=== design 1 ===
--- src/rtl/ss_pkg.sv ---
// Shared constants for the seven-segment scan capture: segment codes, BCD codes, digit slots.
// Optional range check in ss_capture is enabled by defining SS_CAPTURE_RANGE_CHECK_EN.
package ss_pkg;

    // Active-low {g,f,e,d,c,b,a} patterns
    localparam logic [6:0] SEG_0     = 7'h40;
    localparam logic [6:0] SEG_1     = 7'h79;
    localparam logic [6:0] SEG_2     = 7'h24;
    localparam logic [6:0] SEG_3     = 7'h30;
    localparam logic [6:0] SEG_4     = 7'h19;
    localparam logic [6:0] SEG_5     = 7'h12;
    localparam logic [6:0] SEG_6     = 7'h02;
    localparam logic [6:0] SEG_7     = 7'h78;
    localparam logic [6:0] SEG_8     = 7'h00;
    localparam logic [6:0] SEG_9     = 7'h10;
    localparam logic [6:0] SEG_BLANK = 7'h7F;

    localparam logic [3:0] BCD_BLANK = 4'hF;
    localparam logic [3:0] BCD_ERR   = 4'hE;

    localparam logic [1:0] DIG_MINS1  = 2'd0;
    localparam logic [1:0] DIG_MINS2  = 2'd1;
    localparam logic [1:0] DIG_HOURS1 = 2'd2;
    localparam logic [1:0] DIG_HOURS2 = 2'd3;

    typedef enum logic [1:0] {
        ST_WAIT   = 2'd0,
        ST_SETTLE = 2'd1,
        ST_HOLD   = 2'd2
    } state_t;

    typedef logic [3:0][3:0] digits_t;

    function automatic logic sel_legal(input logic [3:0] sel);
        return (sel == 4'b1110) || (sel == 4'b1101) ||
               (sel == 4'b1011) || (sel == 4'b0111);
    endfunction

    function automatic logic [1:0] sel_index(input logic [3:0] sel);
        logic [1:0] idx;
        case (sel)
            4'b0111: idx = DIG_HOURS2;
            4'b1011: idx = DIG_HOURS1;
            4'b1101: idx = DIG_MINS2;
            default: idx = DIG_MINS1;
        endcase
        return idx;
    endfunction

    // True when the frame is not a valid 24-hour HH:MM time (blank counts as invalid)
    function automatic logic range_bad(input digits_t d);
        return (d[DIG_HOURS2] > 4'd2) ||
               ((d[DIG_HOURS2] == 4'd2) && (d[DIG_HOURS1] > 4'd3)) ||
               (d[DIG_HOURS1] > 4'd9) ||
               (d[DIG_MINS2]  > 4'd5) ||
               (d[DIG_MINS1]  > 4'd9);
    endfunction

endpackage

--- src/rtl/ss_seg_decode.sv ---
// Active-low seven-segment pattern to BCD; blank -> 4'hF, anything else unknown -> 4'hE.
// Purely combinational, zero latency, no flow control.
module ss_seg_decode
    import ss_pkg::*;
(
    input  logic [6:0] seg_n_i,
    output logic [3:0] bcd_o
);

    always_comb begin
        case (seg_n_i)
            SEG_0:     bcd_o = 4'd0;
            SEG_1:     bcd_o = 4'd1;
            SEG_2:     bcd_o = 4'd2;
            SEG_3:     bcd_o = 4'd3;
            SEG_4:     bcd_o = 4'd4;
            SEG_5:     bcd_o = 4'd5;
            SEG_6:     bcd_o = 4'd6;
            SEG_7:     bcd_o = 4'd7;
            SEG_8:     bcd_o = 4'd8;
            SEG_9:     bcd_o = 4'd9;
            SEG_BLANK: bcd_o = BCD_BLANK;
            default:   bcd_o = BCD_ERR;
        endcase
    end

endmodule

--- src/rtl/ss_capture.sv ---
// Captures a multiplexed 4-digit seven-segment scan into BCD HH:MM once each digit is stable.
// Capture SETTLE+1 cycles after a digit appears; commit one cycle after the 4th capture. No backpressure.
// Define SS_CAPTURE_RANGE_CHECK_EN to reject frames that are not a valid 24-hour time.
module ss_capture
    import ss_pkg::*;
#(
    parameter int unsigned SETTLE = 4
) (
    input  logic       CLK100MHZ,
    input  logic       Reset,
    input  logic [3:0] SegmentDrivers,
    input  logic [7:0] SevenSegment,
    output logic [3:0] hours2,
    output logic [3:0] hours1,
    output logic [3:0] mins2,
    output logic [3:0] mins1,
    output logic       frame_valid,
    output logic       seg_err,
    output logic       range_err
);

    localparam logic [7:0] SETTLE_C = 8'(SETTLE);

    logic [11:0] s_q, s_d;
    logic [7:0]  c_q, c_d;
    state_t      state_q, state_d;
    logic [3:0]  seen_q, seen_d;
    digits_t     shadow_q, shadow_d;
    digits_t     out_q, out_d;
    logic        frame_valid_q, frame_valid_d;
    logic        seg_err_q, seg_err_d;

    logic        chg;
    logic        capture;
    logic [1:0]  cap_idx;
    logic [3:0]  dec;
    logic        frame_done;
    logic        has_err;
    logic        range_fail;

    ss_seg_decode u_decode (
        .seg_n_i (s_q[6:0]),
        .bcd_o   (dec)
    );

    // Stability tracking and capture FSM; a change always wins over a capture
    always_comb begin
        s_d     = {SegmentDrivers, SevenSegment};
        chg     = (s_d != s_q);
        c_d     = chg ? 8'd0 : ((c_q == SETTLE_C) ? c_q : c_q + 8'd1);
        state_d = state_q;
        capture = 1'b0;
        if (chg) begin
            state_d = sel_legal(s_d[11:8]) ? ST_SETTLE : ST_WAIT;
        end else begin
            case (state_q)
                ST_WAIT: begin
                    if (sel_legal(s_q[11:8])) state_d = ST_SETTLE;
                end
                ST_SETTLE: begin
                    if (c_d == SETTLE_C) begin
                        capture = 1'b1;
                        state_d = ST_HOLD;
                    end
                end
                ST_HOLD: state_d = ST_HOLD;
                default: state_d = ST_WAIT;
            endcase
        end
    end

    assign cap_idx = sel_index(s_q[11:8]);

    // Shadow slots and frame evaluation, using the slot values as they are after this capture
    always_comb begin
        shadow_d   = shadow_q;
        seen_d     = seen_q;
        frame_done = 1'b0;
        seg_err_d  = 1'b0;
        if (capture) begin
            shadow_d[cap_idx] = dec;
            seen_d            = seen_q | (4'b0001 << cap_idx);
            seg_err_d         = (dec == BCD_ERR);
            if (seen_d == 4'hF) begin
                frame_done = 1'b1;
                seen_d     = 4'h0;
            end
        end
        has_err = 1'b0;
        for (int i = 0; i < 4; i++) begin
            if (shadow_d[i] == BCD_ERR) has_err = 1'b1;
        end
    end

`ifdef SS_CAPTURE_RANGE_CHECK_EN
    assign range_fail = range_bad(shadow_d);
`else
    assign range_fail = 1'b0;
`endif

    assign frame_valid_d = frame_done && !has_err && !range_fail;
    assign out_d         = frame_valid_d ? shadow_d : out_q;

    always_ff @(posedge CLK100MHZ or negedge Reset) begin
        if (!Reset) begin
            s_q           <= '1;
            c_q           <= '0;
            state_q       <= ST_WAIT;
            seen_q        <= '0;
            shadow_q      <= '0;
            out_q         <= '0;
            frame_valid_q <= 1'b0;
            seg_err_q     <= 1'b0;
        end else begin
            s_q           <= s_d;
            c_q           <= c_d;
            state_q       <= state_d;
            seen_q        <= seen_d;
            shadow_q      <= shadow_d;
            out_q         <= out_d;
            frame_valid_q <= frame_valid_d;
            seg_err_q     <= seg_err_d;
        end
    end

`ifdef SS_CAPTURE_RANGE_CHECK_EN
    logic range_err_q;
    always_ff @(posedge CLK100MHZ or negedge Reset) begin
        if (!Reset) begin
            range_err_q <= 1'b0;
        end else begin
            range_err_q <= frame_done && !has_err && range_fail;
        end
    end
    assign range_err = range_err_q;
`else
    assign range_err = 1'b0;
`endif

    assign hours2      = out_q[DIG_HOURS2];
    assign hours1      = out_q[DIG_HOURS1];
    assign mins2       = out_q[DIG_MINS2];
    assign mins1       = out_q[DIG_MINS1];
    assign frame_valid = frame_valid_q;
    assign seg_err     = seg_err_q;

endmodule

--- config.mk ---
export PLATFORM = sky130hd
export DESIGN_NAME = ss_capture
export DESIGN_NICKNAME = d
export VERILOG_FILES = /design/src/rtl/ss_pkg.sv /design/src/rtl/ss_seg_decode.sv /design/src/rtl/ss_capture.sv
export SDC_FILE = /design/constraint.sdc
export NUM_CORES = 1
export LEC_CHECK = 0
export CORE_MARGIN = 1.5
export CORE_UTILIZATION = 53
export CTS_BUF_LIST = sky130_fd_sc_hd__clkbuf_16
export CTS_CLUSTER_DIAMETER = 200
export DETAILED_ROUTE_END_ITERATION = 12
export PLACE_DENSITY = 0.75
export RECOVER_POWER = 25
export SYNTH_ARGS = -nofsm -noshare
export SYNTH_HDL_FRONTEND = slang
export SYNTH_SLANG_ARGS = --single-unit
--- constraint.sdc ---
create_clock -name CLK100MHZ -period 6.8 [get_ports CLK100MHZ]
set_clock_uncertainty 0.05 [all_clocks]
set_input_delay 2.04 -clock CLK100MHZ [delete_from_list [all_inputs] [get_ports CLK100MHZ]]
set_output_delay 2.04 -clock CLK100MHZ [all_outputs]
set_load 0.005 [all_outputs]
Design 1, clock nets:
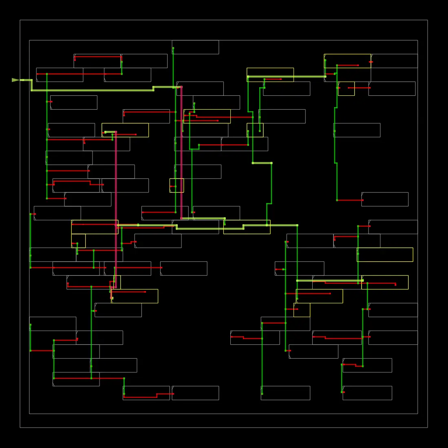
clk latency late pin: 0.33 ns
TritonCTS Sinks: 60
Num CTS Buffers: 9
Flops: 60

==> results.sh <==
# physical design summary
export IMPL_worst_pin_slew_ns=3.14
export IMPL_met1Wirelength_mm=2.95
export IMPL_violations="capacitance limit, slew limit"
export IMPL_die_w_um=80.1
export IMPL_worstPathArrival_ns=5.41
export IMPL_drt_pass1_iterations=4
export IMPL_drtIter0Drc=103
export IMPL_slew_viol_final=61
export IMPL_htreeDepth=3
export IMPL_hpwlAfterDp_mm=4.15
export IMPL_overflow=0
export IMPL_grt_use_met3_pct=5.11
export IMPL_place_area_mm2=0.00347
export IMPL_use_met1_pct=28.3
export IMPL_max_cap_violations=1
export IMPL_synthArstFlopShare_pct=100
export IMPL_grt_pass1_wl_mm=10.5
export IMPL_holdPathStages=1
export IMPL_dr_wl_met2_mm=3.00
export IMPL_ys_cells=270
export IMPL_outcome="complete, but fails checks"
export IMPL_drcViolationCount=0
export IMPL_ys_warn_count=0
export IMPL_pwr_share_seq_pct=43.0
Design 1, signal wires on met2:
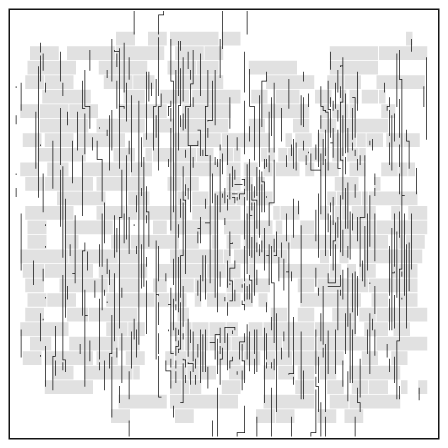
The longest straight run is 45.6 µm. The layer holds 47% of the routed length. 280 nets have wire on it. The wires run mostly vertical. The layer carries 3000 µm of wire.
met2 Use GR: 34.7%
final WL: 6.33 mm

==> layout make-up <==
class | instances | area, µm² | area share [%]
inverter | 12 | 45.0 | 1.20
clock buffer | 9 | 225 | 5.98
sequential | 60 | 1520 | 40.3
multi-input combinational | 183 | 1490 | 39.5
clock inverter | 7 | 75.1 | 1.99
timing repair buffer | 34 | 324 | 8.61
tap | 72 | 90.1 | 2.39
==> registers in the layout (all words and copies together) (netlist names) <==
register     count
shadow_q        16
s_q             12
c_q              8
hours1           4
hours2           4
mins1            4
mins2            4
seen_q           4
state_q          2
frame_valid      1
seg_err          1
==> cell families after synthesis <==
kind of cell / Yosys count / share of synthesized area (%)
other: 1 / 0.119
and+or+nand+nor: 80 / 16.1
DFF: 60 / 48.1
xor gates and xnor gates: 25 / 7.18
buffers and inverters: 27 / 4.72
AOI/OAI and AO/OA: 40 / 9.28
muxes: 32 / 12.5
adders and majority gates: 5 / 1.98
==> worst reg2reg max path, cell delays in order, from the launching register on <==
cell,delay (ns)
dfstp_2,0.66
xor2_2,0.11
nor4_2,0.37
nand3_1,0.40
or4b_1,0.78
a2111oi_4,0.24
buf_4,0.34
mux2_2,0.39

=== design 2 ===
Design 2, cell sizes after repair:
The bar under the picture is 20 µm long.
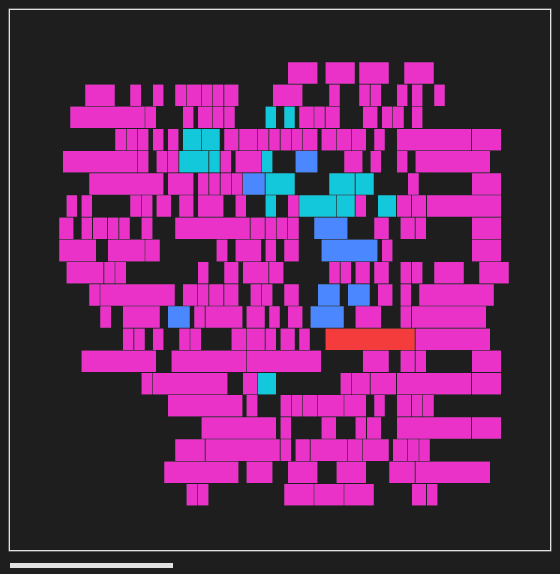
[config.mk]
export PLATFORM = sky130hd
export DESIGN_NAME = semaforo_monitor_flat
export DESIGN_NICKNAME = d
export VERILOG_FILES = /design/src/rtl/semaforo_monitor_if.sv /design/src/rtl/semaforo_monitor.sv /design/src/flat_wrapper.sv
export SDC_FILE = /design/constraint.sdc
export NUM_CORES = 1
export LEC_CHECK = 0
export ABC_AREA = 1
export CAP_MARGIN = 10
export CORE_MARGIN = 5
export CORE_UTILIZATION = 48
export CTS_BUF_LIST = sky130_fd_sc_hd__clkbuf_4 sky130_fd_sc_hd__clkbuf_8
export DETAILED_ROUTE_END_ITERATION = 6
export GPL_TIMING_DRIVEN = 1
export HOLD_SLACK_MARGIN = 0.05
export PLACE_DENSITY = 0.72
export RECOVER_POWER = 100
export SLEW_MARGIN = 5
export SYNTH_ARGS = -nofsm -noshare
export SYNTH_HDL_FRONTEND = slang
export SYNTH_SLANG_ARGS = --single-unit
[constraint.sdc]
create_clock -name clk -period 2.9 [get_ports clk]
set_clock_uncertainty 0.2 [all_clocks]
set_input_delay 0.58 -clock clk [delete_from_list [all_inputs] [get_ports clk]]
set_output_delay 0.58 -clock clk [all_outputs]
set_load 0.005 [all_outputs]
[src/rtl/semaforo_monitor_if.sv]
// Lamp-boundary bus between the traffic-light controller side and the monitor.
interface semaforo_monitor_if;
  logic [2:0] A;
  logic [2:0] B;
  logic       clr;
  logic       fault;
  logic [2:0] fault_code;
  logic       tracking;
  logic [7:0] cycle_cnt;

  modport master (
    output A, B, clr,
    input  fault, fault_code, tracking, cycle_cnt
  );

  modport slave (
    input  A, B, clr,
    output fault, fault_code, tracking, cycle_cnt
  );
endinterface

[src/rtl/semaforo_monitor.sv]
// Receive-side checker for the two-lamp traffic light: follows the main-lamp
// sequence and dwell times, latches the first protocol fault and counts
// completed red->green cycles.
//
// state | meaning
// SYNC  | waiting for a legal main-lamp transition to lock onto
// TRACK | locked; sequence and exact dwell times are checked
// FAULT | sticky fault latched; inputs ignored until clr
module semaforo_monitor #(
  parameter int T_VERDE    = 2,
  parameter int T_AMARELO  = 4,
  parameter int T_VERMELHO = 3,
  parameter int CW         = 4
) (
  input  logic              clk,
  input  logic              rst,
  semaforo_monitor_if.slave bus
);

  typedef enum logic [1:0] {
    SYNC  = 2'd0,
    TRACK = 2'd1,
    FAULT = 2'd2
  } state_t;

  localparam logic [2:0]    LAMP_G = 3'b001;
  localparam logic [2:0]    LAMP_Y = 3'b010;
  localparam logic [2:0]    LAMP_R = 3'b100;
  localparam logic [CW-1:0] TV     = CW'(T_VERDE);
  localparam logic [CW-1:0] TA     = CW'(T_AMARELO);
  localparam logic [CW-1:0] TR     = CW'(T_VERMELHO);
  localparam logic [CW-1:0] CNT_MAX = '1;

  state_t          state_q, state_d;
  logic [2:0]      a_q, a_d;
  logic [CW-1:0]   cnt_q, cnt_d;
  logic            fault_q, fault_d;
  logic [2:0]      code_q, code_d;
  logic            tracking_q, tracking_d;
  logic [7:0]      cycle_q, cycle_d;

  logic            a_onehot;
  logic            b_ok;
  logic [2:0]      succ;
  logic [CW-1:0]   t_cur;
  logic            a_changed;
  logic [2:0]      viol;

  // Decode lamp legality, the expected successor and the dwell for a_q.
  always_comb begin
    a_onehot  = (bus.A == LAMP_G) || (bus.A == LAMP_Y) || (bus.A == LAMP_R);
    b_ok      = ((bus.B == LAMP_G) || (bus.B == LAMP_Y) || (bus.B == LAMP_R)) &&
                ((bus.B == LAMP_G) || (bus.B == bus.A));
    a_changed = (bus.A != a_q);
    succ      = 3'b000;
    t_cur     = CNT_MAX;
    case (a_q)
      LAMP_G: begin succ = LAMP_Y; t_cur = TV; end
      LAMP_Y: begin succ = LAMP_R; t_cur = TA; end
      LAMP_R: begin succ = LAMP_G; t_cur = TR; end
      default: begin succ = 3'b000; t_cur = CNT_MAX; end
    endcase
  end

  // Prioritised violation code; sequence/dwell checks only apply while locked.
  always_comb begin
    viol = 3'd0;
    if (!a_onehot) begin
      viol = 3'd1;
    end else if (!b_ok) begin
      viol = 3'd5;
    end else if (state_q == TRACK) begin
      if (a_changed && (bus.A != succ)) begin
        viol = 3'd2;
      end else if (a_changed && (cnt_q < t_cur)) begin
        viol = 3'd3;
      end else if (!a_changed && (cnt_q == t_cur)) begin
        viol = 3'd4;
      end
    end
  end

  // Next-state and output logic.
  always_comb begin
    state_d    = state_q;
    a_d        = a_q;
    cnt_d      = cnt_q;
    fault_d    = fault_q;
    code_d     = code_q;
    tracking_d = tracking_q;
    cycle_d    = cycle_q;

    case (state_q)
      SYNC: begin
        if (viol != 3'd0) begin
          state_d    = FAULT;
          fault_d    = 1'b1;
          code_d     = viol;
          tracking_d = 1'b0;
        end else if (a_q == 3'b000) begin
          a_d   = bus.A;
          cnt_d = {{(CW-1){1'b0}}, 1'b1};
        end else if (a_changed) begin
          // Illegal successors simply re-seed the lock attempt.
          if (bus.A == succ) begin
            state_d    = TRACK;
            tracking_d = 1'b1;
          end
          a_d   = bus.A;
          cnt_d = {{(CW-1){1'b0}}, 1'b1};
        end else if (cnt_q != CNT_MAX) begin
          cnt_d = cnt_q + 1'b1;
        end
      end

      TRACK: begin
        if (viol != 3'd0) begin
          state_d    = FAULT;
          fault_d    = 1'b1;
          code_d     = viol;
          tracking_d = 1'b0;
        end else if (a_changed) begin
          // Only a legal change at exactly T(a_q) survives the checks above.
          if ((a_q == LAMP_R) && (cycle_q != 8'hFF)) begin
            cycle_d = cycle_q + 8'd1;
          end
          a_d   = bus.A;
          cnt_d = {{(CW-1){1'b0}}, 1'b1};
        end else begin
          cnt_d = cnt_q + 1'b1;
        end
      end

      FAULT: begin
        tracking_d = 1'b0;
        if (bus.clr) begin
          state_d = SYNC;
          fault_d = 1'b0;
          code_d  = 3'b000;
          a_d     = 3'b000;
          cnt_d   = '0;
        end
      end

      default: begin
        state_d    = SYNC;
        a_d        = 3'b000;
        cnt_d      = '0;
        tracking_d = 1'b0;
      end
    endcase
  end

  // State and output registers with asynchronous reset.
  always_ff @(posedge clk or posedge rst) begin
    if (rst) begin
      state_q    <= SYNC;
      a_q        <= 3'b000;
      cnt_q      <= '0;
      fault_q    <= 1'b0;
      code_q     <= 3'b000;
      tracking_q <= 1'b0;
      cycle_q    <= 8'd0;
    end else begin
      state_q    <= state_d;
      a_q        <= a_d;
      cnt_q      <= cnt_d;
      fault_q    <= fault_d;
      code_q     <= code_d;
      tracking_q <= tracking_d;
      cycle_q    <= cycle_d;
    end
  end

  assign bus.fault      = fault_q;
  assign bus.fault_code = code_q;
  assign bus.tracking   = tracking_q;
  assign bus.cycle_cnt  = cycle_q;

endmodule

[src/flat_wrapper.sv]
// flat-port wrapper written by rule: the top's interface ports become plain ports
module semaforo_monitor_flat 
#(
  parameter int T_VERDE    = 2,
  parameter int T_AMARELO  = 4,
  parameter int T_VERMELHO = 3,
  parameter int CW         = 4
)
  (clk, rst, bus_A, bus_B, bus_clr, bus_fault, bus_fault_code, bus_tracking, bus_cycle_cnt);
  semaforo_monitor_if bus_i ();
  input  logic clk;
  input  logic rst;
  input wire logic [$bits(bus_i.A)-1:0] bus_A;
  input wire logic [$bits(bus_i.B)-1:0] bus_B;
  input wire logic [$bits(bus_i.clr)-1:0] bus_clr;
  output wire logic [$bits(bus_i.fault)-1:0] bus_fault;
  output wire logic [$bits(bus_i.fault_code)-1:0] bus_fault_code;
  output wire logic [$bits(bus_i.tracking)-1:0] bus_tracking;
  output wire logic [$bits(bus_i.cycle_cnt)-1:0] bus_cycle_cnt;
  assign bus_i.A = bus_A;
  assign bus_i.B = bus_B;
  assign bus_i.clr = bus_clr;
  assign bus_fault = bus_i.fault;
  assign bus_fault_code = bus_i.fault_code;
  assign bus_tracking = bus_i.tracking;
  assign bus_cycle_cnt = bus_i.cycle_cnt;
  semaforo_monitor #(.T_VERDE(T_VERDE), .T_AMARELO(T_AMARELO), .T_VERMELHO(T_VERMELHO), .CW(CW)) u_core (.clk(clk), .rst(rst), .bus(bus_i));
endmodule
==> results.sh <==
# physical design summary
export IMPL_worstPathCellList="nor2_2, nand2_2, nand3_1, nand2_1, ha_1, nor2_1, o21ai_0, nand2_1, nand3_1, nand2_2, nand2_2, nor2_4, nand2_4, nand2_1, o21ai_0"
export IMPL_ir_drop_mv=0.266
export IMPL_use_met1_pct=22.9
export IMPL_worst_path_max_fanout=10
export IMPL_clockBufferDepth=2
export IMPL_finalSetupTns_ns=0
export IMPL_max_freq_mhz=378
export IMPL_outcome="finished, final reports clean"
export IMPL_ys_seq_elements=22
export IMPL_cts_sinks=22
export IMPL_n_fill_cell=286
export IMPL_hpwlAfterDp_mm=2.53
export IMPL_ys_cells=206
export IMPL_synthArstFlopShare_pct=100
export IMPL_track_usage_pct=15.9
export IMPL_busiest_layer="met2"
export IMPL_slew_viol_final=0
export IMPL_slowest_delay_ns=0.47
export IMPL_cts_root_buffer="clkbuf_4"
export IMPL_combAreaFraction_pct=46.8
export IMPL_synth_edff_count=0
export IMPL_synth_cellmix_xorXnorShare_pct=6.93
export IMPL_grt_pass1_wl_mm=5.52
## Picture notes: 'cell sizes after repair' of design 2
Red is drive 6 and up, cells 1, share 0.43%, most used bufinv_16. Blue is drive 3 to 4, cells 8, share 3.4%, most used clkbuf_4. Cyan is drive 2, cells 15, share 6.4%. Magenta is drive 1 or less, cells 209, share 90%, most used nand2_1.
setup ws final: 0.254 ns
Non-clock buffers: 24
Final Cell Area: 0.00183 mm²
Area growth syn-to-layout: 20.6%

## sequential cells by signal (all words and copies together), names as in the netlist
signal and cells:
u_core.a_q 3, u_core.bus.cycle_cnt 8, u_core.bus.fault 1, u_core.bus.fault_code 3, u_core.bus.tracking 1, u_core.cnt_q 4
u_core.state_q 2
## worst reg2reg max path: cells and delay by family, from the launching register on
family	cells	cell delay [ns]
DFF	1	0.47
adders and majority gates	1	0.17
AOI/OAI and AO/OA	2	0.15
and+or+nand+nor	12	1.53
## worst paths after layout
check	from	end	slack, ns
max in group asynchronous	rst	u_core.bus.fault	0.98
worst max-delay path	u_core.a_q[0]	u_core.bus.cycle_cnt[6]	0.25
min in group asynchronous	rst	u_core.bus.cycle_cnt[0]	0.83
worst min-delay path	u_core.bus.fault	u_core.bus.fault	0.30
worst max register to register	u_core.a_q[0]	u_core.bus.cycle_cnt[6]	0.25
worst min register to register	u_core.bus.fault	u_core.bus.fault	0.30
## metal layers
metal,vias up,wire length (µm)
met1,615,1560
met5,-,0
met2,31,1330
met3,2,185
met4,0,12
li1,726,-
## power by group
part	internal, mW	switching, mW	leakage (nW)
logic	0.105	0.155	0.622
registers	0.339	0.0335	0.298
clock network	0.140	0.0958	0.0279
total	0.584	0.284	0.948

=== design 3 ===
<file path="src/rtl/cmp_pkg.sv">
// Shared definitions for the comparator readout path: accumulator state
// encoding and the default window constants that must agree with the
// comparator phase generator's timing.
`timescale 1ns/1ps

package cmp_pkg;

    // Accumulator control states.
    typedef enum logic {
        IDLE  = 1'b0,
        ACCUM = 1'b1
    } acc_state_t;

    // Decisions per window and majority threshold used by default.
    localparam int DEFAULT_WINDOW      = 64;
    localparam int DEFAULT_MAJ_THRESH  = 32;

    // Depth of the comparator output synchronizer.
    localparam int DEFAULT_SYNC_STAGES = 2;

    // Nominal spacing, in clocks, between sample strobes from the phase
    // generator. The synchronizer depth must stay below this so a fresh
    // decision has settled before it is strobed.
    localparam int PHASE_SAMPLE_SPACING = 4;

    // Width needed to hold a ones count of 0..window inclusive.
    function automatic int cnt_width(input int window);
        return $clog2(window + 1);
    endfunction

endpackage

</file>
<file path="src/rtl/cmp_sync.sv">
// Generic multi-flop synchronizer for a single asynchronous bit. Used on
// the comparator latch output and on other analog-to-digital crossings.
`timescale 1ns/1ps

module cmp_sync #(
    parameter int SYNC_STAGES = 2
) (
    input  logic clk,
    input  logic rst_n,
    input  logic async_in,
    output logic sync_out
);

    logic [SYNC_STAGES-1:0] chain;

    // Shift the raw input through the flop chain; the oldest stage is the
    // synchronized value, so a change appears SYNC_STAGES edges later.
    always_ff @(posedge clk or negedge rst_n) begin
        if (!rst_n) begin
            chain <= '0;
        end else begin
            chain <= {chain[SYNC_STAGES-2:0], async_in};
        end
    end

    assign sync_out = chain[SYNC_STAGES-1];

endmodule

</file>
<file path="src/rtl/cmp_decision_acc.sv">
// Comparator decision accumulator. Synchronizes the comparator output,
// counts ones over back-to-back windows of WINDOW decisions and offers
// each window's count, with a majority flag, over a valid/ready handshake.
// A window that completes while an earlier result is still unconsumed is
// dropped and reported with a one-cycle overflow pulse.
`timescale 1ns/1ps

module cmp_decision_acc
    import cmp_pkg::*;
#(
    parameter  int WINDOW      = DEFAULT_WINDOW,
    parameter  int SYNC_STAGES = DEFAULT_SYNC_STAGES,
    parameter  int MAJ_THRESH  = DEFAULT_MAJ_THRESH,
    localparam int CNT_W       = cnt_width(WINDOW)
) (
    input  logic             clk,
    input  logic             rst_n,
    input  logic             cmp_out,
    input  logic             sample,
    input  logic             enable,
    output logic [CNT_W-1:0] count_o,
    output logic             count_valid,
    input  logic             count_ready,
    output logic             majority_o,
    output logic             overflow,
    output logic             busy
);

    // The decision index only needs to reach WINDOW-1 before it is cleared.
    localparam int N_W = $clog2(WINDOW);

    localparam logic [N_W-1:0]   N_LAST = N_W'(WINDOW - 1);
    localparam logic [CNT_W-1:0] THRESH = CNT_W'(MAJ_THRESH);

    acc_state_t       state;
    logic [N_W-1:0]   n;
    logic [CNT_W-1:0] ones;

    logic             d_sync;
    logic             sample_take;
    logic             window_done;
    logic             result_load;
    logic             result_drop;
    logic             transfer;
    logic [CNT_W-1:0] result;

    cmp_sync #(
        .SYNC_STAGES(SYNC_STAGES)
    ) u_sync (
        .clk     (clk),
        .rst_n   (rst_n),
        .async_in(cmp_out),
        .sync_out(d_sync)
    );

    // Decode which strobes count, when a window closes, and whether its
    // result can be stored or must be dropped. A strobe in the cycle where
    // enable falls is not taken, and IDLE never takes strobes, which also
    // covers the cycle where enable rises.
    always_comb begin
        sample_take = 1'b0;
        window_done = 1'b0;
        result_load = 1'b0;
        result_drop = 1'b0;
        transfer    = count_valid && count_ready;
        result      = ones + CNT_W'(d_sync);

        if (state == ACCUM && enable && sample) begin
            sample_take = 1'b1;
            if (n == N_LAST) begin
                window_done = 1'b1;
            end
        end

        if (window_done) begin
            if (!count_valid || count_ready) begin
                result_load = 1'b1;
            end else begin
                result_drop = 1'b1;
            end
        end
    end

    // Control FSM and window counters. Windows run back-to-back: the
    // completing strobe clears the counters without leaving ACCUM. Leaving
    // ACCUM throws away any partial window.
    always_ff @(posedge clk or negedge rst_n) begin
        if (!rst_n) begin
            state <= IDLE;
            busy  <= 1'b0;
            n     <= '0;
            ones  <= '0;
        end else begin
            case (state)
                IDLE: begin
                    n    <= '0;
                    ones <= '0;
                    if (enable) begin
                        state <= ACCUM;
                        busy  <= 1'b1;
                    end
                end

                ACCUM: begin
                    if (!enable) begin
                        state <= IDLE;
                        busy  <= 1'b0;
                        n     <= '0;
                        ones  <= '0;
                    end else if (window_done) begin
                        n    <= '0;
                        ones <= '0;
                    end else if (sample_take) begin
                        n    <= n + 1'b1;
                        ones <= result;
                    end
                end

                default: begin
                    state <= IDLE;
                    busy  <= 1'b0;
                    n     <= '0;
                    ones  <= '0;
                end
            endcase
        end
    end

    // Result register and handshake. A load may coincide with a transfer of
    // the previous result, in which case valid simply stays high. count_o
    // only changes on a load, so it is stable while a result is pending.
    always_ff @(posedge clk or negedge rst_n) begin
        if (!rst_n) begin
            count_o     <= '0;
            majority_o  <= 1'b0;
            count_valid <= 1'b0;
            overflow    <= 1'b0;
        end else begin
            overflow <= result_drop;
            if (result_load) begin
                count_o     <= result;
                majority_o  <= (result >= THRESH);
                count_valid <= 1'b1;
            end else if (transfer) begin
                count_valid <= 1'b0;
            end
        end
    end

endmodule

</file>
<file path="config.mk">
export PLATFORM = sky130hd
export DESIGN_NAME = cmp_decision_acc
export DESIGN_NICKNAME = d
export VERILOG_FILES = /design/src/rtl/cmp_pkg.sv /design/src/rtl/cmp_sync.sv /design/src/rtl/cmp_decision_acc.sv
export SDC_FILE = /design/constraint.sdc
export NUM_CORES = 1
export LEC_CHECK = 0
export CAP_MARGIN = 25
export CORE_ASPECT_RATIO = 0.7
export CORE_MARGIN = 2
export CORE_UTILIZATION = 28
export DETAILED_ROUTE_END_ITERATION = 7
export DONT_BUFFER_PORTS = 1
export PLACE_DENSITY = 0.52
export SYNTH_ARGS = -nofsm -noshare
export SYNTH_HDL_FRONTEND = slang
export SYNTH_SLANG_ARGS = --single-unit
</file>
<file path="constraint.sdc">
create_clock -name clk -period 1.5 [get_ports clk]
set_input_delay 0.45 -clock clk [delete_from_list [all_inputs] [get_ports clk]]
set_output_delay 0.45 -clock clk [all_outputs]
set_load 0.005 [all_outputs]
</file>
Design 3, routed metal, one colour a layer:
Only two layers are drawn.
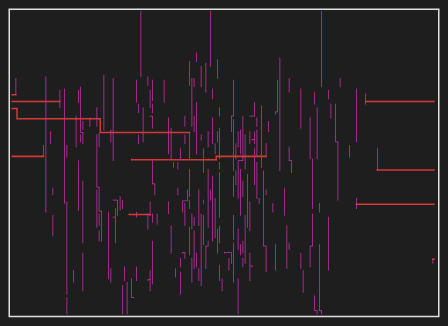
Magenta is met2, wire length 1040 µm. Red is met3, wire length 128 µm.
Vias: 888
final WL: 2.58 mm

==> results.sh <==
# physical design summary
export IMPL_leakage_nw=0.726
export IMPL_critical_path_endpoint_type="register"
export IMPL_mux_share_pct=5.94
export IMPL_outcome="complete, but fails checks"
export IMPL_power_switching_mw=0.295
export IMPL_setup_violations=7
export IMPL_chipArea_mm2=0.00516
export IMPL_holdPathStages=0
export IMPL_overflow=0
export IMPL_fin_ws_ns=-0.0917
export IMPL_cts_sinks=27
export IMPL_routabilityCongestion=0.770
export IMPL_worstPathCellList="ha_4, and4_4, a211oi_4, buf_6, or2b_1, a31oi_1"
export IMPL_fin_worst_skew_ns=0.00331
export IMPL_violations="setup timing"
export IMPL_ctsResizeCount=3
-- worst paths after layout --
| path | start | endpoint |
|---|---|---|
| max in group asynchronous | rst_n | majority_o |
| worst min-delay path | cmp_out | u_sync.chain[0] |
| worst max register to register | state | ones[4] |
| worst min register to register | u_sync.chain[0] | u_sync.chain[1] |
| worst max-delay path | state | ones[4] |
| min in group asynchronous | rst_n | busy |
-- registers in the layout, summed over array words and instances, names as in the netlist, 2 cells and up --
register,flops
ones,7
n,6
count_o,7
u_sync.chain,2
-- layout by cell type (no fill, tap or decap) --
cell	n
dfrtp_1	27
clkinv_2	1
nand2b_1	3
ha_2	2
inv_1	2
nor2b_2	1
and2_1	1
nor2_1	4
nand3_1	4
and3_4	3
and3_1	1
buf_4	19
clkbuf_8	3
mux2_4	3
nand2_1	10
o41a_1	1
buf_6	2
nor2_2	3
a31oi_1	4
a21oi_1	7
buf_12	1
a41oi_2	1
ha_4	2
a22o_2	2
a21oi_2	1
dlygate4sd3_1	1
o21ai_0	7
a211oi_4	1
xnor2_1	5
mux2i_1	2
xor2_1	1
mux2_2	2
a211oi_1	1
a22o_1	2
and3_2	1
and4_4	1
or2b_1	2

=== design 4 ===
Design 4, met4 routing:
The bar under the picture is 200 µm long.
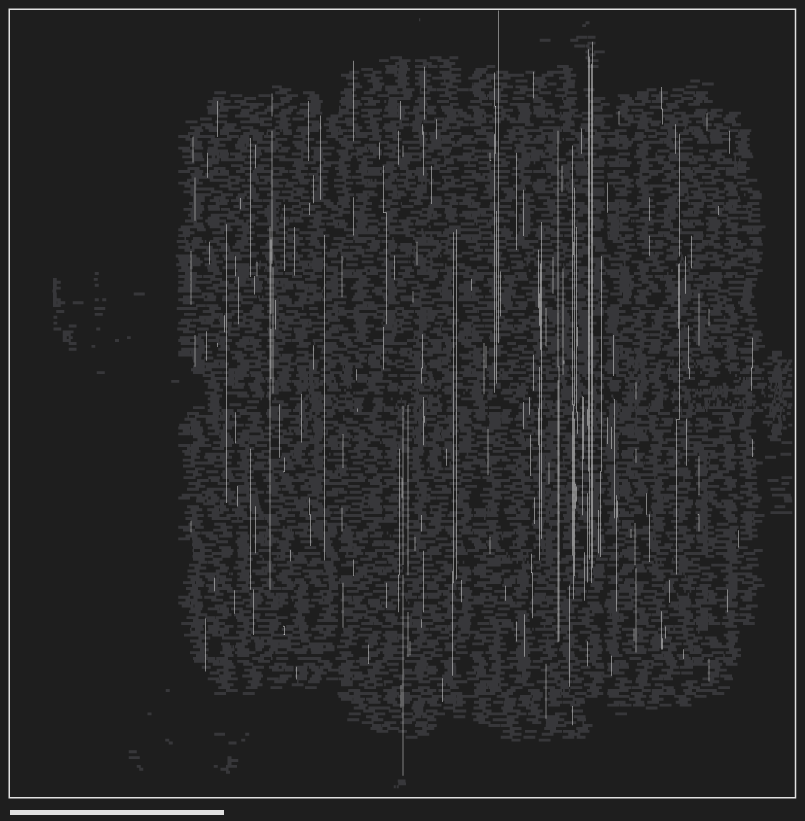
Design 4, routed metal, one colour a layer:
Only two layers are drawn.
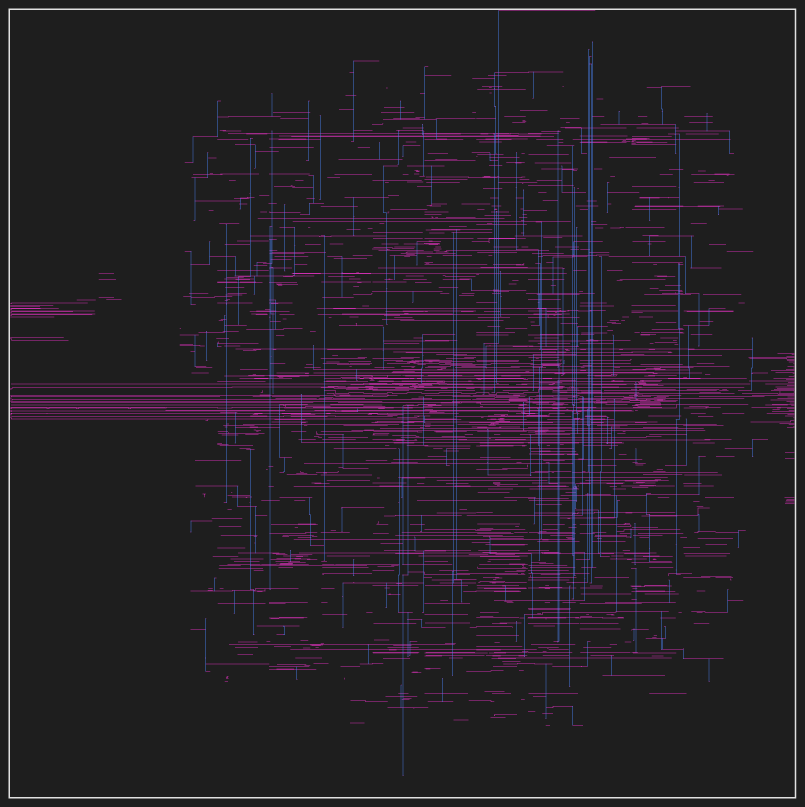
File: config.mk
export PLATFORM = sky130hd
export DESIGN_NAME = usb3_ep0out_buf
export DESIGN_NICKNAME = d
export VERILOG_FILES = /design/src/rtl/usb3_ep0out_buf_pkg.sv /design/src/rtl/usb3_ep0out_ram.sv /design/src/rtl/usb3_ep0out_buf.sv
export SDC_FILE = /design/constraint.sdc
export NUM_CORES = 2
export LEC_CHECK = 0
export CORE_AREA = 2 2 730 732
export CTS_CLUSTER_SIZE = 10
export DETAILED_ROUTE_END_ITERATION = 12
export DIE_AREA = 0 0 732 734
export DONT_BUFFER_PORTS = 1
export GPL_TIMING_DRIVEN = 0
export PLACE_DENSITY = 0.52
export SYNTH_ARGS = -nofsm -noshare
export SYNTH_HDL_FRONTEND = slang
export SYNTH_SLANG_ARGS = --single-unit
File: constraint.sdc
create_clock -name clk -period 8.2 [get_ports clk]
set_input_delay 0.82 -clock clk [delete_from_list [all_inputs] [get_ports clk]]
set_output_delay 0.82 -clock clk [all_outputs]
set_load 0.01 [all_outputs]
File: src/rtl/usb3_ep0out_buf_pkg.sv
// Shared definitions for the EP0 OUT receive buffer: FSM states and
// the control-endpoint max packet size.
package usb3_ep0out_buf_pkg;

  typedef enum logic [1:0] {
    ST_EMPTY = 2'd0,
    ST_RECV  = 2'd1,
    ST_CHECK = 2'd2,
    ST_FULL  = 2'd3
  } state_t;

  localparam int unsigned EP0_MAX_PKT_BYTES = 512;

endpackage

File: src/rtl/usb3_ep0out_ram.sv
// 32-bit payload RAM: synchronous write, registered read on a separate
// address, shaped so it maps onto a block RAM.
module usb3_ep0out_ram #(
  parameter int unsigned DEPTH_W = 128,
  parameter int unsigned ADDR_W  = 7
) (
  input  logic              clk,
  input  logic              reset,
  input  logic              we,
  input  logic [ADDR_W-1:0] wadr,
  input  logic [31:0]       wdat,
  input  logic [ADDR_W-1:0] radr,
  output logic [31:0]       rdat
);

  logic [31:0] mem [DEPTH_W];

  // Array has no reset so it stays inferable as block RAM.
  always_ff @(posedge clk) begin
    if (we) begin
      mem[wadr] <= wdat;
    end
  end

  always_ff @(posedge clk or posedge reset) begin
    if (reset) begin
      rdat <= '0;
    end else begin
      rdat <= mem[radr];
    end
  end

endmodule

File: src/rtl/usb3_ep0out_buf.sv
// EP0 OUT data-stage buffer: receives a packet, commits or discards it at
// packet end, holds it for the reader and tracks the expected sequence.
module usb3_ep0out_buf
  import usb3_ep0out_buf_pkg::*;
#(
  parameter int unsigned DEPTH_W = EP0_MAX_PKT_BYTES / 4,
  parameter int unsigned ADDR_W  = 7,
  parameter int unsigned LEN_W   = 10
) (
  input  logic              clk,
  input  logic              reset,
  input  logic              wr_start,
  input  logic [4:0]        wr_seq,
  input  logic              wr_we,
  input  logic [31:0]       wr_dat,
  input  logic              wr_end,
  input  logic              wr_crc_ok,
  input  logic [1:0]        wr_last_bytes,
  input  logic              seq_clr,
  output logic              ep_ready,
  output logic              pkt_ack,
  output logic              pkt_err,
  output logic              pkt_valid,
  output logic [LEN_W-1:0]  pkt_len,
  input  logic [ADDR_W-1:0] rd_adr,
  output logic [31:0]       rd_dat,
  input  logic              rd_release,
  output logic [4:0]        exp_seq
);

  localparam logic [ADDR_W:0] DEPTH_CNT = (ADDR_W+1)'(DEPTH_W);

  state_t          state, state_nxt;
  logic [ADDR_W:0] wcnt;
  logic            ovf;
  logic [4:0]      seq_lat;
  logic            crc_lat;
  logic [1:0]      lb_lat;
  logic            start_acc;
  logic            ram_we;
  logic            commit_ok;
  logic [2:0]      last_bytes;
  logic [LEN_W-1:0] len_calc;

  // A start is only taken when the buffer is (or is being made) free.
  assign start_acc = wr_start &&
                     ((state == ST_EMPTY) || (state == ST_FULL && rd_release));
  assign ram_we    = (state == ST_RECV) && wr_we && (wcnt != DEPTH_CNT);
  assign commit_ok = crc_lat && !ovf && (seq_lat == exp_seq);

  assign last_bytes = (lb_lat == 2'd0) ? 3'd4 : {1'b0, lb_lat};
  assign len_calc   = (wcnt == '0) ? '0 :
                      (LEN_W'(wcnt) << 2) - LEN_W'(3'd4) + LEN_W'(last_bytes);

  assign ep_ready  = (state == ST_EMPTY);
  assign pkt_valid = (state == ST_FULL);

  always_ff @(posedge clk or posedge reset) begin
    if (reset) begin
      state <= ST_EMPTY;
    end else begin
      state <= state_nxt;
    end
  end

  // seq_clr wins over the CHECK verdict, so no ack/err is emitted then.
  always_comb begin
    state_nxt = state;
    pkt_ack   = 1'b0;
    pkt_err   = 1'b0;
    case (state)
      ST_EMPTY: begin
        if (wr_start) state_nxt = ST_RECV;
      end
      ST_RECV: begin
        if (seq_clr)     state_nxt = ST_EMPTY;
        else if (wr_end) state_nxt = ST_CHECK;
      end
      ST_CHECK: begin
        if (seq_clr) begin
          state_nxt = ST_EMPTY;
        end else if (commit_ok) begin
          pkt_ack   = 1'b1;
          state_nxt = ST_FULL;
        end else begin
          pkt_err   = 1'b1;
          state_nxt = ST_EMPTY;
        end
      end
      ST_FULL: begin
        if (rd_release && wr_start) state_nxt = ST_RECV;
        else if (rd_release)        state_nxt = ST_EMPTY;
      end
      default: state_nxt = ST_EMPTY;
    endcase
  end

  always_ff @(posedge clk or posedge reset) begin
    if (reset) begin
      wcnt    <= '0;
      ovf     <= 1'b0;
      seq_lat <= '0;
      crc_lat <= 1'b0;
      lb_lat  <= '0;
      pkt_len <= '0;
      exp_seq <= '0;
    end else begin
      if (start_acc) begin
        wcnt    <= '0;
        ovf     <= 1'b0;
        seq_lat <= wr_seq;
      end else if (state == ST_RECV) begin
        if (wr_we) begin
          if (wcnt == DEPTH_CNT) ovf <= 1'b1;
          else                   wcnt <= wcnt + 1'b1;
        end
        if (wr_end) begin
          crc_lat <= wr_crc_ok;
          lb_lat  <= wr_last_bytes;
        end
      end
      if (pkt_ack) pkt_len <= len_calc;
      if (seq_clr)      exp_seq <= '0;
      else if (pkt_ack) exp_seq <= exp_seq + 5'd1;
    end
  end

  usb3_ep0out_ram #(
    .DEPTH_W (DEPTH_W),
    .ADDR_W  (ADDR_W)
  ) u_ram (
    .clk   (clk),
    .reset (reset),
    .we    (ram_we),
    .wadr  (wcnt[ADDR_W-1:0]),
    .wdat  (wr_dat),
    .radr  (rd_adr),
    .rdat  (rd_dat)
  );

endmodule

==> results.sh <==
# physical design summary
export IMPL_outcome="complete, but fails checks"
export IMPL_violations="capacitance limit, slew limit"
export IMPL_slowest_delay_ns=1.14
export IMPL_cts_root_buffer="clkbuf_16"
export IMPL_leakage_nw=55.9
export IMPL_slew_viol_final=11
export IMPL_fin_worst_skew_ns=0.0581
export IMPL_finalSetupTns_ns=0
export IMPL_max_cap_violations=1
export IMPL_ys_sh_adder_pct=0.210
export IMPL_crit_cells=10
export IMPL_top_cells_by_area="edfxtp_1 78%, mux4_2 19%, dfrtp_1 1.0%"
export IMPL_ys_top_cells_by_count="4096 x edfxtp_1, 1344 x mux4_2, 181 x clkbuf_1, 145 x nor2_1, 79 x buf_2"
export IMPL_worst_path_max_fanout=18
export IMPL_lay_top_count="edfxtp_1"
export IMPL_insertion_delay_ns=1.00
export IMPL_num_rows=268
export IMPL_drcViolationCount=0
About 'met4 routing' of design 4:
The longest straight run is 490 µm. 95 nets have wire on it. The layer carries 13800 µm of wire.
final WL: 472 mm
Vias: 72600

About 'routed metal, one colour a layer' of design 4:
Magenta is met3, wire length 49.5 mm. Blue is met4, wire length 13800 µm.
overall global routing resource usage: 17.1%
Routed WL per cell: 33.5 µm

stage by stage:
step	power [mW]	cells	hold slack, ns
after floorplan	25.4	6168	0.454
after global placement	26.5	13200	0.497
after detailed placement	26.6	13300	0.501
after CTS	45.0	14000	0.000448
after global routing	45.9	14000	0.0105
final	44.7	14100	0.0936
per-layer routing:
metal / GRT usage (%) / vias up / share of wire [%]
met4: 4.89 / 2 / 2.9
met2: 27.1 / 3406 / 47
met3: 4.86 / 515 / 10
met1: 22.9 / 40400 / 40
li1: - / 28300 / -
met5: 0 / - / 0.0040
power by group:
| part | switching (mW) | internal [mW] | total, mW |
|---|---|---|---|
| logic | 1.87 | 1.04 | 2.90 |
| registers | 0.146 | 23.5 | 23.7 |
| clock network | 7.87 | 10.2 | 18.1 |
| total | 9.88 | 34.8 | 44.7 |
repair_timing:
action | 4_1_cts | 5_1_grt
endpoints found under the hold margin | 1385 | 61
setup endpoints to repair | 0 | 0
hold buffers | 102 | 3
area by class of cell:
class	count	area, µm²
timing repair buffer	250	5030
clock inverter	30	345
clock buffer	562	12200
antenna	40	100
buffer	319	1360
fill	48100	344000
sequential	4162	125000
tap	7020	8780
multi-input combinational	1667	33200
inverter	20	77.6

=== design 5 ===
## src/rtl/pfifo_sync.sv

```systemverilog
// Synchronous FIFO with power-of-two depth, selectable registered or fall-through read,
// occupancy flags derived from a registered count, and sticky overflow/underflow flags.
module pfifo_sync #(
  parameter int D_WIDTH  = 8,
  parameter int ADDRS    = 4,
  parameter int FWFT     = 0,
  parameter int AF_LEVEL = (2 ** ADDRS) - 2,
  parameter int AE_LEVEL = 1
) (
  input  logic               clk,
  input  logic               rst,
  input  logic               wr_en,
  input  logic [D_WIDTH-1:0] wr_data,
  input  logic               rd_en,
  output logic [D_WIDTH-1:0] rd_data,
  output logic               rd_valid,
  input  logic               err_clr,
  output logic               full,
  output logic               empty,
  output logic               almost_full,
  output logic               almost_empty,
  output logic [ADDRS:0]     count,
  output logic               overflow,
  output logic               underflow
);

  localparam int DEPTH = 2 ** ADDRS;
  localparam int CNT_W = ADDRS + 1;

  logic [D_WIDTH-1:0] mem_q [DEPTH];
  logic [ADDRS-1:0]   wr_ptr_q, wr_ptr_d;
  logic [ADDRS-1:0]   rd_ptr_q, rd_ptr_d;
  logic [CNT_W-1:0]   count_q, count_d;
  logic               overflow_q, overflow_d;
  logic               underflow_q, underflow_d;
  logic               push_ok_s, pop_ok_s;

  // Flags depend only on the registered count, never on the request inputs.
  assign full         = (count_q == CNT_W'(DEPTH));
  assign empty        = (count_q == CNT_W'(0));
  assign almost_full  = (count_q >= CNT_W'(AF_LEVEL));
  assign almost_empty = (count_q <= CNT_W'(AE_LEVEL));
  assign count        = count_q;
  assign overflow     = overflow_q;
  assign underflow    = underflow_q;

  // Next-state for pointers, occupancy and sticky error flags.
  always_comb begin
    push_ok_s   = wr_en & ~full;
    pop_ok_s    = rd_en & ~empty;
    wr_ptr_d    = wr_ptr_q;
    rd_ptr_d    = rd_ptr_q;
    count_d     = count_q;
    overflow_d  = overflow_q;
    underflow_d = underflow_q;
    if (push_ok_s) begin
      wr_ptr_d = wr_ptr_q + ADDRS'(1);
    end else begin
      wr_ptr_d = wr_ptr_q;
    end
    if (pop_ok_s) begin
      rd_ptr_d = rd_ptr_q + ADDRS'(1);
    end else begin
      rd_ptr_d = rd_ptr_q;
    end
    case ({push_ok_s, pop_ok_s})
      2'b10:   count_d = count_q + CNT_W'(1);
      2'b01:   count_d = count_q - CNT_W'(1);
      default: count_d = count_q;
    endcase
    // A new error event wins over a coincident clear.
    if (wr_en & full) begin
      overflow_d = 1'b1;
    end else if (err_clr) begin
      overflow_d = 1'b0;
    end else begin
      overflow_d = overflow_q;
    end
    if (rd_en & empty) begin
      underflow_d = 1'b1;
    end else if (err_clr) begin
      underflow_d = 1'b0;
    end else begin
      underflow_d = underflow_q;
    end
  end

  // Control state registers.
  always_ff @(posedge clk) begin
    if (rst) begin
      wr_ptr_q    <= '0;
      rd_ptr_q    <= '0;
      count_q     <= '0;
      overflow_q  <= 1'b0;
      underflow_q <= 1'b0;
    end else begin
      wr_ptr_q    <= wr_ptr_d;
      rd_ptr_q    <= rd_ptr_d;
      count_q     <= count_d;
      overflow_q  <= overflow_d;
      underflow_q <= underflow_d;
    end
  end

  // Storage is not cleared by reset; a push in a reset cycle is discarded.
  always_ff @(posedge clk) begin
    if (!rst && push_ok_s) begin
      mem_q[wr_ptr_q] <= wr_data;
    end
  end

  generate
    if (FWFT == 0) begin : g_reg_read
      logic [D_WIDTH-1:0] rd_data_q, rd_data_d;
      logic               rd_valid_q, rd_valid_d;

      // Registered read: head word appears one cycle after an accepted pop.
      always_comb begin
        rd_data_d  = rd_data_q;
        rd_valid_d = 1'b0;
        if (pop_ok_s) begin
          rd_data_d  = mem_q[rd_ptr_q];
          rd_valid_d = 1'b1;
        end else begin
          rd_data_d  = rd_data_q;
          rd_valid_d = 1'b0;
        end
      end

      // Read output registers.
      always_ff @(posedge clk) begin
        if (rst) begin
          rd_data_q  <= '0;
          rd_valid_q <= 1'b0;
        end else begin
          rd_data_q  <= rd_data_d;
          rd_valid_q <= rd_valid_d;
        end
      end

      assign rd_data  = rd_data_q;
      assign rd_valid = rd_valid_q;
    end else begin : g_fwft_read
      // Fall-through: head word is visible whenever the FIFO holds data.
      assign rd_valid = ~empty;
      assign rd_data  = empty ? '0 : mem_q[rd_ptr_q];
    end
  endgenerate

endmodule

```

## config.mk

```make
export PLATFORM = sky130hd
export DESIGN_NAME = pfifo_sync
export DESIGN_NICKNAME = d
export VERILOG_FILES = /design/src/rtl/pfifo_sync.sv
export SDC_FILE = /design/constraint.sdc
export NUM_CORES = 1
export LEC_CHECK = 0
export CORE_MARGIN = 4
export CORE_UTILIZATION = 49
export DETAILED_ROUTE_END_ITERATION = 12
export GPL_TIMING_DRIVEN = 0
export PLACE_DENSITY_LB_ADDON = 0.05
export SLEW_MARGIN = 20
export SYNTH_ARGS = -nofsm -noshare
export SYNTH_HDL_FRONTEND = slang
export SYNTH_SLANG_ARGS = --single-unit
```

## constraint.sdc

```tcl
create_clock -name clk -period 3.9 [get_ports clk]
set_input_delay 0.975 -clock clk [delete_from_list [all_inputs] [get_ports clk]]
set_output_delay 0.975 -clock clk [all_outputs]
set_load 0.005 [all_outputs]
```

Design 5, clock nets:
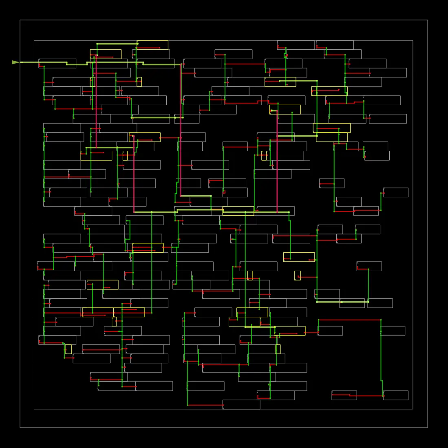
clk latency late pin: 0.41 ns
clock network power: 1.41 mW

==> results.sh <==
# physical design summary
export IMPL_outcome="finished, final reports clean"
export IMPL_fin_cells=567
export IMPL_fin_ws_ns=0.677
export IMPL_max_freq_mhz=310
export IMPL_final_util_pct=59.6
export IMPL_grt_antenna_before_repair=0
export IMPL_synth_edff_count=128
export IMPL_hp_class="reg2reg"
export IMPL_leakage_nw=2.36
export IMPL_combAreaFraction_pct=23.7
export IMPL_grt_max_degree=17
export IMPL_ys_cells=336
export IMPL_regArea_mm2=0.00432
export IMPL_busiest_layer="met2"
export IMPL_hold_violations=0
export IMPL_syn_nets=360
export IMPL_ctsHoldBuffers=0
export IMPL_grt_use_met3_pct=4.21
export IMPL_hpwlAfterDp_mm=7.93
export IMPL_critical_path_buf_inv_count=3
export IMPL_worstPathArrival_ns=2.25
export IMPL_stdcell_area_mm2=0.00724
export IMPL_top_cells_by_area="edfxtp_1 62%, mux4_2 12%, dfxtp_1 7.8%"
export IMPL_max_slew_margin_rel_pct=33.0
export IMPL_die_w_um=120
export IMPL_ys_seq_share_pct=70.0
export IMPL_wl_per_cell_um=21.2
export IMPL_ys_top_cells_by_count="128 x edfxtp_1, 32 x mux4_2, 24 x dfxtp_1, 24 x nor2_1, 17 x mux2i_1"
export IMPL_drive_gt1_share_pct=21.6
export IMPL_yosysTopAreaCellShare_pct=62.2
export IMPL_rsz0062_at_grt="no"
export IMPL_critPathKind="reg2out"
export IMPL_clk_pin_slew_worst_paths_ns=0.06
export IMPL_logic_area_mm2=0.00172
export IMPL_n_fill_cell=926
-- how the worst max path moves through the flow --
stage	slack [ns]	endpoint	cells after the start	from
6_report	0.68	empty	5	count[1]
5_1_grt	0.57	empty	5	count[1]
4_1_cts	0.64	empty	5	count[1]
3_5_place_dp	0.60	mem_q[5][0]	4	rst
3_3_place_gp	0.12	mem_q[3][4]	4	rst
2_1_floorplan	1.52	mem_q[0][0]	4	wr_en
-- worst register-to-register path: stages, from the launching register on --
cell and delay (ns):
dfxtp_1 0.45, inv_1 0.13, ha_1 0.24, nand4bb_1 0.17, inv_1 0.12, nor3_2 0.22, nand2_1 0.20, nor2_1 0.81
-- report_power, final --
group	internal [mW]	leakage [nW]	total [mW]	switching, mW
Combinational	0.450	0.764	0.872	0.422
Clock	0.844	0.243	1.41	0.564
Sequential	1.84	1.35	1.89	0.0576
-- cell families (layout without fill, tap and decap cells) --
kind of cell               count (synthesis)  in the layout  share of synthesized area, %
DFF                                      152            152                          70.0
and+or+nand+nor                           69             69                          6.48
muxes                                     49             49                          14.4
buffers and inverters                     25             88                          2.49
AOI/OAI and AO/OA                         21             21                          3.08
adders and majority gates                 11             11                          2.23
xor gates and xnor gates                   9              9                          1.28

=== design 6 ===
File: src/rtl/kf_post_state_mac.sv
// rtl/kf_post_state_mac.sv - Kalman measurement update x_post = x_prior + K*(z_meas - z_hat) on one shared MAC
// KF_POST_ROUND_EN selects round-half-up instead of truncation; FXP_N / FXP_FRAC override the word format.
`ifndef FXP_N
`define FXP_N 32
`endif
`ifndef FXP_FRAC
`define FXP_FRAC 16
`endif

module kf_post_state_mac #(
    parameter int N    = `FXP_N,
    parameter int FRAC = `FXP_FRAC,
    parameter int NX   = 4,
    parameter int NZ   = 2
) (
    input  logic               clk,
    input  logic               rst_n,
    input  logic               start,
    input  logic [NX*N-1:0]    x_prior,
    input  logic [NZ*N-1:0]    z_meas,
    input  logic [NZ*N-1:0]    z_hat,
    input  logic [NX*NZ*N-1:0] k,
    output logic               busy,
    output logic               done,
    output logic [NX*N-1:0]    x_post,
    output logic               sat_flag
);
    localparam int IW    = (NX > 1) ? $clog2(NX) : 1;
    localparam int JW    = (NZ > 1) ? $clog2(NZ) : 1;
    localparam int ACC_W = 2*N + $clog2(NZ) + 1;
    localparam int SW    = ACC_W + 1;
    localparam logic [IW-1:0] I_LAST = IW'(NX-1);
    localparam logic [JW-1:0] J_LAST = JW'(NZ-1);
    localparam logic signed [N-1:0]  W_MAX   = {1'b0, {(N-1){1'b1}}};
    localparam logic signed [N-1:0]  W_MIN   = {1'b1, {(N-1){1'b0}}};
    localparam logic signed [SW-1:0] SUM_MAX = {{(SW-N+1){1'b0}}, {(N-1){1'b1}}};
    localparam logic signed [SW-1:0] SUM_MIN = {{(SW-N+1){1'b1}}, {(N-1){1'b0}}};
`ifdef KF_POST_ROUND_EN
    localparam logic signed [ACC_W-1:0] RND = {{(ACC_W-1){1'b0}}, 1'b1} << (FRAC-1);
`else
    localparam logic signed [ACC_W-1:0] RND = '0;
`endif

    typedef enum logic [1:0] {S_IDLE, S_INNOV, S_MAC, S_DONE} state_t;

    state_t state, state_nxt;
    logic [IW-1:0] cnt_i;
    logic [JW-1:0] cnt_j;
    logic          i_last, j_last, accept;

    logic signed [N-1:0] x_s   [NX];
    logic signed [N-1:0] zm_s  [NZ];
    logic signed [N-1:0] zh_s  [NZ];
    logic signed [N-1:0] k_s   [NX][NZ];
    logic signed [N-1:0] y_r   [NZ];
    logic signed [N-1:0] res_r [NX];
    logic signed [ACC_W-1:0] acc;
    logic                    sat_st;

    logic signed [N:0]       diff;
    logic signed [N-1:0]     y_sat;
    logic                    y_ovf;
    logic signed [2*N-1:0]   kx, yx, prod;
    logic signed [ACC_W-1:0] acc_nxt, acc_rnd, r;
    logic signed [SW-1:0]    sum;
    logic signed [N-1:0]     sum_sat;
    logic                    sum_ovf;

    assign i_last = (cnt_i == I_LAST);
    assign j_last = (cnt_j == J_LAST);

    always_ff @(posedge clk) begin
        if (!rst_n) state <= S_IDLE;
        else        state <= state_nxt;
    end

    always_comb begin
        state_nxt = state;
        case (state)
            S_IDLE:  if (start) state_nxt = S_INNOV;
            S_INNOV: if (j_last) state_nxt = S_MAC;
            S_MAC:   if (j_last && i_last) state_nxt = S_DONE;
            S_DONE:  state_nxt = S_IDLE;
            default: state_nxt = S_IDLE;
        endcase
    end

    // busy stays up through the done cycle; a start in that cycle is still taken because the FSM is already idle
    always_comb begin
        busy   = (state != S_IDLE) || done;
        accept = (state == S_IDLE) && start;
    end

    always_comb begin
        diff    = {zm_s[cnt_j][N-1], zm_s[cnt_j]} - {zh_s[cnt_j][N-1], zh_s[cnt_j]};
        y_ovf   = diff[N] ^ diff[N-1];
        y_sat   = y_ovf ? (diff[N] ? W_MIN : W_MAX) : diff[N-1:0];
        kx      = {{N{k_s[cnt_i][cnt_j][N-1]}}, k_s[cnt_i][cnt_j]};
        yx      = {{N{y_r[cnt_j][N-1]}}, y_r[cnt_j]};
        prod    = kx * yx;
        acc_nxt = ((cnt_j == '0) ? '0 : acc) + {{(ACC_W-2*N){prod[2*N-1]}}, prod};
        acc_rnd = acc_nxt + RND;
        r       = acc_rnd >>> FRAC;
        sum     = {{(SW-N){x_s[cnt_i][N-1]}}, x_s[cnt_i]} + {r[ACC_W-1], r};
        sum_ovf = (sum > SUM_MAX) || (sum < SUM_MIN);
        sum_sat = (sum > SUM_MAX) ? W_MAX : ((sum < SUM_MIN) ? W_MIN : sum[N-1:0]);
    end

    // shadow copies decouple the input ports from the operation in flight
    always_ff @(posedge clk) begin
        if (accept) begin
            for (int i = 0; i < NX; i++) x_s[i] <= x_prior[i*N +: N];
            for (int j = 0; j < NZ; j++) begin
                zm_s[j] <= z_meas[j*N +: N];
                zh_s[j] <= z_hat[j*N +: N];
            end
            for (int i = 0; i < NX; i++)
                for (int j = 0; j < NZ; j++)
                    k_s[i][j] <= k[(i*NZ+j)*N +: N];
        end
    end

    always_ff @(posedge clk) begin
        if (!rst_n) begin
            cnt_i    <= '0;
            cnt_j    <= '0;
            acc      <= '0;
            sat_st   <= 1'b0;
            done     <= 1'b0;
            sat_flag <= 1'b0;
            x_post   <= '0;
            for (int i = 0; i < NX; i++) res_r[i] <= '0;
            for (int j = 0; j < NZ; j++) y_r[j] <= '0;
        end else begin
            done <= (state == S_DONE);
            case (state)
                S_IDLE: begin
                    cnt_i <= '0;
                    cnt_j <= '0;
                end
                S_INNOV: begin
                    y_r[cnt_j] <= y_sat;
                    if (y_ovf) sat_st <= 1'b1;
                    cnt_j <= j_last ? '0 : cnt_j + JW'(1);
                end
                S_MAC: begin
                    acc   <= acc_nxt;
                    cnt_j <= j_last ? '0 : cnt_j + JW'(1);
                    if (j_last) begin
                        res_r[cnt_i] <= sum_sat;
                        if (sum_ovf) sat_st <= 1'b1;
                        cnt_i <= i_last ? '0 : cnt_i + IW'(1);
                    end
                end
                S_DONE: begin
                    for (int i = 0; i < NX; i++) x_post[i*N +: N] <= res_r[i];
                    sat_flag <= sat_st;
                    sat_st   <= 1'b0;
                end
                default: ;
            endcase
        end
    end
endmodule

File: config.mk
export PLATFORM = sky130hd
export DESIGN_NAME = kf_post_state_mac
export DESIGN_NICKNAME = d
export VERILOG_FILES = /design/src/rtl/kf_post_state_mac.sv
export SDC_FILE = /design/constraint.sdc
export NUM_CORES = 2
export LEC_CHECK = 0
export ABC_AREA = 0
export CORE_ASPECT_RATIO = 1.25
export CORE_MARGIN = 2
export CORE_UTILIZATION = 60
export CTS_CLUSTER_SIZE = 25
export DETAILED_ROUTE_END_ITERATION = 7
export PLACE_DENSITY = 0.85
export SLEW_MARGIN = 20
export SYNTH_ARGS = -nofsm -noshare
export SYNTH_HDL_FRONTEND = slang
export SYNTH_SLANG_ARGS = --single-unit
File: constraint.sdc
create_clock -name clk -period 18.2 [get_ports clk]
set_input_delay 1.82 -clock clk [delete_from_list [all_inputs] [get_ports clk]]
set_output_delay 1.82 -clock clk [all_outputs]
set_load 0.01 [all_outputs]
Design 6, routed metal, one colour a layer:
Only two layers are drawn.
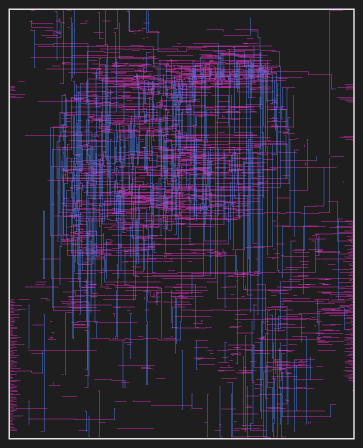
Magenta is met3, wire length 25.0 mm. Blue is met4, wire length 21.5 mm.
overall global routing resource usage: 36.1%
Vias: 56800
Routed WL per cell: 25.4 µm
final WL: 239 mm

==> results.sh <==
# physical design summary
export IMPL_dominant_cell_class="combinational gates"
export IMPL_ff2ff_setup_slack_ns=0.84
export IMPL_critPathSlowestCell="mux2i_2"
export IMPL_final_util_pct=69.6
export IMPL_hold_violations=0
export IMPL_synthArstFlopShare_pct=0
export IMPL_cts_sinks=909
export IMPL_ys_cells=7038
export IMPL_routed_top_layer="met5"
export IMPL_drcViolationCount=1
export IMPL_critPathKind="reg2reg"
export IMPL_fin_cells=9399
export IMPL_crit_cells=63
export IMPL_num_rows=147
export IMPL_synth_cells=7038
export IMPL_post_place_ws_ns=1.05
export IMPL_htreeDepth=3
export IMPL_port_buffers=645
export IMPL_use_met1_pct=40.5
export IMPL_fp_util_pct=60.4
export IMPL_drive_gt1_share_pct=7.27
export IMPL_die_w_um=325
export IMPL_whs_endpoint="sat_st"
export IMPL_openroad_warnings=29
export IMPL_min_delay_start="sat_st"
export IMPL_reg2regPathDepth=63
export IMPL_buffers_excl_clock=772
export IMPL_logic_gate_count=4810
export IMPL_hp_class="reg2reg"
export IMPL_grt_max_degree=97
export IMPL_outcome="complete, but fails checks"
export IMPL_violations="DRC"
export IMPL_regArea_mm2=0.0253
Design 6, met4 routing:
The bar under the picture is 100 µm long.
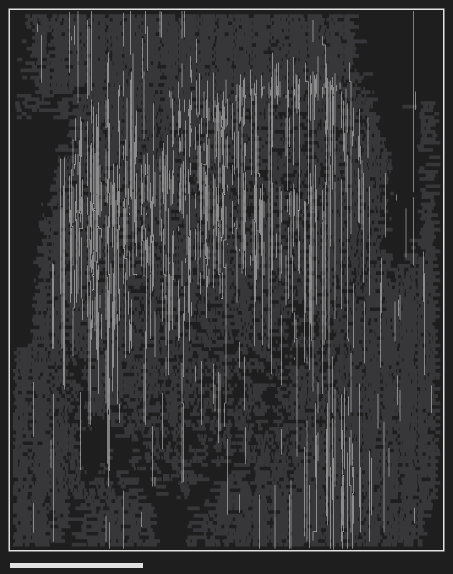
339 nets have wire on it. The layer holds 9.0% of the routed length. The layer carries 21.5 mm of wire. The longest straight run is 297 µm.

[state kept, by name, indices dropped and copies added, names as in the netlist, named ones only]
name	count
x_s	128
x_post	128
zh_s	64
y_r	64
sat_st	1
cnt_i	2
sat_flag	1
zm_s	64
done	1
state	2
res_r	128
acc	66
cnt_j	1
k_s	256
[cells in the final DEF (no fill, tap or decap), types with 98 or more instances in the layout]
master,Yosys,final
xnor2_1,132,132
fa_1,1085,1085
ha_1,335,333
nor2b_1,224,224
clkdlybuf4s50_1,0,644
edfxtp_1,704,704
nand2_1,649,649
dfxtp_1,205,201
a21oi_1,234,233
a21o_1,98,98
mux2i_1,287,251
o21ai_0,111,109
buf_4,3,118
nor2_1,825,825
inv_1,1012,1012
[synth_stat cells (94+ instances only)]
cell         n  area share (%)
fa_1      1085              28
inv_1     1012             4.9
nor2_1     825             4.0
edfxtp_1   704              27
nand2_1    649             3.1
ha_1       335             5.4
mux2i_1    287             3.7
clkbuf_1   251             1.2
a21oi_1    234             1.5
nor2b_1    224             1.8
dfxtp_1    205             5.3
xnor2_1    132             1.5
o21ai_0    111            0.72
a21o_1      98            0.95
mux4_2      95             2.8
mux2_2      94             1.4

=== design 7 ===
Design 7, routed metal, one colour a layer:
Only two layers are drawn.
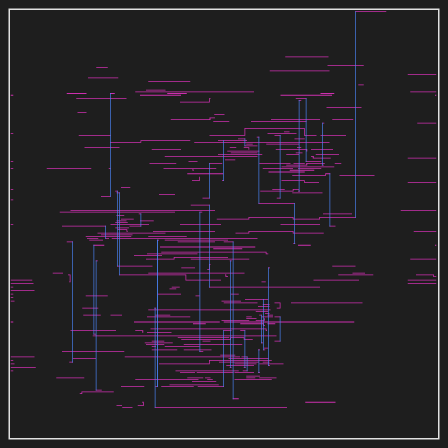
Design 7, clock nets:
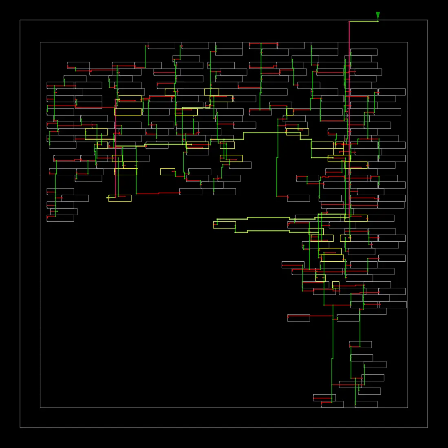
==> config.mk <==
export PLATFORM = sky130hd
export DESIGN_NAME = psum_requant_pack
export DESIGN_NICKNAME = d
export VERILOG_FILES = /design/src/rtl/psum_requant_pack.sv
export SDC_FILE = /design/constraint.sdc
export NUM_CORES = 1
export LEC_CHECK = 0
export CORE_MARGIN = 8
export CORE_UTILIZATION = 50
export CTS_CLUSTER_SIZE = 12
export DETAILED_ROUTE_END_ITERATION = 8
export PLACE_DENSITY = 0.72
export SETUP_SLACK_MARGIN = 0.3
export SYNTH_ARGS = -nofsm -noshare
export SYNTH_HDL_FRONTEND = slang
export SYNTH_SLANG_ARGS = --single-unit
==> constraint.sdc <==
create_clock -name CLK -period 4.7 [get_ports CLK]
set_input_delay 1.41 -clock CLK [delete_from_list [all_inputs] [get_ports CLK]]
set_output_delay 1.41 -clock CLK [all_outputs]
set_load 0.1 [all_outputs]
==> src/rtl/psum_requant_pack.sv <==
// psum_requant_pack: requantizes finished partial sums (shift + clamp) and packs them LSB-first
// into 32-bit words behind a small output FIFO. Define REQUANT_ROUND_EN for round-half-up.
module psum_requant_pack #(
   parameter int BITS_PSUM  = 32,
   parameter int FIFO_DEPTH = 4
) (
   input  logic                        CLK,
   input  logic                        RST,
   input  logic                        i_Valid,
   input  logic signed [BITS_PSUM-1:0] i_Psum,
   input  logic                        i_Last,
   input  logic [4:0]                  i_Shift,
   input  logic [1:0]                  i_OutPrec,
   output logic                        o_Valid,
   input  logic                        i_Ready,
   output logic [31:0]                 o_Data,
   output logic                        o_Stall,
   output logic                        o_Overflow,
   input  logic                        i_ClrOvf
);
   localparam int AW = $clog2(FIFO_DEPTH);
   localparam int CW = AW + 1;
   localparam logic [CW-1:0] FULL_CNT  = CW'(FIFO_DEPTH);
   localparam logic [CW-1:0] STALL_CNT = CW'(FIFO_DEPTH - 1);

   typedef enum logic {ST_EMPTY, ST_FILLING} pack_state_t;

   pack_state_t   state, state_nxt;
   logic [3:0]    lane_cnt, lane_nxt;
   logic [31:0]   pack_word, pack_nxt;

   logic [4:0]    cfg_shift;
   logic [1:0]    cfg_prec;
   logic          lane_first;
   logic [4:0]    eff_shift;
   logic [1:0]    eff_prec;

   logic          q_valid, q_last;
   logic [7:0]    q_lane;
   logic [1:0]    q_prec;

   logic signed [BITS_PSUM:0] shifted;
   logic          sign_bit, fits2, fits4, fits8;
   logic [7:0]    lane_d;

   logic          push, pop, push_ok, ovf_evt;
   logic [31:0]   push_data;
   logic [31:0]   mem [FIFO_DEPTH];
   logic [AW-1:0] wr_ptr, rd_ptr;
   logic [CW-1:0] count;

   // A value is the first of its word when the pack stage will be empty after this cycle,
   // so the live config is used (and latched) for it; later lanes reuse the latched copy.
   assign lane_first = (state_nxt == ST_EMPTY);
   assign eff_shift  = lane_first ? i_Shift   : cfg_shift;
   assign eff_prec   = lane_first ? i_OutPrec : cfg_prec;

`ifdef REQUANT_ROUND_EN
   localparam logic [BITS_PSUM:0] ONE = {{BITS_PSUM{1'b0}}, 1'b1};
   logic signed [BITS_PSUM:0] psum_ext, rnd_sum;
   logic [BITS_PSUM:0]        rnd_add;

   // One bit of headroom lets a positive carry out of the adder still saturate in the clamp.
   assign psum_ext = {i_Psum[BITS_PSUM-1], i_Psum};
   assign rnd_add  = (ONE << eff_shift) >> 1;
   assign rnd_sum  = psum_ext + rnd_add;
   assign shifted  = rnd_sum >>> eff_shift;
`else
   logic signed [BITS_PSUM-1:0] trunc_val;

   assign trunc_val = i_Psum >>> eff_shift;
   assign shifted   = {trunc_val[BITS_PSUM-1], trunc_val};
`endif

   // The value fits in P signed bits when every bit above bit P-1 equals the sign.
   assign sign_bit = shifted[BITS_PSUM];
   assign fits2 = (&shifted[BITS_PSUM:1]) | ~(|shifted[BITS_PSUM:1]);
   assign fits4 = (&shifted[BITS_PSUM:3]) | ~(|shifted[BITS_PSUM:3]);
   assign fits8 = (&shifted[BITS_PSUM:7]) | ~(|shifted[BITS_PSUM:7]);

   always_comb begin
      // NOTE: every always_comb output gets a default first so no path infers a latch.
      lane_d = 8'h00;
      case (eff_prec)
         2'b00:   lane_d = fits2 ? {6'b0, shifted[1:0]} : (sign_bit ? 8'h02 : 8'h01);
         2'b01:   lane_d = fits4 ? {4'b0, shifted[3:0]} : (sign_bit ? 8'h08 : 8'h07);
         default: lane_d = fits8 ? shifted[7:0]         : (sign_bit ? 8'h80 : 8'h7F);
      endcase
   end

   // NOTE: sequential state uses non-blocking assignments so all registers update together.
   always_ff @(posedge CLK or negedge RST) begin
      if (!RST) begin
         q_valid   <= 1'b0;
         q_last    <= 1'b0;
         q_lane    <= 8'h00;
         q_prec    <= 2'b00;
         cfg_shift <= 5'd0;
         cfg_prec  <= 2'b00;
      end else begin
         q_valid <= i_Valid;
         q_last  <= i_Valid & i_Last;
         if (i_Valid) begin
            q_lane <= lane_d;
            q_prec <= eff_prec;
         end
         if (i_Valid && lane_first) begin
            cfg_shift <= i_Shift;
            cfg_prec  <= i_OutPrec;
         end
      end
   end

   logic [3:0]  last_lane;
   logic [31:0] lane_word, merged;

   always_comb begin
      last_lane = 4'd3;
      lane_word = 32'h0;
      case (q_prec)
         2'b00: begin
            last_lane = 4'd15;
            lane_word = 32'(q_lane[1:0]) << {lane_cnt, 1'b0};
         end
         2'b01: begin
            last_lane = 4'd7;
            lane_word = 32'(q_lane[3:0]) << {lane_cnt, 2'b00};
         end
         default: begin
            last_lane = 4'd3;
            lane_word = 32'(q_lane) << {lane_cnt, 3'b000};
         end
      endcase
   end

   assign merged = pack_word | lane_word;

   always_comb begin
      state_nxt = state;
      lane_nxt  = lane_cnt;
      pack_nxt  = pack_word;
      push      = 1'b0;
      push_data = merged;
      if (q_valid) begin
         if (q_last || (lane_cnt == last_lane)) begin
            push      = 1'b1;
            state_nxt = ST_EMPTY;
            lane_nxt  = 4'd0;
            pack_nxt  = 32'h0;
         end else begin
            state_nxt = ST_FILLING;
            lane_nxt  = lane_cnt + 4'd1;
            pack_nxt  = merged;
         end
      end
   end

   always_ff @(posedge CLK or negedge RST) begin
      if (!RST) begin
         state     <= ST_EMPTY;
         lane_cnt  <= 4'd0;
         pack_word <= 32'h0;
      end else begin
         state     <= state_nxt;
         lane_cnt  <= lane_nxt;
         pack_word <= pack_nxt;
      end
   end

   // A push into a full FIFO still succeeds when the head leaves in the same cycle.
   assign o_Valid = (count != '0);
   assign pop     = o_Valid & i_Ready;
   assign push_ok = push & ((count != FULL_CNT) | pop);
   assign ovf_evt = push & ~push_ok;
   assign o_Stall = (count >= STALL_CNT);
   assign o_Data  = o_Valid ? mem[rd_ptr] : 32'h0;

   // NOTE: the storage array has no reset; o_Data is gated by the reset-cleared count instead.
   always_ff @(posedge CLK) begin
      if (push_ok) mem[wr_ptr] <= push_data;
   end

   always_ff @(posedge CLK or negedge RST) begin
      if (!RST) begin
         wr_ptr     <= '0;
         rd_ptr     <= '0;
         count      <= '0;
         o_Overflow <= 1'b0;
      end else begin
         if (push_ok) wr_ptr <= wr_ptr + AW'(1);
         if (pop)     rd_ptr <= rd_ptr + AW'(1);
         if (push_ok && !pop)      count <= count + CW'(1);
         else if (pop && !push_ok) count <= count - CW'(1);
         if (ovf_evt)       o_Overflow <= 1'b1;
         else if (i_ClrOvf) o_Overflow <= 1'b0;
      end
   end

endmodule

==> results.sh <==
# physical design summary
export IMPL_drcViolationCount=0
export IMPL_power_switching_mw=6.42
export IMPL_die_w_um=167
export IMPL_routed_top_layer="met4"
export IMPL_hpwlAfterDp_mm=29.4
export IMPL_p_per_area_mw_per_mm2=833
export IMPL_top_cells_by_area="edfxtp_1 34%, dfrtp_1 14%, mux4_2 6.3%"
export IMPL_grt_pass1_wl_mm=61.4
export IMPL_final_util_pct=69.3
export IMPL_outcome="finished, final reports clean"
export IMPL_crit_path_end="q_lane[0]"
export IMPL_grt_use_met3_pct=4.92
export IMPL_dr_wl_met3_mm=3.12
export IMPL_cp_top_family="simple AND/OR/NAND/NOR gates"
export IMPL_ir_drop_mv=0.585
export IMPL_htreeDepth=4
export IMPL_max_slew_margin_rel_pct=30.9
export IMPL_fin_cells=1680
export IMPL_ys_seq_share_pct=47.9
export IMPL_ys_warn_count=0
export IMPL_critPathKind="in2reg"
export IMPL_critical_path_buf_inv_count=4
export IMPL_ff2ff_setup_slack_ns=0.09
export IMPL_critPathMostFrequentCell="buf_4"
export IMPL_ys_flop_type="edfxtp_1"
export IMPL_gr_usage_met2_pct=45.0
export IMPL_synth_cells=1074
export IMPL_port_buffers=79
export IMPL_lay_top_count="buf_4"
export IMPL_met1Wirelength_mm=17.2
export IMPL_swShare_pct=49.4
export IMPL_regToRegStartpoint="lane_cnt[3]"
export IMPL_drt_pass1_iterations=5
export IMPL_worstPathCellList="buf_2, o21ai_2, o211ai_2, buf_4, buf_4, nor3_1, buf_4, o21ai_0, o2111ai_1, o32a_1, nand4_1, or4_4, nor4b_4, a31oi_1, mux2_1, o32a_1"
export IMPL_first_global_vias=10700
export IMPL_openroad_warnings=32
export IMPL_power_frac_comb_pct=69.7
export IMPL_pg_comb_mw=9.06
export IMPL_seq_power_mw=2.43
export IMPL_holdWs_ns=0.497
export IMPL_synthArstFlopShare_pct=33.3
export IMPL_cts_tree="yes"
export IMPL_stdcell_area_mm2=0.0156
About 'routed metal, one colour a layer' of design 7:
Blue is met4, wire length 931 µm. Magenta is met3, wire length 3120 µm.
Routed WL per cell: 23.8 µm
overall global routing resource usage: 28.0%
final WL: 39.9 mm
Vias: 10800

About 'clock nets' of design 7:
clock network power: 1.51 mW
clk latency late pin: 0.44 ns
Flops: 192
TritonCTS Sinks: 192

-- state kept, by name, indices dropped and copies added, names as in the netlist --
| register | count |
|---|---|
| lane_cnt | 4 |
| q_last | 1 |
| cfg_prec | 2 |
| pack_word | 32 |
| cfg_shift | 5 |
| q_lane | 8 |
| q_valid | 1 |
| o_Overflow | 1 |
| state | 1 |
| mem | 128 |
| q_prec | 2 |
| count | 3 |
| rd_ptr | 2 |
| wr_ptr | 2 |
-- kinds of logic (layout without fill, tap and decap cells) --
family	Yosys count	in the layout	share of synthesized area, %
AOI/OAI and AO/OA	347	347	22.1
xor gates and xnor gates	8	8	0.616
adders and majority gates	7	7	0.836
buffers and inverters	99	420	3.58
DFF	192	192	47.9
muxes	55	55	8.48
and+or+nand+nor	366	366	16.5
-- cell type report --
type	instances	area, µm²
Multi-Input combinational cell	783	6080
Tap cell	285	357
Sequential cell	192	5450
Inverter	18	70.1
Clock buffer	17	425
Clock inverter	15	203
Fill cell	1705	6910
Timing Repair Buffer	370	3010
-- timing repair --
item,CTS,global route
setup buffers,24,18
setup endpoints to repair,7,7
pin swaps,27,22
resized,93,65

=== design 8 ===
Design 8, clock nets:
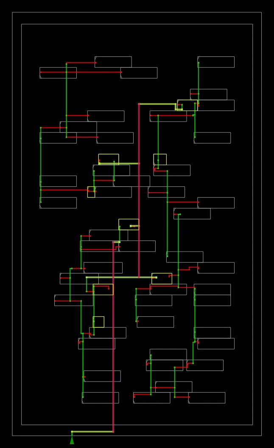
Design 8, signal wires on met2:
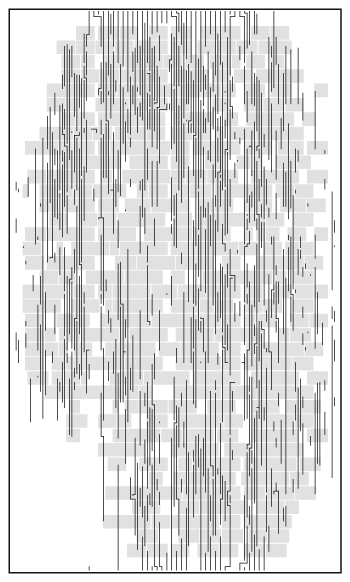
--- src/rtl/vram_host_arbiter.sv ---
// rtl/vram_host_arbiter.sv - two-requester VRAM host-port arbiter with optional screen-clear engine
// Define VRAM_CLEAR_EN to build the clear engine and CLEAR state.
module vram_host_arbiter #(
    parameter int ADDR_W    = 13,
    parameter int DATA_W    = 8,
    parameter int CLR_WORDS = 4000
) (
    input  logic              clk,
    input  logic              rst,
    input  logic              aReq,
    input  logic              aWr,
    input  logic [ADDR_W-1:0] aAddr,
    input  logic [DATA_W-1:0] aWrData,
    output logic              aAck,
    output logic [DATA_W-1:0] aRdData,
    output logic              aRdValid,
    input  logic              bReq,
    input  logic              bWr,
    input  logic [ADDR_W-1:0] bAddr,
    input  logic [DATA_W-1:0] bWrData,
    output logic              bAck,
    output logic [DATA_W-1:0] bRdData,
    output logic              bRdValid,
    input  logic              clrStart,
    input  logic [DATA_W-1:0] clrChar,
    input  logic [DATA_W-1:0] clrAttr,
    output logic              clrBusy,
    output logic [ADDR_W-1:0] hostAddr,
    output logic [DATA_W-1:0] hostWrData,
    output logic              hostSelect,
    output logic              hostRd,
    input  logic [DATA_W-1:0] hostRdData
);

    logic prio_b;     // 1: B wins the next tie
    logic a_rd_pend;  // VRAM read data for A is on hostRdData this cycle
    logic b_rd_pend;
    logic a_elig;
    logic b_elig;
    logic grant_a;
    logic grant_b;
    logic arb_en;

    // A request whose ack is high this cycle has already been issued.
    assign a_elig  = aReq & ~aAck;
    assign b_elig  = bReq & ~bAck;
    assign grant_a = a_elig & (~b_elig | ~prio_b);
    assign grant_b = b_elig & (~a_elig | prio_b);

`ifdef VRAM_CLEAR_EN
    typedef enum logic {IDLE, CLEAR} state_t;

    localparam logic [ADDR_W-1:0] CLR_LAST = ADDR_W'(CLR_WORDS - 1);

    state_t            state;
    logic [ADDR_W-1:0] cnt;
    logic [ADDR_W-1:0] cnt_nxt;
    logic [DATA_W-1:0] fill_char;
    logic [DATA_W-1:0] fill_attr;

    assign cnt_nxt = cnt + 1'b1;
    // Requesters may be granted on the edge that retires the last clear write.
    assign arb_en  = (state == IDLE) ? ~clrStart : (cnt == CLR_LAST);
`else
    logic unused_clr;

    assign unused_clr = ^{clrStart, clrChar, clrAttr};
    assign arb_en     = 1'b1;
    assign clrBusy    = 1'b0;
`endif

    always_ff @(posedge clk or posedge rst) begin
        if (rst) begin
            hostSelect <= 1'b0;
            hostRd     <= 1'b1;
            hostAddr   <= '0;
            hostWrData <= '0;
            aAck       <= 1'b0;
            bAck       <= 1'b0;
            aRdValid   <= 1'b0;
            bRdValid   <= 1'b0;
            aRdData    <= '0;
            bRdData    <= '0;
            a_rd_pend  <= 1'b0;
            b_rd_pend  <= 1'b0;
            prio_b     <= 1'b0;
`ifdef VRAM_CLEAR_EN
            state      <= IDLE;
            cnt        <= '0;
            fill_char  <= '0;
            fill_attr  <= '0;
            clrBusy    <= 1'b0;
`endif
        end else begin
            aAck       <= 1'b0;
            bAck       <= 1'b0;
            aRdValid   <= 1'b0;
            bRdValid   <= 1'b0;
            hostSelect <= 1'b0;
            hostRd     <= 1'b1;
            a_rd_pend  <= aAck & hostRd;
            b_rd_pend  <= bAck & hostRd;

            if (a_rd_pend) begin
                aRdData  <= hostRdData;
                aRdValid <= 1'b1;
            end
            if (b_rd_pend) begin
                bRdData  <= hostRdData;
                bRdValid <= 1'b1;
            end

            if (arb_en && grant_a) begin
                hostSelect <= 1'b1;
                hostRd     <= ~aWr;
                hostAddr   <= aAddr;
                hostWrData <= aWrData;
                aAck       <= 1'b1;
                prio_b     <= 1'b1;
            end else if (arb_en && grant_b) begin
                hostSelect <= 1'b1;
                hostRd     <= ~bWr;
                hostAddr   <= bAddr;
                hostWrData <= bWrData;
                bAck       <= 1'b1;
                prio_b     <= 1'b0;
            end

`ifdef VRAM_CLEAR_EN
            if (state == IDLE) begin
                if (clrStart) begin
                    fill_char  <= clrChar;
                    fill_attr  <= clrAttr;
                    cnt        <= '0;
                    state      <= CLEAR;
                    clrBusy    <= 1'b1;
                    hostSelect <= 1'b1;
                    hostRd     <= 1'b0;
                    hostAddr   <= '0;
                    hostWrData <= clrChar;
                end
            end else begin
                if (cnt == CLR_LAST) begin
                    state   <= IDLE;
                    clrBusy <= 1'b0;
                end else begin
                    cnt        <= cnt_nxt;
                    hostSelect <= 1'b1;
                    hostRd     <= 1'b0;
                    hostAddr   <= cnt_nxt;
                    hostWrData <= cnt_nxt[0] ? fill_attr : fill_char;
                end
            end
`endif
        end
    end

endmodule

--- config.mk ---
export PLATFORM = sky130hd
export DESIGN_NAME = vram_host_arbiter
export DESIGN_NICKNAME = d
export VERILOG_FILES = /design/src/rtl/vram_host_arbiter.sv
export SDC_FILE = /design/constraint.sdc
export NUM_CORES = 1
export LEC_CHECK = 0
export ABC_AREA = 1
export CORE_ASPECT_RATIO = 1.75
export CORE_MARGIN = 2
export CORE_UTILIZATION = 34
export CTS_CLUSTER_DIAMETER = 50
export DETAILED_ROUTE_END_ITERATION = 10
export HOLD_SLACK_MARGIN = 0.03
export PLACE_DENSITY = 0.74
export SETUP_SLACK_MARGIN = 0.3
export SLEW_MARGIN = 25
export SYNTH_ARGS = -nofsm -noshare
export SYNTH_HDL_FRONTEND = slang
export SYNTH_SLANG_ARGS = --single-unit
--- constraint.sdc ---
create_clock -name clk -period 1.2 [get_ports clk]
set_clock_uncertainty 0.05 [all_clocks]
set_input_delay 0.18 -clock clk [delete_from_list [all_inputs] [get_ports clk]]
set_output_delay 0.18 -clock clk [all_outputs]
set_load 0.03 [all_outputs]
==> results.sh <==
# physical design summary
export IMPL_buffers_excl_clock=159
export IMPL_vias_per_cell=4.97
export IMPL_port_buffers=98
export IMPL_fin_cells=420
export IMPL_n_all_inverters=11
export IMPL_top_cells_by_area="dfrtp_1 55%, nand3_1 14%, mux2_2 8.9%"
export IMPL_ctsHoldBuffers=0
export IMPL_drtIter0Drc=61
export IMPL_critPathKind="reg2out"
export IMPL_p_per_area_mw_per_mm2=1810
export IMPL_setup_violations=7
export IMPL_lay_top_count="clkdlybuf4s50_1"
export IMPL_yosysTopAreaCell="dfrtp_1"
export IMPL_diodes=0
export IMPL_synth_cells=185
export IMPL_dr_wl_met3_um=286
export IMPL_synthArstFlopShare_pct=100
export IMPL_ys_warn_count=0
export IMPL_num_rows=37
export IMPL_use_met1_pct=23.7
export IMPL_place_area_mm2=0.00313
export IMPL_die_w_um=62.5
export IMPL_violations="setup timing"
export IMPL_met1Wirelength_mm=2.66
export IMPL_wl_per_cell_um=18.3
export IMPL_logic_gate_count=118
export IMPL_routed_top_layer="met4"
export IMPL_outcome="complete, but fails checks"
export IMPL_numCtsBuffers=5
export IMPL_max_cap_violations=0
export IMPL_regArea_mm2=0.00116
export IMPL_ys_cells=185
export IMPL_fin_ws_ns=-0.0269
export IMPL_critical_path_endpoint_type="output pin"
export IMPL_required_ns=0.97
export IMPL_synthTopLogicFamily="simple AND/OR/NAND/NOR gates"
export IMPL_nonClkBufAreaFrac_pct=40.3
export IMPL_synth_top_cell_by_count="nand3_1"
export IMPL_mux_share_pct=8.86
export IMPL_n_fill_cell=382
Notes on 'clock nets' of design 8 above:
clk_buf instances: 5
Flops: 46
TritonCTS Sinks: 46
clock network power: 0.957 mW

Notes on 'signal wires on met2' of design 8 above:
The longest straight run is 53.0 µm. The layer holds 58% of the routed length. 369 nets have wire on it. The layer carries 4480 µm of wire.
met2 Use GR: 36.9%
Vias: 2086
final WL: 7.69 mm

==> worst max-delay path: cells and delay by family (launching register included) <==
family	cells	cell delay, ns
buffers and inverters	2	0.25
flip-flops	1	0.45
==> metrics by stage <==
stage	utilization, %	hold WS (ns)	setup TNS, ns
floorplan	-	0.147	0
global placement	53.7	0.436	-5.58
detailed placement	53.7	0.439	-6.21
CTS	68.7	0.127	-0.0123
global route	75.1	0.120	-0.689
finish	75.1	0.113	-0.0905
==> final timing paths <==
| path | startpoint | endpoint | slack (ns) | cells past startpoint |
|---|---|---|---|---|
| setup reg to reg | aAck | hostAddr[2] | -0.02 | 5 |
| setup / recovery | bAck | bAck | -0.03 | 2 |
| hold / removal | rst | hostWrData[0] | 0.11 | 2 |
| max in group asynchronous | rst | bRdData[2] | 0.60 | 3 |
| hold reg to reg | bRdData[0] | bRdData[0] | 0.50 | 1 |
| min in group clk | aAddr[0] | hostAddr[0] | 0.41 | 3 |
==> sequential cells by signal, indices dropped and copies added (netlist names) <==
register and flops:
bRdData 8, hostSelect 1, hostWrData 8, bAck 1, bRdValid 1, aRdData 8, hostRd 1, hostAddr 13
aRdValid 1, prio_b 1, aAck 1, b_rd_pend 1, a_rd_pend 1

=== design 9 ===
$ cat src/rtl/btn_conditioner.sv
// Push-button front end for code_FSM: two-flop synchroniser, per-button debounce FSM,
// and one-hot arbitration that turns each accepted press into a single pulse.
module btn_conditioner #(
  parameter int DEBOUNCE_CYCLES = 1000000,
  parameter int CNT_WIDTH       = 20
) (
  input  logic       clk,
  input  logic       reset,
  input  logic       Ubtn_raw,
  input  logic       Dbtn_raw,
  input  logic       Lbtn_raw,
  input  logic       Rbtn_raw,
  output logic       Ubtn,
  output logic       Dbtn,
  output logic       Lbtn,
  output logic       Rbtn,
  output logic       key_valid,
  output logic [1:0] key_code,
  output logic [3:0] btn_level
);

  typedef enum logic [1:0] {
    IDLE,
    PRESS_WAIT,
    PRESSED,
    RELEASE_WAIT
  } chan_state_e;

  localparam logic [CNT_WIDTH-1:0] CntMax = CNT_WIDTH'(DEBOUNCE_CYCLES - 1);

  // Channel index i maps to btn_level bit i: 3=U, 2=D, 1=L, 0=R.
  logic [3:0]           raw;
  logic [3:0]           sync1_q, sync2_q;
  chan_state_e          state_q [4];
  chan_state_e          state_d [4];
  logic [CNT_WIDTH-1:0] cnt_q   [4];
  logic [CNT_WIDTH-1:0] cnt_d   [4];
  logic [3:0]           req;
  logic [3:0]           level;
  logic [3:0]           lockout;
  logic [3:0]           accepted;
  logic [3:0]           pulse_q, pulse_d;
  logic [1:0]           key_code_q, key_code_d;

  assign raw = {Ubtn_raw, Dbtn_raw, Lbtn_raw, Rbtn_raw};

  always_ff @(posedge clk or negedge reset) begin
    if (!reset) begin
      sync1_q <= '0;
      sync2_q <= '0;
    end else begin
      sync1_q <= raw;
      sync2_q <= sync1_q;
    end
  end

  always_ff @(posedge clk or negedge reset) begin
    if (!reset) begin
      for (int i = 0; i < 4; i++) begin
        state_q[i] <= IDLE;
        cnt_q[i]   <= '0;
      end
    end else begin
      for (int i = 0; i < 4; i++) begin
        state_q[i] <= state_d[i];
        cnt_q[i]   <= cnt_d[i];
      end
    end
  end

  // The counter only runs while waiting; every transition lands with it cleared.
  always_comb begin
    for (int i = 0; i < 4; i++) begin
      state_d[i] = state_q[i];
      cnt_d[i]   = '0;
      case (state_q[i])
        IDLE: begin
          if (sync2_q[i]) state_d[i] = PRESS_WAIT;
        end
        PRESS_WAIT: begin
          if (!sync2_q[i])             state_d[i] = IDLE;
          else if (cnt_q[i] == CntMax) state_d[i] = PRESSED;
          else                         cnt_d[i]   = cnt_q[i] + 1'b1;
        end
        PRESSED: begin
          if (!sync2_q[i]) state_d[i] = RELEASE_WAIT;
        end
        RELEASE_WAIT: begin
          if (sync2_q[i])              state_d[i] = PRESSED;
          else if (cnt_q[i] == CntMax) state_d[i] = IDLE;
          else                         cnt_d[i]   = cnt_q[i] + 1'b1;
        end
        default: state_d[i] = IDLE;
      endcase
    end
  end

  always_comb begin
    req   = '0;
    level = '0;
    for (int i = 0; i < 4; i++) begin
      req[i]   = (state_q[i] == PRESS_WAIT) && sync2_q[i] && (cnt_q[i] == CntMax);
      level[i] = (state_q[i] == PRESSED) || (state_q[i] == RELEASE_WAIT);
    end
  end

  // Losers and locked-out requests are dropped outright; the ascending loop lets U win.
  always_comb begin
    lockout    = '0;
    accepted   = '0;
    pulse_d    = '0;
    key_code_d = key_code_q;
    for (int i = 0; i < 4; i++) begin
      lockout[i]  = |(level & ~(4'(1) << i));
      accepted[i] = req[i] & ~lockout[i];
    end
    for (int i = 0; i < 4; i++) begin
      if (accepted[i]) begin
        pulse_d    = 4'(1) << i;
        key_code_d = 2'(3 - i);
      end
    end
  end

  always_ff @(posedge clk or negedge reset) begin
    if (!reset) begin
      pulse_q    <= '0;
      key_code_q <= '0;
    end else begin
      pulse_q    <= pulse_d;
      key_code_q <= key_code_d;
    end
  end

  assign Ubtn      = pulse_q[3];
  assign Dbtn      = pulse_q[2];
  assign Lbtn      = pulse_q[1];
  assign Rbtn      = pulse_q[0];
  assign key_valid = |pulse_q;
  assign key_code  = key_code_q;
  assign btn_level = level;

endmodule
$ cat config.mk
export PLATFORM = sky130hd
export DESIGN_NAME = btn_conditioner
export DESIGN_NICKNAME = d
export VERILOG_FILES = /design/src/rtl/btn_conditioner.sv
export SDC_FILE = /design/constraint.sdc
export NUM_CORES = 1
export LEC_CHECK = 0
export ABC_AREA = 1
export CORE_ASPECT_RATIO = 1.1
export CORE_MARGIN = 2
export CORE_UTILIZATION = 30
export DETAILED_ROUTE_END_ITERATION = 16
export GPL_ROUTABILITY_DRIVEN = 0
export GPL_TIMING_DRIVEN = 0
export RECOVER_POWER = 50
export SLEW_MARGIN = 20
export SYNTH_ARGS = -nofsm -noshare
export SYNTH_HDL_FRONTEND = slang
export SYNTH_SLANG_ARGS = --single-unit
$ cat constraint.sdc
create_clock -name clk -period 2.7 [get_ports clk]
set_input_delay 0.54 -clock clk [delete_from_list [all_inputs] [get_ports clk]]
set_output_delay 0.54 -clock clk [all_outputs]
set_load 0.1 [all_outputs]
==> results.sh <==
# physical design summary
export IMPL_slew_viol_final=31
export IMPL_yosysTopAreaCellShare_pct=48.1
export IMPL_pg_comb_mw=0.0949
export IMPL_outcome="complete, but fails checks"
export IMPL_grt_antenna_before_repair=0
export IMPL_violations="capacitance limit, slew limit"
export IMPL_top_cells_by_area="dfrtp_1 48%, nor2_1 11%, nand2_1 9.0%"
export IMPL_ys_types=34
export IMPL_ctsHoldBuffers=0
export IMPL_seq_share_pct=41.9
export IMPL_leakage_nw=2.65
export IMPL_required_ns=2.16
export IMPL_power_frac_comb_pct=3.2
export IMPL_slowest_delay_ns=1.12
export IMPL_wl_per_cell_um=11.2
export IMPL_internal_power_mw=2.34
export IMPL_yosys_stat_area_mm2=0.00530
export IMPL_met1Wirelength_mm=5.09
export IMPL_fin_cells=939
export IMPL_max_cap_violations=1
export IMPL_critical_path_endpoint_type="output pin"
export IMPL_critical_path_buf_inv_count=2
export IMPL_ff_count=102
export IMPL_synth_cellmix_xorXnorShare_pct=4.62
export IMPL_n_fill_cell=1836
export IMPL_hpwlAfterDp_mm=7.63
export IMPL_ys_seq_elements=102
export IMPL_seq_power_mw=1.55
-- how the worst min path moves through the flow --
stage / end / slack, ns / cells after the start
2_1_floorplan: async pin / 0.24 / 0
3_3_place_gp: sync2_q[3] / 0.33 / 0
3_5_place_dp: sync2_q[3] / 0.34 / 0
4_1_cts: cnt_q[15] / 0.06 / 1
5_1_grt: sync2_q[3] / 0.36 / 0
6_report: sync2_q[2] / 0.35 / 0
-- cell usage in the layout, fill, tap and decap left out, types with 4 or more instances in the layout --
master	n
o21ai_1	5
inv_1	78
clkdlybuf4s50_1	10
clkbuf_16	9
inv_2	5
a21oi_1	17
a31oi_1	4
buf_2	4
nand3_1	36
xnor2_1	6
nor3b_1	5
nor2_4	7
clkbuf_1	6
nand2_2	8
nor2_1	153
nor3_1	19
nor2_2	9
dfrtp_1	102
o21ai_0	15
nand2_1	127
xor2_1	22
nand3_2	5
nand4_1	18
dlygate4sd3_1	4
ha_1	4
-- routing by layer --
metal  global-route usage, %  vias up
met5                       0        -
met2                    20.9       39
met4                    5.15        0
li1                        -     2184
met3                    2.27        7
met1                    15.9     1925
Design 9, cell sizes after repair:
The bar under the picture is 50 µm long.
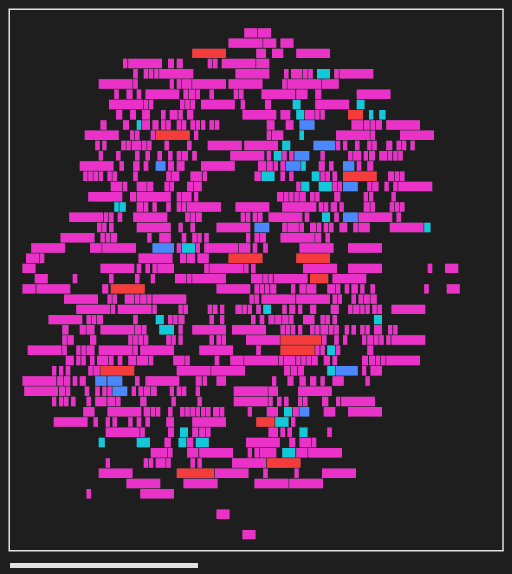
Cyan is drive 2, cells 35, share 5.0%, most used nor2_2. Blue is drive 3 to 4, cells 15, share 2.1%, most used nor2_4. Red is drive 6 and up, cells 14, share 2.0%, most used clkbuf_16. Magenta is drive 1 or less, cells 641, share 91%, most used nor2_1.
Final Cell Area: 0.00609 mm²
Non-clock buffers: 27
setup ws final: 0.129 ns
Area growth syn-to-layout: 14.8%

Design 9, signal wires on met1:
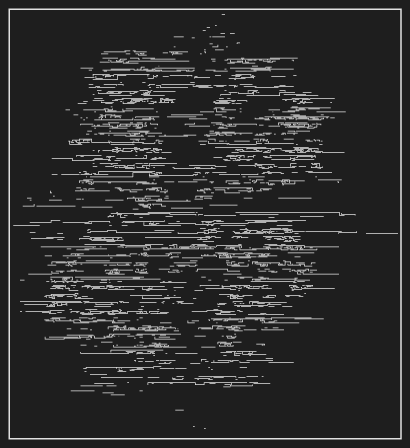
666 nets have wire on it. The layer holds 48% of the routed length. The wires run mostly horizontal.
Vias: 4155
met1 Track Usage GR: 15.9%
final WL: 10.5 mm


=== design 10 ===
Design 10, signal wires on met2:
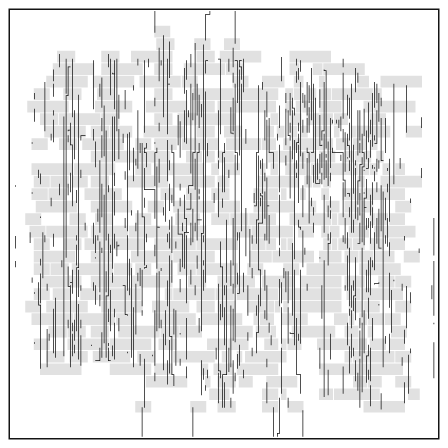
Design 10, routed metal, one colour a layer:
Only two layers are drawn.
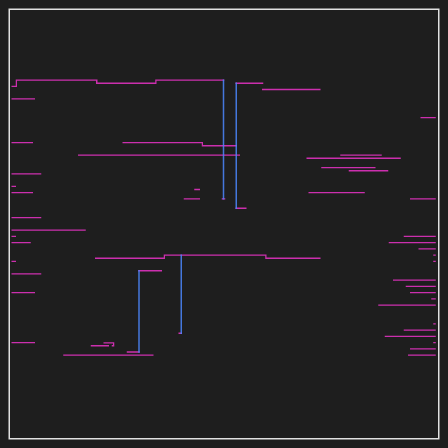
Design 10, signal wires on met1:
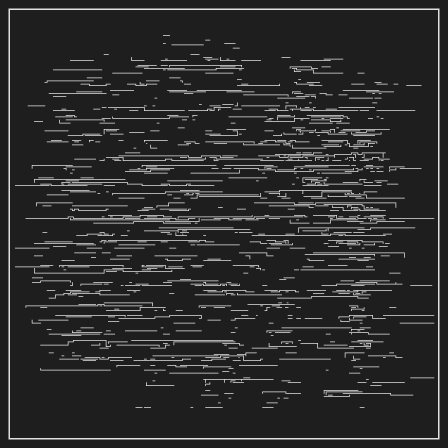
`src/rtl/noc_config_injector_if.sv`:
```
// Request channel from the processor plus the configure/ack pair towards the mesh.
interface noc_config_injector_if;
    logic        req_valid;
    logic        req_ready;
    logic [1:0]  req_dest;
    logic [7:0]  req_payload;
    logic [10:0] configure;
    logic        processor_ready;

    modport master (
        output req_valid, req_dest, req_payload, processor_ready,
        input  req_ready, configure
    );

    modport slave (
        input  req_valid, req_dest, req_payload, processor_ready,
        output req_ready, configure
    );
endinterface

```
`src/rtl/noc_config_injector.sv`:
```
// Queues processor requests and drives them one at a time onto the mesh configure word.
// Optional macro NOC_INJ_RETRY_EN: a timed-out request is re-driven once before being discarded.
module noc_config_injector #(
    parameter int NODE_ID = 0,
    parameter int DEPTH   = 4,
    parameter int TIMEOUT = 64,
    parameter int GAP     = 2
) (
    input  logic                   clock,
    input  logic                   reset,
    noc_config_injector_if.slave   bus,
    output logic                   busy,
    output logic [$clog2(DEPTH):0] fifo_count,
    output logic [7:0]             sent_count,
    output logic                   timeout_err,
    output logic                   drop_self
);
    localparam int         AW       = $clog2(DEPTH);
    localparam int         CW       = AW + 1;
    localparam logic [1:0] NODE_L   = 2'(NODE_ID);
    localparam logic [7:0] TMO_LAST = 8'(TIMEOUT - 1);
    localparam logic [3:0] GAP_LAST = 4'(GAP - 1);

    typedef enum logic [1:0] {
        ST_IDLE  = 2'b00,
        ST_DRIVE = 2'b01,
        ST_GAP   = 2'b10
    } state_e;

    state_e        state_q, state_d;
    logic [9:0]    mem_q [DEPTH];
    logic [9:0]    mem_d [DEPTH];
    logic [AW-1:0] wr_ptr_q, wr_ptr_d;
    logic [AW-1:0] rd_ptr_q, rd_ptr_d;
    logic [CW-1:0] count_q, count_d;
    logic [7:0]    wait_q, wait_d;
    logic [3:0]    gap_q, gap_d;
    logic [10:0]   cfg_q, cfg_d;
    logic [7:0]    sent_q, sent_d;
    logic          tmo_q, tmo_d;
    logic          drop_q, drop_d;
`ifdef NOC_INJ_RETRY_EN
    logic          retry_pend_q, retry_pend_d;
    logic          retry_used_q, retry_used_d;
    logic [9:0]    retry_item_q, retry_item_d;
`endif

    logic          ready_s;
    logic          push_s;
    logic          pop_s;
    logic [9:0]    head_s;

    // FIFO entries are stored as {dest, payload}
    assign ready_s = (count_q != CW'(DEPTH));
    assign push_s  = bus.req_valid & ready_s;
    assign head_s  = mem_q[rd_ptr_q];

    // FIFO storage, pointers and occupancy
    always_comb begin
        mem_d    = mem_q;
        wr_ptr_d = wr_ptr_q;
        rd_ptr_d = rd_ptr_q;
        count_d  = count_q;
        if (push_s) begin
            mem_d[wr_ptr_q] = {bus.req_dest, bus.req_payload};
            wr_ptr_d        = wr_ptr_q + AW'(1);
        end else begin
            wr_ptr_d = wr_ptr_q;
        end
        if (pop_s) begin
            rd_ptr_d = rd_ptr_q + AW'(1);
        end else begin
            rd_ptr_d = rd_ptr_q;
        end
        case ({push_s, pop_s})
            2'b10:   count_d = count_q + CW'(1);
            2'b01:   count_d = count_q - CW'(1);
            default: count_d = count_q;
        endcase
    end

    // Injector FSM: next state, configure word and status pulses
    always_comb begin
        state_d = state_q;
        wait_d  = wait_q;
        gap_d   = gap_q;
        cfg_d   = cfg_q;
        sent_d  = sent_q;
        tmo_d   = 1'b0;
        drop_d  = 1'b0;
        pop_s   = 1'b0;
`ifdef NOC_INJ_RETRY_EN
        retry_pend_d = retry_pend_q;
        retry_used_d = retry_used_q;
        retry_item_d = retry_item_q;
`endif
        case (state_q)
            ST_IDLE: begin
                cfg_d = 11'd0;
`ifdef NOC_INJ_RETRY_EN
                // A pending retry takes precedence over fresh FIFO entries
                if (retry_pend_q) begin
                    cfg_d        = {retry_item_q[7:0], retry_item_q[9:8], 1'b1};
                    retry_pend_d = 1'b0;
                    retry_used_d = 1'b1;
                    wait_d       = 8'd0;
                    state_d      = ST_DRIVE;
                end else
`endif
                if (count_q != CW'(0)) begin
                    pop_s = 1'b1;
                    if (head_s[9:8] == NODE_L) begin
                        drop_d = 1'b1;
                    end else begin
                        cfg_d   = {head_s[7:0], head_s[9:8], 1'b1};
                        wait_d  = 8'd0;
                        state_d = ST_DRIVE;
`ifdef NOC_INJ_RETRY_EN
                        retry_used_d = 1'b0;
`endif
                    end
                end else begin
                    state_d = ST_IDLE;
                end
            end
            ST_DRIVE: begin
                if (bus.processor_ready) begin
                    cfg_d   = 11'd0;
                    sent_d  = sent_q + 8'd1;
                    gap_d   = 4'd0;
                    state_d = ST_GAP;
                end else if (wait_q == TMO_LAST) begin
                    cfg_d   = 11'd0;
                    tmo_d   = 1'b1;
                    gap_d   = 4'd0;
                    state_d = ST_GAP;
`ifdef NOC_INJ_RETRY_EN
                    if (!retry_used_q) begin
                        retry_pend_d = 1'b1;
                        retry_item_d = {cfg_q[2:1], cfg_q[10:3]};
                    end else begin
                        retry_pend_d = 1'b0;
                    end
`endif
                end else begin
                    wait_d = wait_q + 8'd1;
                end
            end
            ST_GAP: begin
                cfg_d = 11'd0;
                if (gap_q == GAP_LAST) begin
                    state_d = ST_IDLE;
                end else begin
                    gap_d = gap_q + 4'd1;
                end
            end
            default: begin
                state_d = ST_IDLE;
                cfg_d   = 11'd0;
            end
        endcase
    end

    // State registers; reset discards any in-flight and queued request
    always_ff @(posedge clock or negedge reset) begin
        if (!reset) begin
            state_q  <= ST_IDLE;
            wr_ptr_q <= '0;
            rd_ptr_q <= '0;
            count_q  <= '0;
            wait_q   <= 8'd0;
            gap_q    <= 4'd0;
            cfg_q    <= 11'd0;
            sent_q   <= 8'd0;
            tmo_q    <= 1'b0;
            drop_q   <= 1'b0;
            for (int i = 0; i < DEPTH; i++) begin
                mem_q[i] <= 10'd0;
            end
`ifdef NOC_INJ_RETRY_EN
            retry_pend_q <= 1'b0;
            retry_used_q <= 1'b0;
            retry_item_q <= 10'd0;
`endif
        end else begin
            state_q  <= state_d;
            wr_ptr_q <= wr_ptr_d;
            rd_ptr_q <= rd_ptr_d;
            count_q  <= count_d;
            wait_q   <= wait_d;
            gap_q    <= gap_d;
            cfg_q    <= cfg_d;
            sent_q   <= sent_d;
            tmo_q    <= tmo_d;
            drop_q   <= drop_d;
            mem_q    <= mem_d;
`ifdef NOC_INJ_RETRY_EN
            retry_pend_q <= retry_pend_d;
            retry_used_q <= retry_used_d;
            retry_item_q <= retry_item_d;
`endif
        end
    end

    assign bus.req_ready = ready_s;
    assign bus.configure = cfg_q;
    assign fifo_count    = count_q;
    assign sent_count    = sent_q;
    assign timeout_err   = tmo_q;
    assign drop_self     = drop_q;
`ifdef NOC_INJ_RETRY_EN
    assign busy = (state_q != ST_IDLE) || (count_q != CW'(0)) || retry_pend_q;
`else
    assign busy = (state_q != ST_IDLE) || (count_q != CW'(0));
`endif

endmodule

```
`src/flat_wrapper.sv`:
```
// flat-port wrapper written by rule: the top's interface ports become plain ports
module noc_config_injector_flat 
#(
    parameter int NODE_ID = 0,
    parameter int DEPTH   = 4,
    parameter int TIMEOUT = 64,
    parameter int GAP     = 2
)
  (clock, reset, busy, fifo_count, sent_count, timeout_err, drop_self, bus_req_valid, bus_req_dest, bus_req_payload, bus_processor_ready, bus_req_ready, bus_configure);
  noc_config_injector_if bus_i ();
  input  logic clock;
  input  logic reset;
  output logic busy;
  output logic [$clog2(DEPTH):0] fifo_count;
  output logic [7:0] sent_count;
  output logic timeout_err;
  output logic drop_self;
  input wire logic [$bits(bus_i.req_valid)-1:0] bus_req_valid;
  input wire logic [$bits(bus_i.req_dest)-1:0] bus_req_dest;
  input wire logic [$bits(bus_i.req_payload)-1:0] bus_req_payload;
  input wire logic [$bits(bus_i.processor_ready)-1:0] bus_processor_ready;
  output wire logic [$bits(bus_i.req_ready)-1:0] bus_req_ready;
  output wire logic [$bits(bus_i.configure)-1:0] bus_configure;
  assign bus_i.req_valid = bus_req_valid;
  assign bus_i.req_dest = bus_req_dest;
  assign bus_i.req_payload = bus_req_payload;
  assign bus_i.processor_ready = bus_processor_ready;
  assign bus_req_ready = bus_i.req_ready;
  assign bus_configure = bus_i.configure;
  noc_config_injector #(.NODE_ID(NODE_ID), .DEPTH(DEPTH), .TIMEOUT(TIMEOUT), .GAP(GAP)) u_core (.clock(clock), .reset(reset), .bus(bus_i), .busy(busy), .fifo_count(fifo_count), .sent_count(sent_count), .timeout_err(timeout_err), .drop_self(drop_self));
endmodule
```
`config.mk`:
```
export PLATFORM = sky130hd
export DESIGN_NAME = noc_config_injector_flat
export DESIGN_NICKNAME = d
export VERILOG_FILES = /design/src/rtl/noc_config_injector_if.sv /design/src/rtl/noc_config_injector.sv /design/src/flat_wrapper.sv
export SDC_FILE = /design/constraint.sdc
export NUM_CORES = 1
export LEC_CHECK = 0
export CORE_MARGIN = 3
export CORE_UTILIZATION = 51
export DETAILED_ROUTE_END_ITERATION = 7
export GPL_TIMING_DRIVEN = 0
export PLACE_DENSITY = 0.76
export SLEW_MARGIN = 20
export SYNTH_ARGS = -nofsm -noshare
export SYNTH_HDL_FRONTEND = slang
export SYNTH_SLANG_ARGS = --single-unit
export TNS_END_PERCENT = 5
```
`constraint.sdc`:
```
create_clock -name clock -period 2.2 [get_ports clock]
set_input_delay 0.44 -clock clock [delete_from_list [all_inputs] [get_ports clock]]
set_output_delay 0.44 -clock clock [all_outputs]
set_load 0.01 [all_outputs]
```
==> results.sh <==
# physical design summary
export IMPL_crit_cells=9
export IMPL_n_fill_cell=596
export IMPL_core_mm2=0.00729
export IMPL_vias_per_cell=5.71
export IMPL_min_period_ns=2.06
export IMPL_die_height_um=93.1
export IMPL_ys_warn_count=0
export IMPL_yosysTopAreaCellShare_pct=53.0
export IMPL_regToRegStartpoint="u_core.state_q[1]"
export IMPL_seq_power_mw=2.64
export IMPL_critical_path_buf_inv_count=3
export IMPL_critPathSlowestCell="dfrtp_1"
export IMPL_n_tap_cell=99
export IMPL_period_used_pct=93.8
export IMPL_ctsHoldBuffers=0
export IMPL_power_switching_mw=2.40
export IMPL_drcViolationCount=0
export IMPL_met1Wirelength_mm=3.35
export IMPL_max_slew_margin_rel_pct=51.1
export IMPL_dominant_cell_class="flip-flops and latches"
export IMPL_p_per_area_mw_per_mm2=1470
export IMPL_combAreaFraction_pct=36.8
export IMPL_dr_wl_met2_mm=3.67
export IMPL_start_kind="register"
export IMPL_cts_sinks=82
export IMPL_critical_path_endpoint_type="register"
export IMPL_clkCellAreaFrac_pct=4.59
export IMPL_openroad_warnings=31
export IMPL_outcome="finished, final reports clean"
export IMPL_grt_max_degree=52
export IMPL_max_freq_mhz=485
export IMPL_chipArea_mm2=0.00867
export IMPL_crit_path_end="u_core.fifo_count[2]"
export IMPL_ys_seq_elements=82
About 'signal wires on met2' of design 10:
The layer holds 49% of the routed length. The longest straight run is 52.0 µm. 338 nets have wire on it.
met2 Use GR: 31.1%
Vias: 2537
final WL: 7.54 mm

About 'routed metal, one colour a layer' of design 10:
Blue is met4, wire length 87.7 µm. Magenta is met3, wire length 433 µm.
Routed WL per cell: 17.0 µm
overall global routing resource usage: 19.3%

About 'signal wires on met1' of design 10:
322 nets have wire on it. The wires run mostly horizontal.
met1 Track Usage GR: 26.2%

[cell families (layout without fill, tap and decap cells)]
logic type / count (synthesis) / after routing / synth area share (%)
adder cells (fa/ha/maj): 10 / 10 / 3.43
XOR/XNOR: 14 / 14 / 3.17
buffers and inverters: 22 / 78 / 3.20
multiplexers: 59 / 59 / 19.3
AND/OR/NAND/NOR: 54 / 54 / 8.54
flip-flops: 82 / 82 / 53.0
AND-OR/OR-AND: 48 / 48 / 9.31
[cell usage after synthesis (2+ instances only)]
master,count
a22o_1,3
buf_4,2
nor2_1,6
a31oi_1,2
buf_6,4
clkbuf_1,3
or2_2,2
nand3_1,10
o21ai_0,10
o21a_1,2
inv_1,10
nor2_2,2
xor2_1,6
mux2i_1,8
o21ai_1,2
dfrtp_1,82
a21oi_1,10
xnor2_1,8
a32o_1,8
nor3_1,5
mux2_1,3
mux2_2,39
buf_2,3
ha_1,9
nand2_4,4
nand2_1,11
and3_1,3
a41oi_1,2
mux4_2,8

=== design 11 ===
Design 11, routed metal, one colour a layer:
Only two layers are drawn.
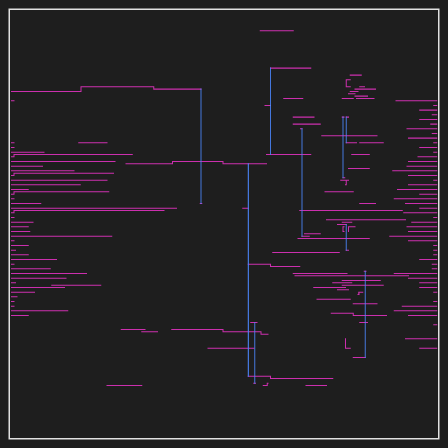
Design 11, cell sizes after repair:
The bar under the picture is 20 µm long.
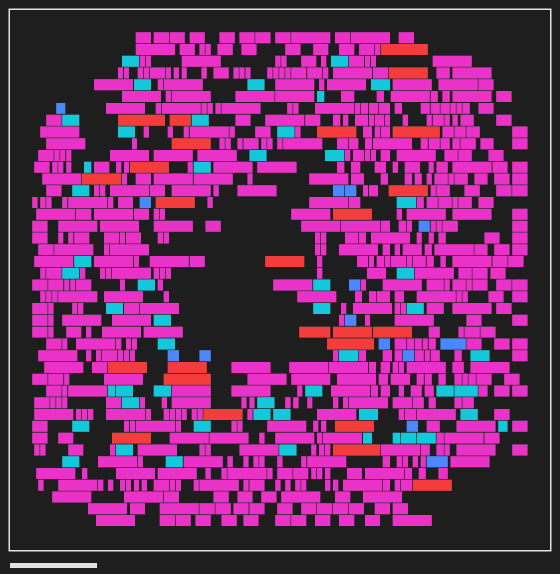
$ cat src/rtl/vector_operand_fetch.sv
// Fetches A[i]/B[i] pairs over one shared sync-read memory port; 4-cycle element period (start to first pair: 4 cycles).
// Backpressure: elem_ready low holds the registered pair and suspends all memory requests.
module vector_operand_fetch #(
    parameter int ADDR_WIDTH = 12,
    parameter int DATA_WIDTH = 32,
    parameter int LEN_WIDTH  = 8
) (
    input  logic                  clk,
    input  logic                  rst,
    input  logic                  start,
    input  logic [ADDR_WIDTH-1:0] base_a,
    input  logic [ADDR_WIDTH-1:0] base_b,
    input  logic [LEN_WIDTH-1:0]  length,
    output logic                  busy,
    output logic                  done,
    output logic                  mem_req,
    output logic [ADDR_WIDTH-1:0] mem_addr,
    input  logic [DATA_WIDTH-1:0] mem_rdata,
    output logic                  elem_valid,
    input  logic                  elem_ready,
    output logic [DATA_WIDTH-1:0] elem_a,
    output logic [DATA_WIDTH-1:0] elem_b,
    output logic                  elem_last
);

    typedef enum logic [2:0] {
        IDLE  = 3'd0,
        RD_A  = 3'd1,
        RD_B  = 3'd2,
        CAP   = 3'd3,
        VALID = 3'd4
    } state_t;

    state_t                state, state_nx;
    logic [ADDR_WIDTH-1:0] addr_a, addr_b;
    logic [LEN_WIDTH-1:0]  remaining;
    logic [DATA_WIDTH-1:0] a_buf;

    always_ff @(posedge clk or posedge rst) begin
        if (rst) state <= IDLE;
        else     state <= state_nx;
    end

    // Memory port is decoded from state and address registers only.
    always_comb begin
        state_nx = state;
        mem_req  = 1'b0;
        mem_addr = '0;
        case (state)
            IDLE:  if (start && (length != '0)) state_nx = RD_A;
            RD_A: begin
                mem_req  = 1'b1;
                mem_addr = addr_a;
                state_nx = RD_B;
            end
            RD_B: begin
                mem_req  = 1'b1;
                mem_addr = addr_b;
                state_nx = CAP;
            end
            CAP:   state_nx = VALID;
            VALID: if (elem_ready) state_nx = elem_last ? IDLE : RD_A;
            default: state_nx = IDLE;
        endcase
    end

    assign busy = (state != IDLE);

    always_ff @(posedge clk or posedge rst) begin
        if (rst) begin
            addr_a     <= '0;
            addr_b     <= '0;
            remaining  <= '0;
            a_buf      <= '0;
            elem_a     <= '0;
            elem_b     <= '0;
            elem_valid <= 1'b0;
            elem_last  <= 1'b0;
            done       <= 1'b0;
        end else begin
            done <= 1'b0;
            case (state)
                IDLE: begin
                    if (start) begin
                        if (length != '0) begin
                            addr_a    <= base_a;
                            addr_b    <= base_b;
                            remaining <= length;
                        end else begin
                            done <= 1'b1;
                        end
                    end
                end
                RD_B: a_buf <= mem_rdata;
                CAP: begin
                    elem_a     <= a_buf;
                    elem_b     <= mem_rdata;
                    elem_valid <= 1'b1;
                    elem_last  <= (remaining == LEN_WIDTH'(1));
                    addr_a     <= addr_a + ADDR_WIDTH'(1);
                    addr_b     <= addr_b + ADDR_WIDTH'(1);
                    remaining  <= remaining - LEN_WIDTH'(1);
                end
                VALID: begin
                    if (elem_ready) begin
                        elem_valid <= 1'b0;
                        if (elem_last) done <= 1'b1;
                    end
                end
                default: ;
            endcase
        end
    end

endmodule

$ cat config.mk
export PLATFORM = sky130hd
export DESIGN_NAME = vector_operand_fetch
export DESIGN_NICKNAME = d
export VERILOG_FILES = /design/src/rtl/vector_operand_fetch.sv
export SDC_FILE = /design/constraint.sdc
export NUM_CORES = 1
export LEC_CHECK = 0
export CORE_MARGIN = 5
export CORE_UTILIZATION = 44
export DETAILED_ROUTE_END_ITERATION = 16
export PLACE_DENSITY = 0.74
export SETUP_SLACK_MARGIN = 0.05
export SLEW_MARGIN = 20
export SYNTH_ARGS = -nofsm -noshare
export SYNTH_HDL_FRONTEND = slang
export SYNTH_SLANG_ARGS = --single-unit
$ cat constraint.sdc
create_clock -name clk -period 4.15 [get_ports clk]
set_input_delay 0.415 -clock clk [delete_from_list [all_inputs] [get_ports clk]]
set_output_delay 0.415 -clock clk [all_outputs]
set_load 0.005 [all_outputs]
==> results.sh <==
# physical design summary
export IMPL_aoi_share_pct=9.77
export IMPL_routed_top_layer="met4"
export IMPL_fp_util_pct=44.3
export IMPL_die_height_um=125
export IMPL_start_kind="register"
export IMPL_fin_cells=910
export IMPL_holdPathStages=2
export IMPL_ant_nets=0
export IMPL_top_regs="a_buf (32), elem_a (32), elem_b (32)"
export IMPL_syn_nets=651
export IMPL_routabilityCongestion=0.967
export IMPL_ys_seq_share_pct=57.9
export IMPL_openroad_warnings=27
export IMPL_synth_edff_count=0
export IMPL_crit_cells=3
export IMPL_hpwlAfterDp_mm=10.5
export IMPL_clk_pin_slew_worst_paths_ns=0.06
export IMPL_drcViolationCount=0
export IMPL_fin_worst_skew_ns=0.00519
export IMPL_period_used_pct=72.8
export IMPL_core_mm2=0.0131
export IMPL_slew_viol_final=0
export IMPL_worstPathArrival_ns=2.61
export IMPL_vias_per_cell=5.38
export IMPL_ir_drop_mv=0.439
export IMPL_dr_wl_met3_mm=1.40
export IMPL_min_delay_start="a_buf[21]"
export IMPL_min_period_ns=3.02
export IMPL_yosys_stat_area_mm2=0.00579
export IMPL_critical_path_endpoint_type="output pin"
export IMPL_outcome="finished, final reports clean"
export IMPL_hp_class="reg2reg"
export IMPL_max_freq_mhz=331
export IMPL_ys_types=48
export IMPL_clock_power_share_pct=25.2
export IMPL_insertion_delay_ns=0.41
export IMPL_ys_cells=579
export IMPL_ys_seq_elements=134
Notes on 'routed metal, one colour a layer' of design 11 above:
Magenta is met3, wire length 1400 µm. Blue is met4, wire length 227 µm.
Routed WL per cell: 16.7 µm
Vias: 4892
final WL: 15.2 mm
overall global routing resource usage: 19.5%

Notes on 'cell sizes after repair' of design 11 above:
Magenta is drive 1 or less, cells 644, share 88%, most used nand2_1. Red is drive 6 and up, cells 25, share 3.4%, most used clkbuf_16. Blue is drive 3 to 4, cells 14, share 1.9%, most used buf_4. Cyan is drive 2, cells 51, share 6.9%, most used mux2_2.
setup ws final: 1.13 ns
Area growth syn-to-layout: 39.7%
Final Cell Area: 0.00809 mm²
Non-clock buffers: 156

## final cells by class
class | count | area [µm²] | share of cell area, %
clock buffer | 18 | 439 | 5.43
clock inverter | 14 | 230 | 2.85
inverter | 10 | 40.0 | 0.495
multi-input combinational | 402 | 2250 | 27.8
sequential | 134 | 3350 | 41.5
tap | 176 | 220 | 2.72
timing repair buffer | 156 | 1550 | 19.2
## cells in the final DEF (no fill, tap or decap), types with 2 or more instances in the layout
master,Yosys,routed
and3_1,5,5
clkdlybuf4s50_1,0,148
or2_2,2,2
a211oi_2,5,5
a21oi_1,11,11
clkbuf_16,0,17
clkinvlp_4,0,4
nor4_1,8,8
clkinv_2,0,4
a22o_1,12,12
a21o_1,2,2
nor3b_1,3,2
nand2_1,211,211
or3_1,3,3
a311oi_1,5,5
nor2_1,23,23
dfrtp_1,134,134
inv_1,10,9
nand3_1,16,16
nand3b_1,2,2
bufinv_16,0,6
nor3_1,13,13
nand4_1,4,4
a32oi_1,2,2
buf_4,1,7
a211oi_1,7,7
o221a_2,4,4
o21ai_0,5,5
ha_1,4,4
o22ai_1,2,2
o211ai_1,4,4
mux2_2,32,32

=== design 12 ===
Design 12, signal wires on met1:
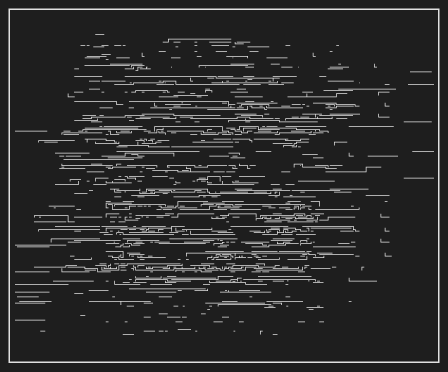
===== src/rtl/bus_xfer_decoder.sv =====
// -----------------------------------------------------------------------------
// bus_xfer_decoder
//
// Purpose:
//   This block sequences one register-to-register bus transfer.
//   In IDLE it accepts a request and captures the source and destination
//   codes. In DRIVE it enables the source driver. In LATCH it keeps the
//   source driver on and pulses the destination latch enable. It then
//   returns to IDLE and acknowledges the transfer.
//   When either code is out of range (27..31), the request is rejected.
//   The block pulses err and does not start a transfer.
//
// Bus bit order for out_en / in_en (bit index = code - 1):
//   0-15 R0..R15, 16 LO, 17 HI, 18 Zhigh, 19 Zlow, 20 PC, 21 IR,
//   22 MAR, 23 MDR, 24 InPort, 25 C
//
// Ports:
//   clk         system clock, rising edge
//   clr         synchronous active-high reset
//   req         transfer request, sampled only in IDLE
//   src_code    5-bit source code (0 = none, 1..26 = index + 1)
//   dst_code    5-bit destination code (0 = none, 1..26 = index + 1)
//   out_en      26-bit one-hot source drive enables (registered)
//   in_en       26-bit one-hot destination latch enables (registered)
//   busy        high while the FSM is in DRIVE or LATCH
//   ack         one-cycle pulse in the cycle after LATCH
//   err         one-cycle pulse after a rejected request
//   xfer_count  completed-transfer counter, CNT_W bits, wraps
//
// Configuration:
//   BUS_XFER_COUNT_EN  when defined, the transfer counter is built.
//                      When undefined, xfer_count is tied to zero.
// -----------------------------------------------------------------------------
module bus_xfer_decoder #(
    parameter int CNT_W = 16
) (
    input  logic             clk,
    input  logic             clr,
    input  logic             req,
    input  logic [4:0]       src_code,
    input  logic [4:0]       dst_code,
    output logic [25:0]      out_en,
    output logic [25:0]      in_en,
    output logic             busy,
    output logic             ack,
    output logic             err,
    output logic [CNT_W-1:0] xfer_count
);

    typedef enum logic [1:0] {
        IDLE  = 2'd0,
        DRIVE = 2'd1,
        LATCH = 2'd2
    } state_t;

    state_t      state_reg;
    logic [4:0]  src_reg;
    logic [4:0]  dst_reg;

    // src_in_dec feeds out_en on the capture edge. The DRIVE->LATCH edge
    // reloads out_en from the captured src_reg. Input changes after
    // capture therefore never reach the enables.
    logic [25:0] src_in_dec;
    logic [25:0] src_reg_dec;
    logic [25:0] dst_reg_dec;
    logic        codes_valid;

    // Code 0 and codes 27..31 match no bit, so each decode is one-hot or zero.
    generate
        for (genvar gi = 0; gi < 26; gi++) begin : g_dec
            assign src_in_dec[gi]  = (src_code == 5'(gi + 1));
            assign src_reg_dec[gi] = (src_reg  == 5'(gi + 1));
            assign dst_reg_dec[gi] = (dst_reg  == 5'(gi + 1));
        end
    endgenerate

    assign codes_valid = (src_code <= 5'd26) && (dst_code <= 5'd26);

    always_ff @(posedge clk) begin
        if (clr) begin
            state_reg <= IDLE;
            src_reg   <= '0;
            dst_reg   <= '0;
            out_en    <= '0;
            in_en     <= '0;
            busy      <= 1'b0;
            ack       <= 1'b0;
            err       <= 1'b0;
        end else begin
            ack <= 1'b0;
            err <= 1'b0;
            case (state_reg)
                IDLE: begin
                    out_en <= '0;
                    in_en  <= '0;
                    busy   <= 1'b0;
                    if (req) begin
                        if (codes_valid) begin
                            src_reg   <= src_code;
                            dst_reg   <= dst_code;
                            out_en    <= src_in_dec;
                            busy      <= 1'b1;
                            state_reg <= DRIVE;
                        end else begin
                            err <= 1'b1;
                        end
                    end
                end
                DRIVE: begin
                    // The source stays driven while the destination latches.
                    out_en    <= src_reg_dec;
                    in_en     <= dst_reg_dec;
                    busy      <= 1'b1;
                    state_reg <= LATCH;
                end
                LATCH: begin
                    out_en    <= '0;
                    in_en     <= '0;
                    busy      <= 1'b0;
                    ack       <= 1'b1;
                    state_reg <= IDLE;
                end
                default: begin
                    out_en    <= '0;
                    in_en     <= '0;
                    busy      <= 1'b0;
                    state_reg <= IDLE;
                end
            endcase
        end
    end

`ifdef BUS_XFER_COUNT_EN
    logic [CNT_W-1:0] count_reg;

    // The counter advances on the same edge that raises ack. The new value
    // is therefore visible in the ack cycle. A clr in LATCH wins, so an
    // aborted transfer is never counted.
    always_ff @(posedge clk) begin
        if (clr) begin
            count_reg <= '0;
        end else if (state_reg == LATCH) begin
            count_reg <= count_reg + CNT_W'(1);
        end
    end

    assign xfer_count = count_reg;
`else
    assign xfer_count = '0;
`endif

endmodule


===== config.mk =====
export PLATFORM = sky130hd
export DESIGN_NAME = bus_xfer_decoder
export DESIGN_NICKNAME = d
export VERILOG_FILES = /design/src/rtl/bus_xfer_decoder.sv
export SDC_FILE = /design/constraint.sdc
export NUM_CORES = 1
export LEC_CHECK = 0
export CORE_ASPECT_RATIO = 0.8
export CORE_MARGIN = 5
export CORE_UTILIZATION = 47
export DETAILED_ROUTE_END_ITERATION = 8
export GPL_ROUTABILITY_DRIVEN = 0
export PLACE_DENSITY_LB_ADDON = 0.25
export REMOVE_ABC_BUFFERS = 1
export SKIP_CTS_REPAIR_TIMING = 1
export SYNTH_ARGS = -nofsm -noshare
export SYNTH_HDL_FRONTEND = slang
export SYNTH_SLANG_ARGS = --single-unit

===== constraint.sdc =====
create_clock -name clk -period 4.8 [get_ports clk]
set_clock_uncertainty 0.2 [all_clocks]
set_input_delay 0.48 -clock clk [delete_from_list [all_inputs] [get_ports clk]]
set_output_delay 0.48 -clock clk [all_outputs]
set_load 0.02 [all_outputs]

==> results.sh <==
# physical design summary
export IMPL_clock_power_share_pct=45.9
export IMPL_min_delay_start="dst_reg[4]"
export IMPL_via_count=2295
export IMPL_period_used_pct=54.7
export IMPL_chipArea_mm2=0.00713
export IMPL_num_rows=24
export IMPL_port_buffers=67
export IMPL_power_group_top="registers"
export IMPL_insertion_delay_ns=0.35
export IMPL_synth_top_cell_by_count="dfxtp_1"
export IMPL_mux_share_pct=0
export IMPL_finalSetupTns_ns=0
export IMPL_outcome="finished, final reports clean"
export IMPL_worstPathCellList="clkdlybuf4s50_1, or2_2, nor3b_1, nand3_1, nor3_1"
export IMPL_worst_pin_slew_ns=0.903
export IMPL_max_cap_violations=0
export IMPL_cts_root_buffer="clkbuf_8"
export IMPL_p_per_area_mw_per_mm2=365
export IMPL_hp_class="reg2reg"
export IMPL_clk_power_mw=0.577
export IMPL_drtIter0Drc=168
export IMPL_yosysTopAreaCell="dfxtp_1"
export IMPL_worst_path_max_fanout=30
export IMPL_avgSynthCellArea_um2=8.58
export IMPL_synth_edff_count=0
export IMPL_whs_endpoint="dst_reg[4]"
export IMPL_clk_pin_slew_worst_paths_ns=0.08
export IMPL_pg_comb_mw=0.103
export IMPL_crit_start="clr"
export IMPL_diodes=0
export IMPL_synth_cells=303
export IMPL_ys_seq_share_pct=51.6
export IMPL_openroad_warnings=25
export IMPL_ys_sh_adder_pct=0
export IMPL_ys_seq_elements=67
export IMPL_cts_tree="yes"
About 'signal wires on met1' of design 12:
330 nets have wire on it. The layer holds 42% of the routed length. The layer carries 2720 µm of wire. The wires run mostly horizontal. The longest straight run is 26.7 µm.
met1 Track Usage GR: 24.6%
final WL: 6.45 mm

-- per-stage QoR --
step / instance area [µm²] / setup WS (ns) / hold slack (ns) / power (mW) / utilization, %
after floorplan: 2440 / 2.88 / 0.244 / 0.646 / -
after global placement: 3190 / 1.98 / 0.266 / 0.687 / 59.0
after detailed placement: 3190 / 1.90 / 0.267 / 0.688 / 59.0
after CTS: 3440 / 2.20 / 0.276 / 1.26 / 63.6
after global routing: 3440 / 1.84 / 0.316 / 1.30 / 63.6
final: 3440 / 2.17 / 0.280 / 1.26 / 63.6
-- final cells by class --
class                           count  area [µm²]  area share [%]
Sequential cell                    67        1340            39.0
Multi-Input combinational cell    207        1070            31.2
Timing Repair Buffer               67         671            19.5
Clock inverter                      7         125            3.64
Clock buffer                        9         124            3.60
Tap cell                           65        81.3            2.36
Inverter                            6        22.5           0.655
-- critical path: cells and delay by family --
kind,cells,cell delay (ns)
AND/OR/NAND/NOR,4,1.56
buffers and inverters,1,0.64
-- routing by layer --
metal  up-vias  global-route usage, %  wire length [µm]
met1      1042                   24.6              2720
met4         0                   6.00                91
met3        10                   7.90               770
li1       1120                      -                 -
met5         -                      0                 0
met2       123                   28.6              2870

=== design 13 ===
--- src/rtl/cache_refill_ctrl.sv ---
// ============================================================================
// Module  : cache_refill_ctrl
// Brief   : Load-miss refill and store write-through controller for a
//           direct-mapped data cache; stalls the pipeline during memory access.
// Revision: 1.0 - initial release
// ============================================================================
`default_nettype none

module cache_refill_ctrl #(
    parameter int DATA_WIDTH        = 32,
    parameter int TAG_WIDTH         = 27,
    parameter int SET_ADDRESS_WIDTH = 3,
    parameter int CNT_WIDTH         = 16
) (
    input  logic                         CLK,
    input  logic                         RST,
    input  logic                         req_valid,
    input  logic                         req_we,
    input  logic [3:0]                   req_be,
    input  logic [DATA_WIDTH-1:0]        req_addr,
    input  logic [DATA_WIDTH-1:0]        req_wdata,
    input  logic                         hit,
    input  logic [DATA_WIDTH-1:0]        cache_rd,
    output logic                         stall,
    output logic [DATA_WIDTH-1:0]        rdata,
    output logic                         rdata_valid,
    output logic                         fill_en,
    output logic [SET_ADDRESS_WIDTH-1:0] fill_set,
    output logic [TAG_WIDTH-1:0]         fill_tag,
    output logic [DATA_WIDTH-1:0]        fill_data,
    output logic                         mem_req,
    output logic                         mem_we,
    output logic [3:0]                   mem_be,
    output logic [DATA_WIDTH-1:0]        mem_addr,
    output logic [DATA_WIDTH-1:0]        mem_wdata,
    input  logic                         mem_ack,
    input  logic [DATA_WIDTH-1:0]        mem_rdata,
    output logic [CNT_WIDTH-1:0]         miss_count
);

    typedef enum logic [1:0] {
        S_IDLE  = 2'd0,
        S_READ  = 2'd1,
        S_WRITE = 2'd2,
        S_RESP  = 2'd3
    } state_t;

    state_t                  state_q, state_d;
    logic [DATA_WIDTH-1:0]   addr_q, addr_d;
    logic [3:0]              be_q, be_d;
    logic [DATA_WIDTH-1:0]   wdata_q, wdata_d;
    logic [DATA_WIDTH-1:0]   merged_q, merged_d;
    logic [DATA_WIDTH-1:0]   rd_q, rd_d;
    logic                    hit_q, hit_d;
    logic                    store_q, store_d;
    logic [CNT_WIDTH-1:0]    miss_count_q, miss_count_d;
    logic [DATA_WIDTH-1:0]   w_merged;

    // Store data merged over the currently cached word, byte by byte
    always_comb begin
        w_merged = cache_rd;
        for (int i = 0; i < 4; i++) begin
            if (req_be[i]) begin
                w_merged[8*i +: 8] = req_wdata[8*i +: 8];
            end
        end
    end

    always_ff @(posedge CLK or negedge RST) begin
        if (!RST) begin
            state_q      <= S_IDLE;
            addr_q       <= '0;
            be_q         <= '0;
            wdata_q      <= '0;
            merged_q     <= '0;
            rd_q         <= '0;
            hit_q        <= 1'b0;
            store_q      <= 1'b0;
            miss_count_q <= '0;
        end else begin
            state_q      <= state_d;
            addr_q       <= addr_d;
            be_q         <= be_d;
            wdata_q      <= wdata_d;
            merged_q     <= merged_d;
            rd_q         <= rd_d;
            hit_q        <= hit_d;
            store_q      <= store_d;
            miss_count_q <= miss_count_d;
        end
    end

    always_comb begin
        state_d      = state_q;
        addr_d       = addr_q;
        be_d         = be_q;
        wdata_d      = wdata_q;
        merged_d     = merged_q;
        rd_d         = rd_q;
        hit_d        = hit_q;
        store_d      = store_q;
        miss_count_d = miss_count_q;
        case (state_q)
            S_IDLE: begin
                if (req_valid && req_we) begin
                    addr_d   = req_addr;
                    be_d     = req_be;
                    wdata_d  = req_wdata;
                    merged_d = w_merged;
                    hit_d    = hit;
                    store_d  = 1'b1;
                    state_d  = S_WRITE;
                end else if (req_valid && !hit) begin
                    addr_d  = req_addr;
                    store_d = 1'b0;
                    if (miss_count_q != {CNT_WIDTH{1'b1}}) begin
                        miss_count_d = miss_count_q + CNT_WIDTH'(1);
                    end
                    state_d = S_READ;
                end
            end
            S_READ: begin
                if (mem_ack) begin
                    rd_d    = mem_rdata;
                    state_d = S_RESP;
                end
            end
            S_WRITE: begin
                if (mem_ack) begin
                    state_d = S_RESP;
                end
            end
            S_RESP: begin
                state_d = S_IDLE;
            end
            default: begin
                state_d = S_IDLE;
            end
        endcase
    end

    // Outputs are forced low while reset is held, even if req_* toggle
    always_comb begin
        stall       = 1'b0;
        rdata       = '0;
        rdata_valid = 1'b0;
        fill_en     = 1'b0;
        fill_set    = '0;
        fill_tag    = '0;
        fill_data   = '0;
        mem_req     = 1'b0;
        mem_we      = 1'b0;
        mem_be      = '0;
        mem_addr    = '0;
        mem_wdata   = '0;
        if (RST) begin
            case (state_q)
                S_IDLE: begin
                    if (req_valid && !req_we && hit) begin
                        rdata       = cache_rd;
                        rdata_valid = 1'b1;
                    end else if (req_valid) begin
                        stall = 1'b1;
                    end
                end
                S_READ: begin
                    stall    = 1'b1;
                    mem_req  = 1'b1;
                    mem_be   = 4'hF;
                    mem_addr = addr_q;
                end
                S_WRITE: begin
                    stall     = 1'b1;
                    mem_req   = 1'b1;
                    mem_we    = 1'b1;
                    mem_be    = be_q;
                    mem_addr  = addr_q;
                    mem_wdata = wdata_q;
                end
                S_RESP: begin
                    if (!store_q) begin
                        fill_en     = 1'b1;
                        fill_set    = addr_q[2 +: SET_ADDRESS_WIDTH];
                        fill_tag    = addr_q[DATA_WIDTH-1 -: TAG_WIDTH];
                        fill_data   = rd_q;
                        rdata       = rd_q;
                        rdata_valid = 1'b1;
                    end else if (hit_q) begin
                        fill_en   = 1'b1;
                        fill_set  = addr_q[2 +: SET_ADDRESS_WIDTH];
                        fill_tag  = addr_q[DATA_WIDTH-1 -: TAG_WIDTH];
                        fill_data = merged_q;
                    end
                end
                default: begin
                    stall = 1'b0;
                end
            endcase
        end
    end

    assign miss_count = miss_count_q;

endmodule

`default_nettype wire

--- config.mk ---
export PLATFORM = sky130hd
export DESIGN_NAME = cache_refill_ctrl
export DESIGN_NICKNAME = d
export VERILOG_FILES = /design/src/rtl/cache_refill_ctrl.sv
export SDC_FILE = /design/constraint.sdc
export NUM_CORES = 1
export LEC_CHECK = 0
export CAP_MARGIN = 20
export CORE_ASPECT_RATIO = 1.1
export CORE_UTILIZATION = 44
export DETAILED_ROUTE_END_ITERATION = 12
export GPL_ROUTABILITY_DRIVEN = 0
export PLACE_DENSITY = 0.79
export SYNTH_ARGS = -nofsm -noshare
export SYNTH_HDL_FRONTEND = slang
export SYNTH_SLANG_ARGS = --single-unit
--- constraint.sdc ---
create_clock -name CLK -period 2 [get_ports CLK]
set_input_delay 0.4 -clock CLK [delete_from_list [all_inputs] [get_ports CLK]]
set_output_delay 0.4 -clock CLK [all_outputs]
set_load 0.005 [all_outputs]
Design 13, signal wires on met2:
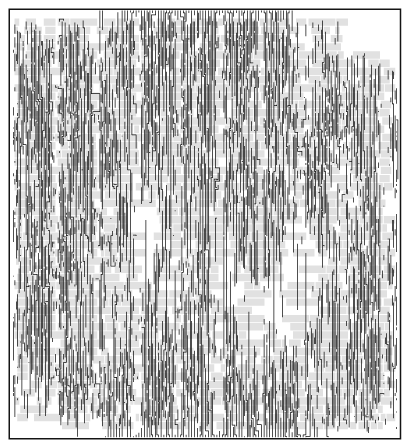
The layer holds 51% of the routed length. The longest straight run is 59.8 µm. The layer carries 16100 µm of wire. 1215 nets have wire on it. The wires run mostly vertical.
final WL: 31.6 mm
met2 Use GR: 53.7%
Vias: 7970

==> results.sh <==
# physical design summary
export IMPL_outcome="complete, but fails checks"
export IMPL_violations="setup timing"
export IMPL_hold_violations=0
export IMPL_ant_nets=0
export IMPL_drive_gt1_share_pct=49.8
export IMPL_p_per_area_mw_per_mm2=1320
export IMPL_met1Wirelength_mm=11.5
export IMPL_nonClkBufAreaFrac_pct=34.9
export IMPL_routed_top_layer="met4"
export IMPL_cts_sinks=152
export IMPL_total_power_mw=18.6
export IMPL_regToRegStartpoint="state_q[1]"
export IMPL_dpl_cell_count=1313
export IMPL_layout_top_cells="152 x clkdlybuf4s50_1, 151 x dfrtp_1, 131 x buf_6, 73 x buf_2, 69 x buf_4"
export IMPL_setup_violations=167
export IMPL_synth_edff_count=0
export IMPL_leakage_nw=6.48
export IMPL_pin_count=321
export IMPL_hpwlAfterDp_mm=18.7
export IMPL_fin_ws_ns=-0.387
export IMPL_dr_wl_met3_mm=2.49
Design 13, cell sizes after repair:
The bar under the picture is 50 µm long.
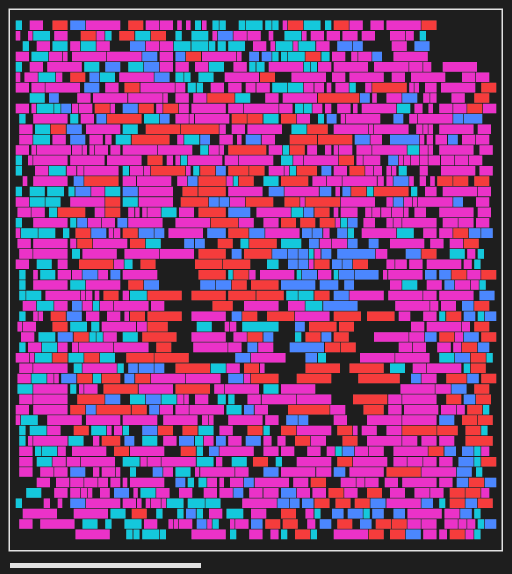
Red is drive 6 and up, cells 199, share 17%, most used buf_6. Cyan is drive 2, cells 223, share 19%, most used buf_2. Blue is drive 3 to 4, cells 174, share 15%, most used buf_4. Magenta is drive 1 or less, cells 601, share 50%, most used clkdlybuf4s50_1.
Non-clock buffers: 489
Area growth syn-to-layout: 81.2%
setup ws final: -0.387 ns
Final Cell Area: 0.0141 mm²

## power by group through the flow
stage | sequential (mW) | clock [mW] | combinational, mW
after global placement | 5.49 | 0 | 6.19
after CTS | 5.58 | 3.33 | 7.45
after detailed placement | 5.54 | 0 | 6.39
final | 5.77 | 3.29 | 9.53
after floorplan | 5.16 | 0 | 3.30
after global routing | 5.91 | 3.47 | 10.1
## synthesized netlist by cell type (7+ instances only)
cell,n
clkbuf_1,39
mux2_1,42
mux2_2,61
and3_1,64
buf_2,12
a21oi_1,9
nand2_1,45
and2_1,33
nor2_1,80
dfrtp_1,152
o21ai_0,35
mux2i_1,34
a22oi_1,64
buf_1,7
## kinds of logic (layout without fill, tap and decap cells)
group / after synthesis / count (layout) / share of synthesized area, %
simple gates: 251 / 251 / 16.7
buf+inv: 65 / 527 / 3.33
compound gates: 114 / 114 / 9.61
xor+xnor: 10 / 10 / 1.13
fa+ha+maj: 6 / 6 / 0.966
mux: 137 / 137 / 19.3
flops: 152 / 152 / 49.0
## registers in the layout, summed over array words and instances, names as in the netlist
name        count
be_q            4
state_q         2
wdata_q        32
rd_q           32
merged_q       32
hit_q           1
store_q         1
addr_q         32
miss_count     16

=== design 14 ===
### src/rtl/fifo_stream_reader_pkg.sv
// Shared types for the FIFO read-side stream controller.
package fifo_rd_pkg;

   // Word width the output buffer entry is built for.
   localparam int unsigned RD_DATA_W = 8;

   // Controller states.
   typedef enum logic [1:0] {
      IDLE   = 2'd0,
      STREAM = 2'd1,
      FLUSH  = 2'd2
   } rd_state_t;

   // One buffered output word together with its end-of-packet tag.
   typedef struct packed {
      logic [RD_DATA_W-1:0] data;
      logic                 last;
   } rd_word_t;

endpackage

### src/rtl/fifo_stream_reader_if.sv
// Output stream bundle of the FIFO reader.
// Handshake: a word moves on a rising clk edge where m_valid && m_ready are both
// high. Once m_valid is raised it stays high, and m_data/m_last stay stable,
// until that transfer happens. m_ready may change freely and does not depend on m_valid.
interface fifo_stream_reader_if #(
   parameter int unsigned DATA_WIDTH = 8
);
   logic                  m_valid;
   logic                  m_ready;
   logic [DATA_WIDTH-1:0] m_data;
   logic                  m_last;

   modport master (output m_valid, output m_data, output m_last, input m_ready);
   modport slave  (input m_valid, input m_data, input m_last, output m_ready);
endinterface

### src/rtl/fifo_stream_reader_skid_buf2.sv
// Two-entry in-order buffer of {data,last} words; entry 0 is always the head.
module skid_buf2
   import fifo_rd_pkg::*;
(
   input  logic     clk,
   input  logic     rst,
   input  logic     push,
   input  rd_word_t push_word,
   input  logic     pop,
   output rd_word_t head,
   output logic [1:0] occ
);

   rd_word_t   mem0_q, mem0_d;
   rd_word_t   mem1_q, mem1_d;
   logic [1:0] occ_q, occ_d;
   logic       do_pop;

   // Next buffer contents: push appends behind the head, pop shifts entry 1 forward.
   always_comb begin
      mem0_d = mem0_q;
      mem1_d = mem1_q;
      occ_d  = occ_q;
      do_pop = pop && (occ_q != 2'd0);
      case ({push, do_pop})
         2'b10: begin
            if (occ_q == 2'd0) mem0_d = push_word;
            else               mem1_d = push_word;
            occ_d = occ_q + 2'd1;
         end
         2'b01: begin
            mem0_d = mem1_q;
            occ_d  = occ_q - 2'd1;
         end
         2'b11: begin
            // Occupancy is unchanged; the new word lands behind whatever remains.
            if (occ_q == 2'd1) begin
               mem0_d = push_word;
            end else begin
               mem0_d = mem1_q;
               mem1_d = push_word;
            end
         end
         default: ;
      endcase
   end

   // Buffer registers; reset empties the buffer and zeroes the head word.
   always_ff @(posedge clk) begin
      if (rst) begin
         mem0_q <= '0;
         mem1_q <= '0;
         occ_q  <= 2'd0;
      end else begin
         mem0_q <= mem0_d;
         mem1_q <= mem1_d;
         occ_q  <= occ_d;
      end
   end

   assign head = mem0_q;
   assign occ  = occ_q;

endmodule

### src/rtl/fifo_stream_reader.sv
// Read-side controller for sync_fifo: pops words and re-emits them as fixed-length
// packets on a valid/ready stream. Packets start only when the FIFO is above its
// almost-empty threshold, or while a flush is pending.
module fifo_stream_reader
   import fifo_rd_pkg::*;
#(
   parameter int unsigned DATA_WIDTH = RD_DATA_W,
   parameter int unsigned PKT_LEN    = 4,
   parameter int unsigned CNT_WIDTH  = 16
) (
   input  logic                  clk,
   input  logic                  rst,
   input  logic                  fifo_empty,
   input  logic                  fifo_almost_empty,
   input  logic [DATA_WIDTH-1:0] fifo_data,
   output logic                  fifo_rd_en,
   input  logic                  flush,
   fifo_stream_reader_if.master  m_if,
   output logic [CNT_WIDTH-1:0]  pkt_count,
   output rd_state_t             dbg_state,
   output logic                  dbg_flush_pending
);

   localparam int unsigned      BEAT_W    = (PKT_LEN > 2) ? $clog2(PKT_LEN) : 1;
   localparam logic [BEAT_W-1:0] BEAT_LAST = BEAT_W'(PKT_LEN - 1);

   rd_state_t            state_q, state_d;
   logic [BEAT_W-1:0]    beat_q, beat_d;
   logic                 in_flight_q, in_flight_d;
   logic                 tag_q, tag_d;
   logic                 flush_pending_q, flush_pending_d;
   logic [CNT_WIDTH-1:0] pkt_count_q, pkt_count_d;

   rd_word_t   head;
   rd_word_t   push_word;
   logic [1:0] occ;
   logic       out_valid;
   logic       pop;
   logic [2:0] slots;
   logic       room;
   logic       hold_boundary;
   logic       rd_en;

   assign out_valid = (occ != 2'd0);
   assign pop       = out_valid && m_if.m_ready;

   // Issue decision: only read when the word already requested plus what sits in the
   // buffer still leaves a free slot after this cycle's pop. A STREAM packet never
   // starts while the FIFO is at its almost-empty threshold.
   always_comb begin
      slots         = {1'b0, occ} + {2'b00, in_flight_q};
      room          = slots < (3'd2 + {2'b00, pop});
      hold_boundary = (state_q == STREAM) && (beat_q == '0) && fifo_almost_empty;
      rd_en         = (state_q != IDLE) && !fifo_empty && room && !hold_boundary;
   end

   // Next-state logic for the FSM, beat counter, flush request and packet count.
   always_comb begin
      state_d         = state_q;
      beat_d          = beat_q;
      in_flight_d     = rd_en;
      tag_d           = rd_en && (beat_q == BEAT_LAST);
      flush_pending_d = flush_pending_q || flush;
      pkt_count_d     = pkt_count_q + CNT_WIDTH'(pop && head.last);

      if (rd_en) begin
         beat_d = (beat_q == BEAT_LAST) ? '0 : beat_q + BEAT_W'(1);
      end

      case (state_q)
         IDLE: begin
            if (flush_pending_q && !fifo_empty) state_d = FLUSH;
            else if (!fifo_almost_empty)        state_d = STREAM;
         end
         STREAM: begin
            // A partial packet keeps reading; only a packet boundary may stop.
            if (hold_boundary) state_d = IDLE;
         end
         FLUSH: begin
            // Leave only at a packet boundary with nothing left; a trailing partial
            // packet holds here until the rest of it arrives.
            if ((beat_q == '0) && fifo_empty) begin
               state_d         = IDLE;
               flush_pending_d = flush;
            end
         end
         default: state_d = IDLE;
      endcase
   end

   // All controller registers; reset abandons any packet in progress.
   always_ff @(posedge clk) begin
      if (rst) begin
         state_q         <= IDLE;
         beat_q          <= '0;
         in_flight_q     <= 1'b0;
         tag_q           <= 1'b0;
         flush_pending_q <= 1'b0;
         pkt_count_q     <= '0;
      end else begin
         state_q         <= state_d;
         beat_q          <= beat_d;
         in_flight_q     <= in_flight_d;
         tag_q           <= tag_d;
         flush_pending_q <= flush_pending_d;
         pkt_count_q     <= pkt_count_d;
      end
   end

   // FIFO read data arrives one cycle after the pop and carries the tag captured at issue.
   always_comb begin
      push_word.data = fifo_data;
      push_word.last = tag_q;
   end

   skid_buf2 u_buf (
      .clk       (clk),
      .rst       (rst),
      .push      (in_flight_q),
      .push_word (push_word),
      .pop       (pop),
      .head      (head),
      .occ       (occ)
   );

   assign fifo_rd_en        = rd_en;
   assign m_if.m_valid      = out_valid;
   assign m_if.m_data       = head.data;
   assign m_if.m_last       = head.last;
   assign pkt_count         = pkt_count_q;
   assign dbg_state         = state_q;
   assign dbg_flush_pending = flush_pending_q;

endmodule

### src/flat_wrapper.sv
// flat-port wrapper written by rule: the top's interface ports become plain ports
module fifo_stream_reader_flat import fifo_rd_pkg::*;
#(
   parameter int unsigned DATA_WIDTH = RD_DATA_W,
   parameter int unsigned PKT_LEN    = 4,
   parameter int unsigned CNT_WIDTH  = 16
)
  (clk, rst, fifo_empty, fifo_almost_empty, fifo_data, fifo_rd_en, flush, pkt_count, dbg_state, dbg_flush_pending, m_if_m_valid, m_if_m_data, m_if_m_last, m_if_m_ready);
  fifo_stream_reader_if #(.DATA_WIDTH(DATA_WIDTH)) m_if_i ();
  input  logic clk;
  input  logic rst;
  input  logic fifo_empty;
  input  logic fifo_almost_empty;
  input  logic [DATA_WIDTH-1:0] fifo_data;
  output logic fifo_rd_en;
  input  logic flush;
  output logic [CNT_WIDTH-1:0] pkt_count;
  output rd_state_t dbg_state;
  output logic dbg_flush_pending;
  output wire logic [$bits(m_if_i.m_valid)-1:0] m_if_m_valid;
  output wire logic [$bits(m_if_i.m_data)-1:0] m_if_m_data;
  output wire logic [$bits(m_if_i.m_last)-1:0] m_if_m_last;
  input wire logic [$bits(m_if_i.m_ready)-1:0] m_if_m_ready;
  assign m_if_m_valid = m_if_i.m_valid;
  assign m_if_m_data = m_if_i.m_data;
  assign m_if_m_last = m_if_i.m_last;
  assign m_if_i.m_ready = m_if_m_ready;
  fifo_stream_reader #(.DATA_WIDTH(DATA_WIDTH), .PKT_LEN(PKT_LEN), .CNT_WIDTH(CNT_WIDTH)) u_core (.clk(clk), .rst(rst), .fifo_empty(fifo_empty), .fifo_almost_empty(fifo_almost_empty), .fifo_data(fifo_data), .fifo_rd_en(fifo_rd_en), .flush(flush), .m_if(m_if_i), .pkt_count(pkt_count), .dbg_state(dbg_state), .dbg_flush_pending(dbg_flush_pending));
endmodule
### config.mk
export PLATFORM = sky130hd
export DESIGN_NAME = fifo_stream_reader_flat
export DESIGN_NICKNAME = d
export VERILOG_FILES = /design/src/rtl/fifo_stream_reader_pkg.sv /design/src/rtl/fifo_stream_reader_if.sv /design/src/rtl/fifo_stream_reader_skid_buf2.sv /design/src/rtl/fifo_stream_reader.sv /design/src/flat_wrapper.sv
export SDC_FILE = /design/constraint.sdc
export NUM_CORES = 1
export LEC_CHECK = 0
export CORE_UTILIZATION = 47
export CTS_BUF_LIST = sky130_fd_sc_hd__clkbuf_8
export CTS_CLUSTER_SIZE = 16
export DETAILED_ROUTE_END_ITERATION = 10
export PLACE_DENSITY = 0.74
export SETUP_SLACK_MARGIN = 0.5
export SLEW_MARGIN = 40
export SYNTH_ARGS = -nofsm -noshare
export SYNTH_HDL_FRONTEND = slang
export SYNTH_SLANG_ARGS = --single-unit
export TNS_END_PERCENT = 50
### constraint.sdc
create_clock -name clk -period 2.1 [get_ports clk]
set_input_delay 0.21 -clock clk [delete_from_list [all_inputs] [get_ports clk]]
set_output_delay 0.21 -clock clk [all_outputs]
set_load 0.03 [all_outputs]
Design 14, signal wires on met2:
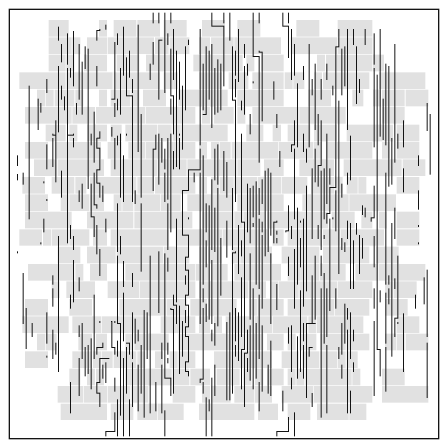
274 nets have wire on it. The layer carries 2620 µm of wire. The wires run mostly vertical. The layer holds 51% of the routed length.
final WL: 5.12 mm
met2 Use GR: 36.2%

==> results.sh <==
# physical design summary
export IMPL_ff_count=43
export IMPL_ys_top_cells_by_count="43 x dfxtp_1, 39 x nor2_1, 14 x nor3_1"
export IMPL_synthesis_area_mm2=0.00197
export IMPL_n_tap_cell=50
export IMPL_regArea_um2=870
export IMPL_yosysTopAreaCell="dfxtp_1"
export IMPL_hp_class="reg2reg"
export IMPL_die_w_um=66.8
export IMPL_clk_power_mw=0.650
export IMPL_synthTopLogicFamily="simple AND/OR/NAND/NOR gates"
export IMPL_ant_nets=0
export IMPL_openroad_warnings=34
export IMPL_fin_nets=311
export IMPL_crit_start="u_core.u_buf.occ[0]"
export IMPL_core_mm2=0.00400
export IMPL_syn_nets=240
export IMPL_clock_power_share_pct=21.8
export IMPL_finalSetupTns_ns=0
export IMPL_swShare_pct=35.4
export IMPL_logic_gate_count=151
export IMPL_nonClkBufAreaFrac_pct=22.8
export IMPL_p_per_area_mw_per_mm2=952
export IMPL_leakage_nw=1.28
export IMPL_power_group_top="combinational cells"
export IMPL_avgSynthCellArea_um2=9.17
export IMPL_clk_pin_slew_worst_paths_ns=0.08
export IMPL_ys_cells=215
export IMPL_pwr_share_seq_pct=33.2
export IMPL_post_cts_setup_buffer_count=11
export IMPL_ys_sh_adder_pct=6.98
export IMPL_drtIter0Drc=47
export IMPL_hold_violations=0
export IMPL_slowest_delay_ns=0.36
export IMPL_outcome="finished, final reports clean"
export IMPL_grt_antenna_before_repair=0
export IMPL_ys_warn_count=0
export IMPL_holdPathStages=1
## layer usage
metal | up-vias | part of all wire [%] | routed length (µm)
met3 | 7 | 4.4 | 223
met4 | 0 | 1.4 | 74
met5 | - | 0 | 0
met1 | 828 | 43 | 2200
met2 | 47 | 51 | 2620
li1 | 884 | - | -
## through the flow
step | cell area, µm² | std cells | utilization, % | hold WS [ns]
2_1_floorplan | 2130 | 215 | - | 0.327
3_3_place_gp | 2680 | 310 | 66.9 | 0.455
3_5_place_dp | 2680 | 310 | 66.9 | 0.462
4_1_cts | 2980 | 330 | 74.5 | 0.480
5_1_grt | 3130 | 337 | 78.2 | 0.509
6_report | 3130 | 337 | 78.2 | 0.479
## worst reg2reg max path: cells and delay by family (launching register included)
family          cells  cell delay (ns)
fa+ha+maj           2             0.44
buf+inv             1             0.16
flops               1             0.36
simple gates        1             0.33
compound gates      3             0.48
## registers in the layout (all words and copies together), names as in the netlist
signal,cells
u_core.u_buf.mem1_q,9
u_core.u_buf.head,9
u_core.pkt_count,16
u_core.in_flight_q,1
u_core.dbg_state,2
u_core.beat_q,2
u_core.u_buf.occ,2
u_core.dbg_flush_pending,1
u_core.tag_q,1

=== design 15 ===
### src/rtl/jop_alarm_ctrl_if.sv
// Alarm controller bus: software/counter side (master)
// and alarm controller (slave).
interface jop_alarm_ctrl_if #(
  parameter int Width      = 8,
  parameter int TimerWidth = 16,
  parameter int EvtWidth   = 8
);
  logic                  en_i;
  logic [Width-1:0]      cnt_i;
  logic [Width-1:0]      thresh_hi_i;
  logic [Width-1:0]      thresh_lo_i;
  logic [TimerWidth-1:0] decay_period_i;
  logic                  ack_i;
  logic                  evt_clr_i;
  logic                  decay_o;
  logic                  alarm_o;
  logic                  irq_o;
  logic [1:0]            state_o;
  logic [EvtWidth-1:0]   evt_cnt_o;

  modport master (
    output en_i, cnt_i, thresh_hi_i,
    output thresh_lo_i, decay_period_i,
    output ack_i, evt_clr_i,
    input  decay_o, alarm_o, irq_o,
    input  state_o, evt_cnt_o
  );

  modport slave (
    input  en_i, cnt_i, thresh_hi_i,
    input  thresh_lo_i, decay_period_i,
    input  ack_i, evt_clr_i,
    output decay_o, alarm_o, irq_o,
    output state_o, evt_cnt_o
  );
endinterface

### src/rtl/jop_alarm_ctrl.sv
// Hysteretic alarm/irq FSM with periodic decay pulses
// and a saturating alarm occurrence tally.
module jop_alarm_ctrl #(
  parameter int Width      = 8,
  parameter int TimerWidth = 16,
  parameter int EvtWidth   = 8
) (
  input logic             clk_i,
  input logic             rst_ni,
  jop_alarm_ctrl_if.slave bus
);
  typedef enum logic [1:0] {
    StDis = 2'd0,
    StArm = 2'd1,
    StAlm = 2'd2,
    StAck = 2'd3
  } state_e;

  state_e                state_q, state_d;
  logic [TimerWidth-1:0] timer_q, timer_d;
  logic                  decay_q, decay_d;
  logic [EvtWidth-1:0]   evt_q, evt_d;
  logic [TimerWidth-1:0] reload;
  logic                  hit, rearm;
  logic                  evt_inc;
  logic                  per_nz;
  logic                  alarm, irq;

  assign hit    = bus.cnt_i >= bus.thresh_hi_i;
  // lo >= hi degrades to lo = hi-1
  assign rearm  = (bus.cnt_i <= bus.thresh_lo_i) && !hit;
  assign per_nz = bus.decay_period_i != '0;
  assign reload = per_nz
                ? bus.decay_period_i - TimerWidth'(1)
                : '0;

  always_ff @(posedge clk_i or negedge rst_ni) begin
    if (!rst_ni) begin
      state_q <= StDis;
    end else begin
      state_q <= state_d;
    end
  end

  always_comb begin
    state_d = state_q;
    unique case (state_q)
      StDis: if (bus.en_i)  state_d = StArm;
      StArm: if (hit)       state_d = StAlm;
      StAlm: if (bus.ack_i) state_d = StAck;
      StAck: if (rearm)     state_d = StArm;
      default:              state_d = StDis;
    endcase
    if (!bus.en_i) state_d = StDis;
  end

  always_comb begin
    alarm = 1'b0;
    irq   = 1'b0;
    unique case (1'b1)
      state_q == StAlm: begin
        alarm = 1'b1;
        irq   = 1'b1;
      end
      state_q == StAck: alarm = 1'b1;
      default: ;
    endcase
  end

  assign evt_inc = bus.en_i && hit
                && (state_q == StArm);

  always_comb begin
    evt_d = evt_q;
    if (bus.evt_clr_i) begin
      evt_d = '0;
    end else if (evt_inc && evt_q != '1) begin
      evt_d = evt_q + EvtWidth'(1);
    end
  end

  // A zero period parks the timer at 0 until reload
  always_comb begin
    timer_d = timer_q;
    decay_d = 1'b0;
    if (!bus.en_i) begin
      timer_d = '0;
    end else if (state_q == StDis) begin
      timer_d = reload;
    end else if (timer_q != '0) begin
      timer_d = timer_q - TimerWidth'(1);
    end else if (per_nz) begin
      timer_d = reload;
      decay_d = bus.cnt_i != '0;
    end else begin
      timer_d = '0;
    end
  end

  always_ff @(posedge clk_i or negedge rst_ni) begin
    if (!rst_ni) begin
      timer_q <= '0;
      decay_q <= 1'b0;
      evt_q   <= '0;
    end else begin
      timer_q <= timer_d;
      decay_q <= decay_d;
      evt_q   <= evt_d;
    end
  end

  assign bus.decay_o   = decay_q;
  assign bus.alarm_o   = alarm;
  assign bus.irq_o     = irq;
  assign bus.state_o   = state_q;
  assign bus.evt_cnt_o = evt_q;
endmodule
### src/flat_wrapper.sv
// flat-port wrapper written by rule: the top's interface ports become plain ports
module jop_alarm_ctrl_flat 
#(
  parameter int Width      = 8,
  parameter int TimerWidth = 16,
  parameter int EvtWidth   = 8
)
  (clk_i, rst_ni, bus_en_i, bus_cnt_i, bus_thresh_hi_i, bus_thresh_lo_i, bus_decay_period_i, bus_ack_i, bus_evt_clr_i, bus_decay_o, bus_alarm_o, bus_irq_o, bus_state_o, bus_evt_cnt_o);
  jop_alarm_ctrl_if #(.Width(Width), .TimerWidth(TimerWidth), .EvtWidth(EvtWidth)) bus_i ();
  input logic clk_i;
  input logic rst_ni;
  input wire logic [$bits(bus_i.en_i)-1:0] bus_en_i;
  input wire logic [$bits(bus_i.cnt_i)-1:0] bus_cnt_i;
  input wire logic [$bits(bus_i.thresh_hi_i)-1:0] bus_thresh_hi_i;
  input wire logic [$bits(bus_i.thresh_lo_i)-1:0] bus_thresh_lo_i;
  input wire logic [$bits(bus_i.decay_period_i)-1:0] bus_decay_period_i;
  input wire logic [$bits(bus_i.ack_i)-1:0] bus_ack_i;
  input wire logic [$bits(bus_i.evt_clr_i)-1:0] bus_evt_clr_i;
  output wire logic [$bits(bus_i.decay_o)-1:0] bus_decay_o;
  output wire logic [$bits(bus_i.alarm_o)-1:0] bus_alarm_o;
  output wire logic [$bits(bus_i.irq_o)-1:0] bus_irq_o;
  output wire logic [$bits(bus_i.state_o)-1:0] bus_state_o;
  output wire logic [$bits(bus_i.evt_cnt_o)-1:0] bus_evt_cnt_o;
  assign bus_i.en_i = bus_en_i;
  assign bus_i.cnt_i = bus_cnt_i;
  assign bus_i.thresh_hi_i = bus_thresh_hi_i;
  assign bus_i.thresh_lo_i = bus_thresh_lo_i;
  assign bus_i.decay_period_i = bus_decay_period_i;
  assign bus_i.ack_i = bus_ack_i;
  assign bus_i.evt_clr_i = bus_evt_clr_i;
  assign bus_decay_o = bus_i.decay_o;
  assign bus_alarm_o = bus_i.alarm_o;
  assign bus_irq_o = bus_i.irq_o;
  assign bus_state_o = bus_i.state_o;
  assign bus_evt_cnt_o = bus_i.evt_cnt_o;
  jop_alarm_ctrl #(.Width(Width), .TimerWidth(TimerWidth), .EvtWidth(EvtWidth)) u_core (.clk_i(clk_i), .rst_ni(rst_ni), .bus(bus_i));
endmodule
### config.mk
export PLATFORM = sky130hd
export DESIGN_NAME = jop_alarm_ctrl_flat
export DESIGN_NICKNAME = d
export VERILOG_FILES = /design/src/rtl/jop_alarm_ctrl_if.sv /design/src/rtl/jop_alarm_ctrl.sv /design/src/flat_wrapper.sv
export SDC_FILE = /design/constraint.sdc
export NUM_CORES = 1
export LEC_CHECK = 0
export CORE_ASPECT_RATIO = 0.8
export CORE_MARGIN = 8
export CORE_UTILIZATION = 50
export CTS_CLUSTER_SIZE = 30
export DETAILED_ROUTE_END_ITERATION = 10
export PLACE_DENSITY = 0.81
export SYNTH_ARGS = -nofsm -noshare
export SYNTH_HDL_FRONTEND = slang
export SYNTH_SLANG_ARGS = --single-unit
### constraint.sdc
create_clock -name clk_i -period 2.4 [get_ports clk_i]
set_input_delay 0.48 -clock clk_i [delete_from_list [all_inputs] [get_ports clk_i]]
set_output_delay 0.48 -clock clk_i [all_outputs]
set_load 0.02 [all_outputs]
Design 15, clock nets:
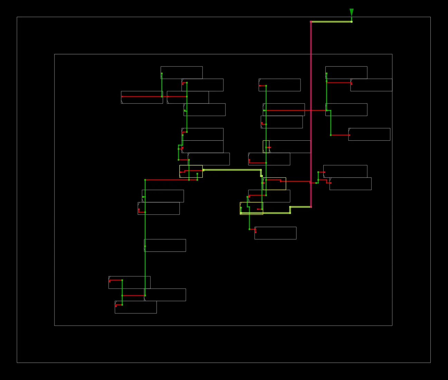
clock network power: 0.249 mW
clk latency late pin: 0.26 ns
TritonCTS Sinks: 27
skew final: 0.00104 ns
Flops: 27

==> results.sh <==
# physical design summary
export IMPL_outcome="finished, final reports clean"
export IMPL_pwr_share_seq_pct=32.7
export IMPL_power_switching_mw=0.991
export IMPL_ys_flop_type="dfrtp_1"
export IMPL_aoi_share_pct=13.0
export IMPL_ctsHoldBuffers=0
export IMPL_power_frac_comb_pct=56.7
export IMPL_dr_wl_met2_mm=2.78
export IMPL_drtIter0Drc=71
export IMPL_r2r_end="u_core.timer_q[7]"
export IMPL_wl_mm=5.82
export IMPL_ir_drop_mv=0.486
export IMPL_yosysTopAreaCellShare_pct=29.8
export IMPL_fin_cells=412
export IMPL_top_cells_by_area="dfrtp_1 30%, ha_1 13%, xnor2_1 7.7%"
export IMPL_grt_pass1_wl_mm=9.83
export IMPL_synth_cells=265
export IMPL_n_tap_cell=60
export IMPL_synthArstFlopShare_pct=100
export IMPL_max_cap_violations=0
export IMPL_gr_usage_met2_pct=28.4
export IMPL_max_slew_margin_rel_pct=56.2
export IMPL_worst_path_max_fanout=5
export IMPL_num_rows=22
export IMPL_final_util_pct=71.4
export IMPL_critPathKind="in2reg"
export IMPL_ys_warn_count=0
export IMPL_worstPathCellList="clkdlybuf4s50_1, or4_4, or3_4, or4_4, xor2_2, o22ai_2"
export IMPL_setup_violations=0
[cells in the final DEF (no fill, tap or decap), types with 8 or more instances in the layout]
| cell type | synthesis | layout |
|---|---|---|
| ha_1 | 24 | 24 |
| dfrtp_1 | 27 | 26 |
| buf_4 | 1 | 32 |
| nor2_1 | 15 | 15 |
| inv_1 | 25 | 25 |
| nor3_1 | 17 | 17 |
| xnor2_1 | 20 | 20 |
| nand2_1 | 22 | 22 |
| xor2_1 | 10 | 9 |
| clkdlybuf4s50_1 | 0 | 55 |
| nor4_1 | 11 | 11 |
| nor2b_1 | 8 | 8 |
| a21oi_1 | 13 | 13 |
| o21ai_0 | 11 | 11 |
[worst reg2reg max path: cells and delay by family (launching register included)]
family | cells | cell delay, ns
compound gates | 2 | 0.38
flops | 1 | 0.43
simple gates | 3 | 1.10
buf+inv | 1 | 0.23
[timing repair]
| action | in CTS | in global routing |
|---|---|---|
| endpoints found under the setup margin | 7 | 14 |
| hold endpoints to repair | 0 | 0 |
| buffers inserted | 1 | 0 |
| resized | 5 | 3 |
| pin swaps | 4 | 1 |

=== design 16 ===
Design 16, signal wires on met2:
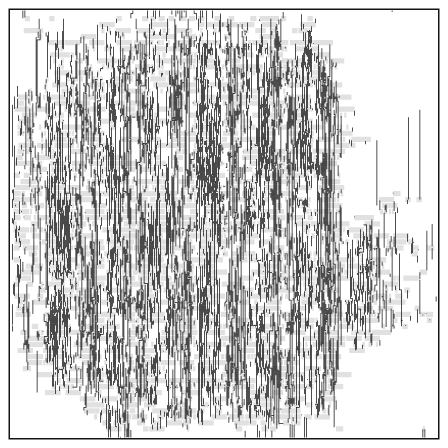
Design 16, routed metal, one colour a layer:
Only two layers are drawn.
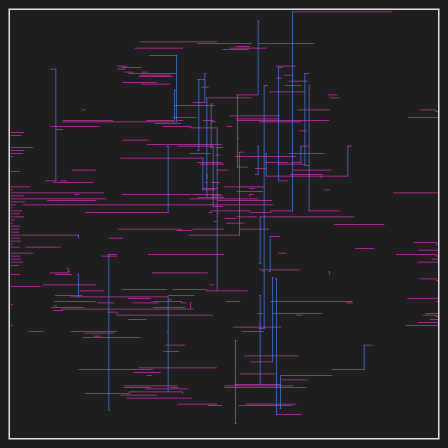
`src/rtl/systolic_feeder.sv`:
```
// -----------------------------------------------------------------------------
// systolic_feeder
//
// Upstream driver for an NxN systolic PE array. Buffers matrix A (NxK) and
// matrix B (KxN) and streams them diagonally skewed into the west (a) and
// north (b) edges of the array. It also sequences the array's block/clear
// lines. Result readout is handled elsewhere.
//
// Sequence: IDLE -> (CLR) -> MAC -> SHIFT -> MAC ... -> DONE -> IDLE
//   S = K + 2N - 2 steps, each step is one MAC cycle followed by one SHIFT
//   cycle. At step t: a_edge[i] = A[i][t-i], b_edge[j] = B[t-j][j] when the
//   inner index lies in 0..K-1, else 0.
//
// Optional feature macro: FEEDER_ARR_CLR_EN
//   defined   : a one-cycle CLR state precedes step 0 and pulses pe_clr_o.
//   undefined : no CLR state, pe_clr_o is constant 0.
//
// Ports
//   clk          clock
//   rst          synchronous active-high reset
//   wr_en_i      buffer write strobe
//   wr_sel_i     0 = write A[row][col], 1 = write B[row][col]
//   wr_row_i     element row index
//   wr_col_i     element column index
//   wr_data_i    element value
//   wr_err_o     one-cycle pulse: write rejected (busy or index out of range)
//   start_i      begin a run (honoured in IDLE only)
//   busy_o       run in progress
//   done_o       one-cycle pulse after the final step
//   a_edge_o     row i at bits [i*W +: W], to PE(i,0).a
//   b_edge_o     col j at bits [j*W +: W], to PE(0,j).b
//   pe_block_o   array block line, 1 = hold, 0 = accumulate
//   pe_clr_o     array accumulator clear line
//   step_idx_o   current step t (0 when idle)
// -----------------------------------------------------------------------------
module systolic_feeder #(
   parameter int N  = 4,
   parameter int K  = 4,
   parameter int W  = 8,
   parameter int IW = 3
) (
   input  logic            clk,
   input  logic            rst,
   input  logic            wr_en_i,
   input  logic            wr_sel_i,
   input  logic [IW-1:0]   wr_row_i,
   input  logic [IW-1:0]   wr_col_i,
   input  logic [W-1:0]    wr_data_i,
   output logic            wr_err_o,
   input  logic            start_i,
   output logic            busy_o,
   output logic            done_o,
   output logic [N*W-1:0]  a_edge_o,
   output logic [N*W-1:0]  b_edge_o,
   output logic            pe_block_o,
   output logic            pe_clr_o,
   output logic [IW+1:0]   step_idx_o
);

   localparam int            S         = K + 2*N - 2;
   localparam int            SW        = IW + 2;
   localparam logic [SW-1:0] LAST_STEP = SW'(S - 1);

   typedef enum logic [2:0] {ST_IDLE, ST_CLR, ST_MAC, ST_SHIFT, ST_DONE} state_e;

   state_e         state_q, state_d;
   logic [SW-1:0]  step_q, step_d;
   logic [N*W-1:0] a_edge_q, a_edge_d;
   logic [N*W-1:0] b_edge_q, b_edge_d;
   logic           wr_err_q, wr_err_d;

   logic [W-1:0]   a_mem_q [N][K];
   logic [W-1:0]   b_mem_q [K][N];
   // Buffer contents as they will be after this cycle's write; lets a run
   // started in the same cycle as a write see the new value.
   logic [W-1:0]   a_view [N][K];
   logic [W-1:0]   b_view [K][N];
   logic           a_hit  [N][K];
   logic           b_hit  [K][N];

   logic [N*W-1:0] a_load, b_load;
   logic           wr_in_range, wr_ok;
   logic           load_edges, clear_edges;

   // ---------------------------------------------------------------- writes
   always_comb begin
      if (wr_sel_i)
         wr_in_range = (int'(wr_row_i) < K) && (int'(wr_col_i) < N);
      else
         wr_in_range = (int'(wr_row_i) < N) && (int'(wr_col_i) < K);
   end

   assign wr_ok    = wr_en_i && (state_q == ST_IDLE) && wr_in_range;
   assign wr_err_d = wr_en_i && !wr_ok;

   always_comb begin
      for (int i = 0; i < N; i++) begin
         for (int k = 0; k < K; k++) begin
            a_hit[i][k]  = wr_ok && !wr_sel_i && (int'(wr_row_i) == i) && (int'(wr_col_i) == k);
            a_view[i][k] = a_hit[i][k] ? wr_data_i : a_mem_q[i][k];
         end
      end
      for (int k = 0; k < K; k++) begin
         for (int j = 0; j < N; j++) begin
            b_hit[k][j]  = wr_ok && wr_sel_i && (int'(wr_row_i) == k) && (int'(wr_col_i) == j);
            b_view[k][j] = b_hit[k][j] ? wr_data_i : b_mem_q[k][j];
         end
      end
   end

   // Buffer is deliberately left out of reset so its contents survive rst.
   always_ff @(posedge clk) begin
      for (int i = 0; i < N; i++)
         for (int k = 0; k < K; k++)
            if (a_hit[i][k]) a_mem_q[i][k] <= wr_data_i;
      for (int k = 0; k < K; k++)
         for (int j = 0; j < N; j++)
            if (b_hit[k][j]) b_mem_q[k][j] <= wr_data_i;
   end

   // ------------------------------------------------------ skewed edge mux
   // Edge lane gi carries inner index k where step == gi + k; the equality
   // form never needs a subtraction, so nothing can wrap.
   for (genvar gi = 0; gi < N; gi++) begin : g_edge
      logic [W-1:0] a_sel, b_sel;
      always_comb begin
         a_sel = '0;
         b_sel = '0;
         for (int k = 0; k < K; k++) begin
            if (int'(step_d) == gi + k) begin
               a_sel = a_view[gi][k];
               b_sel = b_view[k][gi];
            end
         end
      end
      assign a_load[gi*W +: W] = a_sel;
      assign b_load[gi*W +: W] = b_sel;
   end

   // -------------------------------------------------------- state register
   always_ff @(posedge clk) begin
      if (rst) begin
         state_q  <= ST_IDLE;
         step_q   <= '0;
         a_edge_q <= '0;
         b_edge_q <= '0;
         wr_err_q <= 1'b0;
      end else begin
         state_q  <= state_d;
         step_q   <= step_d;
         a_edge_q <= a_edge_d;
         b_edge_q <= b_edge_d;
         wr_err_q <= wr_err_d;
      end
   end

   // ------------------------------------------------------------ next state
   always_comb begin
      state_d     = state_q;
      step_d      = step_q;
      load_edges  = 1'b0;
      clear_edges = 1'b0;
      case (state_q)
         ST_IDLE: begin
            if (start_i) begin
               step_d = '0;
`ifdef FEEDER_ARR_CLR_EN
               state_d = ST_CLR;
`else
               state_d    = ST_MAC;
               load_edges = 1'b1;
`endif
            end
         end
         ST_CLR: begin
            state_d    = ST_MAC;
            load_edges = 1'b1;
         end
         ST_MAC: state_d = ST_SHIFT;
         ST_SHIFT: begin
            if (step_q < LAST_STEP) begin
               step_d     = step_q + 1'b1;
               state_d    = ST_MAC;
               load_edges = 1'b1;
            end else begin
               state_d     = ST_DONE;
               clear_edges = 1'b1;
            end
         end
         ST_DONE: begin
            state_d = ST_IDLE;
            step_d  = '0;
         end
         default: state_d = ST_IDLE;
      endcase

      // Edges change only on entry to MAC; SHIFT holds the step's values.
      if (load_edges) begin
         a_edge_d = a_load;
         b_edge_d = b_load;
      end else if (clear_edges) begin
         a_edge_d = '0;
         b_edge_d = '0;
      end else begin
         a_edge_d = a_edge_q;
         b_edge_d = b_edge_q;
      end
   end

   // --------------------------------------------------------------- outputs
   always_comb begin
      busy_o     = 1'b0;
      done_o     = 1'b0;
      pe_block_o = 1'b1;
      pe_clr_o   = 1'b0;
      step_idx_o = '0;
      case (state_q)
         ST_CLR: begin
            busy_o = 1'b1;
`ifdef FEEDER_ARR_CLR_EN
            pe_clr_o = 1'b1;
`endif
         end
         ST_MAC: begin
            busy_o     = 1'b1;
            pe_block_o = 1'b0;
            step_idx_o = step_q;
         end
         ST_SHIFT: begin
            busy_o     = 1'b1;
            step_idx_o = step_q;
         end
         ST_DONE: done_o = 1'b1;
         default: ;
      endcase
   end

   assign a_edge_o = a_edge_q;
   assign b_edge_o = b_edge_q;
   assign wr_err_o = wr_err_q;

endmodule
```
`config.mk`:
```
export PLATFORM = sky130hd
export DESIGN_NAME = systolic_feeder
export DESIGN_NICKNAME = d
export VERILOG_FILES = /design/src/rtl/systolic_feeder.sv
export SDC_FILE = /design/constraint.sdc
export NUM_CORES = 1
export LEC_CHECK = 0
export ABC_AREA = 1
export ABC_CLOCK_PERIOD_IN_PS = 2000
export CORE_UTILIZATION = 38
export DETAILED_ROUTE_END_ITERATION = 6
export HOLD_SLACK_MARGIN = 0.1
export RECOVER_POWER = 100
export SYNTH_ARGS = -nofsm -noshare
export SYNTH_HDL_FRONTEND = slang
export SYNTH_SLANG_ARGS = --single-unit
```
`constraint.sdc`:
```
create_clock -name clk -period 2 [get_ports clk]
set_clock_uncertainty 0.15 [all_clocks]
set_input_delay 0.3 -clock clk [delete_from_list [all_inputs] [get_ports clk]]
set_output_delay 0.3 -clock clk [all_outputs]
set_load 0.05 [all_outputs]
```
==> results.sh <==
# physical design summary
export IMPL_fin_ws_ns=-0.340
export IMPL_synth_cellmix_xorXnorShare_pct=0
export IMPL_drcViolationCount=6
export IMPL_hp_class="reg2reg"
export IMPL_ys_types=28
export IMPL_ant_nets=0
export IMPL_required_ns=2.30
export IMPL_internal_power_mw=11.4
export IMPL_setup_violations=71
export IMPL_slowest_delay_ns=0.35
export IMPL_ys_cells=1918
export IMPL_worst_path_max_fanout=8
export IMPL_dr_wl_met2_mm=21.0
export IMPL_pwr_share_seq_pct=44.7
export IMPL_violations="DRC, setup timing"
export IMPL_yosys_stat_area_mm2=0.0138
export IMPL_hold_violations=0
export IMPL_outcome="complete, but fails checks"
export IMPL_synthArstFlopShare_pct=0
export IMPL_layout_top_cells="515 x nand2_1, 324 x dfxtp_1, 201 x buf_4, 196 x inv_1, 184 x o21ai_0"
About 'signal wires on met2' of design 16:
1656 nets have wire on it. The longest straight run is 68.3 µm. The wires run mostly vertical.
met2 Use GR: 39.8%
final WL: 46.4 mm
Vias: 13500

About 'routed metal, one colour a layer' of design 16:
Magenta is met3, wire length 3260 µm. Blue is met4, wire length 1210 µm.
Routed WL per cell: 17.6 µm
overall global routing resource usage: 24.9%

-- final cells by class --
| type | count | area [µm²] |
|---|---|---|
| Multi-Input combinational cell | 1245 | 6410 |
| Tap cell | 461 | 577 |
| Timing Repair Buffer | 329 | 3440 |
| Sequential cell | 329 | 6600 |
| Clock buffer | 56 | 1160 |
| Inverter | 210 | 796 |
| Fill cell | 3436 | 16700 |
| Clock inverter | 11 | 111 |
-- worst min path at each step --
stage | slack (ns) | to | depth (start not counted)
finish | 0.31 | b_mem_q[2][11] | 2
global route | 0.33 | a_mem_q[2][13] | 2
CTS | 0.28 | wr_err_o | 4
detailed placement | 0.29 | b_mem_q[0][21] | 2
global placement | 0.28 | b_mem_q[0][21] | 2
floorplan | 0.27 | b_mem_q[0][21] | 2
-- timing repair --
item / 4_1_cts / 5_1_grt
hold buffers: 1 / 0
setup endpoints to repair: 106 / 109
gates resized: 151 / 81
buffers inserted: 15 / 11
pin swaps: 27 / 53
hold endpoints to repair: 7 / 0
gates cloned: 6 / 2

=== design 17 ===
Design 17, signal wires on met1:
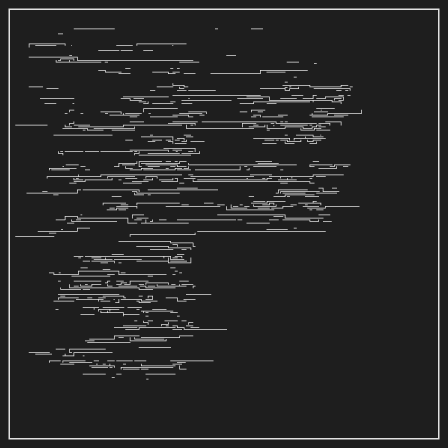
$ cat src/rtl/alarm_ring_controller_pkg.sv
// ============================================================================
// alarm_ring_controller_pkg : shared state encoding, default timing, timer width
// Rev 1.0
// ============================================================================
`default_nettype none

package alarm_ring_controller_pkg;

  typedef enum logic [1:0] {
    IDLE   = 2'b00,
    RING   = 2'b01,
    SNOOZE = 2'b10
  } state_t;

  localparam int DEF_RING_TIMEOUT_S = 60;
  localparam int DEF_SNOOZE_S       = 300;
  localparam int DEF_MAX_SNOOZE     = 3;

  // One timer width serves both counters so they can share the sub-module.
  function automatic int timer_width(input int ring_s, input int snooze_s);
    int longest;
    longest = (ring_s > snooze_s) ? ring_s : snooze_s;
    return $clog2(longest + 1);
  endfunction

endpackage

`default_nettype wire

$ cat src/rtl/alarm_ring_controller_sec_down_timer.sv
// ============================================================================
// sec_down_timer : loadable seconds down-counter with expiry pulse on 1 -> 0
// Rev 1.0
// ============================================================================
`default_nettype none

module sec_down_timer
  import alarm_ring_controller_pkg::*;
#(
  parameter int WIDTH = 6
) (
  input  logic             clk,
  input  logic             reset,
  input  logic             load,
  input  logic [WIDTH-1:0] load_val,
  input  logic             tick,
  input  logic             clear,
  output logic [WIDTH-1:0] count,
  output logic             expire
);

  assign expire = tick & (count == WIDTH'(1));

  always_ff @(posedge clk) begin
    if (reset || clear) begin
      count <= '0;
    end else if (load) begin
      count <= load_val;
    end else if (tick && (count != '0)) begin
      count <= count - WIDTH'(1);
    end
  end

endmodule

`default_nettype wire

$ cat src/rtl/alarm_ring_controller.sv
// ============================================================================
// alarm_ring_controller : ring cadence, limited snooze, stop and auto-timeout
// Option macro ALARM_AUTO_SNOOZE_EN turns a ring timeout into a snooze. Rev 1.0
// ============================================================================
`default_nettype none

module alarm_ring_controller
  import alarm_ring_controller_pkg::*;
#(
  parameter int RING_TIMEOUT_S = DEF_RING_TIMEOUT_S,
  parameter int SNOOZE_S       = DEF_SNOOZE_S,
  parameter int MAX_SNOOZE     = DEF_MAX_SNOOZE
) (
  input  logic       clk,
  input  logic       reset,
  input  logic       tick_1hz,
  input  logic       alarm_en,
  input  logic       alarm_match,
  input  logic       btn_snooze,
  input  logic       btn_stop,
  output logic       sound,
  output logic       ringing,
  output logic       snoozing,
  output logic [2:0] snooze_left
);

  localparam int             TW          = timer_width(RING_TIMEOUT_S, SNOOZE_S);
  localparam logic [TW-1:0]  RING_LOAD   = TW'(RING_TIMEOUT_S);
  localparam logic [TW-1:0]  SNOOZE_LOAD = TW'(SNOOZE_S);
  localparam logic [2:0]     SNOOZE_INIT = 3'(MAX_SNOOZE);

  state_t        state, state_n;
  logic          match_q;
  logic          beep_phase, beep_n;
  logic [2:0]    snooze_left_n;
  logic          trigger, snooze_ok, auto_snooze;
  logic          to_idle, to_snooze;
  logic          ring_load, ring_clear, ring_tick, ring_expire;
  logic          snz_load, snz_clear, snz_tick, snz_expire;
  logic [TW-1:0] ring_cnt, snooze_cnt;
  logic          unused_cnt;

  assign trigger   = alarm_match & ~match_q;
  assign snooze_ok = (snooze_left != 3'd0);

  // A button that moves the FSM swallows a coincident tick.
  assign ring_tick = alarm_en & (state == RING) & tick_1hz & ~btn_stop
                   & ~(btn_snooze & snooze_ok);
  assign snz_tick  = alarm_en & (state == SNOOZE) & tick_1hz & ~btn_stop;

`ifdef ALARM_AUTO_SNOOZE_EN
  assign auto_snooze = snooze_ok;
`else
  assign auto_snooze = 1'b0;
`endif

  // Counts are observed only through the expiry pulses.
  assign unused_cnt = ^{ring_cnt, snooze_cnt};

  sec_down_timer #(.WIDTH(TW)) u_ring_timer (
    .clk      (clk),
    .reset    (reset),
    .load     (ring_load),
    .load_val (RING_LOAD),
    .tick     (ring_tick),
    .clear    (ring_clear),
    .count    (ring_cnt),
    .expire   (ring_expire)
  );

  sec_down_timer #(.WIDTH(TW)) u_snooze_timer (
    .clk      (clk),
    .reset    (reset),
    .load     (snz_load),
    .load_val (SNOOZE_LOAD),
    .tick     (snz_tick),
    .clear    (snz_clear),
    .count    (snooze_cnt),
    .expire   (snz_expire)
  );

  always_comb begin
    state_n       = state;
    beep_n        = beep_phase;
    snooze_left_n = snooze_left;
    to_idle       = 1'b0;
    to_snooze     = 1'b0;
    ring_load     = 1'b0;
    ring_clear    = 1'b0;
    snz_load      = 1'b0;
    snz_clear     = 1'b0;

    if (!alarm_en) begin
      to_idle = 1'b1;
    end else begin
      case (state)
        IDLE: begin
          if (trigger) begin
            state_n       = RING;
            ring_load     = 1'b1;
            snooze_left_n = SNOOZE_INIT;
            beep_n        = 1'b1;
          end
        end
        RING: begin
          if (btn_stop) begin
            to_idle = 1'b1;
          end else if (btn_snooze && snooze_ok) begin
            to_snooze = 1'b1;
          end else if (ring_expire) begin
            if (auto_snooze) to_snooze = 1'b1;
            else             to_idle   = 1'b1;
          end else if (tick_1hz) begin
            beep_n = ~beep_phase;
          end
        end
        SNOOZE: begin
          if (btn_stop) begin
            to_idle = 1'b1;
          end else if (snz_expire) begin
            state_n   = RING;
            ring_load = 1'b1;
            snz_clear = 1'b1;
            beep_n    = 1'b1;
          end
        end
        default: to_idle = 1'b1;
      endcase
    end

    if (to_idle) begin
      state_n       = IDLE;
      beep_n        = 1'b0;
      snooze_left_n = 3'd0;
      ring_clear    = 1'b1;
      snz_clear     = 1'b1;
    end else if (to_snooze) begin
      state_n       = SNOOZE;
      beep_n        = 1'b0;
      snooze_left_n = snooze_left - 3'd1;
      ring_clear    = 1'b1;
      snz_load      = 1'b1;
    end
  end

  always_ff @(posedge clk) begin
    if (reset) begin
      state       <= IDLE;
      match_q     <= 1'b0;
      beep_phase  <= 1'b0;
      snooze_left <= 3'd0;
      sound       <= 1'b0;
      ringing     <= 1'b0;
      snoozing    <= 1'b0;
    end else begin
      state       <= state_n;
      match_q     <= alarm_match;
      beep_phase  <= beep_n;
      snooze_left <= snooze_left_n;
      sound       <= (state_n == RING) & beep_n;
      ringing     <= (state_n == RING);
      snoozing    <= (state_n == SNOOZE);
    end
  end

endmodule

`default_nettype wire
$ cat config.mk
export PLATFORM = sky130hd
export DESIGN_NAME = alarm_ring_controller
export DESIGN_NICKNAME = d
export VERILOG_FILES = /design/src/rtl/alarm_ring_controller_pkg.sv /design/src/rtl/alarm_ring_controller_sec_down_timer.sv /design/src/rtl/alarm_ring_controller.sv
export SDC_FILE = /design/constraint.sdc
export NUM_CORES = 1
export LEC_CHECK = 0
export CAP_MARGIN = 20
export CORE_MARGIN = 3
export CORE_UTILIZATION = 25
export DETAILED_ROUTE_END_ITERATION = 8
export PLACE_DENSITY = 0.44
export SYNTH_ARGS = -nofsm -noshare
export SYNTH_HDL_FRONTEND = slang
export SYNTH_SLANG_ARGS = --single-unit
$ cat constraint.sdc
create_clock -name clk -period 5 [get_ports clk]
set_clock_uncertainty 0.2 [all_clocks]
set_input_delay 1 -clock clk [delete_from_list [all_inputs] [get_ports clk]]
set_output_delay 1 -clock clk [all_outputs]
set_load 0.01 [all_outputs]
==> results.sh <==
# physical design summary
export IMPL_die_height_um=87.7
export IMPL_internal_power_mw=0.316
export IMPL_fp_util_pct=26.0
export IMPL_htreeDepth=1
export IMPL_crit_start="alarm_en"
export IMPL_power_switching_mw=0.102
export IMPL_drtIter0Drc=78
export IMPL_ant_nets=0
export IMPL_max_slew_margin_rel_pct=51.7
export IMPL_ir_drop_mv=0.108
export IMPL_top_cells_by_area="dfxtp_1 34%, ha_1 6.0%, nor2_1 2.9%"
export IMPL_clk_power_mw=0.144
export IMPL_max_cap_violations=0
export IMPL_start_kind="primary input"
export IMPL_lay_top_count="dfxtp_1"
export IMPL_n_fill_cell=674
export IMPL_ys_sh_adder_pct=6.60
export IMPL_period_used_pct=62.8
export IMPL_layout_top_cells="28 x dfxtp_1, 13 x nor2_1, 12 x clkdlybuf4s50_1, 11 x inv_1"
export IMPL_routabilityCongestion=0.810
export IMPL_grt_antenna_before_repair=0
export IMPL_port_buffers=12
export IMPL_ys_cells=186
export IMPL_top_regs="u_ring_timer.count (9), u_snooze_timer.count (9), snooze_left (3)"
export IMPL_power_group_top="registers"
export IMPL_reg2regPathDepth=7
export IMPL_die_w_um=87.7
export IMPL_outcome="finished, final reports clean"
## Picture notes: 'signal wires on met1' of design 17
The layer holds 47% of the routed length. 196 nets have wire on it. The layer carries 1910 µm of wire.
Vias: 1490
final WL: 4.06 mm
met1 Track Usage GR: 15.7%

## worst max-delay path, stage by stage
cell and delay (ns):
clkdlybuf4s50_1 0.71, nand3b_1 0.25, nor3_1 0.65, a21oi_1 0.18, a2111oi_2 0.34
## Yosys cell counts (all sizes together), types with 2 or more instances
cell,count
a2111oi,2
a211oi,8
a21oi,9
a311oi,4
a31o,3
a31oi,6
and2b,2
clkbuf,2
dfxtp,28
ha,8
inv,11
nand2,5
nand2b,2
nand3,9
nand3b,2
nand4,4
nor2,13
nor2b,3
nor3,8
nor3b,2
nor4,3
nor4b,2
o211ai,2
o21ai,8
o31ai,5
o41ai,3
or2,3
or3,2
or3b,4
or4,9
or4b,2
## routing by layer
metal  track usage, %  up-vias  part of all wire [%]
met4             2.79        0                  0.84
met2             18.0       33                    47
met1             15.7      689                    47
met3             2.63        4                   4.8
met5                0        -                     0
li1                 -      764                     -
## area by class of cell
type | instances | area (µm²) | area share (%)
clock buffer | 4 | 55.1 | 2.88
inverter | 11 | 41.3 | 2.16
multi-input combinational | 144 | 1030 | 54.0
sequential | 28 | 561 | 29.3
tap | 77 | 96.3 | 5.03
timing repair buffer | 13 | 128 | 6.67

=== design 18 ===
## config.mk

```make
export PLATFORM = sky130hd
export DESIGN_NAME = xmemport
export DESIGN_NICKNAME = d
export VERILOG_FILES = /design/src/rtl/xmemport.sv
export SDC_FILE = /design/constraint.sdc
export NUM_CORES = 1
export LEC_CHECK = 0
export ABC_AREA = 1
export CORE_UTILIZATION = 38
export CTS_BUF_LIST = sky130_fd_sc_hd__clkbuf_16
export CTS_CLUSTER_DIAMETER = 120
export DETAILED_ROUTE_END_ITERATION = 7
export MAX_ROUTING_LAYER = met4
export PLACE_DENSITY = 0.77
export REMOVE_ABC_BUFFERS = 1
export SLEW_MARGIN = 5
export SYNTH_ARGS = -nofsm -noshare
export SYNTH_HDL_FRONTEND = slang
export SYNTH_SLANG_ARGS = --single-unit
```

## constraint.sdc

```tcl
create_clock -name clk -period 2.3 [get_ports clk]
set_input_delay 0.23 -clock clk [delete_from_list [all_inputs] [get_ports clk]]
set_output_delay 0.23 -clock clk [all_outputs]
set_load 0.02 [all_outputs]
```

## src/rtl/xmemport.sv

```systemverilog
// rtl/xmemport.sv - memory-port sequencer between the Versat address generator and a single-port RAM
//
// Sequences generator requests (addr_in/en_in/done_in) onto one synchronous
// single-port RAM. Read mode returns RAM words as a registered data_out /
// data_valid stream. Write mode stores data_in. A one-word skid register
// holds a read returning across a pause. done rises only when the read
// pipeline has drained.
//
// Optional feature: define XMEMPORT_BOUNDS_CHK_EN to suppress accesses with
// addr_in >= addr_limit and raise the sticky err flag. When it is undefined,
// addr_limit is ignored and err is tied low.
//
// Ports:
//   clk, rst                        clock, async active-high reset
//   run, pause, wr_mode             start pulse, global stall, 0=read/1=write
//   addr_in, en_in, done_in         generator address stream
//   data_in                         write data, aligned with en_in
//   addr_limit                      exclusive address bound (bounds check only)
//   ram_en, ram_we, ram_addr,
//   ram_wdata, ram_rdata            RAM request / read data (1-cycle latency)
//   data_out, data_valid            registered read result stream
//   acc_cnt                         saturating count of accesses since run
//   done                            idle and drained
//   err                             sticky out-of-bounds flag
`ifndef MEM_ADDR_W
`define MEM_ADDR_W 10
`endif

module xmemport #(
   parameter int MEM_ADDR_W = `MEM_ADDR_W,
   parameter int DATA_W     = 32
) (
   input  logic                  clk,
   input  logic                  rst,
   input  logic                  run,
   input  logic                  pause,
   input  logic                  wr_mode,
   input  logic [MEM_ADDR_W-1:0] addr_in,
   input  logic                  en_in,
   input  logic                  done_in,
   input  logic [DATA_W-1:0]     data_in,
   input  logic [MEM_ADDR_W-1:0] addr_limit,
   output logic                  ram_en,
   output logic                  ram_we,
   output logic [MEM_ADDR_W-1:0] ram_addr,
   output logic [DATA_W-1:0]     ram_wdata,
   input  logic [DATA_W-1:0]     ram_rdata,
   output logic [DATA_W-1:0]     data_out,
   output logic                  data_valid,
   output logic [MEM_ADDR_W-1:0] acc_cnt,
   output logic                  done,
   output logic                  err
);

   typedef enum logic [1:0] {S_IDLE, S_ACTIVE, S_DRAIN} state_t;

   state_t            state;
   logic              mode_r;
   logic              s1;
   logic              skid_v;
   logic [DATA_W-1:0] skid;
   logic              oob;

`ifdef XMEMPORT_BOUNDS_CHK_EN
   assign oob = addr_in >= addr_limit;

   always_ff @(posedge clk or posedge rst) begin
      if (rst)
         err <= 1'b0;
      else if (run)
         err <= 1'b0;
      else if (en_in && !pause && (state != S_IDLE) && oob)
         err <= 1'b1;
   end
`else
   logic unused_limit;
   assign unused_limit = ^addr_limit;
   assign oob          = 1'b0;
   assign err          = 1'b0;
`endif

   // Generator outputs are already registered, so the request path is pure logic.
   assign ram_en    = en_in & ~pause & (state != S_IDLE) & ~oob;
   assign ram_we    = ram_en & mode_r;
   assign ram_addr  = addr_in;
   assign ram_wdata = data_in;

   always_ff @(posedge clk or posedge rst) begin
      if (rst) begin
         state      <= S_IDLE;
         mode_r     <= 1'b0;
         acc_cnt    <= '0;
         done       <= 1'b1;
         s1         <= 1'b0;
         skid_v     <= 1'b0;
         skid       <= '0;
         data_out   <= '0;
         data_valid <= 1'b0;
      end else begin
         // run restarts from any state and wins over done_in.
         if (run) begin
            state   <= S_ACTIVE;
            mode_r  <= wr_mode;
            acc_cnt <= '0;
         end else begin
            case (state)
               S_ACTIVE: if (done_in && !ram_en) state <= S_DRAIN;
               S_DRAIN:  if (!s1 && !skid_v) state <= S_IDLE;
               default:  ;
            endcase
            if (ram_en && (acc_cnt != '1))
               acc_cnt <= acc_cnt + 1'b1;
         end

         done <= (state == S_IDLE) && !run;

         if (!pause) begin
            s1 <= ram_en & ~mode_r;
            // The skid word was captured during the pause; any read issued
            // this cycle only returns next cycle, so the two never collide.
            if (skid_v) begin
               data_out   <= skid;
               data_valid <= 1'b1;
               skid_v     <= 1'b0;
            end else if (s1) begin
               data_out   <= ram_rdata;
               data_valid <= 1'b1;
            end else begin
               data_valid <= 1'b0;
            end
         end else if (s1) begin
            // RAM word arrives on the first paused cycle; park it.
            skid   <= ram_rdata;
            skid_v <= 1'b1;
            s1     <= 1'b0;
         end
      end
   end

endmodule

```

Design 18, routed metal, one colour a layer:
Only two layers are drawn.
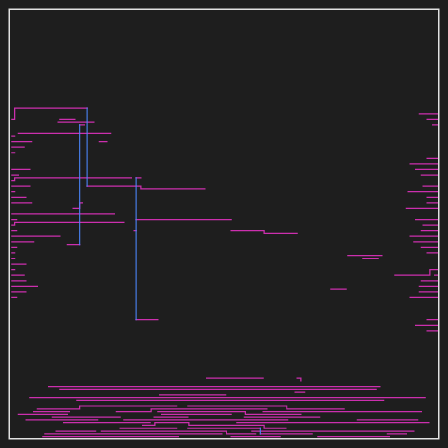
Magenta is met3, wire length 1480 µm. Blue is met4, wire length 84.3 µm.
Routed WL per cell: 14.9 µm
Vias: 3290
final WL: 10.1 mm
overall global routing resource usage: 19.9%

Design 18, clock nets:
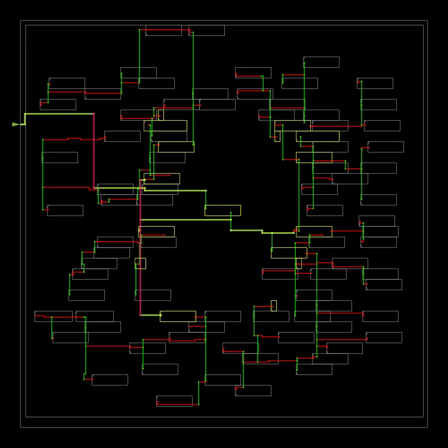
Flops: 81
clock network power: 1.47 mW
Num CTS Buffers: 9

==> results.sh <==
# physical design summary
export IMPL_cts_sinks=81
export IMPL_reg2regPathDepth=8
export IMPL_post_cts_setup_buffer_count=0
export IMPL_rsz0062_at_grt="no"
export IMPL_synth_top_cell_by_count="nand2_1"
export IMPL_synth_edff_count=0
export IMPL_hold_violations=0
export IMPL_synth_cells=504
export IMPL_fin_nets=632
export IMPL_overflow=0
export IMPL_worst_pin_slew_ns=0.593
export IMPL_ys_top_cells_by_count="192 x nand2_1, 80 x dfrtp_1, 70 x o21ai_0, 46 x buf_4, 45 x inv_1"
export IMPL_synth_cellmix_xorXnorShare_pct=0.438
export IMPL_ys_warn_count=0
export IMPL_ys_flop_type="dfrtp_1"
export IMPL_clock_power_share_pct=32.6
export IMPL_top_regs="data_out (32), skid (32), acc_cnt (10)"
export IMPL_drcViolationCount=0
export IMPL_routabilityCongestion=0.807
export IMPL_regToRegStartpoint="acc_cnt[0]"
export IMPL_clk_pin_slew_worst_paths_ns=0.06
export IMPL_htreeDepth=3
export IMPL_worst_path_max_fanout=4
export IMPL_outcome="finished, final reports clean"
export IMPL_aoi_share_pct=9.51
export IMPL_total_power_mw=4.51
export IMPL_ctsResizeCount=0
export IMPL_ff2ff_setup_slack_ns=0.65
export IMPL_die_w_um=105
export IMPL_core_mm2=0.0103
export IMPL_drt_pass1_iterations=4
export IMPL_required_ns=2.07
export IMPL_ys_seq_elements=81
export IMPL_internal_power_mw=3.20
export IMPL_yosys_stat_area_mm2=0.00400
export IMPL_setup_violations=0
export IMPL_r2r_end="acc_cnt[2]"
export IMPL_avgSynthCellArea_um2=7.93
export IMPL_dpl_cell_count=665
export IMPL_fp_util_pct=38.9
export IMPL_final_util_pct=48.2
Design 18, cell sizes after repair:
The bar under the picture is 20 µm long.
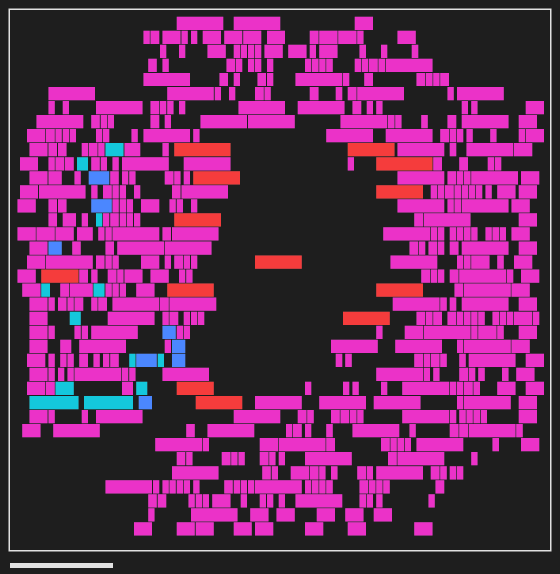
Red is drive 6 and up, cells 13, share 2.4%, most used clkbuf_16. Magenta is drive 1 or less, cells 512, share 94%, most used nand2_1. Cyan is drive 2, cells 12, share 2.2%. Blue is drive 3 to 4, cells 8, share 1.5%, most used buf_4.
Non-clock buffers: 90
Final Cell Area: 0.00495 mm²
setup ws final: 0.301 ns

## per-layer routing
metal	routed length (µm)	track usage [%]
met2	4090	25.6
met4	84	4.73
met5	0	-
met1	4460	25.4
met3	1480	13.3
## cell type report
type,count,area [µm²]
clock buffers,9,225
clock inverters,7,82.6
fillers,980,5330
inverters,48,181
multi-input cells,310,1350
flip-flops and latches,81,2030
well taps,136,170
repair buffers,90,911
## cells by family (layout without fill, tap and decap cells)
logic type	Yosys count	in the layout
xor gates and xnor gates	2	2
adders and majority gates	1	1
AOI/OAI and AO/OA	75	75
and+or+nand+nor	231	231
buffers and inverters	113	154
DFF	81	81
other	1	1
## layout by cell type (no fill, tap or decap), types with 2 or more instances in the layout
cell and count:
dfrtp_1 79, bufinv_16 2, nor2_4 3, buf_4 4, inv_1 48, clkbuf_16 9, nand2_1 192, nand3_2 2
o21ai_1 2, inv_2 3, o21ai_0 70, nand3_1 16, nand2_2 3, buf_12 2, clkdlybuf4s50_1 84, o21bai_1 2
nor2_1 11
## critical path, cell delays in order
cell	delay, ns
clkdlybuf4s50_1	0.53
inv_1	0.15
nand3_2	0.12
inv_1	0.12
clkdlybuf4s50_1	0.62

=== design 19 ===
Design 19, routed metal, one colour a layer:
Only two layers are drawn.
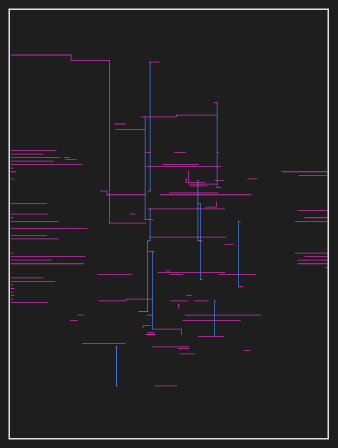
Design 19, cell sizes after repair:
The bar under the picture is 20 µm long.
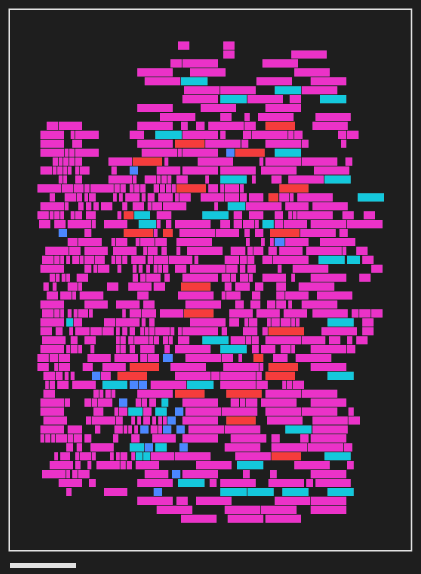
--- src/rtl/maxpool2_flatten.sv ---
// Streaming 2x2 stride-2 signed max-pool with flattened channel-major output.
// One output register; the line buffer keeps the even-row pair maxima.
module maxpool2_flatten #(
  parameter int DATA_W   = 12,
  parameter int IMG_W    = 20,
  parameter int IMG_H    = 20,
  parameter int CHANNELS = 16,
  parameter int IDX_W    = 11
) (
  input  logic                     clk,
  input  logic                     rst,
  input  logic                     in_valid,
  output logic                     in_ready,
  input  logic signed [DATA_W-1:0] in_data,
  output logic                     out_valid,
  input  logic                     out_ready,
  output logic signed [DATA_W-1:0] out_data,
  output logic [IDX_W-1:0]         out_index,
  output logic                     out_last,
  output logic                     frame_done
);

  localparam int HALF_W = IMG_W / 2;
  localparam int COL_W  = (IMG_W > 2) ? $clog2(IMG_W) : 2;
  localparam int ROW_W  = (IMG_H > 2) ? $clog2(IMG_H) : 1;
  localparam int CH_W   = (CHANNELS > 1) ? $clog2(CHANNELS) : 1;
  localparam int NFEAT  = CHANNELS * IMG_H * IMG_W / 4;

  localparam logic [COL_W-1:0] COL_LAST = COL_W'(IMG_W - 1);
  localparam logic [ROW_W-1:0] ROW_LAST = ROW_W'(IMG_H - 1);
  localparam logic [CH_W-1:0]  CH_LAST  = CH_W'(CHANNELS - 1);
  localparam logic [IDX_W-1:0] IDX_LAST = IDX_W'(NFEAT - 1);
  localparam logic [COL_W-1:0] COL_ONE  = {{(COL_W-1){1'b0}}, 1'b1};
  localparam logic [ROW_W-1:0] ROW_ONE  = {{(ROW_W-1){1'b0}}, 1'b1};
  localparam logic [CH_W-1:0]  CH_ONE   = {{(CH_W-1){1'b0}}, 1'b1};
  localparam logic [IDX_W-1:0] IDX_ONE  = {{(IDX_W-1){1'b0}}, 1'b1};

  function automatic logic signed [DATA_W-1:0] smax(
    input logic signed [DATA_W-1:0] a,
    input logic signed [DATA_W-1:0] b
  );
    return (a > b) ? a : b;
  endfunction

  logic [COL_W-1:0]         col_r;
  logic [ROW_W-1:0]         row_r;
  logic [CH_W-1:0]          ch_r;
  logic [IDX_W-1:0]         feat_r;
  logic signed [DATA_W-1:0] hold_r;
  logic signed [DATA_W-1:0] linebuf_r [HALF_W];
  logic                     out_valid_r;
  logic signed [DATA_W-1:0] out_data_r;
  logic [IDX_W-1:0]         out_index_r;
  logic                     out_last_r;
  logic                     frame_done_r;

  logic                     in_fire_s;
  logic                     out_fire_s;
  logic                     load_s;
  logic [COL_W-2:0]         lb_idx_s;
  logic signed [DATA_W-1:0] pair_s;
  logic signed [DATA_W-1:0] pool_s;

  // Skid-free handshake: a new result may replace the register only as it leaves.
  assign in_ready   = !out_valid_r || out_ready;
  assign out_valid  = out_valid_r;
  assign out_data   = out_data_r;
  assign out_index  = out_index_r;
  assign out_last   = out_last_r;
  assign frame_done = frame_done_r;

  // Transfer qualifiers and the pooling datapath.
  always_comb begin
    in_fire_s  = in_valid && in_ready;
    out_fire_s = out_valid_r && out_ready;
    lb_idx_s   = col_r[COL_W-1:1];
    pair_s     = smax(hold_r, in_data);
    pool_s     = smax(linebuf_r[lb_idx_s], pair_s);
    load_s     = in_fire_s && col_r[0] && row_r[0];
  end

  // Raster counters, horizontal hold register and the output register.
  always_ff @(posedge clk) begin
    if (rst) begin
      col_r        <= {COL_W{1'b0}};
      row_r        <= {ROW_W{1'b0}};
      ch_r         <= {CH_W{1'b0}};
      feat_r       <= {IDX_W{1'b0}};
      hold_r       <= {DATA_W{1'b0}};
      out_valid_r  <= 1'b0;
      out_data_r   <= {DATA_W{1'b0}};
      out_index_r  <= {IDX_W{1'b0}};
      out_last_r   <= 1'b0;
      frame_done_r <= 1'b0;
    end else begin
      frame_done_r <= out_fire_s && out_last_r;

      if (in_fire_s) begin
        if (!col_r[0]) begin
          hold_r <= in_data;
        end
        if (col_r == COL_LAST) begin
          col_r <= {COL_W{1'b0}};
          if (row_r == ROW_LAST) begin
            row_r <= {ROW_W{1'b0}};
            ch_r  <= (ch_r == CH_LAST) ? {CH_W{1'b0}} : ch_r + CH_ONE;
          end else begin
            row_r <= row_r + ROW_ONE;
          end
        end else begin
          col_r <= col_r + COL_ONE;
        end
      end

      if (load_s) begin
        out_valid_r <= 1'b1;
        out_data_r  <= pool_s;
        out_index_r <= feat_r;
        out_last_r  <= (feat_r == IDX_LAST);
        feat_r      <= (feat_r == IDX_LAST) ? {IDX_W{1'b0}} : feat_r + IDX_ONE;
      end else if (out_fire_s) begin
        out_valid_r <= 1'b0;
        out_last_r  <= 1'b0;
      end
    end
  end

  // Line buffer: even-row pair maxima, consumed by the odd row below.
  always_ff @(posedge clk) begin
    if (in_fire_s && col_r[0] && !row_r[0]) begin
      linebuf_r[lb_idx_s] <= pair_s;
    end
  end

endmodule
--- config.mk ---
export PLATFORM = sky130hd
export DESIGN_NAME = maxpool2_flatten
export DESIGN_NICKNAME = d
export VERILOG_FILES = /design/src/rtl/maxpool2_flatten.sv
export SDC_FILE = /design/constraint.sdc
export NUM_CORES = 1
export LEC_CHECK = 0
export CAP_MARGIN = 20
export CORE_ASPECT_RATIO = 1.4
export CORE_MARGIN = 8
export CORE_UTILIZATION = 50
export DETAILED_ROUTE_END_ITERATION = 7
export PLACE_DENSITY = 0.69
export REMOVE_ABC_BUFFERS = 1
export SKIP_LAST_GASP = 1
export SYNTH_ARGS = -nofsm -noshare
export SYNTH_HDL_FRONTEND = slang
export SYNTH_SLANG_ARGS = --single-unit
--- constraint.sdc ---
create_clock -name clk -period 13.35 [get_ports clk]
set_input_delay 4.005 -clock clk [delete_from_list [all_inputs] [get_ports clk]]
set_output_delay 4.005 -clock clk [all_outputs]
set_load 0.02 [all_outputs]
==> results.sh <==
# physical design summary
export IMPL_lay_top_count="edfxtp_1"
export IMPL_pwr_share_seq_pct=51.2
export IMPL_outcome="finished, final reports clean"
export IMPL_ir_drop_mv=0.0810
export IMPL_fin_nets=693
export IMPL_busiest_layer="met2"
export IMPL_grt_antenna_before_repair=0
export IMPL_max_slew_margin_rel_pct=29.0
export IMPL_ys_cells=609
export IMPL_cts_sinks=183
export IMPL_synth_cells=609
export IMPL_use_met1_pct=21.1
export IMPL_fin_worst_skew_ns=0.00945
export IMPL_synthesis_area_mm2=0.00788
export IMPL_setup_violations=0
export IMPL_ff2ff_setup_slack_ns=8.41
export IMPL_insertion_delay_ns=0.42
About 'routed metal, one colour a layer' of design 19:
Blue is met4, wire length 361 µm. Magenta is met3, wire length 1020 µm.
Vias: 4985
Routed WL per cell: 19.9 µm
final WL: 17.1 mm

About 'cell sizes after repair' of design 19:
Cyan is drive 2, cells 38, share 5.7%, most used mux4_2. Magenta is drive 1 or less, cells 584, share 88%, most used edfxtp_1. Red is drive 6 and up, cells 23, share 3.5%, most used clkbuf_16. Blue is drive 3 to 4, cells 18, share 2.7%, most used buf_4.
Non-clock buffers: 55
setup ws final: 3.92 ns
Final Cell Area: 0.00910 mm²
Area growth syn-to-layout: 15.5%

==> final cells by class <==
cell class	count	area share [%]
inverter	32	1.32
tap	196	2.70
multi-input combinational	361	30.5
sequential	183	53.5
timing repair buffer	55	5.69
clock inverter	14	1.61
clock buffer	18	4.72
==> kinds of logic (layout without fill, tap and decap cells) <==
kind of cell | Yosys count | count (layout) | synth area share (%)
fa+ha+maj | 27 | 27 | 4.29
mux | 54 | 54 | 10.7
buf+inv | 65 | 119 | 3.41
compound gates | 117 | 117 | 9.42
simple gates | 154 | 154 | 9.39
flops | 183 | 183 | 61.8
xor+xnor | 9 | 9 | 1.00
==> synth_stat cells (all sizes together), types with 3 or more instances <==
library cell / instances
inv: 32
nor3b: 3
clkbuf: 24
a211oi: 11
edfxtp: 120
or3: 4
a21oi: 48
nor3: 6
buf: 9
xor2: 9
mux2i: 29
and4: 3
o21ai: 21
nand2b: 5
mux4: 24
ha: 27
nand2: 60
nor2b: 15
nand3: 7
o211ai: 12
o311ai: 12
nand4: 10
dfxtp: 63
nor2: 31
==> critical path: cells and delay by family <==
family / cells / cell delay [ns]
buf+inv: 2 / 1.15
simple gates: 1 / 0.27

=== design 20 ===
`config.mk`:
```
export PLATFORM = sky130hd
export DESIGN_NAME = boot_loader
export DESIGN_NICKNAME = d
export VERILOG_FILES = /design/src/rtl/boot_loader_pkg.sv /design/src/rtl/boot_loader_byte_packer.sv /design/src/rtl/boot_loader.sv
export SDC_FILE = /design/constraint.sdc
export NUM_CORES = 1
export LEC_CHECK = 0
export ABC_AREA = 0
export CAP_MARGIN = 20
export CORE_MARGIN = 2
export CORE_UTILIZATION = 54
export DETAILED_ROUTE_END_ITERATION = 8
export PLACE_DENSITY = 0.76
export SETUP_SLACK_MARGIN = 0.15
export SYNTH_ARGS = -nofsm -noshare
export SYNTH_HDL_FRONTEND = slang
export SYNTH_SLANG_ARGS = --single-unit
```
`constraint.sdc`:
```
create_clock -name clock -period 2.25 [get_ports clock]
set_input_delay 0.5625 -clock clock [delete_from_list [all_inputs] [get_ports clock]]
set_output_delay 0.5625 -clock clock [all_outputs]
set_load 0.005 [all_outputs]
```
`src/rtl/boot_loader_pkg.sv`:
```
`default_nettype none
// ============================================================================
// Module   : boot_loader_pkg
// Brief    : Shared state encodings and word-packing constants for the
//            boot loader and its byte packer.
// Revision : 1.0 - initial release
// ============================================================================
package boot_loader_pkg;

    // Loader FSM states; encodings are fixed so other tools can decode them
    typedef enum logic [2:0] {
        S_HDR_LO = 3'd0,
        S_HDR_HI = 3'd1,
        S_DATA   = 3'd2,
        S_CHECK  = 3'd3,
        S_DONE   = 3'd4,
        S_ERROR  = 3'd5
    } state_t;

    localparam int c_bytes_per_word = 4;
    localparam int c_lane_width     = $clog2(c_bytes_per_word);

    // DONE and ERROR are sticky until reset and refuse further bytes
    function automatic logic is_terminal(input state_t s);
        return (s == S_DONE) || (s == S_ERROR);
    endfunction

endpackage
`default_nettype wire

```
`src/rtl/boot_loader_byte_packer.sv`:
```
`default_nettype none
// ============================================================================
// Module   : boot_loader_byte_packer
// Brief    : Packs a byte stream into little-endian words. The first byte of
//            a word lands in bits [7:0]. word_valid pulses for one cycle the
//            cycle after the last byte of a word is taken.
// Revision : 1.0 - initial release
// ============================================================================
module boot_loader_byte_packer
    import boot_loader_pkg::*;
#(
    parameter int DATA_WIDTH = 32
) (
    input  logic                  clock,
    input  logic                  reset,
    input  logic                  byte_en,
    input  logic [7:0]            byte_data,
    output logic                  lane_last,
    output logic                  word_valid,
    output logic [DATA_WIDTH-1:0] word
);

    logic [c_lane_width-1:0] r_lane;
    logic [DATA_WIDTH-9:0]   r_shift;
    logic                    r_word_valid;
    logic [DATA_WIDTH-1:0]   r_word;

    assign lane_last  = (r_lane == c_lane_width'(c_bytes_per_word - 1));
    assign word_valid = r_word_valid;
    assign word       = r_word;

    // Shift bytes in from the top so the oldest byte ends up in the low lane
    always_ff @(posedge clock) begin
        if (!reset) begin
            r_lane       <= '0;
            r_shift      <= '0;
            r_word_valid <= 1'b0;
            r_word       <= '0;
        end else begin
            r_word_valid <= 1'b0;
            if (byte_en) begin
                r_lane  <= r_lane + 1'b1;
                r_shift <= {byte_data, r_shift[DATA_WIDTH-9:8]};
                if (lane_last) begin
                    r_word       <= {byte_data, r_shift};
                    r_word_valid <= 1'b1;
                end
            end
        end
    end

endmodule
`default_nettype wire

```
`src/rtl/boot_loader.sv`:
```
`default_nettype none
// ============================================================================
// Module   : boot_loader
// Brief    : Receives a program image as a byte stream (LEN lo, LEN hi,
//            4*LEN data bytes, XOR checksum), writes the packed words into
//            instruction/data memory and holds the CPU in reset until the
//            checksum verifies.
// Revision : 1.0 - initial release
// ============================================================================
module boot_loader
    import boot_loader_pkg::*;
#(
    parameter int ADDR_WIDTH = 8,
    parameter int DATA_WIDTH = 32,
    parameter int BASE_ADDR  = 0
) (
    input  logic                  clock,
    input  logic                  reset,
    input  logic                  in_valid,
    input  logic [7:0]            in_data,
    output logic                  in_ready,
    output logic                  mem_we,
    output logic [ADDR_WIDTH-1:0] mem_addr,
    output logic [DATA_WIDTH-1:0] mem_wdata,
    output logic                  cpu_reset,
    output logic                  load_done,
    output logic                  load_error,
    output logic [15:0]           words_loaded
);

    // Largest image that fits between BASE_ADDR and the top of memory
    localparam int unsigned c_max_len = 32'((1 << ADDR_WIDTH) - BASE_ADDR);

    state_t                r_state;
    logic                  r_in_ready;
    logic [ADDR_WIDTH-1:0] r_mem_addr;
    logic                  r_cpu_reset;
    logic                  r_load_done;
    logic                  r_load_error;
    logic [15:0]           r_words_loaded;
    logic [7:0]            r_xor;
    logic [15:0]           r_len;

    logic                  w_accept;
    logic                  w_pack_en;
    logic                  w_lane_last;
    logic                  w_word_valid;
    logic [DATA_WIDTH-1:0] w_word;
    logic [15:0]           w_len_full;
    logic                  w_len_too_big;
    logic                  w_last_word;

    assign w_accept      = in_valid & r_in_ready;
    assign w_pack_en     = w_accept && (r_state == S_DATA);
    assign w_len_full    = {in_data, r_len[7:0]};
    assign w_len_too_big = 32'(w_len_full) > c_max_len;
    assign w_last_word   = (r_words_loaded + 16'd1) == r_len;

    boot_loader_byte_packer #(
        .DATA_WIDTH (DATA_WIDTH)
    ) u_packer (
        .clock      (clock),
        .reset      (reset),
        .byte_en    (w_pack_en),
        .byte_data  (in_data),
        .lane_last  (w_lane_last),
        .word_valid (w_word_valid),
        .word       (w_word)
    );

    assign in_ready     = r_in_ready;
    assign mem_we       = w_word_valid;
    assign mem_wdata    = w_word;
    assign mem_addr     = r_mem_addr;
    assign cpu_reset    = r_cpu_reset;
    assign load_done    = r_load_done;
    assign load_error   = r_load_error;
    assign words_loaded = r_words_loaded;

    // Load sequencer: header decode, word counting, checksum and verdict
    always_ff @(posedge clock) begin
        if (!reset) begin
            r_state        <= S_HDR_LO;
            r_in_ready     <= 1'b0;
            r_mem_addr     <= ADDR_WIDTH'(BASE_ADDR);
            r_cpu_reset    <= 1'b1;
            r_load_done    <= 1'b0;
            r_load_error   <= 1'b0;
            r_words_loaded <= '0;
            r_xor          <= '0;
            r_len          <= '0;
        end else begin
            r_in_ready <= !is_terminal(r_state);
            case (r_state)
                S_HDR_LO: begin
                    if (w_accept) begin
                        r_len[7:0] <= in_data;
                        r_xor      <= r_xor ^ in_data;
                        r_state    <= S_HDR_HI;
                    end
                end
                S_HDR_HI: begin
                    if (w_accept) begin
                        r_len <= w_len_full;
                        r_xor <= r_xor ^ in_data;
                        if (w_len_too_big) begin
                            r_state      <= S_ERROR;
                            r_load_error <= 1'b1;
                            r_in_ready   <= 1'b0;
                        end else if (w_len_full == 16'd0) begin
                            r_state <= S_CHECK;
                        end else begin
                            r_state <= S_DATA;
                        end
                    end
                end
                S_DATA: begin
                    if (w_accept) begin
                        r_xor <= r_xor ^ in_data;
                        // The packer raises mem_we next cycle; address and
                        // count are registered alongside it
                        if (w_lane_last) begin
                            r_mem_addr     <= ADDR_WIDTH'(BASE_ADDR) + ADDR_WIDTH'(r_words_loaded);
                            r_words_loaded <= r_words_loaded + 16'd1;
                            if (w_last_word) begin
                                r_state <= S_CHECK;
                            end
                        end
                    end
                end
                S_CHECK: begin
                    if (w_accept) begin
                        r_in_ready <= 1'b0;
                        if (in_data == r_xor) begin
                            r_state     <= S_DONE;
                            r_load_done <= 1'b1;
                            r_cpu_reset <= 1'b0;
                        end else begin
                            r_state      <= S_ERROR;
                            r_load_error <= 1'b1;
                        end
                    end
                end
                default: begin
                    r_in_ready <= 1'b0;
                end
            endcase
        end
    end

endmodule
`default_nettype wire

```
Design 20, clock nets:
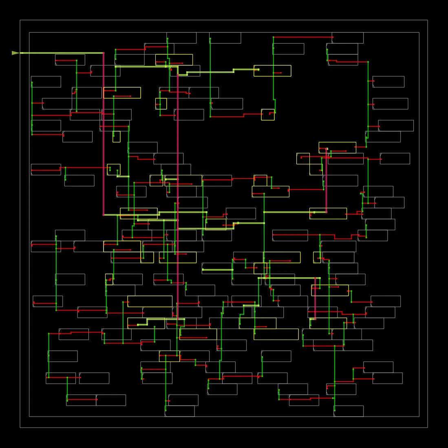
TritonCTS Sinks: 114
clk latency late pin: 0.52 ns
Num CTS Buffers: 17

Design 20, met4 routing:
The bar under the picture is 20 µm long.
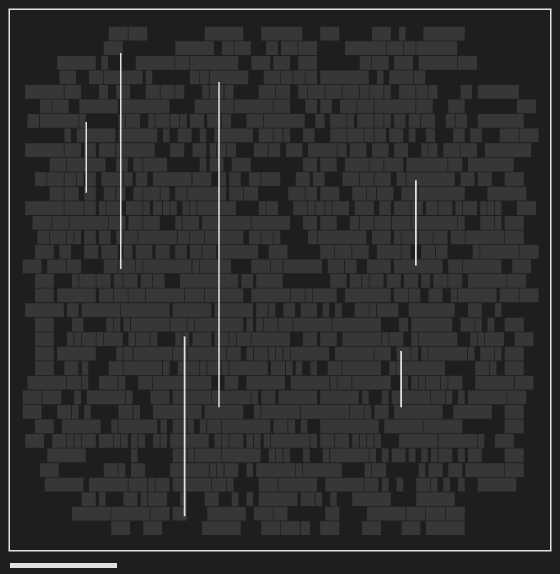
The layer holds 1.4% of the routed length. The longest straight run is 60.5 µm. 4 nets have wire on it. The wires run mostly vertical.
Vias: 4419
final WL: 12.4 mm

==> results.sh <==
# physical design summary
export IMPL_outcome="finished, final reports clean"
export IMPL_setup_violations=0
export IMPL_track_usage_pct=25.1
export IMPL_max_cap_violations=0
export IMPL_period_used_pct=91.2
export IMPL_finalSetupTns_ns=0
export IMPL_yosys_stat_area_mm2=0.00508
export IMPL_met1Wirelength_mm=5.50
export IMPL_seq_power_mw=2.06
export IMPL_worstPathArrival_ns=1.49
export IMPL_logic_area_mm2=0.00263
export IMPL_pg_comb_mw=0.224
export IMPL_drtIter0Drc=220
export IMPL_reg2regPathDepth=7
export IMPL_routabilityCongestion=0.847
export IMPL_power_switching_mw=1.12
export IMPL_swShare_pct=23.0
export IMPL_num_rows=35
export IMPL_holdPathStages=2
## layout by cell type, fill, tap and decap left out, types with 7 or more instances in the layout
| cell | netlist | final |
|---|---|---|
| buf_4 | 2 | 41 |
| dfxtp_4 | 0 | 7 |
| nand3_1 | 10 | 8 |
| dfxtp_1 | 114 | 100 |
| a21boi_0 | 75 | 75 |
| dfxtp_2 | 0 | 7 |
| nor2_1 | 9 | 9 |
| clkdlybuf4s50_1 | 0 | 70 |
| mux2i_1 | 8 | 8 |
| and2_1 | 24 | 24 |
| clkbuf_16 | 0 | 16 |
| nor2b_1 | 14 | 14 |
| xor2_1 | 14 | 14 |
| xnor2_1 | 33 | 33 |
| o21ai_0 | 16 | 16 |
| nand2_1 | 161 | 161 |
## kinds of logic (layout without fill, tap and decap cells)
logic type,Yosys count,in the layout,synth area share [%]
adders and majority gates,3,3,0.739
xor gates and xnor gates,47,47,8.10
AOI/OAI and AO/OA,115,115,16.2
and+or+nand+nor,260,260,24.4
DFF,114,114,44.9
muxes,9,9,1.80
buffers and inverters,46,149,3.84
## critical path, delay by kind of cell (launching register included)
| family | cells | cell delay [ns] |
|---|---|---|
| flip-flops | 1 | 0.36 |
| buffers and inverters | 2 | 0.61 |

=== design 21 ===
Design 21, routed metal, one colour a layer:
Only two layers are drawn.
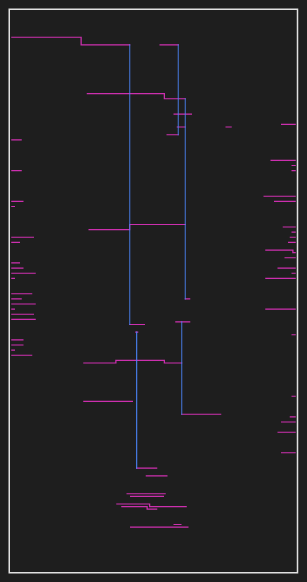
Design 21, cell sizes after repair:
The bar under the picture is 20 µm long.
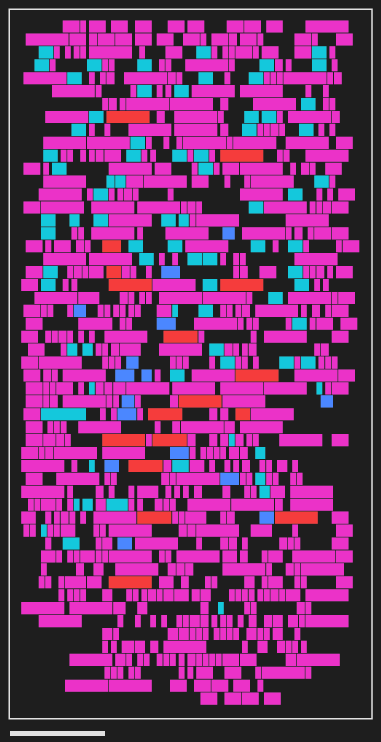
Design 21, signal wires on met2:
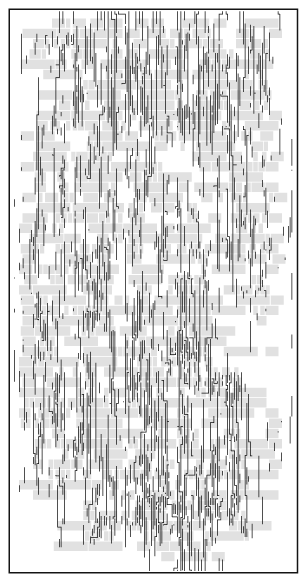
===== src/rtl/img_pkg.sv =====
// Shared constants, select encodings and FSM states for the raster-scan frame reader.
package img_pkg;

   localparam int IMG_W  = 320;
   localparam int IMG_H  = 240;
   localparam int ADDR_W = 17;
   localparam int PIX_W  = 24;

   localparam logic [2:0] SEL_IMG0 = 3'b001;
   localparam logic [2:0] SEL_IMG1 = 3'b010;
   localparam logic [2:0] SEL_IMG2 = 3'b100;

   typedef enum logic [1:0] {
      IDLE  = 2'd0,
      RUN   = 2'd1,
      DRAIN = 2'd2
   } state_t;

   // Anything that is not a legal one-hot image select falls back to image 0.
   function automatic logic [2:0] sanitize_sel(input logic [2:0] sel);
      case (sel)
         SEL_IMG0, SEL_IMG1, SEL_IMG2: return sel;
         default:                      return SEL_IMG0;
      endcase
   endfunction

endpackage


===== src/rtl/pix_skid_fifo.sv =====
// Two-entry skid FIFO carrying a pixel plus its sof/eol/eof tags.
// The caller guarantees no push when full and no pop when empty.
module pix_skid_fifo #(
   parameter int W = 27
) (
   input  logic         clock,
   input  logic         reset,
   input  logic         push,
   input  logic [W-1:0] push_data,
   input  logic         pop,
   output logic [W-1:0] head,
   output logic [1:0]   count
);

   logic [W-1:0] mem [2];
   logic         wr_ptr;
   logic         rd_ptr;

   always_ff @(posedge clock or posedge reset) begin
      if (reset) begin
         mem[0] <= '0;
         mem[1] <= '0;
         wr_ptr <= 1'b0;
         rd_ptr <= 1'b0;
         count  <= 2'd0;
      end else begin
         if (push) begin
            mem[wr_ptr] <= push_data;
            wr_ptr      <= ~wr_ptr;
         end
         if (pop) begin
            rd_ptr <= ~rd_ptr;
         end
         count <= count + {1'b0, push} - {1'b0, pop};
      end
   end

   assign head = mem[rd_ptr];

endmodule


===== src/rtl/image_frame_reader.sv =====
// Raster-scan reader: walks bank addresses for one latched image and streams RGB pixels
// over valid/ready with sof/eol/eof framing, hiding the bank's 1-cycle read latency.
module image_frame_reader #(
   parameter int IMG_W  = img_pkg::IMG_W,
   parameter int IMG_H  = img_pkg::IMG_H,
   parameter int ADDR_W = img_pkg::ADDR_W,
   parameter int PIX_W  = img_pkg::PIX_W
) (
   input  logic              clock,
   input  logic              reset,
   input  logic              start,
   input  logic [2:0]        sel_in,
   output logic              busy,
   output logic              done,
   output logic [ADDR_W-1:0] rom_addr,
   output logic [2:0]        rom_sel,
   input  logic [PIX_W-1:0]  rom_q,
   output logic [PIX_W-1:0]  m_data,
   output logic              m_valid,
   input  logic              m_ready,
   output logic              m_sof,
   output logic              m_eol,
   output logic              m_eof,
   output img_pkg::state_t   dbg_state
);

   localparam int XW = (IMG_W > 1) ? $clog2(IMG_W) : 1;
   localparam int YW = (IMG_H > 1) ? $clog2(IMG_H) : 1;
   localparam logic [XW-1:0] X_LAST = XW'(IMG_W - 1);
   localparam logic [YW-1:0] Y_LAST = YW'(IMG_H - 1);

   img_pkg::state_t state, state_nx;
   logic            done_nx;
   logic [XW-1:0]   x;
   logic [YW-1:0]   y;
   logic            inflight;
   logic            tag_sof, tag_eol, tag_eof;
   logic [1:0]      fifo_count;
   logic [PIX_W+2:0] head;
   logic            pop;
   logic            issue;
   logic            last_pos;
   logic [2:0]      occupancy;

   // Handshake: a pixel transfers on a rising edge where m_valid and m_ready are both high;
   // m_data and flags hold while m_valid is high and m_ready is low.
   assign m_valid   = (fifo_count != 2'd0);
   assign pop       = m_valid & m_ready;
   assign occupancy = {1'b0, fifo_count} + {2'b00, inflight} - {2'b00, pop};
   assign issue     = (state == img_pkg::RUN) && (occupancy < 3'd2);
   assign last_pos  = (x == X_LAST) && (y == Y_LAST);

   always_comb begin
      state_nx = state;
      done_nx  = 1'b0;
      case (state)
         img_pkg::IDLE:  if (start) state_nx = img_pkg::RUN;
         img_pkg::RUN:   if (issue && last_pos) state_nx = img_pkg::DRAIN;
         img_pkg::DRAIN: begin
            if (pop && head[PIX_W]) begin
               state_nx = img_pkg::IDLE;
               done_nx  = 1'b1;
            end
         end
         default:        state_nx = img_pkg::IDLE;
      endcase
   end

   always_ff @(posedge clock or posedge reset) begin
      if (reset) begin
         state    <= img_pkg::IDLE;
         done     <= 1'b0;
         rom_sel  <= img_pkg::SEL_IMG0;
         rom_addr <= '0;
         x        <= '0;
         y        <= '0;
         inflight <= 1'b0;
         tag_sof  <= 1'b0;
         tag_eol  <= 1'b0;
         tag_eof  <= 1'b0;
      end else begin
         state    <= state_nx;
         done     <= done_nx;
         inflight <= issue;
         if (state == img_pkg::IDLE && start) begin
            rom_sel <= img_pkg::sanitize_sel(sel_in);
         end
         // Tags travel alongside the read so they line up with rom_q one cycle later.
         if (issue) begin
            tag_sof <= (rom_addr == '0);
            tag_eol <= (x == X_LAST);
            tag_eof <= last_pos;
         end
         if (done_nx) begin
            rom_addr <= '0;
            x        <= '0;
            y        <= '0;
         end else if (issue && !last_pos) begin
            rom_addr <= rom_addr + ADDR_W'(1);
            if (x == X_LAST) begin
               x <= '0;
               y <= y + YW'(1);
            end else begin
               x <= x + XW'(1);
            end
         end
      end
   end

   pix_skid_fifo #(.W(PIX_W + 3)) u_fifo (
      .clock     (clock),
      .reset     (reset),
      .push      (inflight),
      .push_data ({tag_sof, tag_eol, tag_eof, rom_q}),
      .pop       (pop),
      .head      (head),
      .count     (fifo_count)
   );

   assign m_data    = head[PIX_W-1:0];
   assign m_eof     = m_valid & head[PIX_W];
   assign m_eol     = m_valid & head[PIX_W+1];
   assign m_sof     = m_valid & head[PIX_W+2];
   assign busy      = (state != img_pkg::IDLE);
   assign dbg_state = state;

endmodule


===== config.mk =====
export PLATFORM = sky130hd
export DESIGN_NAME = image_frame_reader
export DESIGN_NICKNAME = d
export VERILOG_FILES = /design/src/rtl/img_pkg.sv /design/src/rtl/pix_skid_fifo.sv /design/src/rtl/image_frame_reader.sv
export SDC_FILE = /design/constraint.sdc
export NUM_CORES = 1
export LEC_CHECK = 0
export ABC_AREA = 1
export CAP_MARGIN = 15
export CORE_AREA = 2 2 74 147
export CTS_CLUSTER_SIZE = 24
export DETAILED_ROUTE_END_ITERATION = 10
export DIE_AREA = 0 0 76 149
export GPL_TIMING_DRIVEN = 1
export MAX_ROUTING_LAYER = met4
export PLACE_DENSITY_LB_ADDON = 0.25
export SETUP_SLACK_MARGIN = 0.4
export SLEW_MARGIN = 20
export SYNTH_ARGS = -nofsm -noshare
export SYNTH_HDL_FRONTEND = slang
export SYNTH_HIERARCHICAL = 1
export SYNTH_SLANG_ARGS = --single-unit

===== constraint.sdc =====
create_clock -name clock -period 3.3 [get_ports clock]
set_input_delay 0.66 -clock clock [delete_from_list [all_inputs] [get_ports clock]]
set_output_delay 0.66 -clock clock [all_outputs]
set_load 0.005 [all_outputs]

==> results.sh <==
# physical design summary
export IMPL_outcome="finished, final reports clean"
export IMPL_fin_worst_skew_ns=0.00684
export IMPL_yosys_stat_area_mm2=0.00551
export IMPL_clk_pin_slew_worst_paths_ns=0.07
export IMPL_combAreaFraction_pct=35.6
export IMPL_regArea_mm2=0.00255
export IMPL_cts_sinks=102
export IMPL_diodes=0
export IMPL_cts_root_buffer="clkbuf_16"
export IMPL_swShare_pct=39.3
export IMPL_max_freq_mhz=373
export IMPL_total_power_mw=5.71
export IMPL_dpl_cell_count=870
export IMPL_leakage_nw=3.24
export IMPL_num_rows=53
export IMPL_die_w_um=76
export IMPL_clockBufferDepth=2
export IMPL_holdPathStages=2
export IMPL_worst_path_max_fanout=48
export IMPL_power_frac_comb_pct=46.6
export IMPL_logic_area_mm2=0.00238
export IMPL_ys_flop_type="dfrtp_1"
export IMPL_holdWs_ns=0.481
export IMPL_chipArea_mm2=0.0113
export IMPL_grt_antenna_before_repair=0
export IMPL_post_cts_setup_buffer_count=0
export IMPL_ys_seq_share_pct=46.3
export IMPL_dominant_cell_class="flip-flops and latches"
export IMPL_numCtsBuffers=9
export IMPL_p_per_area_mw_per_mm2=854
export IMPL_ff_count=102
export IMPL_ff2ff_setup_slack_ns=0.87
export IMPL_cts_tree="yes"
export IMPL_worstPathCellList="buf_6, nand2_1, o21ai_0, inv_1, nor2_1, clkdlybuf4s50_1"
export IMPL_clock_power_share_pct=17.4
export IMPL_syn_nets=703
## Picture notes: 'routed metal, one colour a layer' of design 21
Magenta is met3, wire length 385 µm. Blue is met4, wire length 212 µm.
Vias: 4448
overall global routing resource usage: 21.1%
final WL: 11.0 mm

## Picture notes: 'cell sizes after repair' of design 21
Magenta is drive 1 or less, cells 640, share 85%, most used nand2_1. Blue is drive 3 to 4, cells 15, share 2.0%. Red is drive 6 and up, cells 17, share 2.3%, most used clkbuf_16. Cyan is drive 2, cells 77, share 10%, most used o21ai_2.
Final Cell Area: 0.00668 mm²
setup ws final: 0.621 ns
Non-clock buffers: 89
Area growth syn-to-layout: 21.2%

## Picture notes: 'signal wires on met2' of design 21
The longest straight run is 36.0 µm. The layer holds 50% of the routed length. The wires run mostly vertical. 617 nets have wire on it.
met2 Use GR: 33.5%

-- worst max path at each step --
stage             startpoint      endpoint  slack (ns)  depth (start not counted)
2_1_floorplan        m_ready  rom_addr[14]        0.74                         14
3_3_place_gp         m_ready          x[8]        0.35                         12
3_5_place_dp         m_ready   rom_addr[7]        0.28                         12
4_1_cts        u_fifo/rd_ptr         m_eol        0.50                          6
5_1_grt        u_fifo/rd_ptr         m_sof        0.48                          6
6_report       u_fifo/rd_ptr         m_eol        0.62                          6
-- registers in the layout, summed over array words and instances, names as in the netlist --
register,flops
u_fifo/mem,54
rom_addr,17
x,9
y,8
rom_sel,3
dbg_state,2
u_fifo/count,2
done,1
inflight,1
tag_eof,1
tag_eol,1
tag_sof,1
u_fifo/rd_ptr,1
u_fifo/wr_ptr,1
-- layer usage --
layer	wire [µm]	global-route usage, %
met5	0	-
met4	211	7.82
met3	384	4.18
met2	5540	33.5
met1	4830	26.9
-- cells by family (layout without fill, tap and decap cells) --
kind of cell	Yosys count	in the layout	share of synthesized area, %
and+or+nand+nor	313	313	25.6
adders and majority gates	7	7	1.73
DFF	102	102	46.3
AOI/OAI and AO/OA	102	102	13.2
xor gates and xnor gates	16	16	2.54
buffers and inverters	125	209	10.5

=== design 22 ===
**config.mk**
```make
export PLATFORM = sky130hd
export DESIGN_NAME = speedpong_key_conditioner
export DESIGN_NICKNAME = d
export VERILOG_FILES = /design/src/rtl/speedpong_input_pkg.sv /design/src/rtl/speedpong_key_debounce.sv /design/src/rtl/speedpong_key_conditioner.sv
export SDC_FILE = /design/constraint.sdc
export NUM_CORES = 1
export LEC_CHECK = 0
export CELL_PAD_IN_SITES_DETAIL_PLACEMENT = 2
export CELL_PAD_IN_SITES_GLOBAL_PLACEMENT = 2
export CORE_MARGIN = 2
export CORE_UTILIZATION = 41
export DETAILED_ROUTE_END_ITERATION = 6
export PLACE_DENSITY = 0.95
export SKIP_LAST_GASP = 1
export SYNTH_ARGS = -nofsm -noshare
export SYNTH_HDL_FRONTEND = slang
export SYNTH_SLANG_ARGS = --single-unit
```
**constraint.sdc**
```tcl
create_clock -name CLOCK_50 -period 5.6 [get_ports CLOCK_50]
set_input_delay 0.84 -clock CLOCK_50 [delete_from_list [all_inputs] [get_ports CLOCK_50]]
set_output_delay 0.84 -clock CLOCK_50 [all_outputs]
set_load 0.05 [all_outputs]
```
**src/rtl/speedpong_input_pkg.sv**
```systemverilog
// Shared types and default timing for the push-button conditioning path.
package speedpong_input_pkg;

  typedef enum logic [1:0] {
    IDLE,
    PRESS_WAIT,
    HELD,
    RELEASE_WAIT
  } key_state_t;

  localparam int DEF_N_KEYS          = 4;
  localparam int DEF_DEBOUNCE_CYCLES = 500000;    // 10 ms at 50 MHz
  localparam int DEF_REPEAT_DELAY    = 25000000;  // 500 ms at 50 MHz
  localparam int DEF_REPEAT_PERIOD   = 5000000;   // 100 ms at 50 MHz

  function automatic int max3(input int a, input int b, input int c);
    int m;
    m = (a > b) ? a : b;
    return (m > c) ? m : c;
  endfunction

  function automatic int cnt_width(input int max_count);
    return (max_count > 1) ? $clog2(max_count) : 1;
  endfunction

endpackage

```
**src/rtl/speedpong_key_debounce.sv**
```systemverilog
// One button channel: 2-flop synchronizer, debounce FSM, optional auto-repeat
// (SPEEDPONG_KEY_AUTOREPEAT_EN). Press/release pulse 2 + DEBOUNCE_CYCLES after a clean edge.
module speedpong_key_debounce
  import speedpong_input_pkg::*;
#(
  parameter int DEBOUNCE_CYCLES = DEF_DEBOUNCE_CYCLES,
  parameter int REPEAT_DELAY    = DEF_REPEAT_DELAY,
  parameter int REPEAT_PERIOD   = DEF_REPEAT_PERIOD
) (
  input  logic clk,
  input  logic rst_n,
  input  logic key_n,
  output logic key_level,
  output logic key_press,
  output logic key_release
);

  localparam int CW = cnt_width(max3(DEBOUNCE_CYCLES, REPEAT_DELAY, REPEAT_PERIOD));
  localparam logic [CW-1:0] DB_LAST = CW'(DEBOUNCE_CYCLES - 1);

`ifdef SPEEDPONG_KEY_AUTOREPEAT_EN
  localparam logic [CW-1:0] RD_LAST = CW'(REPEAT_DELAY - 1);
  localparam logic [CW-1:0] RP_LAST = CW'(REPEAT_PERIOD - 1);
  logic rep_phase;
`endif

  logic          sync_q1;
  logic          sync_q2;
  key_state_t    state;
  logic [CW-1:0] cnt;
  logic [CW-1:0] cnt_inc;

  assign cnt_inc = (&cnt) ? cnt : cnt + 1'b1;

  // Inverted before the first flop so a cleared synchronizer reads as released.
  always_ff @(posedge clk or negedge rst_n) begin
    if (!rst_n) begin
      sync_q1 <= 1'b0;
      sync_q2 <= 1'b0;
    end else begin
      sync_q1 <= ~key_n;
      sync_q2 <= sync_q1;
    end
  end

  always_ff @(posedge clk or negedge rst_n) begin
    if (!rst_n) begin
      state       <= IDLE;
      cnt         <= '0;
      key_level   <= 1'b0;
      key_press   <= 1'b0;
      key_release <= 1'b0;
`ifdef SPEEDPONG_KEY_AUTOREPEAT_EN
      rep_phase   <= 1'b0;
`endif
    end else begin
      key_press   <= 1'b0;
      key_release <= 1'b0;
      case (state)
        IDLE: begin
          if (sync_q2) begin
            state <= PRESS_WAIT;
            cnt   <= '0;
          end
        end
        // The IDLE->PRESS_WAIT cycle counts as the first stable sample.
        PRESS_WAIT: begin
          if (!sync_q2) begin
            state <= IDLE;
          end else if (cnt_inc == DB_LAST) begin
            state     <= HELD;
            cnt       <= '0;
            key_level <= 1'b1;
            key_press <= 1'b1;
`ifdef SPEEDPONG_KEY_AUTOREPEAT_EN
            rep_phase <= 1'b0;
`endif
          end else begin
            cnt <= cnt_inc;
          end
        end
        HELD: begin
          if (!sync_q2) begin
            state <= RELEASE_WAIT;
            cnt   <= '0;
          end
`ifdef SPEEDPONG_KEY_AUTOREPEAT_EN
          else if (cnt == (rep_phase ? RP_LAST : RD_LAST)) begin
            key_press <= 1'b1;
            cnt       <= '0;
            rep_phase <= 1'b1;
          end else begin
            cnt <= cnt_inc;
          end
`endif
        end
        RELEASE_WAIT: begin
          if (sync_q2) begin
            state <= HELD;
            cnt   <= '0;
`ifdef SPEEDPONG_KEY_AUTOREPEAT_EN
            rep_phase <= 1'b0;
`endif
          end else if (cnt_inc == DB_LAST) begin
            state       <= IDLE;
            key_level   <= 1'b0;
            key_release <= 1'b1;
          end else begin
            cnt <= cnt_inc;
          end
        end
        default: state <= IDLE;
      endcase
    end
  end

endmodule

```
**src/rtl/speedpong_key_conditioner.sv**
```systemverilog
// N_KEYS independent debounced button channels; auto-repeat under SPEEDPONG_KEY_AUTOREPEAT_EN.
// Pulses arrive 2 + DEBOUNCE_CYCLES cycles after a clean edge on key_n.
module speedpong_key_conditioner
  import speedpong_input_pkg::*;
#(
  parameter int N_KEYS          = DEF_N_KEYS,
  parameter int DEBOUNCE_CYCLES = DEF_DEBOUNCE_CYCLES,
  parameter int REPEAT_DELAY    = DEF_REPEAT_DELAY,
  parameter int REPEAT_PERIOD   = DEF_REPEAT_PERIOD
) (
  input  logic              CLOCK_50,
  input  logic              RESET_N,
  input  logic [N_KEYS-1:0] key_n,
  output logic [N_KEYS-1:0] key_level,
  output logic [N_KEYS-1:0] key_press,
  output logic [N_KEYS-1:0] key_release
);

  for (genvar i = 0; i < N_KEYS; i++) begin : g_key
    speedpong_key_debounce #(
      .DEBOUNCE_CYCLES (DEBOUNCE_CYCLES),
      .REPEAT_DELAY    (REPEAT_DELAY),
      .REPEAT_PERIOD   (REPEAT_PERIOD)
    ) u_debounce (
      .clk         (CLOCK_50),
      .rst_n       (RESET_N),
      .key_n       (key_n[i]),
      .key_level   (key_level[i]),
      .key_press   (key_press[i]),
      .key_release (key_release[i])
    );
  end

endmodule
```
Design 22, met4 routing:
The bar under the picture is 50 µm long.
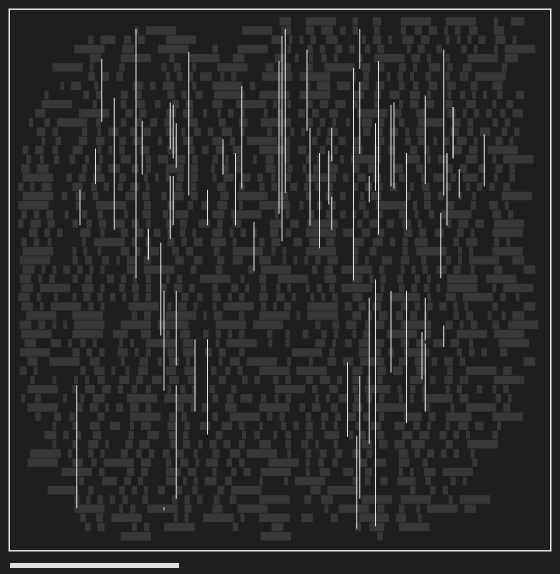
The layer carries 1550 µm of wire. 54 nets have wire on it.
final WL: 42.6 mm
Vias: 11000

==> results.sh <==
# physical design summary
export IMPL_whs_endpoint="g_key[2].u_debounce.sync_q2"
export IMPL_cts_root_buffer="clkbuf_16"
export IMPL_overflow=0
export IMPL_syn_nets=1309
export IMPL_nonClkBufAreaFrac_pct=2.81
export IMPL_outcome="finished, final reports clean"
export IMPL_ctsHoldBuffers=0
export IMPL_start_kind="register"
export IMPL_holdWs_ns=0.348
export IMPL_dpl_cell_count=1544
export IMPL_max_cap_violations=0
export IMPL_fin_worst_skew_ns=0.0150
export IMPL_drive_gt1_share_pct=6.08
export IMPL_slowest_delay_ns=1.18
export IMPL_dr_wl_met3_mm=2.45
export IMPL_grt_antenna_before_repair=1
export IMPL_ys_sh_simple_pct=31.7
Design 22, routed metal, one colour a layer:
Only two layers are drawn.
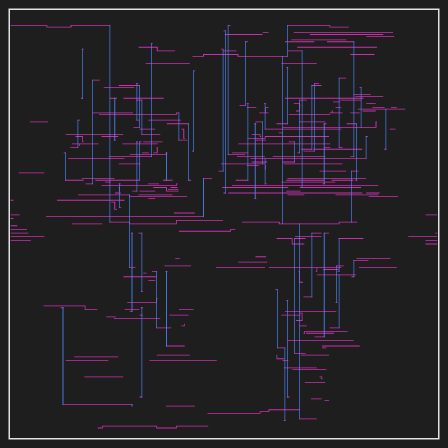
Magenta is met3, wire length 2450 µm. Blue is met4, wire length 1550 µm.
overall global routing resource usage: 33.7%
Routed WL per cell: 27.0 µm

[cell usage in the layout, fill, tap and decap left out, drive strengths merged, types with 18 or more instances in the layout]
master and n:
dfrtp 128, nor3 37, nand3 105, buf 18, inv 45, nand2 141
a21oi 105, nor4 25, o31ai 21, and4 22, or3 19, a31oi 27
o21ai 85, nor2 103, nand4 44, and3 30
[how the worst max path moves through the flow]
stage                               startpoint                           to  slack, ns  cells past startpoint
global placement    g_key[3].u_debounce.cnt[0]  g_key[3].u_debounce.cnt[18]       1.63                     11
detailed placement  g_key[0].u_debounce.cnt[0]  g_key[0].u_debounce.cnt[19]       1.42                     11
floorplan           g_key[0].u_debounce.cnt[0]  g_key[0].u_debounce.cnt[11]       2.23                     12
finish              g_key[2].u_debounce.cnt[0]   g_key[2].u_debounce.cnt[4]       1.07                      9
CTS                 g_key[0].u_debounce.cnt[0]  g_key[0].u_debounce.cnt[19]       1.26                     11
global route        g_key[2].u_debounce.cnt[0]   g_key[2].u_debounce.cnt[4]       0.82                      9
[report_power, final]
part           leakage (nW)  internal (mW)  switching (mW)  total [mW]
Combinational          2.02         0.0572           0.135       0.192
Clock                 0.253          0.569           0.518        1.09
Sequential             1.75          0.943          0.0418       0.985

=== design 23 ===
Design 23, signal wires on met2:
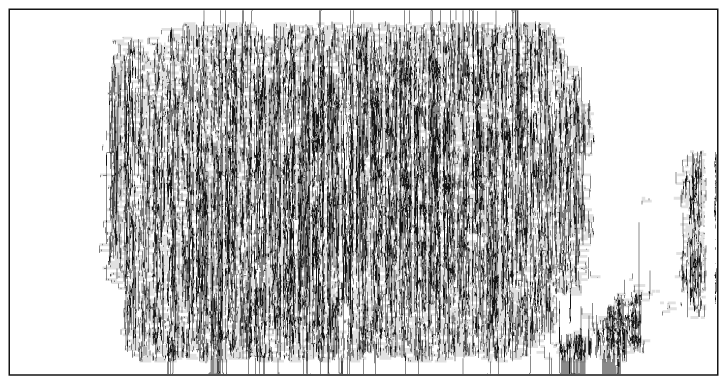
Design 23, clock nets:
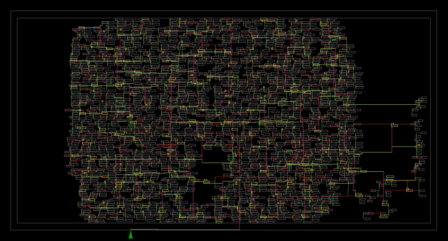
Design 23, routed metal, one colour a layer:
Only two layers are drawn.
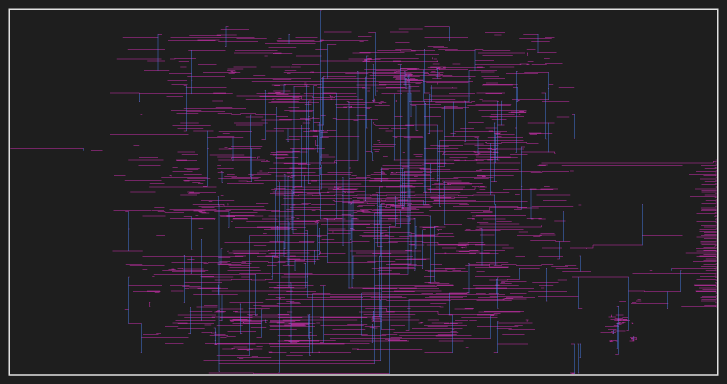
## src/rtl/mips_tb_pkg.sv

```systemverilog
// Shared types and constants for the mips_cpu_harvard test monitor.
// Holds the run-state encoding, reset vector, NOP word and byte-lane swap helper.
package mips_tb_pkg;

    typedef enum logic [1:0] {
        IDLE,
        RUN,
        HALT,
        TIMEOUT
    } state_t;

    localparam logic [31:0] RESET_VECTOR = 32'hBFC00000;
    localparam logic [31:0] NOP          = 32'h0000_0000;

    function automatic logic [31:0] byte_swap(input logic [31:0] w);
        return {w[7:0], w[15:8], w[23:16], w[31:24]};
    endfunction

endpackage

```

## src/rtl/mips_tb_rom.sv

```systemverilog
// Program ROM for the test monitor: synchronous write port, combinational fetch port.
// Fetches that are misaligned or outside the ROM window return NOP and drop in_range.
module mips_tb_rom
    import mips_tb_pkg::*;
#(
    parameter int unsigned DEPTH      = 64,
    parameter logic [31:0] BASE_ADDR  = RESET_VECTOR,
    parameter bit          SWAP_BYTES = 1'b1
) (
    input  logic                     clk,
    input  logic                     we,
    input  logic [$clog2(DEPTH)-1:0] waddr,
    input  logic [31:0]              wdata,
    input  logic [31:0]              raddr,
    output logic [31:0]              rdata,
    output logic                     in_range
);

    localparam int unsigned AW = $clog2(DEPTH);

    logic [31:0] mem [DEPTH];
    logic [31:0] offset;
    logic [31:0] word;

    always_ff @(posedge clk) begin
        if (we) begin
            mem[waddr] <= wdata;
        end
    end

    // Word index is the offset from the reset vector; any upper offset bit set means past the end.
    always_comb begin
        offset   = raddr - BASE_ADDR;
        in_range = (offset[1:0] == 2'b00) && (offset[31:AW+2] == '0);
        word     = in_range ? mem[offset[AW+1:2]] : NOP;
        rdata    = SWAP_BYTES ? byte_swap(word) : word;
    end

endmodule

```

## src/rtl/mips_harvard_test_monitor.sv

```systemverilog
// Program ROM plus run monitor for mips_cpu_harvard harnesses: sequences CPU reset,
// counts run cycles, detects halt (fetch of address 0 while inactive) or timeout.
module mips_harvard_test_monitor
    import mips_tb_pkg::*;
#(
    parameter int unsigned DEPTH      = 64,
    parameter logic [31:0] BASE_ADDR  = RESET_VECTOR,
    parameter bit          SWAP_BYTES = 1'b1,
    parameter int unsigned MAX_CYCLES = 1000,
    parameter int unsigned CW         = 16
) (
    input  logic                     clk,
    input  logic                     reset,
    input  logic                     clk_enable,
    input  logic                     start,
    input  logic                     load_we,
    input  logic [$clog2(DEPTH)-1:0] load_addr,
    input  logic [31:0]              load_data,
    output logic                     cpu_reset,
    input  logic [31:0]              instr_address,
    output logic [31:0]              instr_readdata,
    input  logic                     active,
    input  logic [31:0]              register_v0,
    input  logic [31:0]              expected_v0,
    output logic                     done,
    output logic                     pass,
    output logic                     timeout,
    output logic                     oob_fetch,
    output logic [31:0]              result_v0,
    output logic [CW-1:0]            cycle_count
);

    if (CW < $clog2(MAX_CYCLES)) begin : g_cw_check
        $error("cycle_count width CW is too narrow for MAX_CYCLES");
    end
    if ((DEPTH < 4) || ((DEPTH & (DEPTH - 1)) != 0)) begin : g_depth_check
        $error("DEPTH must be a power of two and at least 4");
    end

    localparam logic [CW-1:0] LAST_CYCLE = CW'(MAX_CYCLES - 1);

    state_t state;
    state_t state_next;
    logic   in_range;
    logic   halt_det;
    logic   last_cycle;
    logic   fetch_oob;

    mips_tb_rom #(
        .DEPTH      (DEPTH),
        .BASE_ADDR  (BASE_ADDR),
        .SWAP_BYTES (SWAP_BYTES)
    ) u_rom (
        .clk      (clk),
        .we       (load_we && (state != RUN)),
        .waddr    (load_addr),
        .wdata    (load_data),
        .raddr    (instr_address),
        .rdata    (instr_readdata),
        .in_range (in_range)
    );

    always_ff @(posedge clk) begin
        if (reset) begin
            state <= IDLE;
        end else begin
            state <= state_next;
        end
    end

    // The first RUN cycle is excluded from halt detection while the CPU leaves reset.
    always_comb begin
        halt_det   = !active && (instr_address == '0) && (cycle_count != '0);
        last_cycle = (cycle_count == LAST_CYCLE);
        fetch_oob  = !in_range && (instr_address != '0);
        cpu_reset  = (state != RUN);
        state_next = state;
        if (clk_enable) begin
            case (state)
                IDLE, HALT, TIMEOUT: if (start) state_next = RUN;
                RUN: begin
                    if (halt_det) begin
                        state_next = HALT;
                    end else if (last_cycle) begin
                        state_next = TIMEOUT;
                    end
                end
                default: state_next = IDLE;
            endcase
        end
    end

    always_ff @(posedge clk) begin
        if (reset) begin
            done        <= 1'b0;
            pass        <= 1'b0;
            timeout     <= 1'b0;
            oob_fetch   <= 1'b0;
            result_v0   <= '0;
            cycle_count <= '0;
        end else if (clk_enable) begin
            if (state != RUN) begin
                if (start) begin
                    done        <= 1'b0;
                    pass        <= 1'b0;
                    timeout     <= 1'b0;
                    oob_fetch   <= 1'b0;
                    result_v0   <= '0;
                    cycle_count <= '0;
                end
            end else begin
                if (fetch_oob) begin
                    oob_fetch <= 1'b1;
                end
                // Count advances only while staying in RUN, so it freezes at the exit cycle.
                if (halt_det) begin
                    result_v0 <= register_v0;
                    pass      <= (register_v0 == expected_v0);
                    done      <= 1'b1;
                end else if (last_cycle) begin
                    timeout <= 1'b1;
                    done    <= 1'b1;
                    pass    <= 1'b0;
                end else if (cycle_count != '1) begin
                    cycle_count <= cycle_count + CW'(1);
                end
            end
        end
    end

endmodule

```

## config.mk

```make
export PLATFORM = sky130hd
export DESIGN_NAME = mips_harvard_test_monitor
export DESIGN_NICKNAME = d
export VERILOG_FILES = /design/src/rtl/mips_tb_pkg.sv /design/src/rtl/mips_tb_rom.sv /design/src/rtl/mips_harvard_test_monitor.sv
export SDC_FILE = /design/constraint.sdc
export NUM_CORES = 2
export LEC_CHECK = 0
export CAP_MARGIN = 20
export CORE_ASPECT_RATIO = 0.5
export CORE_MARGIN = 10
export CORE_UTILIZATION = 40
export CTS_CLUSTER_DIAMETER = 80
export DETAILED_ROUTE_END_ITERATION = 7
export REMOVE_ABC_BUFFERS = 1
export SETUP_SLACK_MARGIN = 0.4
export SLEW_MARGIN = 0
export SYNTH_ARGS = -nofsm -noshare
export SYNTH_HDL_FRONTEND = slang
export SYNTH_HIERARCHICAL = 1
export SYNTH_SLANG_ARGS = --single-unit
```

## constraint.sdc

```tcl
create_clock -name clk -period 4 [get_ports clk]
set_input_delay 1 -clock clk [delete_from_list [all_inputs] [get_ports clk]]
set_output_delay 1 -clock clk [all_outputs]
set_load 0.02 [all_outputs]
```

==> results.sh <==
# physical design summary
export IMPL_ir_drop_mv=0.327
export IMPL_min_delay_start="oob_fetch"
export IMPL_outcome="complete, but fails checks"
export IMPL_synthArstFlopShare_pct=0
export IMPL_combAreaFraction_pct=19.3
export IMPL_slew_viol_final=0
export IMPL_critical_path_buf_inv_count=6
export IMPL_hp_class="reg2reg"
export IMPL_max_cap_violations=0
export IMPL_routabilityCongestion=0.843
export IMPL_yosysTopAreaCellShare_pct=74.8
export IMPL_numCtsBuffers=194
export IMPL_critPathSlowestCell="a2111oi_4"
export IMPL_mux_share_pct=15.8
export IMPL_ys_sh_adder_pct=0.0305
export IMPL_aoi_share_pct=3.23
export IMPL_period_used_pct=112
export IMPL_critPathKind="in2out"
export IMPL_hold_violations=0
export IMPL_cts_sinks=2102
export IMPL_dpl_cell_count=7016
export IMPL_seq_share_pct=62.1
export IMPL_min_period_ns=4.46
export IMPL_worstPathArrival_ns=3.46
export IMPL_cp_top_family="buffers and inverters"
export IMPL_violations="setup timing"
export IMPL_clkCellAreaFrac_pct=5.77
export IMPL_ff_count=2102
export IMPL_logic_area_mm2=0.0195
export IMPL_crit_path_end="instr_readdata[6]"
export IMPL_post_cts_setup_buffer_count=64
export IMPL_synth_cellmix_xorXnorShare_pct=0.362
export IMPL_yosysTopAreaCell="edfxtp_1"
export IMPL_yosys_stat_area_mm2=0.0822
export IMPL_setup_violations=32
export IMPL_ys_flop_type="edfxtp_1"
export IMPL_nonClkBufAreaFrac_pct=9.22
export IMPL_n_fill_cell=16200
export IMPL_first_global_vias=44500
export IMPL_fin_ws_ns=-0.463
export IMPL_grt_max_degree=65
Notes on 'signal wires on met2' of design 23 above:
The wires run mostly vertical. 4270 nets have wire on it.
final WL: 248 mm
met2 Use GR: 33.9%
Vias: 45000

Notes on 'clock nets' of design 23 above:
clk_buf instances: 243
skew final: 0.0949 ns

Notes on 'routed metal, one colour a layer' of design 23 above:
Blue is met4, wire length 7650 µm. Magenta is met3, wire length 26.5 mm.
Routed WL per cell: 33.2 µm
overall global routing resource usage: 21.4%

## state kept, by name, summed over array words and instances (netlist names)
signal,flops
timeout,1
cycle_count,16
state,2
pass,1
done,1
u_rom/mem,2048
oob_fetch,1
result_v0,32
## per-stage QoR
step                      hold WS, ns  utilization [%]  setup TNS [ns]
after floorplan                 0.490                -          -73.54
after global placement          0.462             44.9          -28.84
after detailed placement        0.459             44.9          -27.94
after CTS                       0.468             48.8           -8.80
after global routing            0.480             49.4          -10.39
final                           0.459             49.4           -8.92
## where the power goes
part | switching [mW] | internal [mW]
clock | 7.89 | 9.67
combinational | 1.78 | 1.33
sequential | 0.0181 | 24.2
## metal layers
layer	GRT usage (%)	wire (µm)	share of wire, %
met5	0	25	0.010
met4	6.24	7650	3.1
met3	4.14	26500	11
met2	33.9	115000	47
met1	30.4	98300	40
## layout by cell type (no fill, tap or decap), drive strengths merged, types with 38 or more instances in the layout
cell / instances
a22oi: 54
mux2i: 164
a21oi: 65
clkinv: 75
clkbuf: 246
dfxtp: 54
mux4: 490
edfxtp: 2048
nor2: 120
a221oi: 38
clkdlybuf4s50: 144
nand3: 44
nand2: 99
buf: 640
o21ai: 60

=== design 24 ===
===== src/rtl/wb_grf.sv =====
// Write-back stage and 32-entry general register file for the 5-stage MIPS
// pipeline. Chooses the write-back value from the MEM/WB register, commits it
// to the register array one edge later, and serves the two ID-stage read
// ports. A write and a read of the same register in one cycle return the new
// value through a bypass. Register 0 always reads as zero.
module wb_grf #(
  parameter int DW          = 32,
  parameter int NREG        = 32,
  parameter int PC_LINK_OFS = 8
) (
  input  logic          clk,
  input  logic          reset,
  input  logic [DW-1:0] wb_dm_data,
  input  logic [DW-1:0] wb_alu_out,
  input  logic [4:0]    wb_waddr,
  input  logic [DW-1:0] wb_pc,
  input  logic [1:0]    wb_mem_to_reg,
  input  logic [4:0]    rs_addr,
  input  logic [4:0]    rt_addr,
  output logic [DW-1:0] rs_data,
  output logic [DW-1:0] rt_data,
  output logic [DW-1:0] wb_wdata,
  output logic          wb_we
);

  logic [DW-1:0] regs [NREG];

  // Write-back source mux; the link address wraps silently at 2^DW and the
  // reserved encoding drives zero.
  function automatic logic [DW-1:0] wb_select(input logic [1:0]    sel,
                                              input logic [DW-1:0] alu,
                                              input logic [DW-1:0] dm,
                                              input logic [DW-1:0] pc);
    logic [DW-1:0] res;
    case (sel)
      2'd0:    res = alu;
      2'd1:    res = dm;
      2'd2:    res = pc + DW'(PC_LINK_OFS);
      default: res = '0;
    endcase
    return res;
  endfunction

  // Select the write-back value; upstream encodes "no write" as address 0.
  always_comb begin
    wb_wdata = wb_select(wb_mem_to_reg, wb_alu_out, wb_dm_data, wb_pc);
    wb_we    = (wb_waddr != 5'd0);
  end

  // Read port A: r0 is zero, a same-cycle write wins, otherwise the array.
  always_comb begin
    rs_data = '0;
    if (rs_addr == 5'd0) begin
      rs_data = '0;
    end else if (wb_we && (rs_addr == wb_waddr)) begin
      rs_data = wb_wdata;
    end else if (int'(rs_addr) < NREG) begin
      rs_data = regs[rs_addr];
    end
  end

  // Read port B: same priority as port A.
  always_comb begin
    rt_data = '0;
    if (rt_addr == 5'd0) begin
      rt_data = '0;
    end else if (wb_we && (rt_addr == wb_waddr)) begin
      rt_data = wb_wdata;
    end else if (int'(rt_addr) < NREG) begin
      rt_data = regs[rt_addr];
    end
  end

  // Register array: reset clears everything at once, a write pending while
  // reset is high is dropped; r0 is never written because wb_we excludes it.
  always_ff @(posedge clk or posedge reset) begin
    if (reset) begin
      for (int i = 0; i < NREG; i++) begin
        regs[i] <= '0;
      end
    end else if (wb_we && (int'(wb_waddr) < NREG)) begin
      regs[wb_waddr] <= wb_wdata;
    end
  end

endmodule


===== config.mk =====
export PLATFORM = sky130hd
export DESIGN_NAME = wb_grf
export DESIGN_NICKNAME = d
export VERILOG_FILES = /design/src/rtl/wb_grf.sv
export SDC_FILE = /design/constraint.sdc
export NUM_CORES = 2
export LEC_CHECK = 0
export ABC_CLOCK_PERIOD_IN_PS = 37200
export CAP_MARGIN = 30
export CORE_UTILIZATION = 55
export DETAILED_ROUTE_END_ITERATION = 8
export PLACE_DENSITY = 0.69
export RECOVER_POWER = 100
export SLEW_MARGIN = 0
export SYNTH_ARGS = -nofsm -noshare
export SYNTH_HDL_FRONTEND = slang
export SYNTH_SLANG_ARGS = --single-unit

===== constraint.sdc =====
create_clock -name clk -period 37.2 [get_ports clk]
set_input_delay 3.72 -clock clk [delete_from_list [all_inputs] [get_ports clk]]
set_output_delay 3.72 -clock clk [all_outputs]
set_load 0.005 [all_outputs]

Design 24, signal wires on met2:
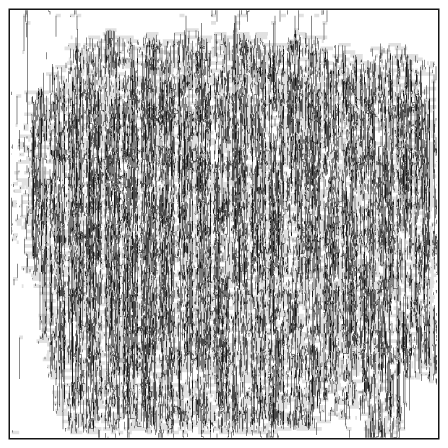
The wires run mostly vertical. The layer holds 44% of the routed length. The longest straight run is 98.7 µm.
met2 Use GR: 53.6%
Vias: 42900

Design 24, clock nets:
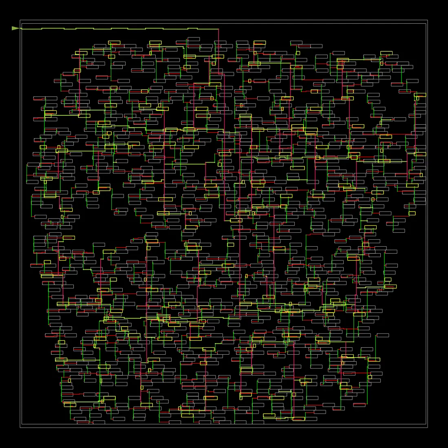
clock network power: 1.16 mW
clk latency late pin: 0.68 ns
skew final: 0 ns
Flops: 1024
Num CTS Buffers: 110

==> results.sh <==
# physical design summary
export IMPL_r2r_end="regs[907]"
export IMPL_clk_pin_slew_worst_paths_ns=0.06
export IMPL_crit_start="rs_addr[0]"
export IMPL_pin_count=212
export IMPL_syn_nets=5133
export IMPL_holdWs_ns=0.396
export IMPL_routabilityCongestion=0.853
export IMPL_ys_flop_type="dfrtp_1"
export IMPL_die_height_um=318
export IMPL_cts_tree="yes"
export IMPL_core_mm2=0.0987
export IMPL_mux_share_pct=25.0
export IMPL_slew_viol_final=2545
export IMPL_outcome="complete, but fails checks"
export IMPL_overflow=0
export IMPL_max_cap_violations=53
export IMPL_die_w_um=318
export IMPL_ys_top_cells_by_count="1024 x dfrtp_1, 714 x nor2_1, 700 x a21oi_1, 510 x mux4_2, 439 x nand2_1"
export IMPL_regMostFlops="regs"
export IMPL_whs_endpoint="regs[999]"
export IMPL_max_freq_mhz=46.9
export IMPL_hold_violations=0
export IMPL_start_kind="primary input"
export IMPL_openroad_warnings=39
export IMPL_top_regs="regs (1024)"
export IMPL_violations="capacitance limit, slew limit"
export IMPL_worst_pin_slew_ns=9.43
Design 24, cell sizes after repair:
The bar under the picture is 100 µm long.
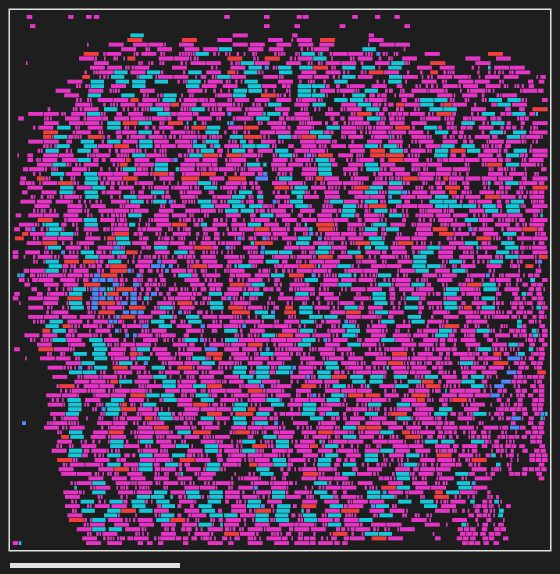
Magenta is drive 1 or less, cells 4161, share 83%, most used dfrtp_1. Red is drive 6 and up, cells 178, share 3.6%, most used clkbuf_16. Cyan is drive 2, cells 574, share 11%, most used mux4_2. Blue is drive 3 to 4, cells 98, share 2.0%, most used buf_4.
Area growth syn-to-layout: 11.5%
Final Cell Area: 0.0613 mm²
Non-clock buffers: 335

## worst max-delay path, cell delays in order
cell,delay [ns]
clkbuf_1,3.83
clkbuf_1,2.08
clkbuf_1,2.31
clkbuf_1,2.93
mux4_2,0.76
nor2b_1,0.15
a211oi_1,0.29
a21oi_1,0.07
a211oi_1,0.47
a211oi_1,0.15
dlygate4sd3_1,0.70
## routing by layer
| layer | global-route usage, % | vias up | part of all wire, % |
|---|---|---|---|
| met5 | 0 | - | 0.090 |
| met3 | 10.0 | 518 | 12 |
| met2 | 53.6 | 2664 | 44 |
| li1 | - | 18100 | - |
| met4 | 14.3 | 24 | 4.5 |
| met1 | 50.7 | 21700 | 39 |
## area by class of cell
type	count	area, µm²	area share, %
multi-input cells	3404	27000	44.0
flip-flops and latches	1024	25600	41.8
clock buffers	157	3270	5.33
repair buffers	335	3080	5.02
well taps	1287	1610	2.63
clock inverters	46	578	0.943
inverters	45	173	0.282
diodes	2	5.00	0.00816
## where the power goes
group | internal, mW | switching, mW | total, mW
Sequential | 1.36 | 0.193 | 1.56
Combinational | 0.435 | 0.397 | 0.832
Clock | 0.693 | 0.472 | 1.16
Total | 2.49 | 1.06 | 3.55


==> screenshots <==
Met4 routing.
Plate I
The bar under the picture is 50 µm long.
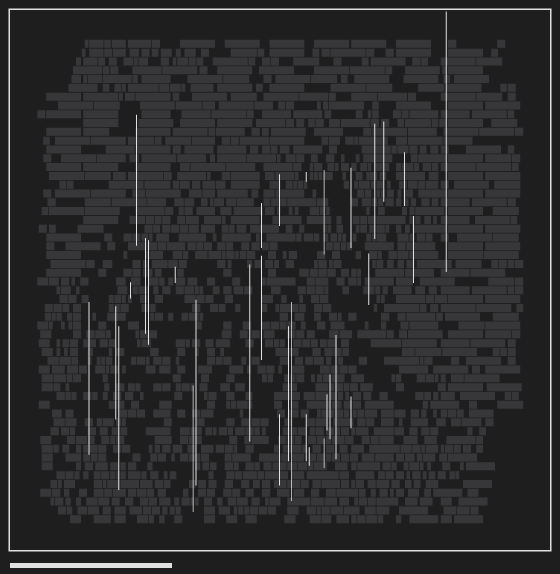
Plate II
The bar under the picture is 50 µm long.
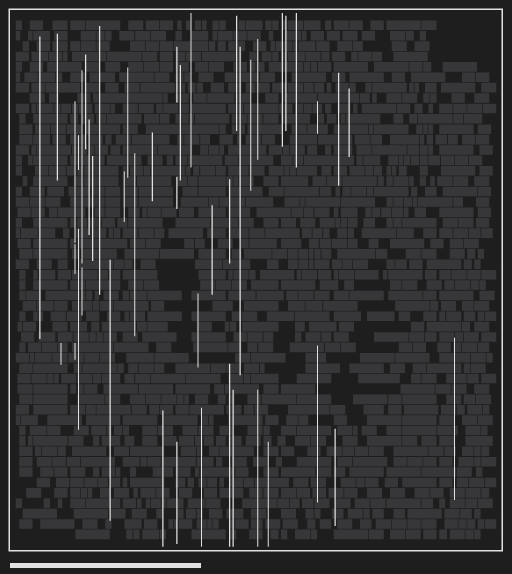
Plate III
The bar under the picture is 20 µm long.
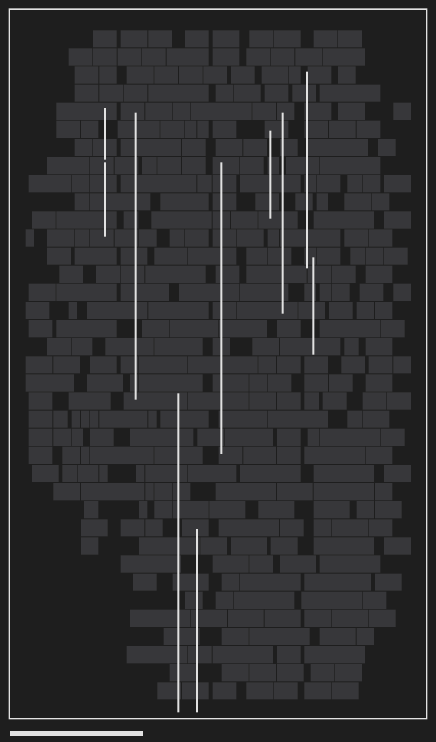
Plate IV
The bar under the picture is 20 µm long.
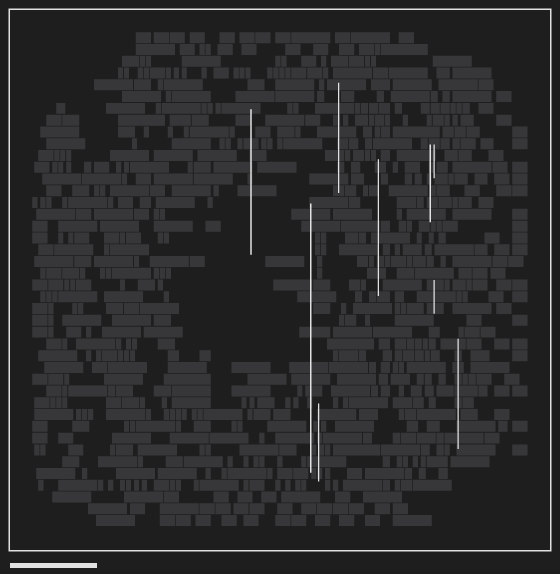
Plate V
The bar under the picture is 100 µm long.
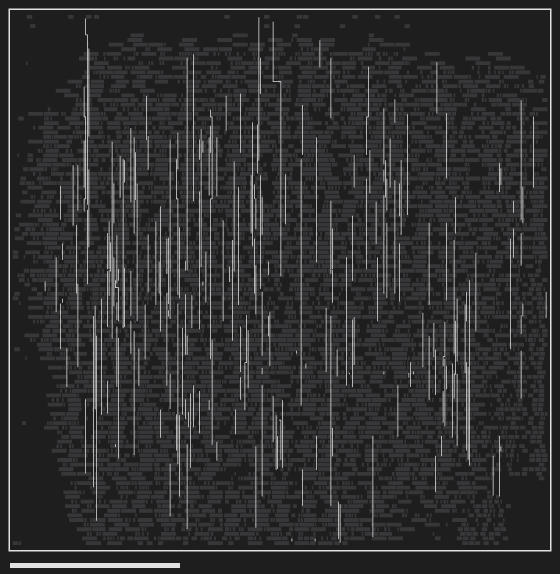
Plate VI
The bar under the picture is 50 µm long.
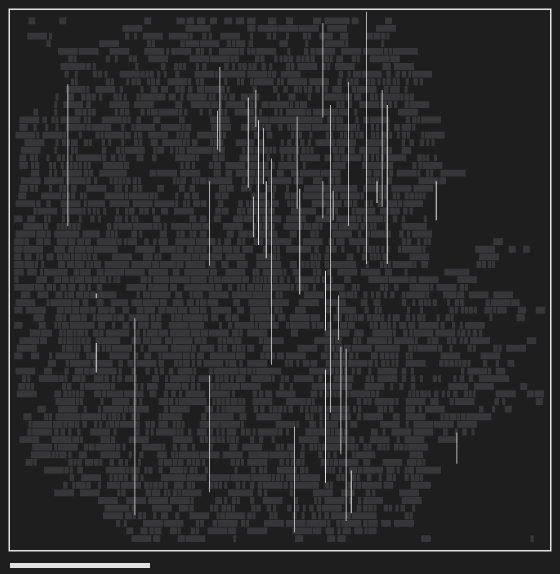
The one with the largest die is Plate V.
The one with the smallest die is Plate III.
Plate II -> design 13
Plate VI -> design 16
Plate V -> design 24
Plate IV -> design 11
Plate III -> design 8
Plate I -> design 7


==> screenshots <==
Met4 routing.
(a)
The bar under the picture is 20 µm long.
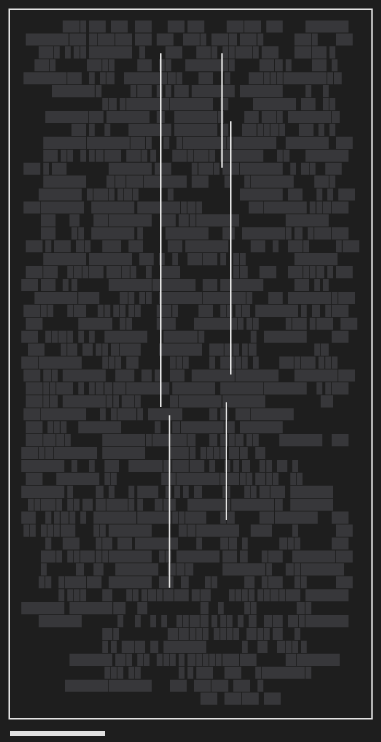
(b)
The bar under the picture is 200 µm long.
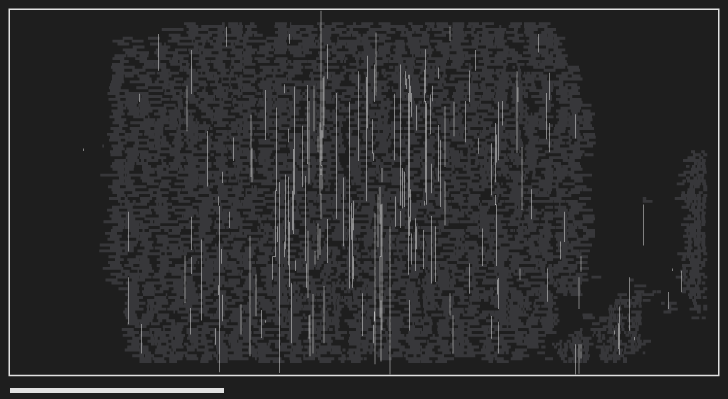
Design 23 is (b).
Design 21 is (a).
The one with the largest die is (b).

Key to (b):
The layer carries 7650 µm of wire. 118 nets have wire on it. The wires run mostly vertical. The longest straight run is 178 µm. The layer holds 3.1% of the routed length.

Power is estimated from default activity; no workload was simulated.
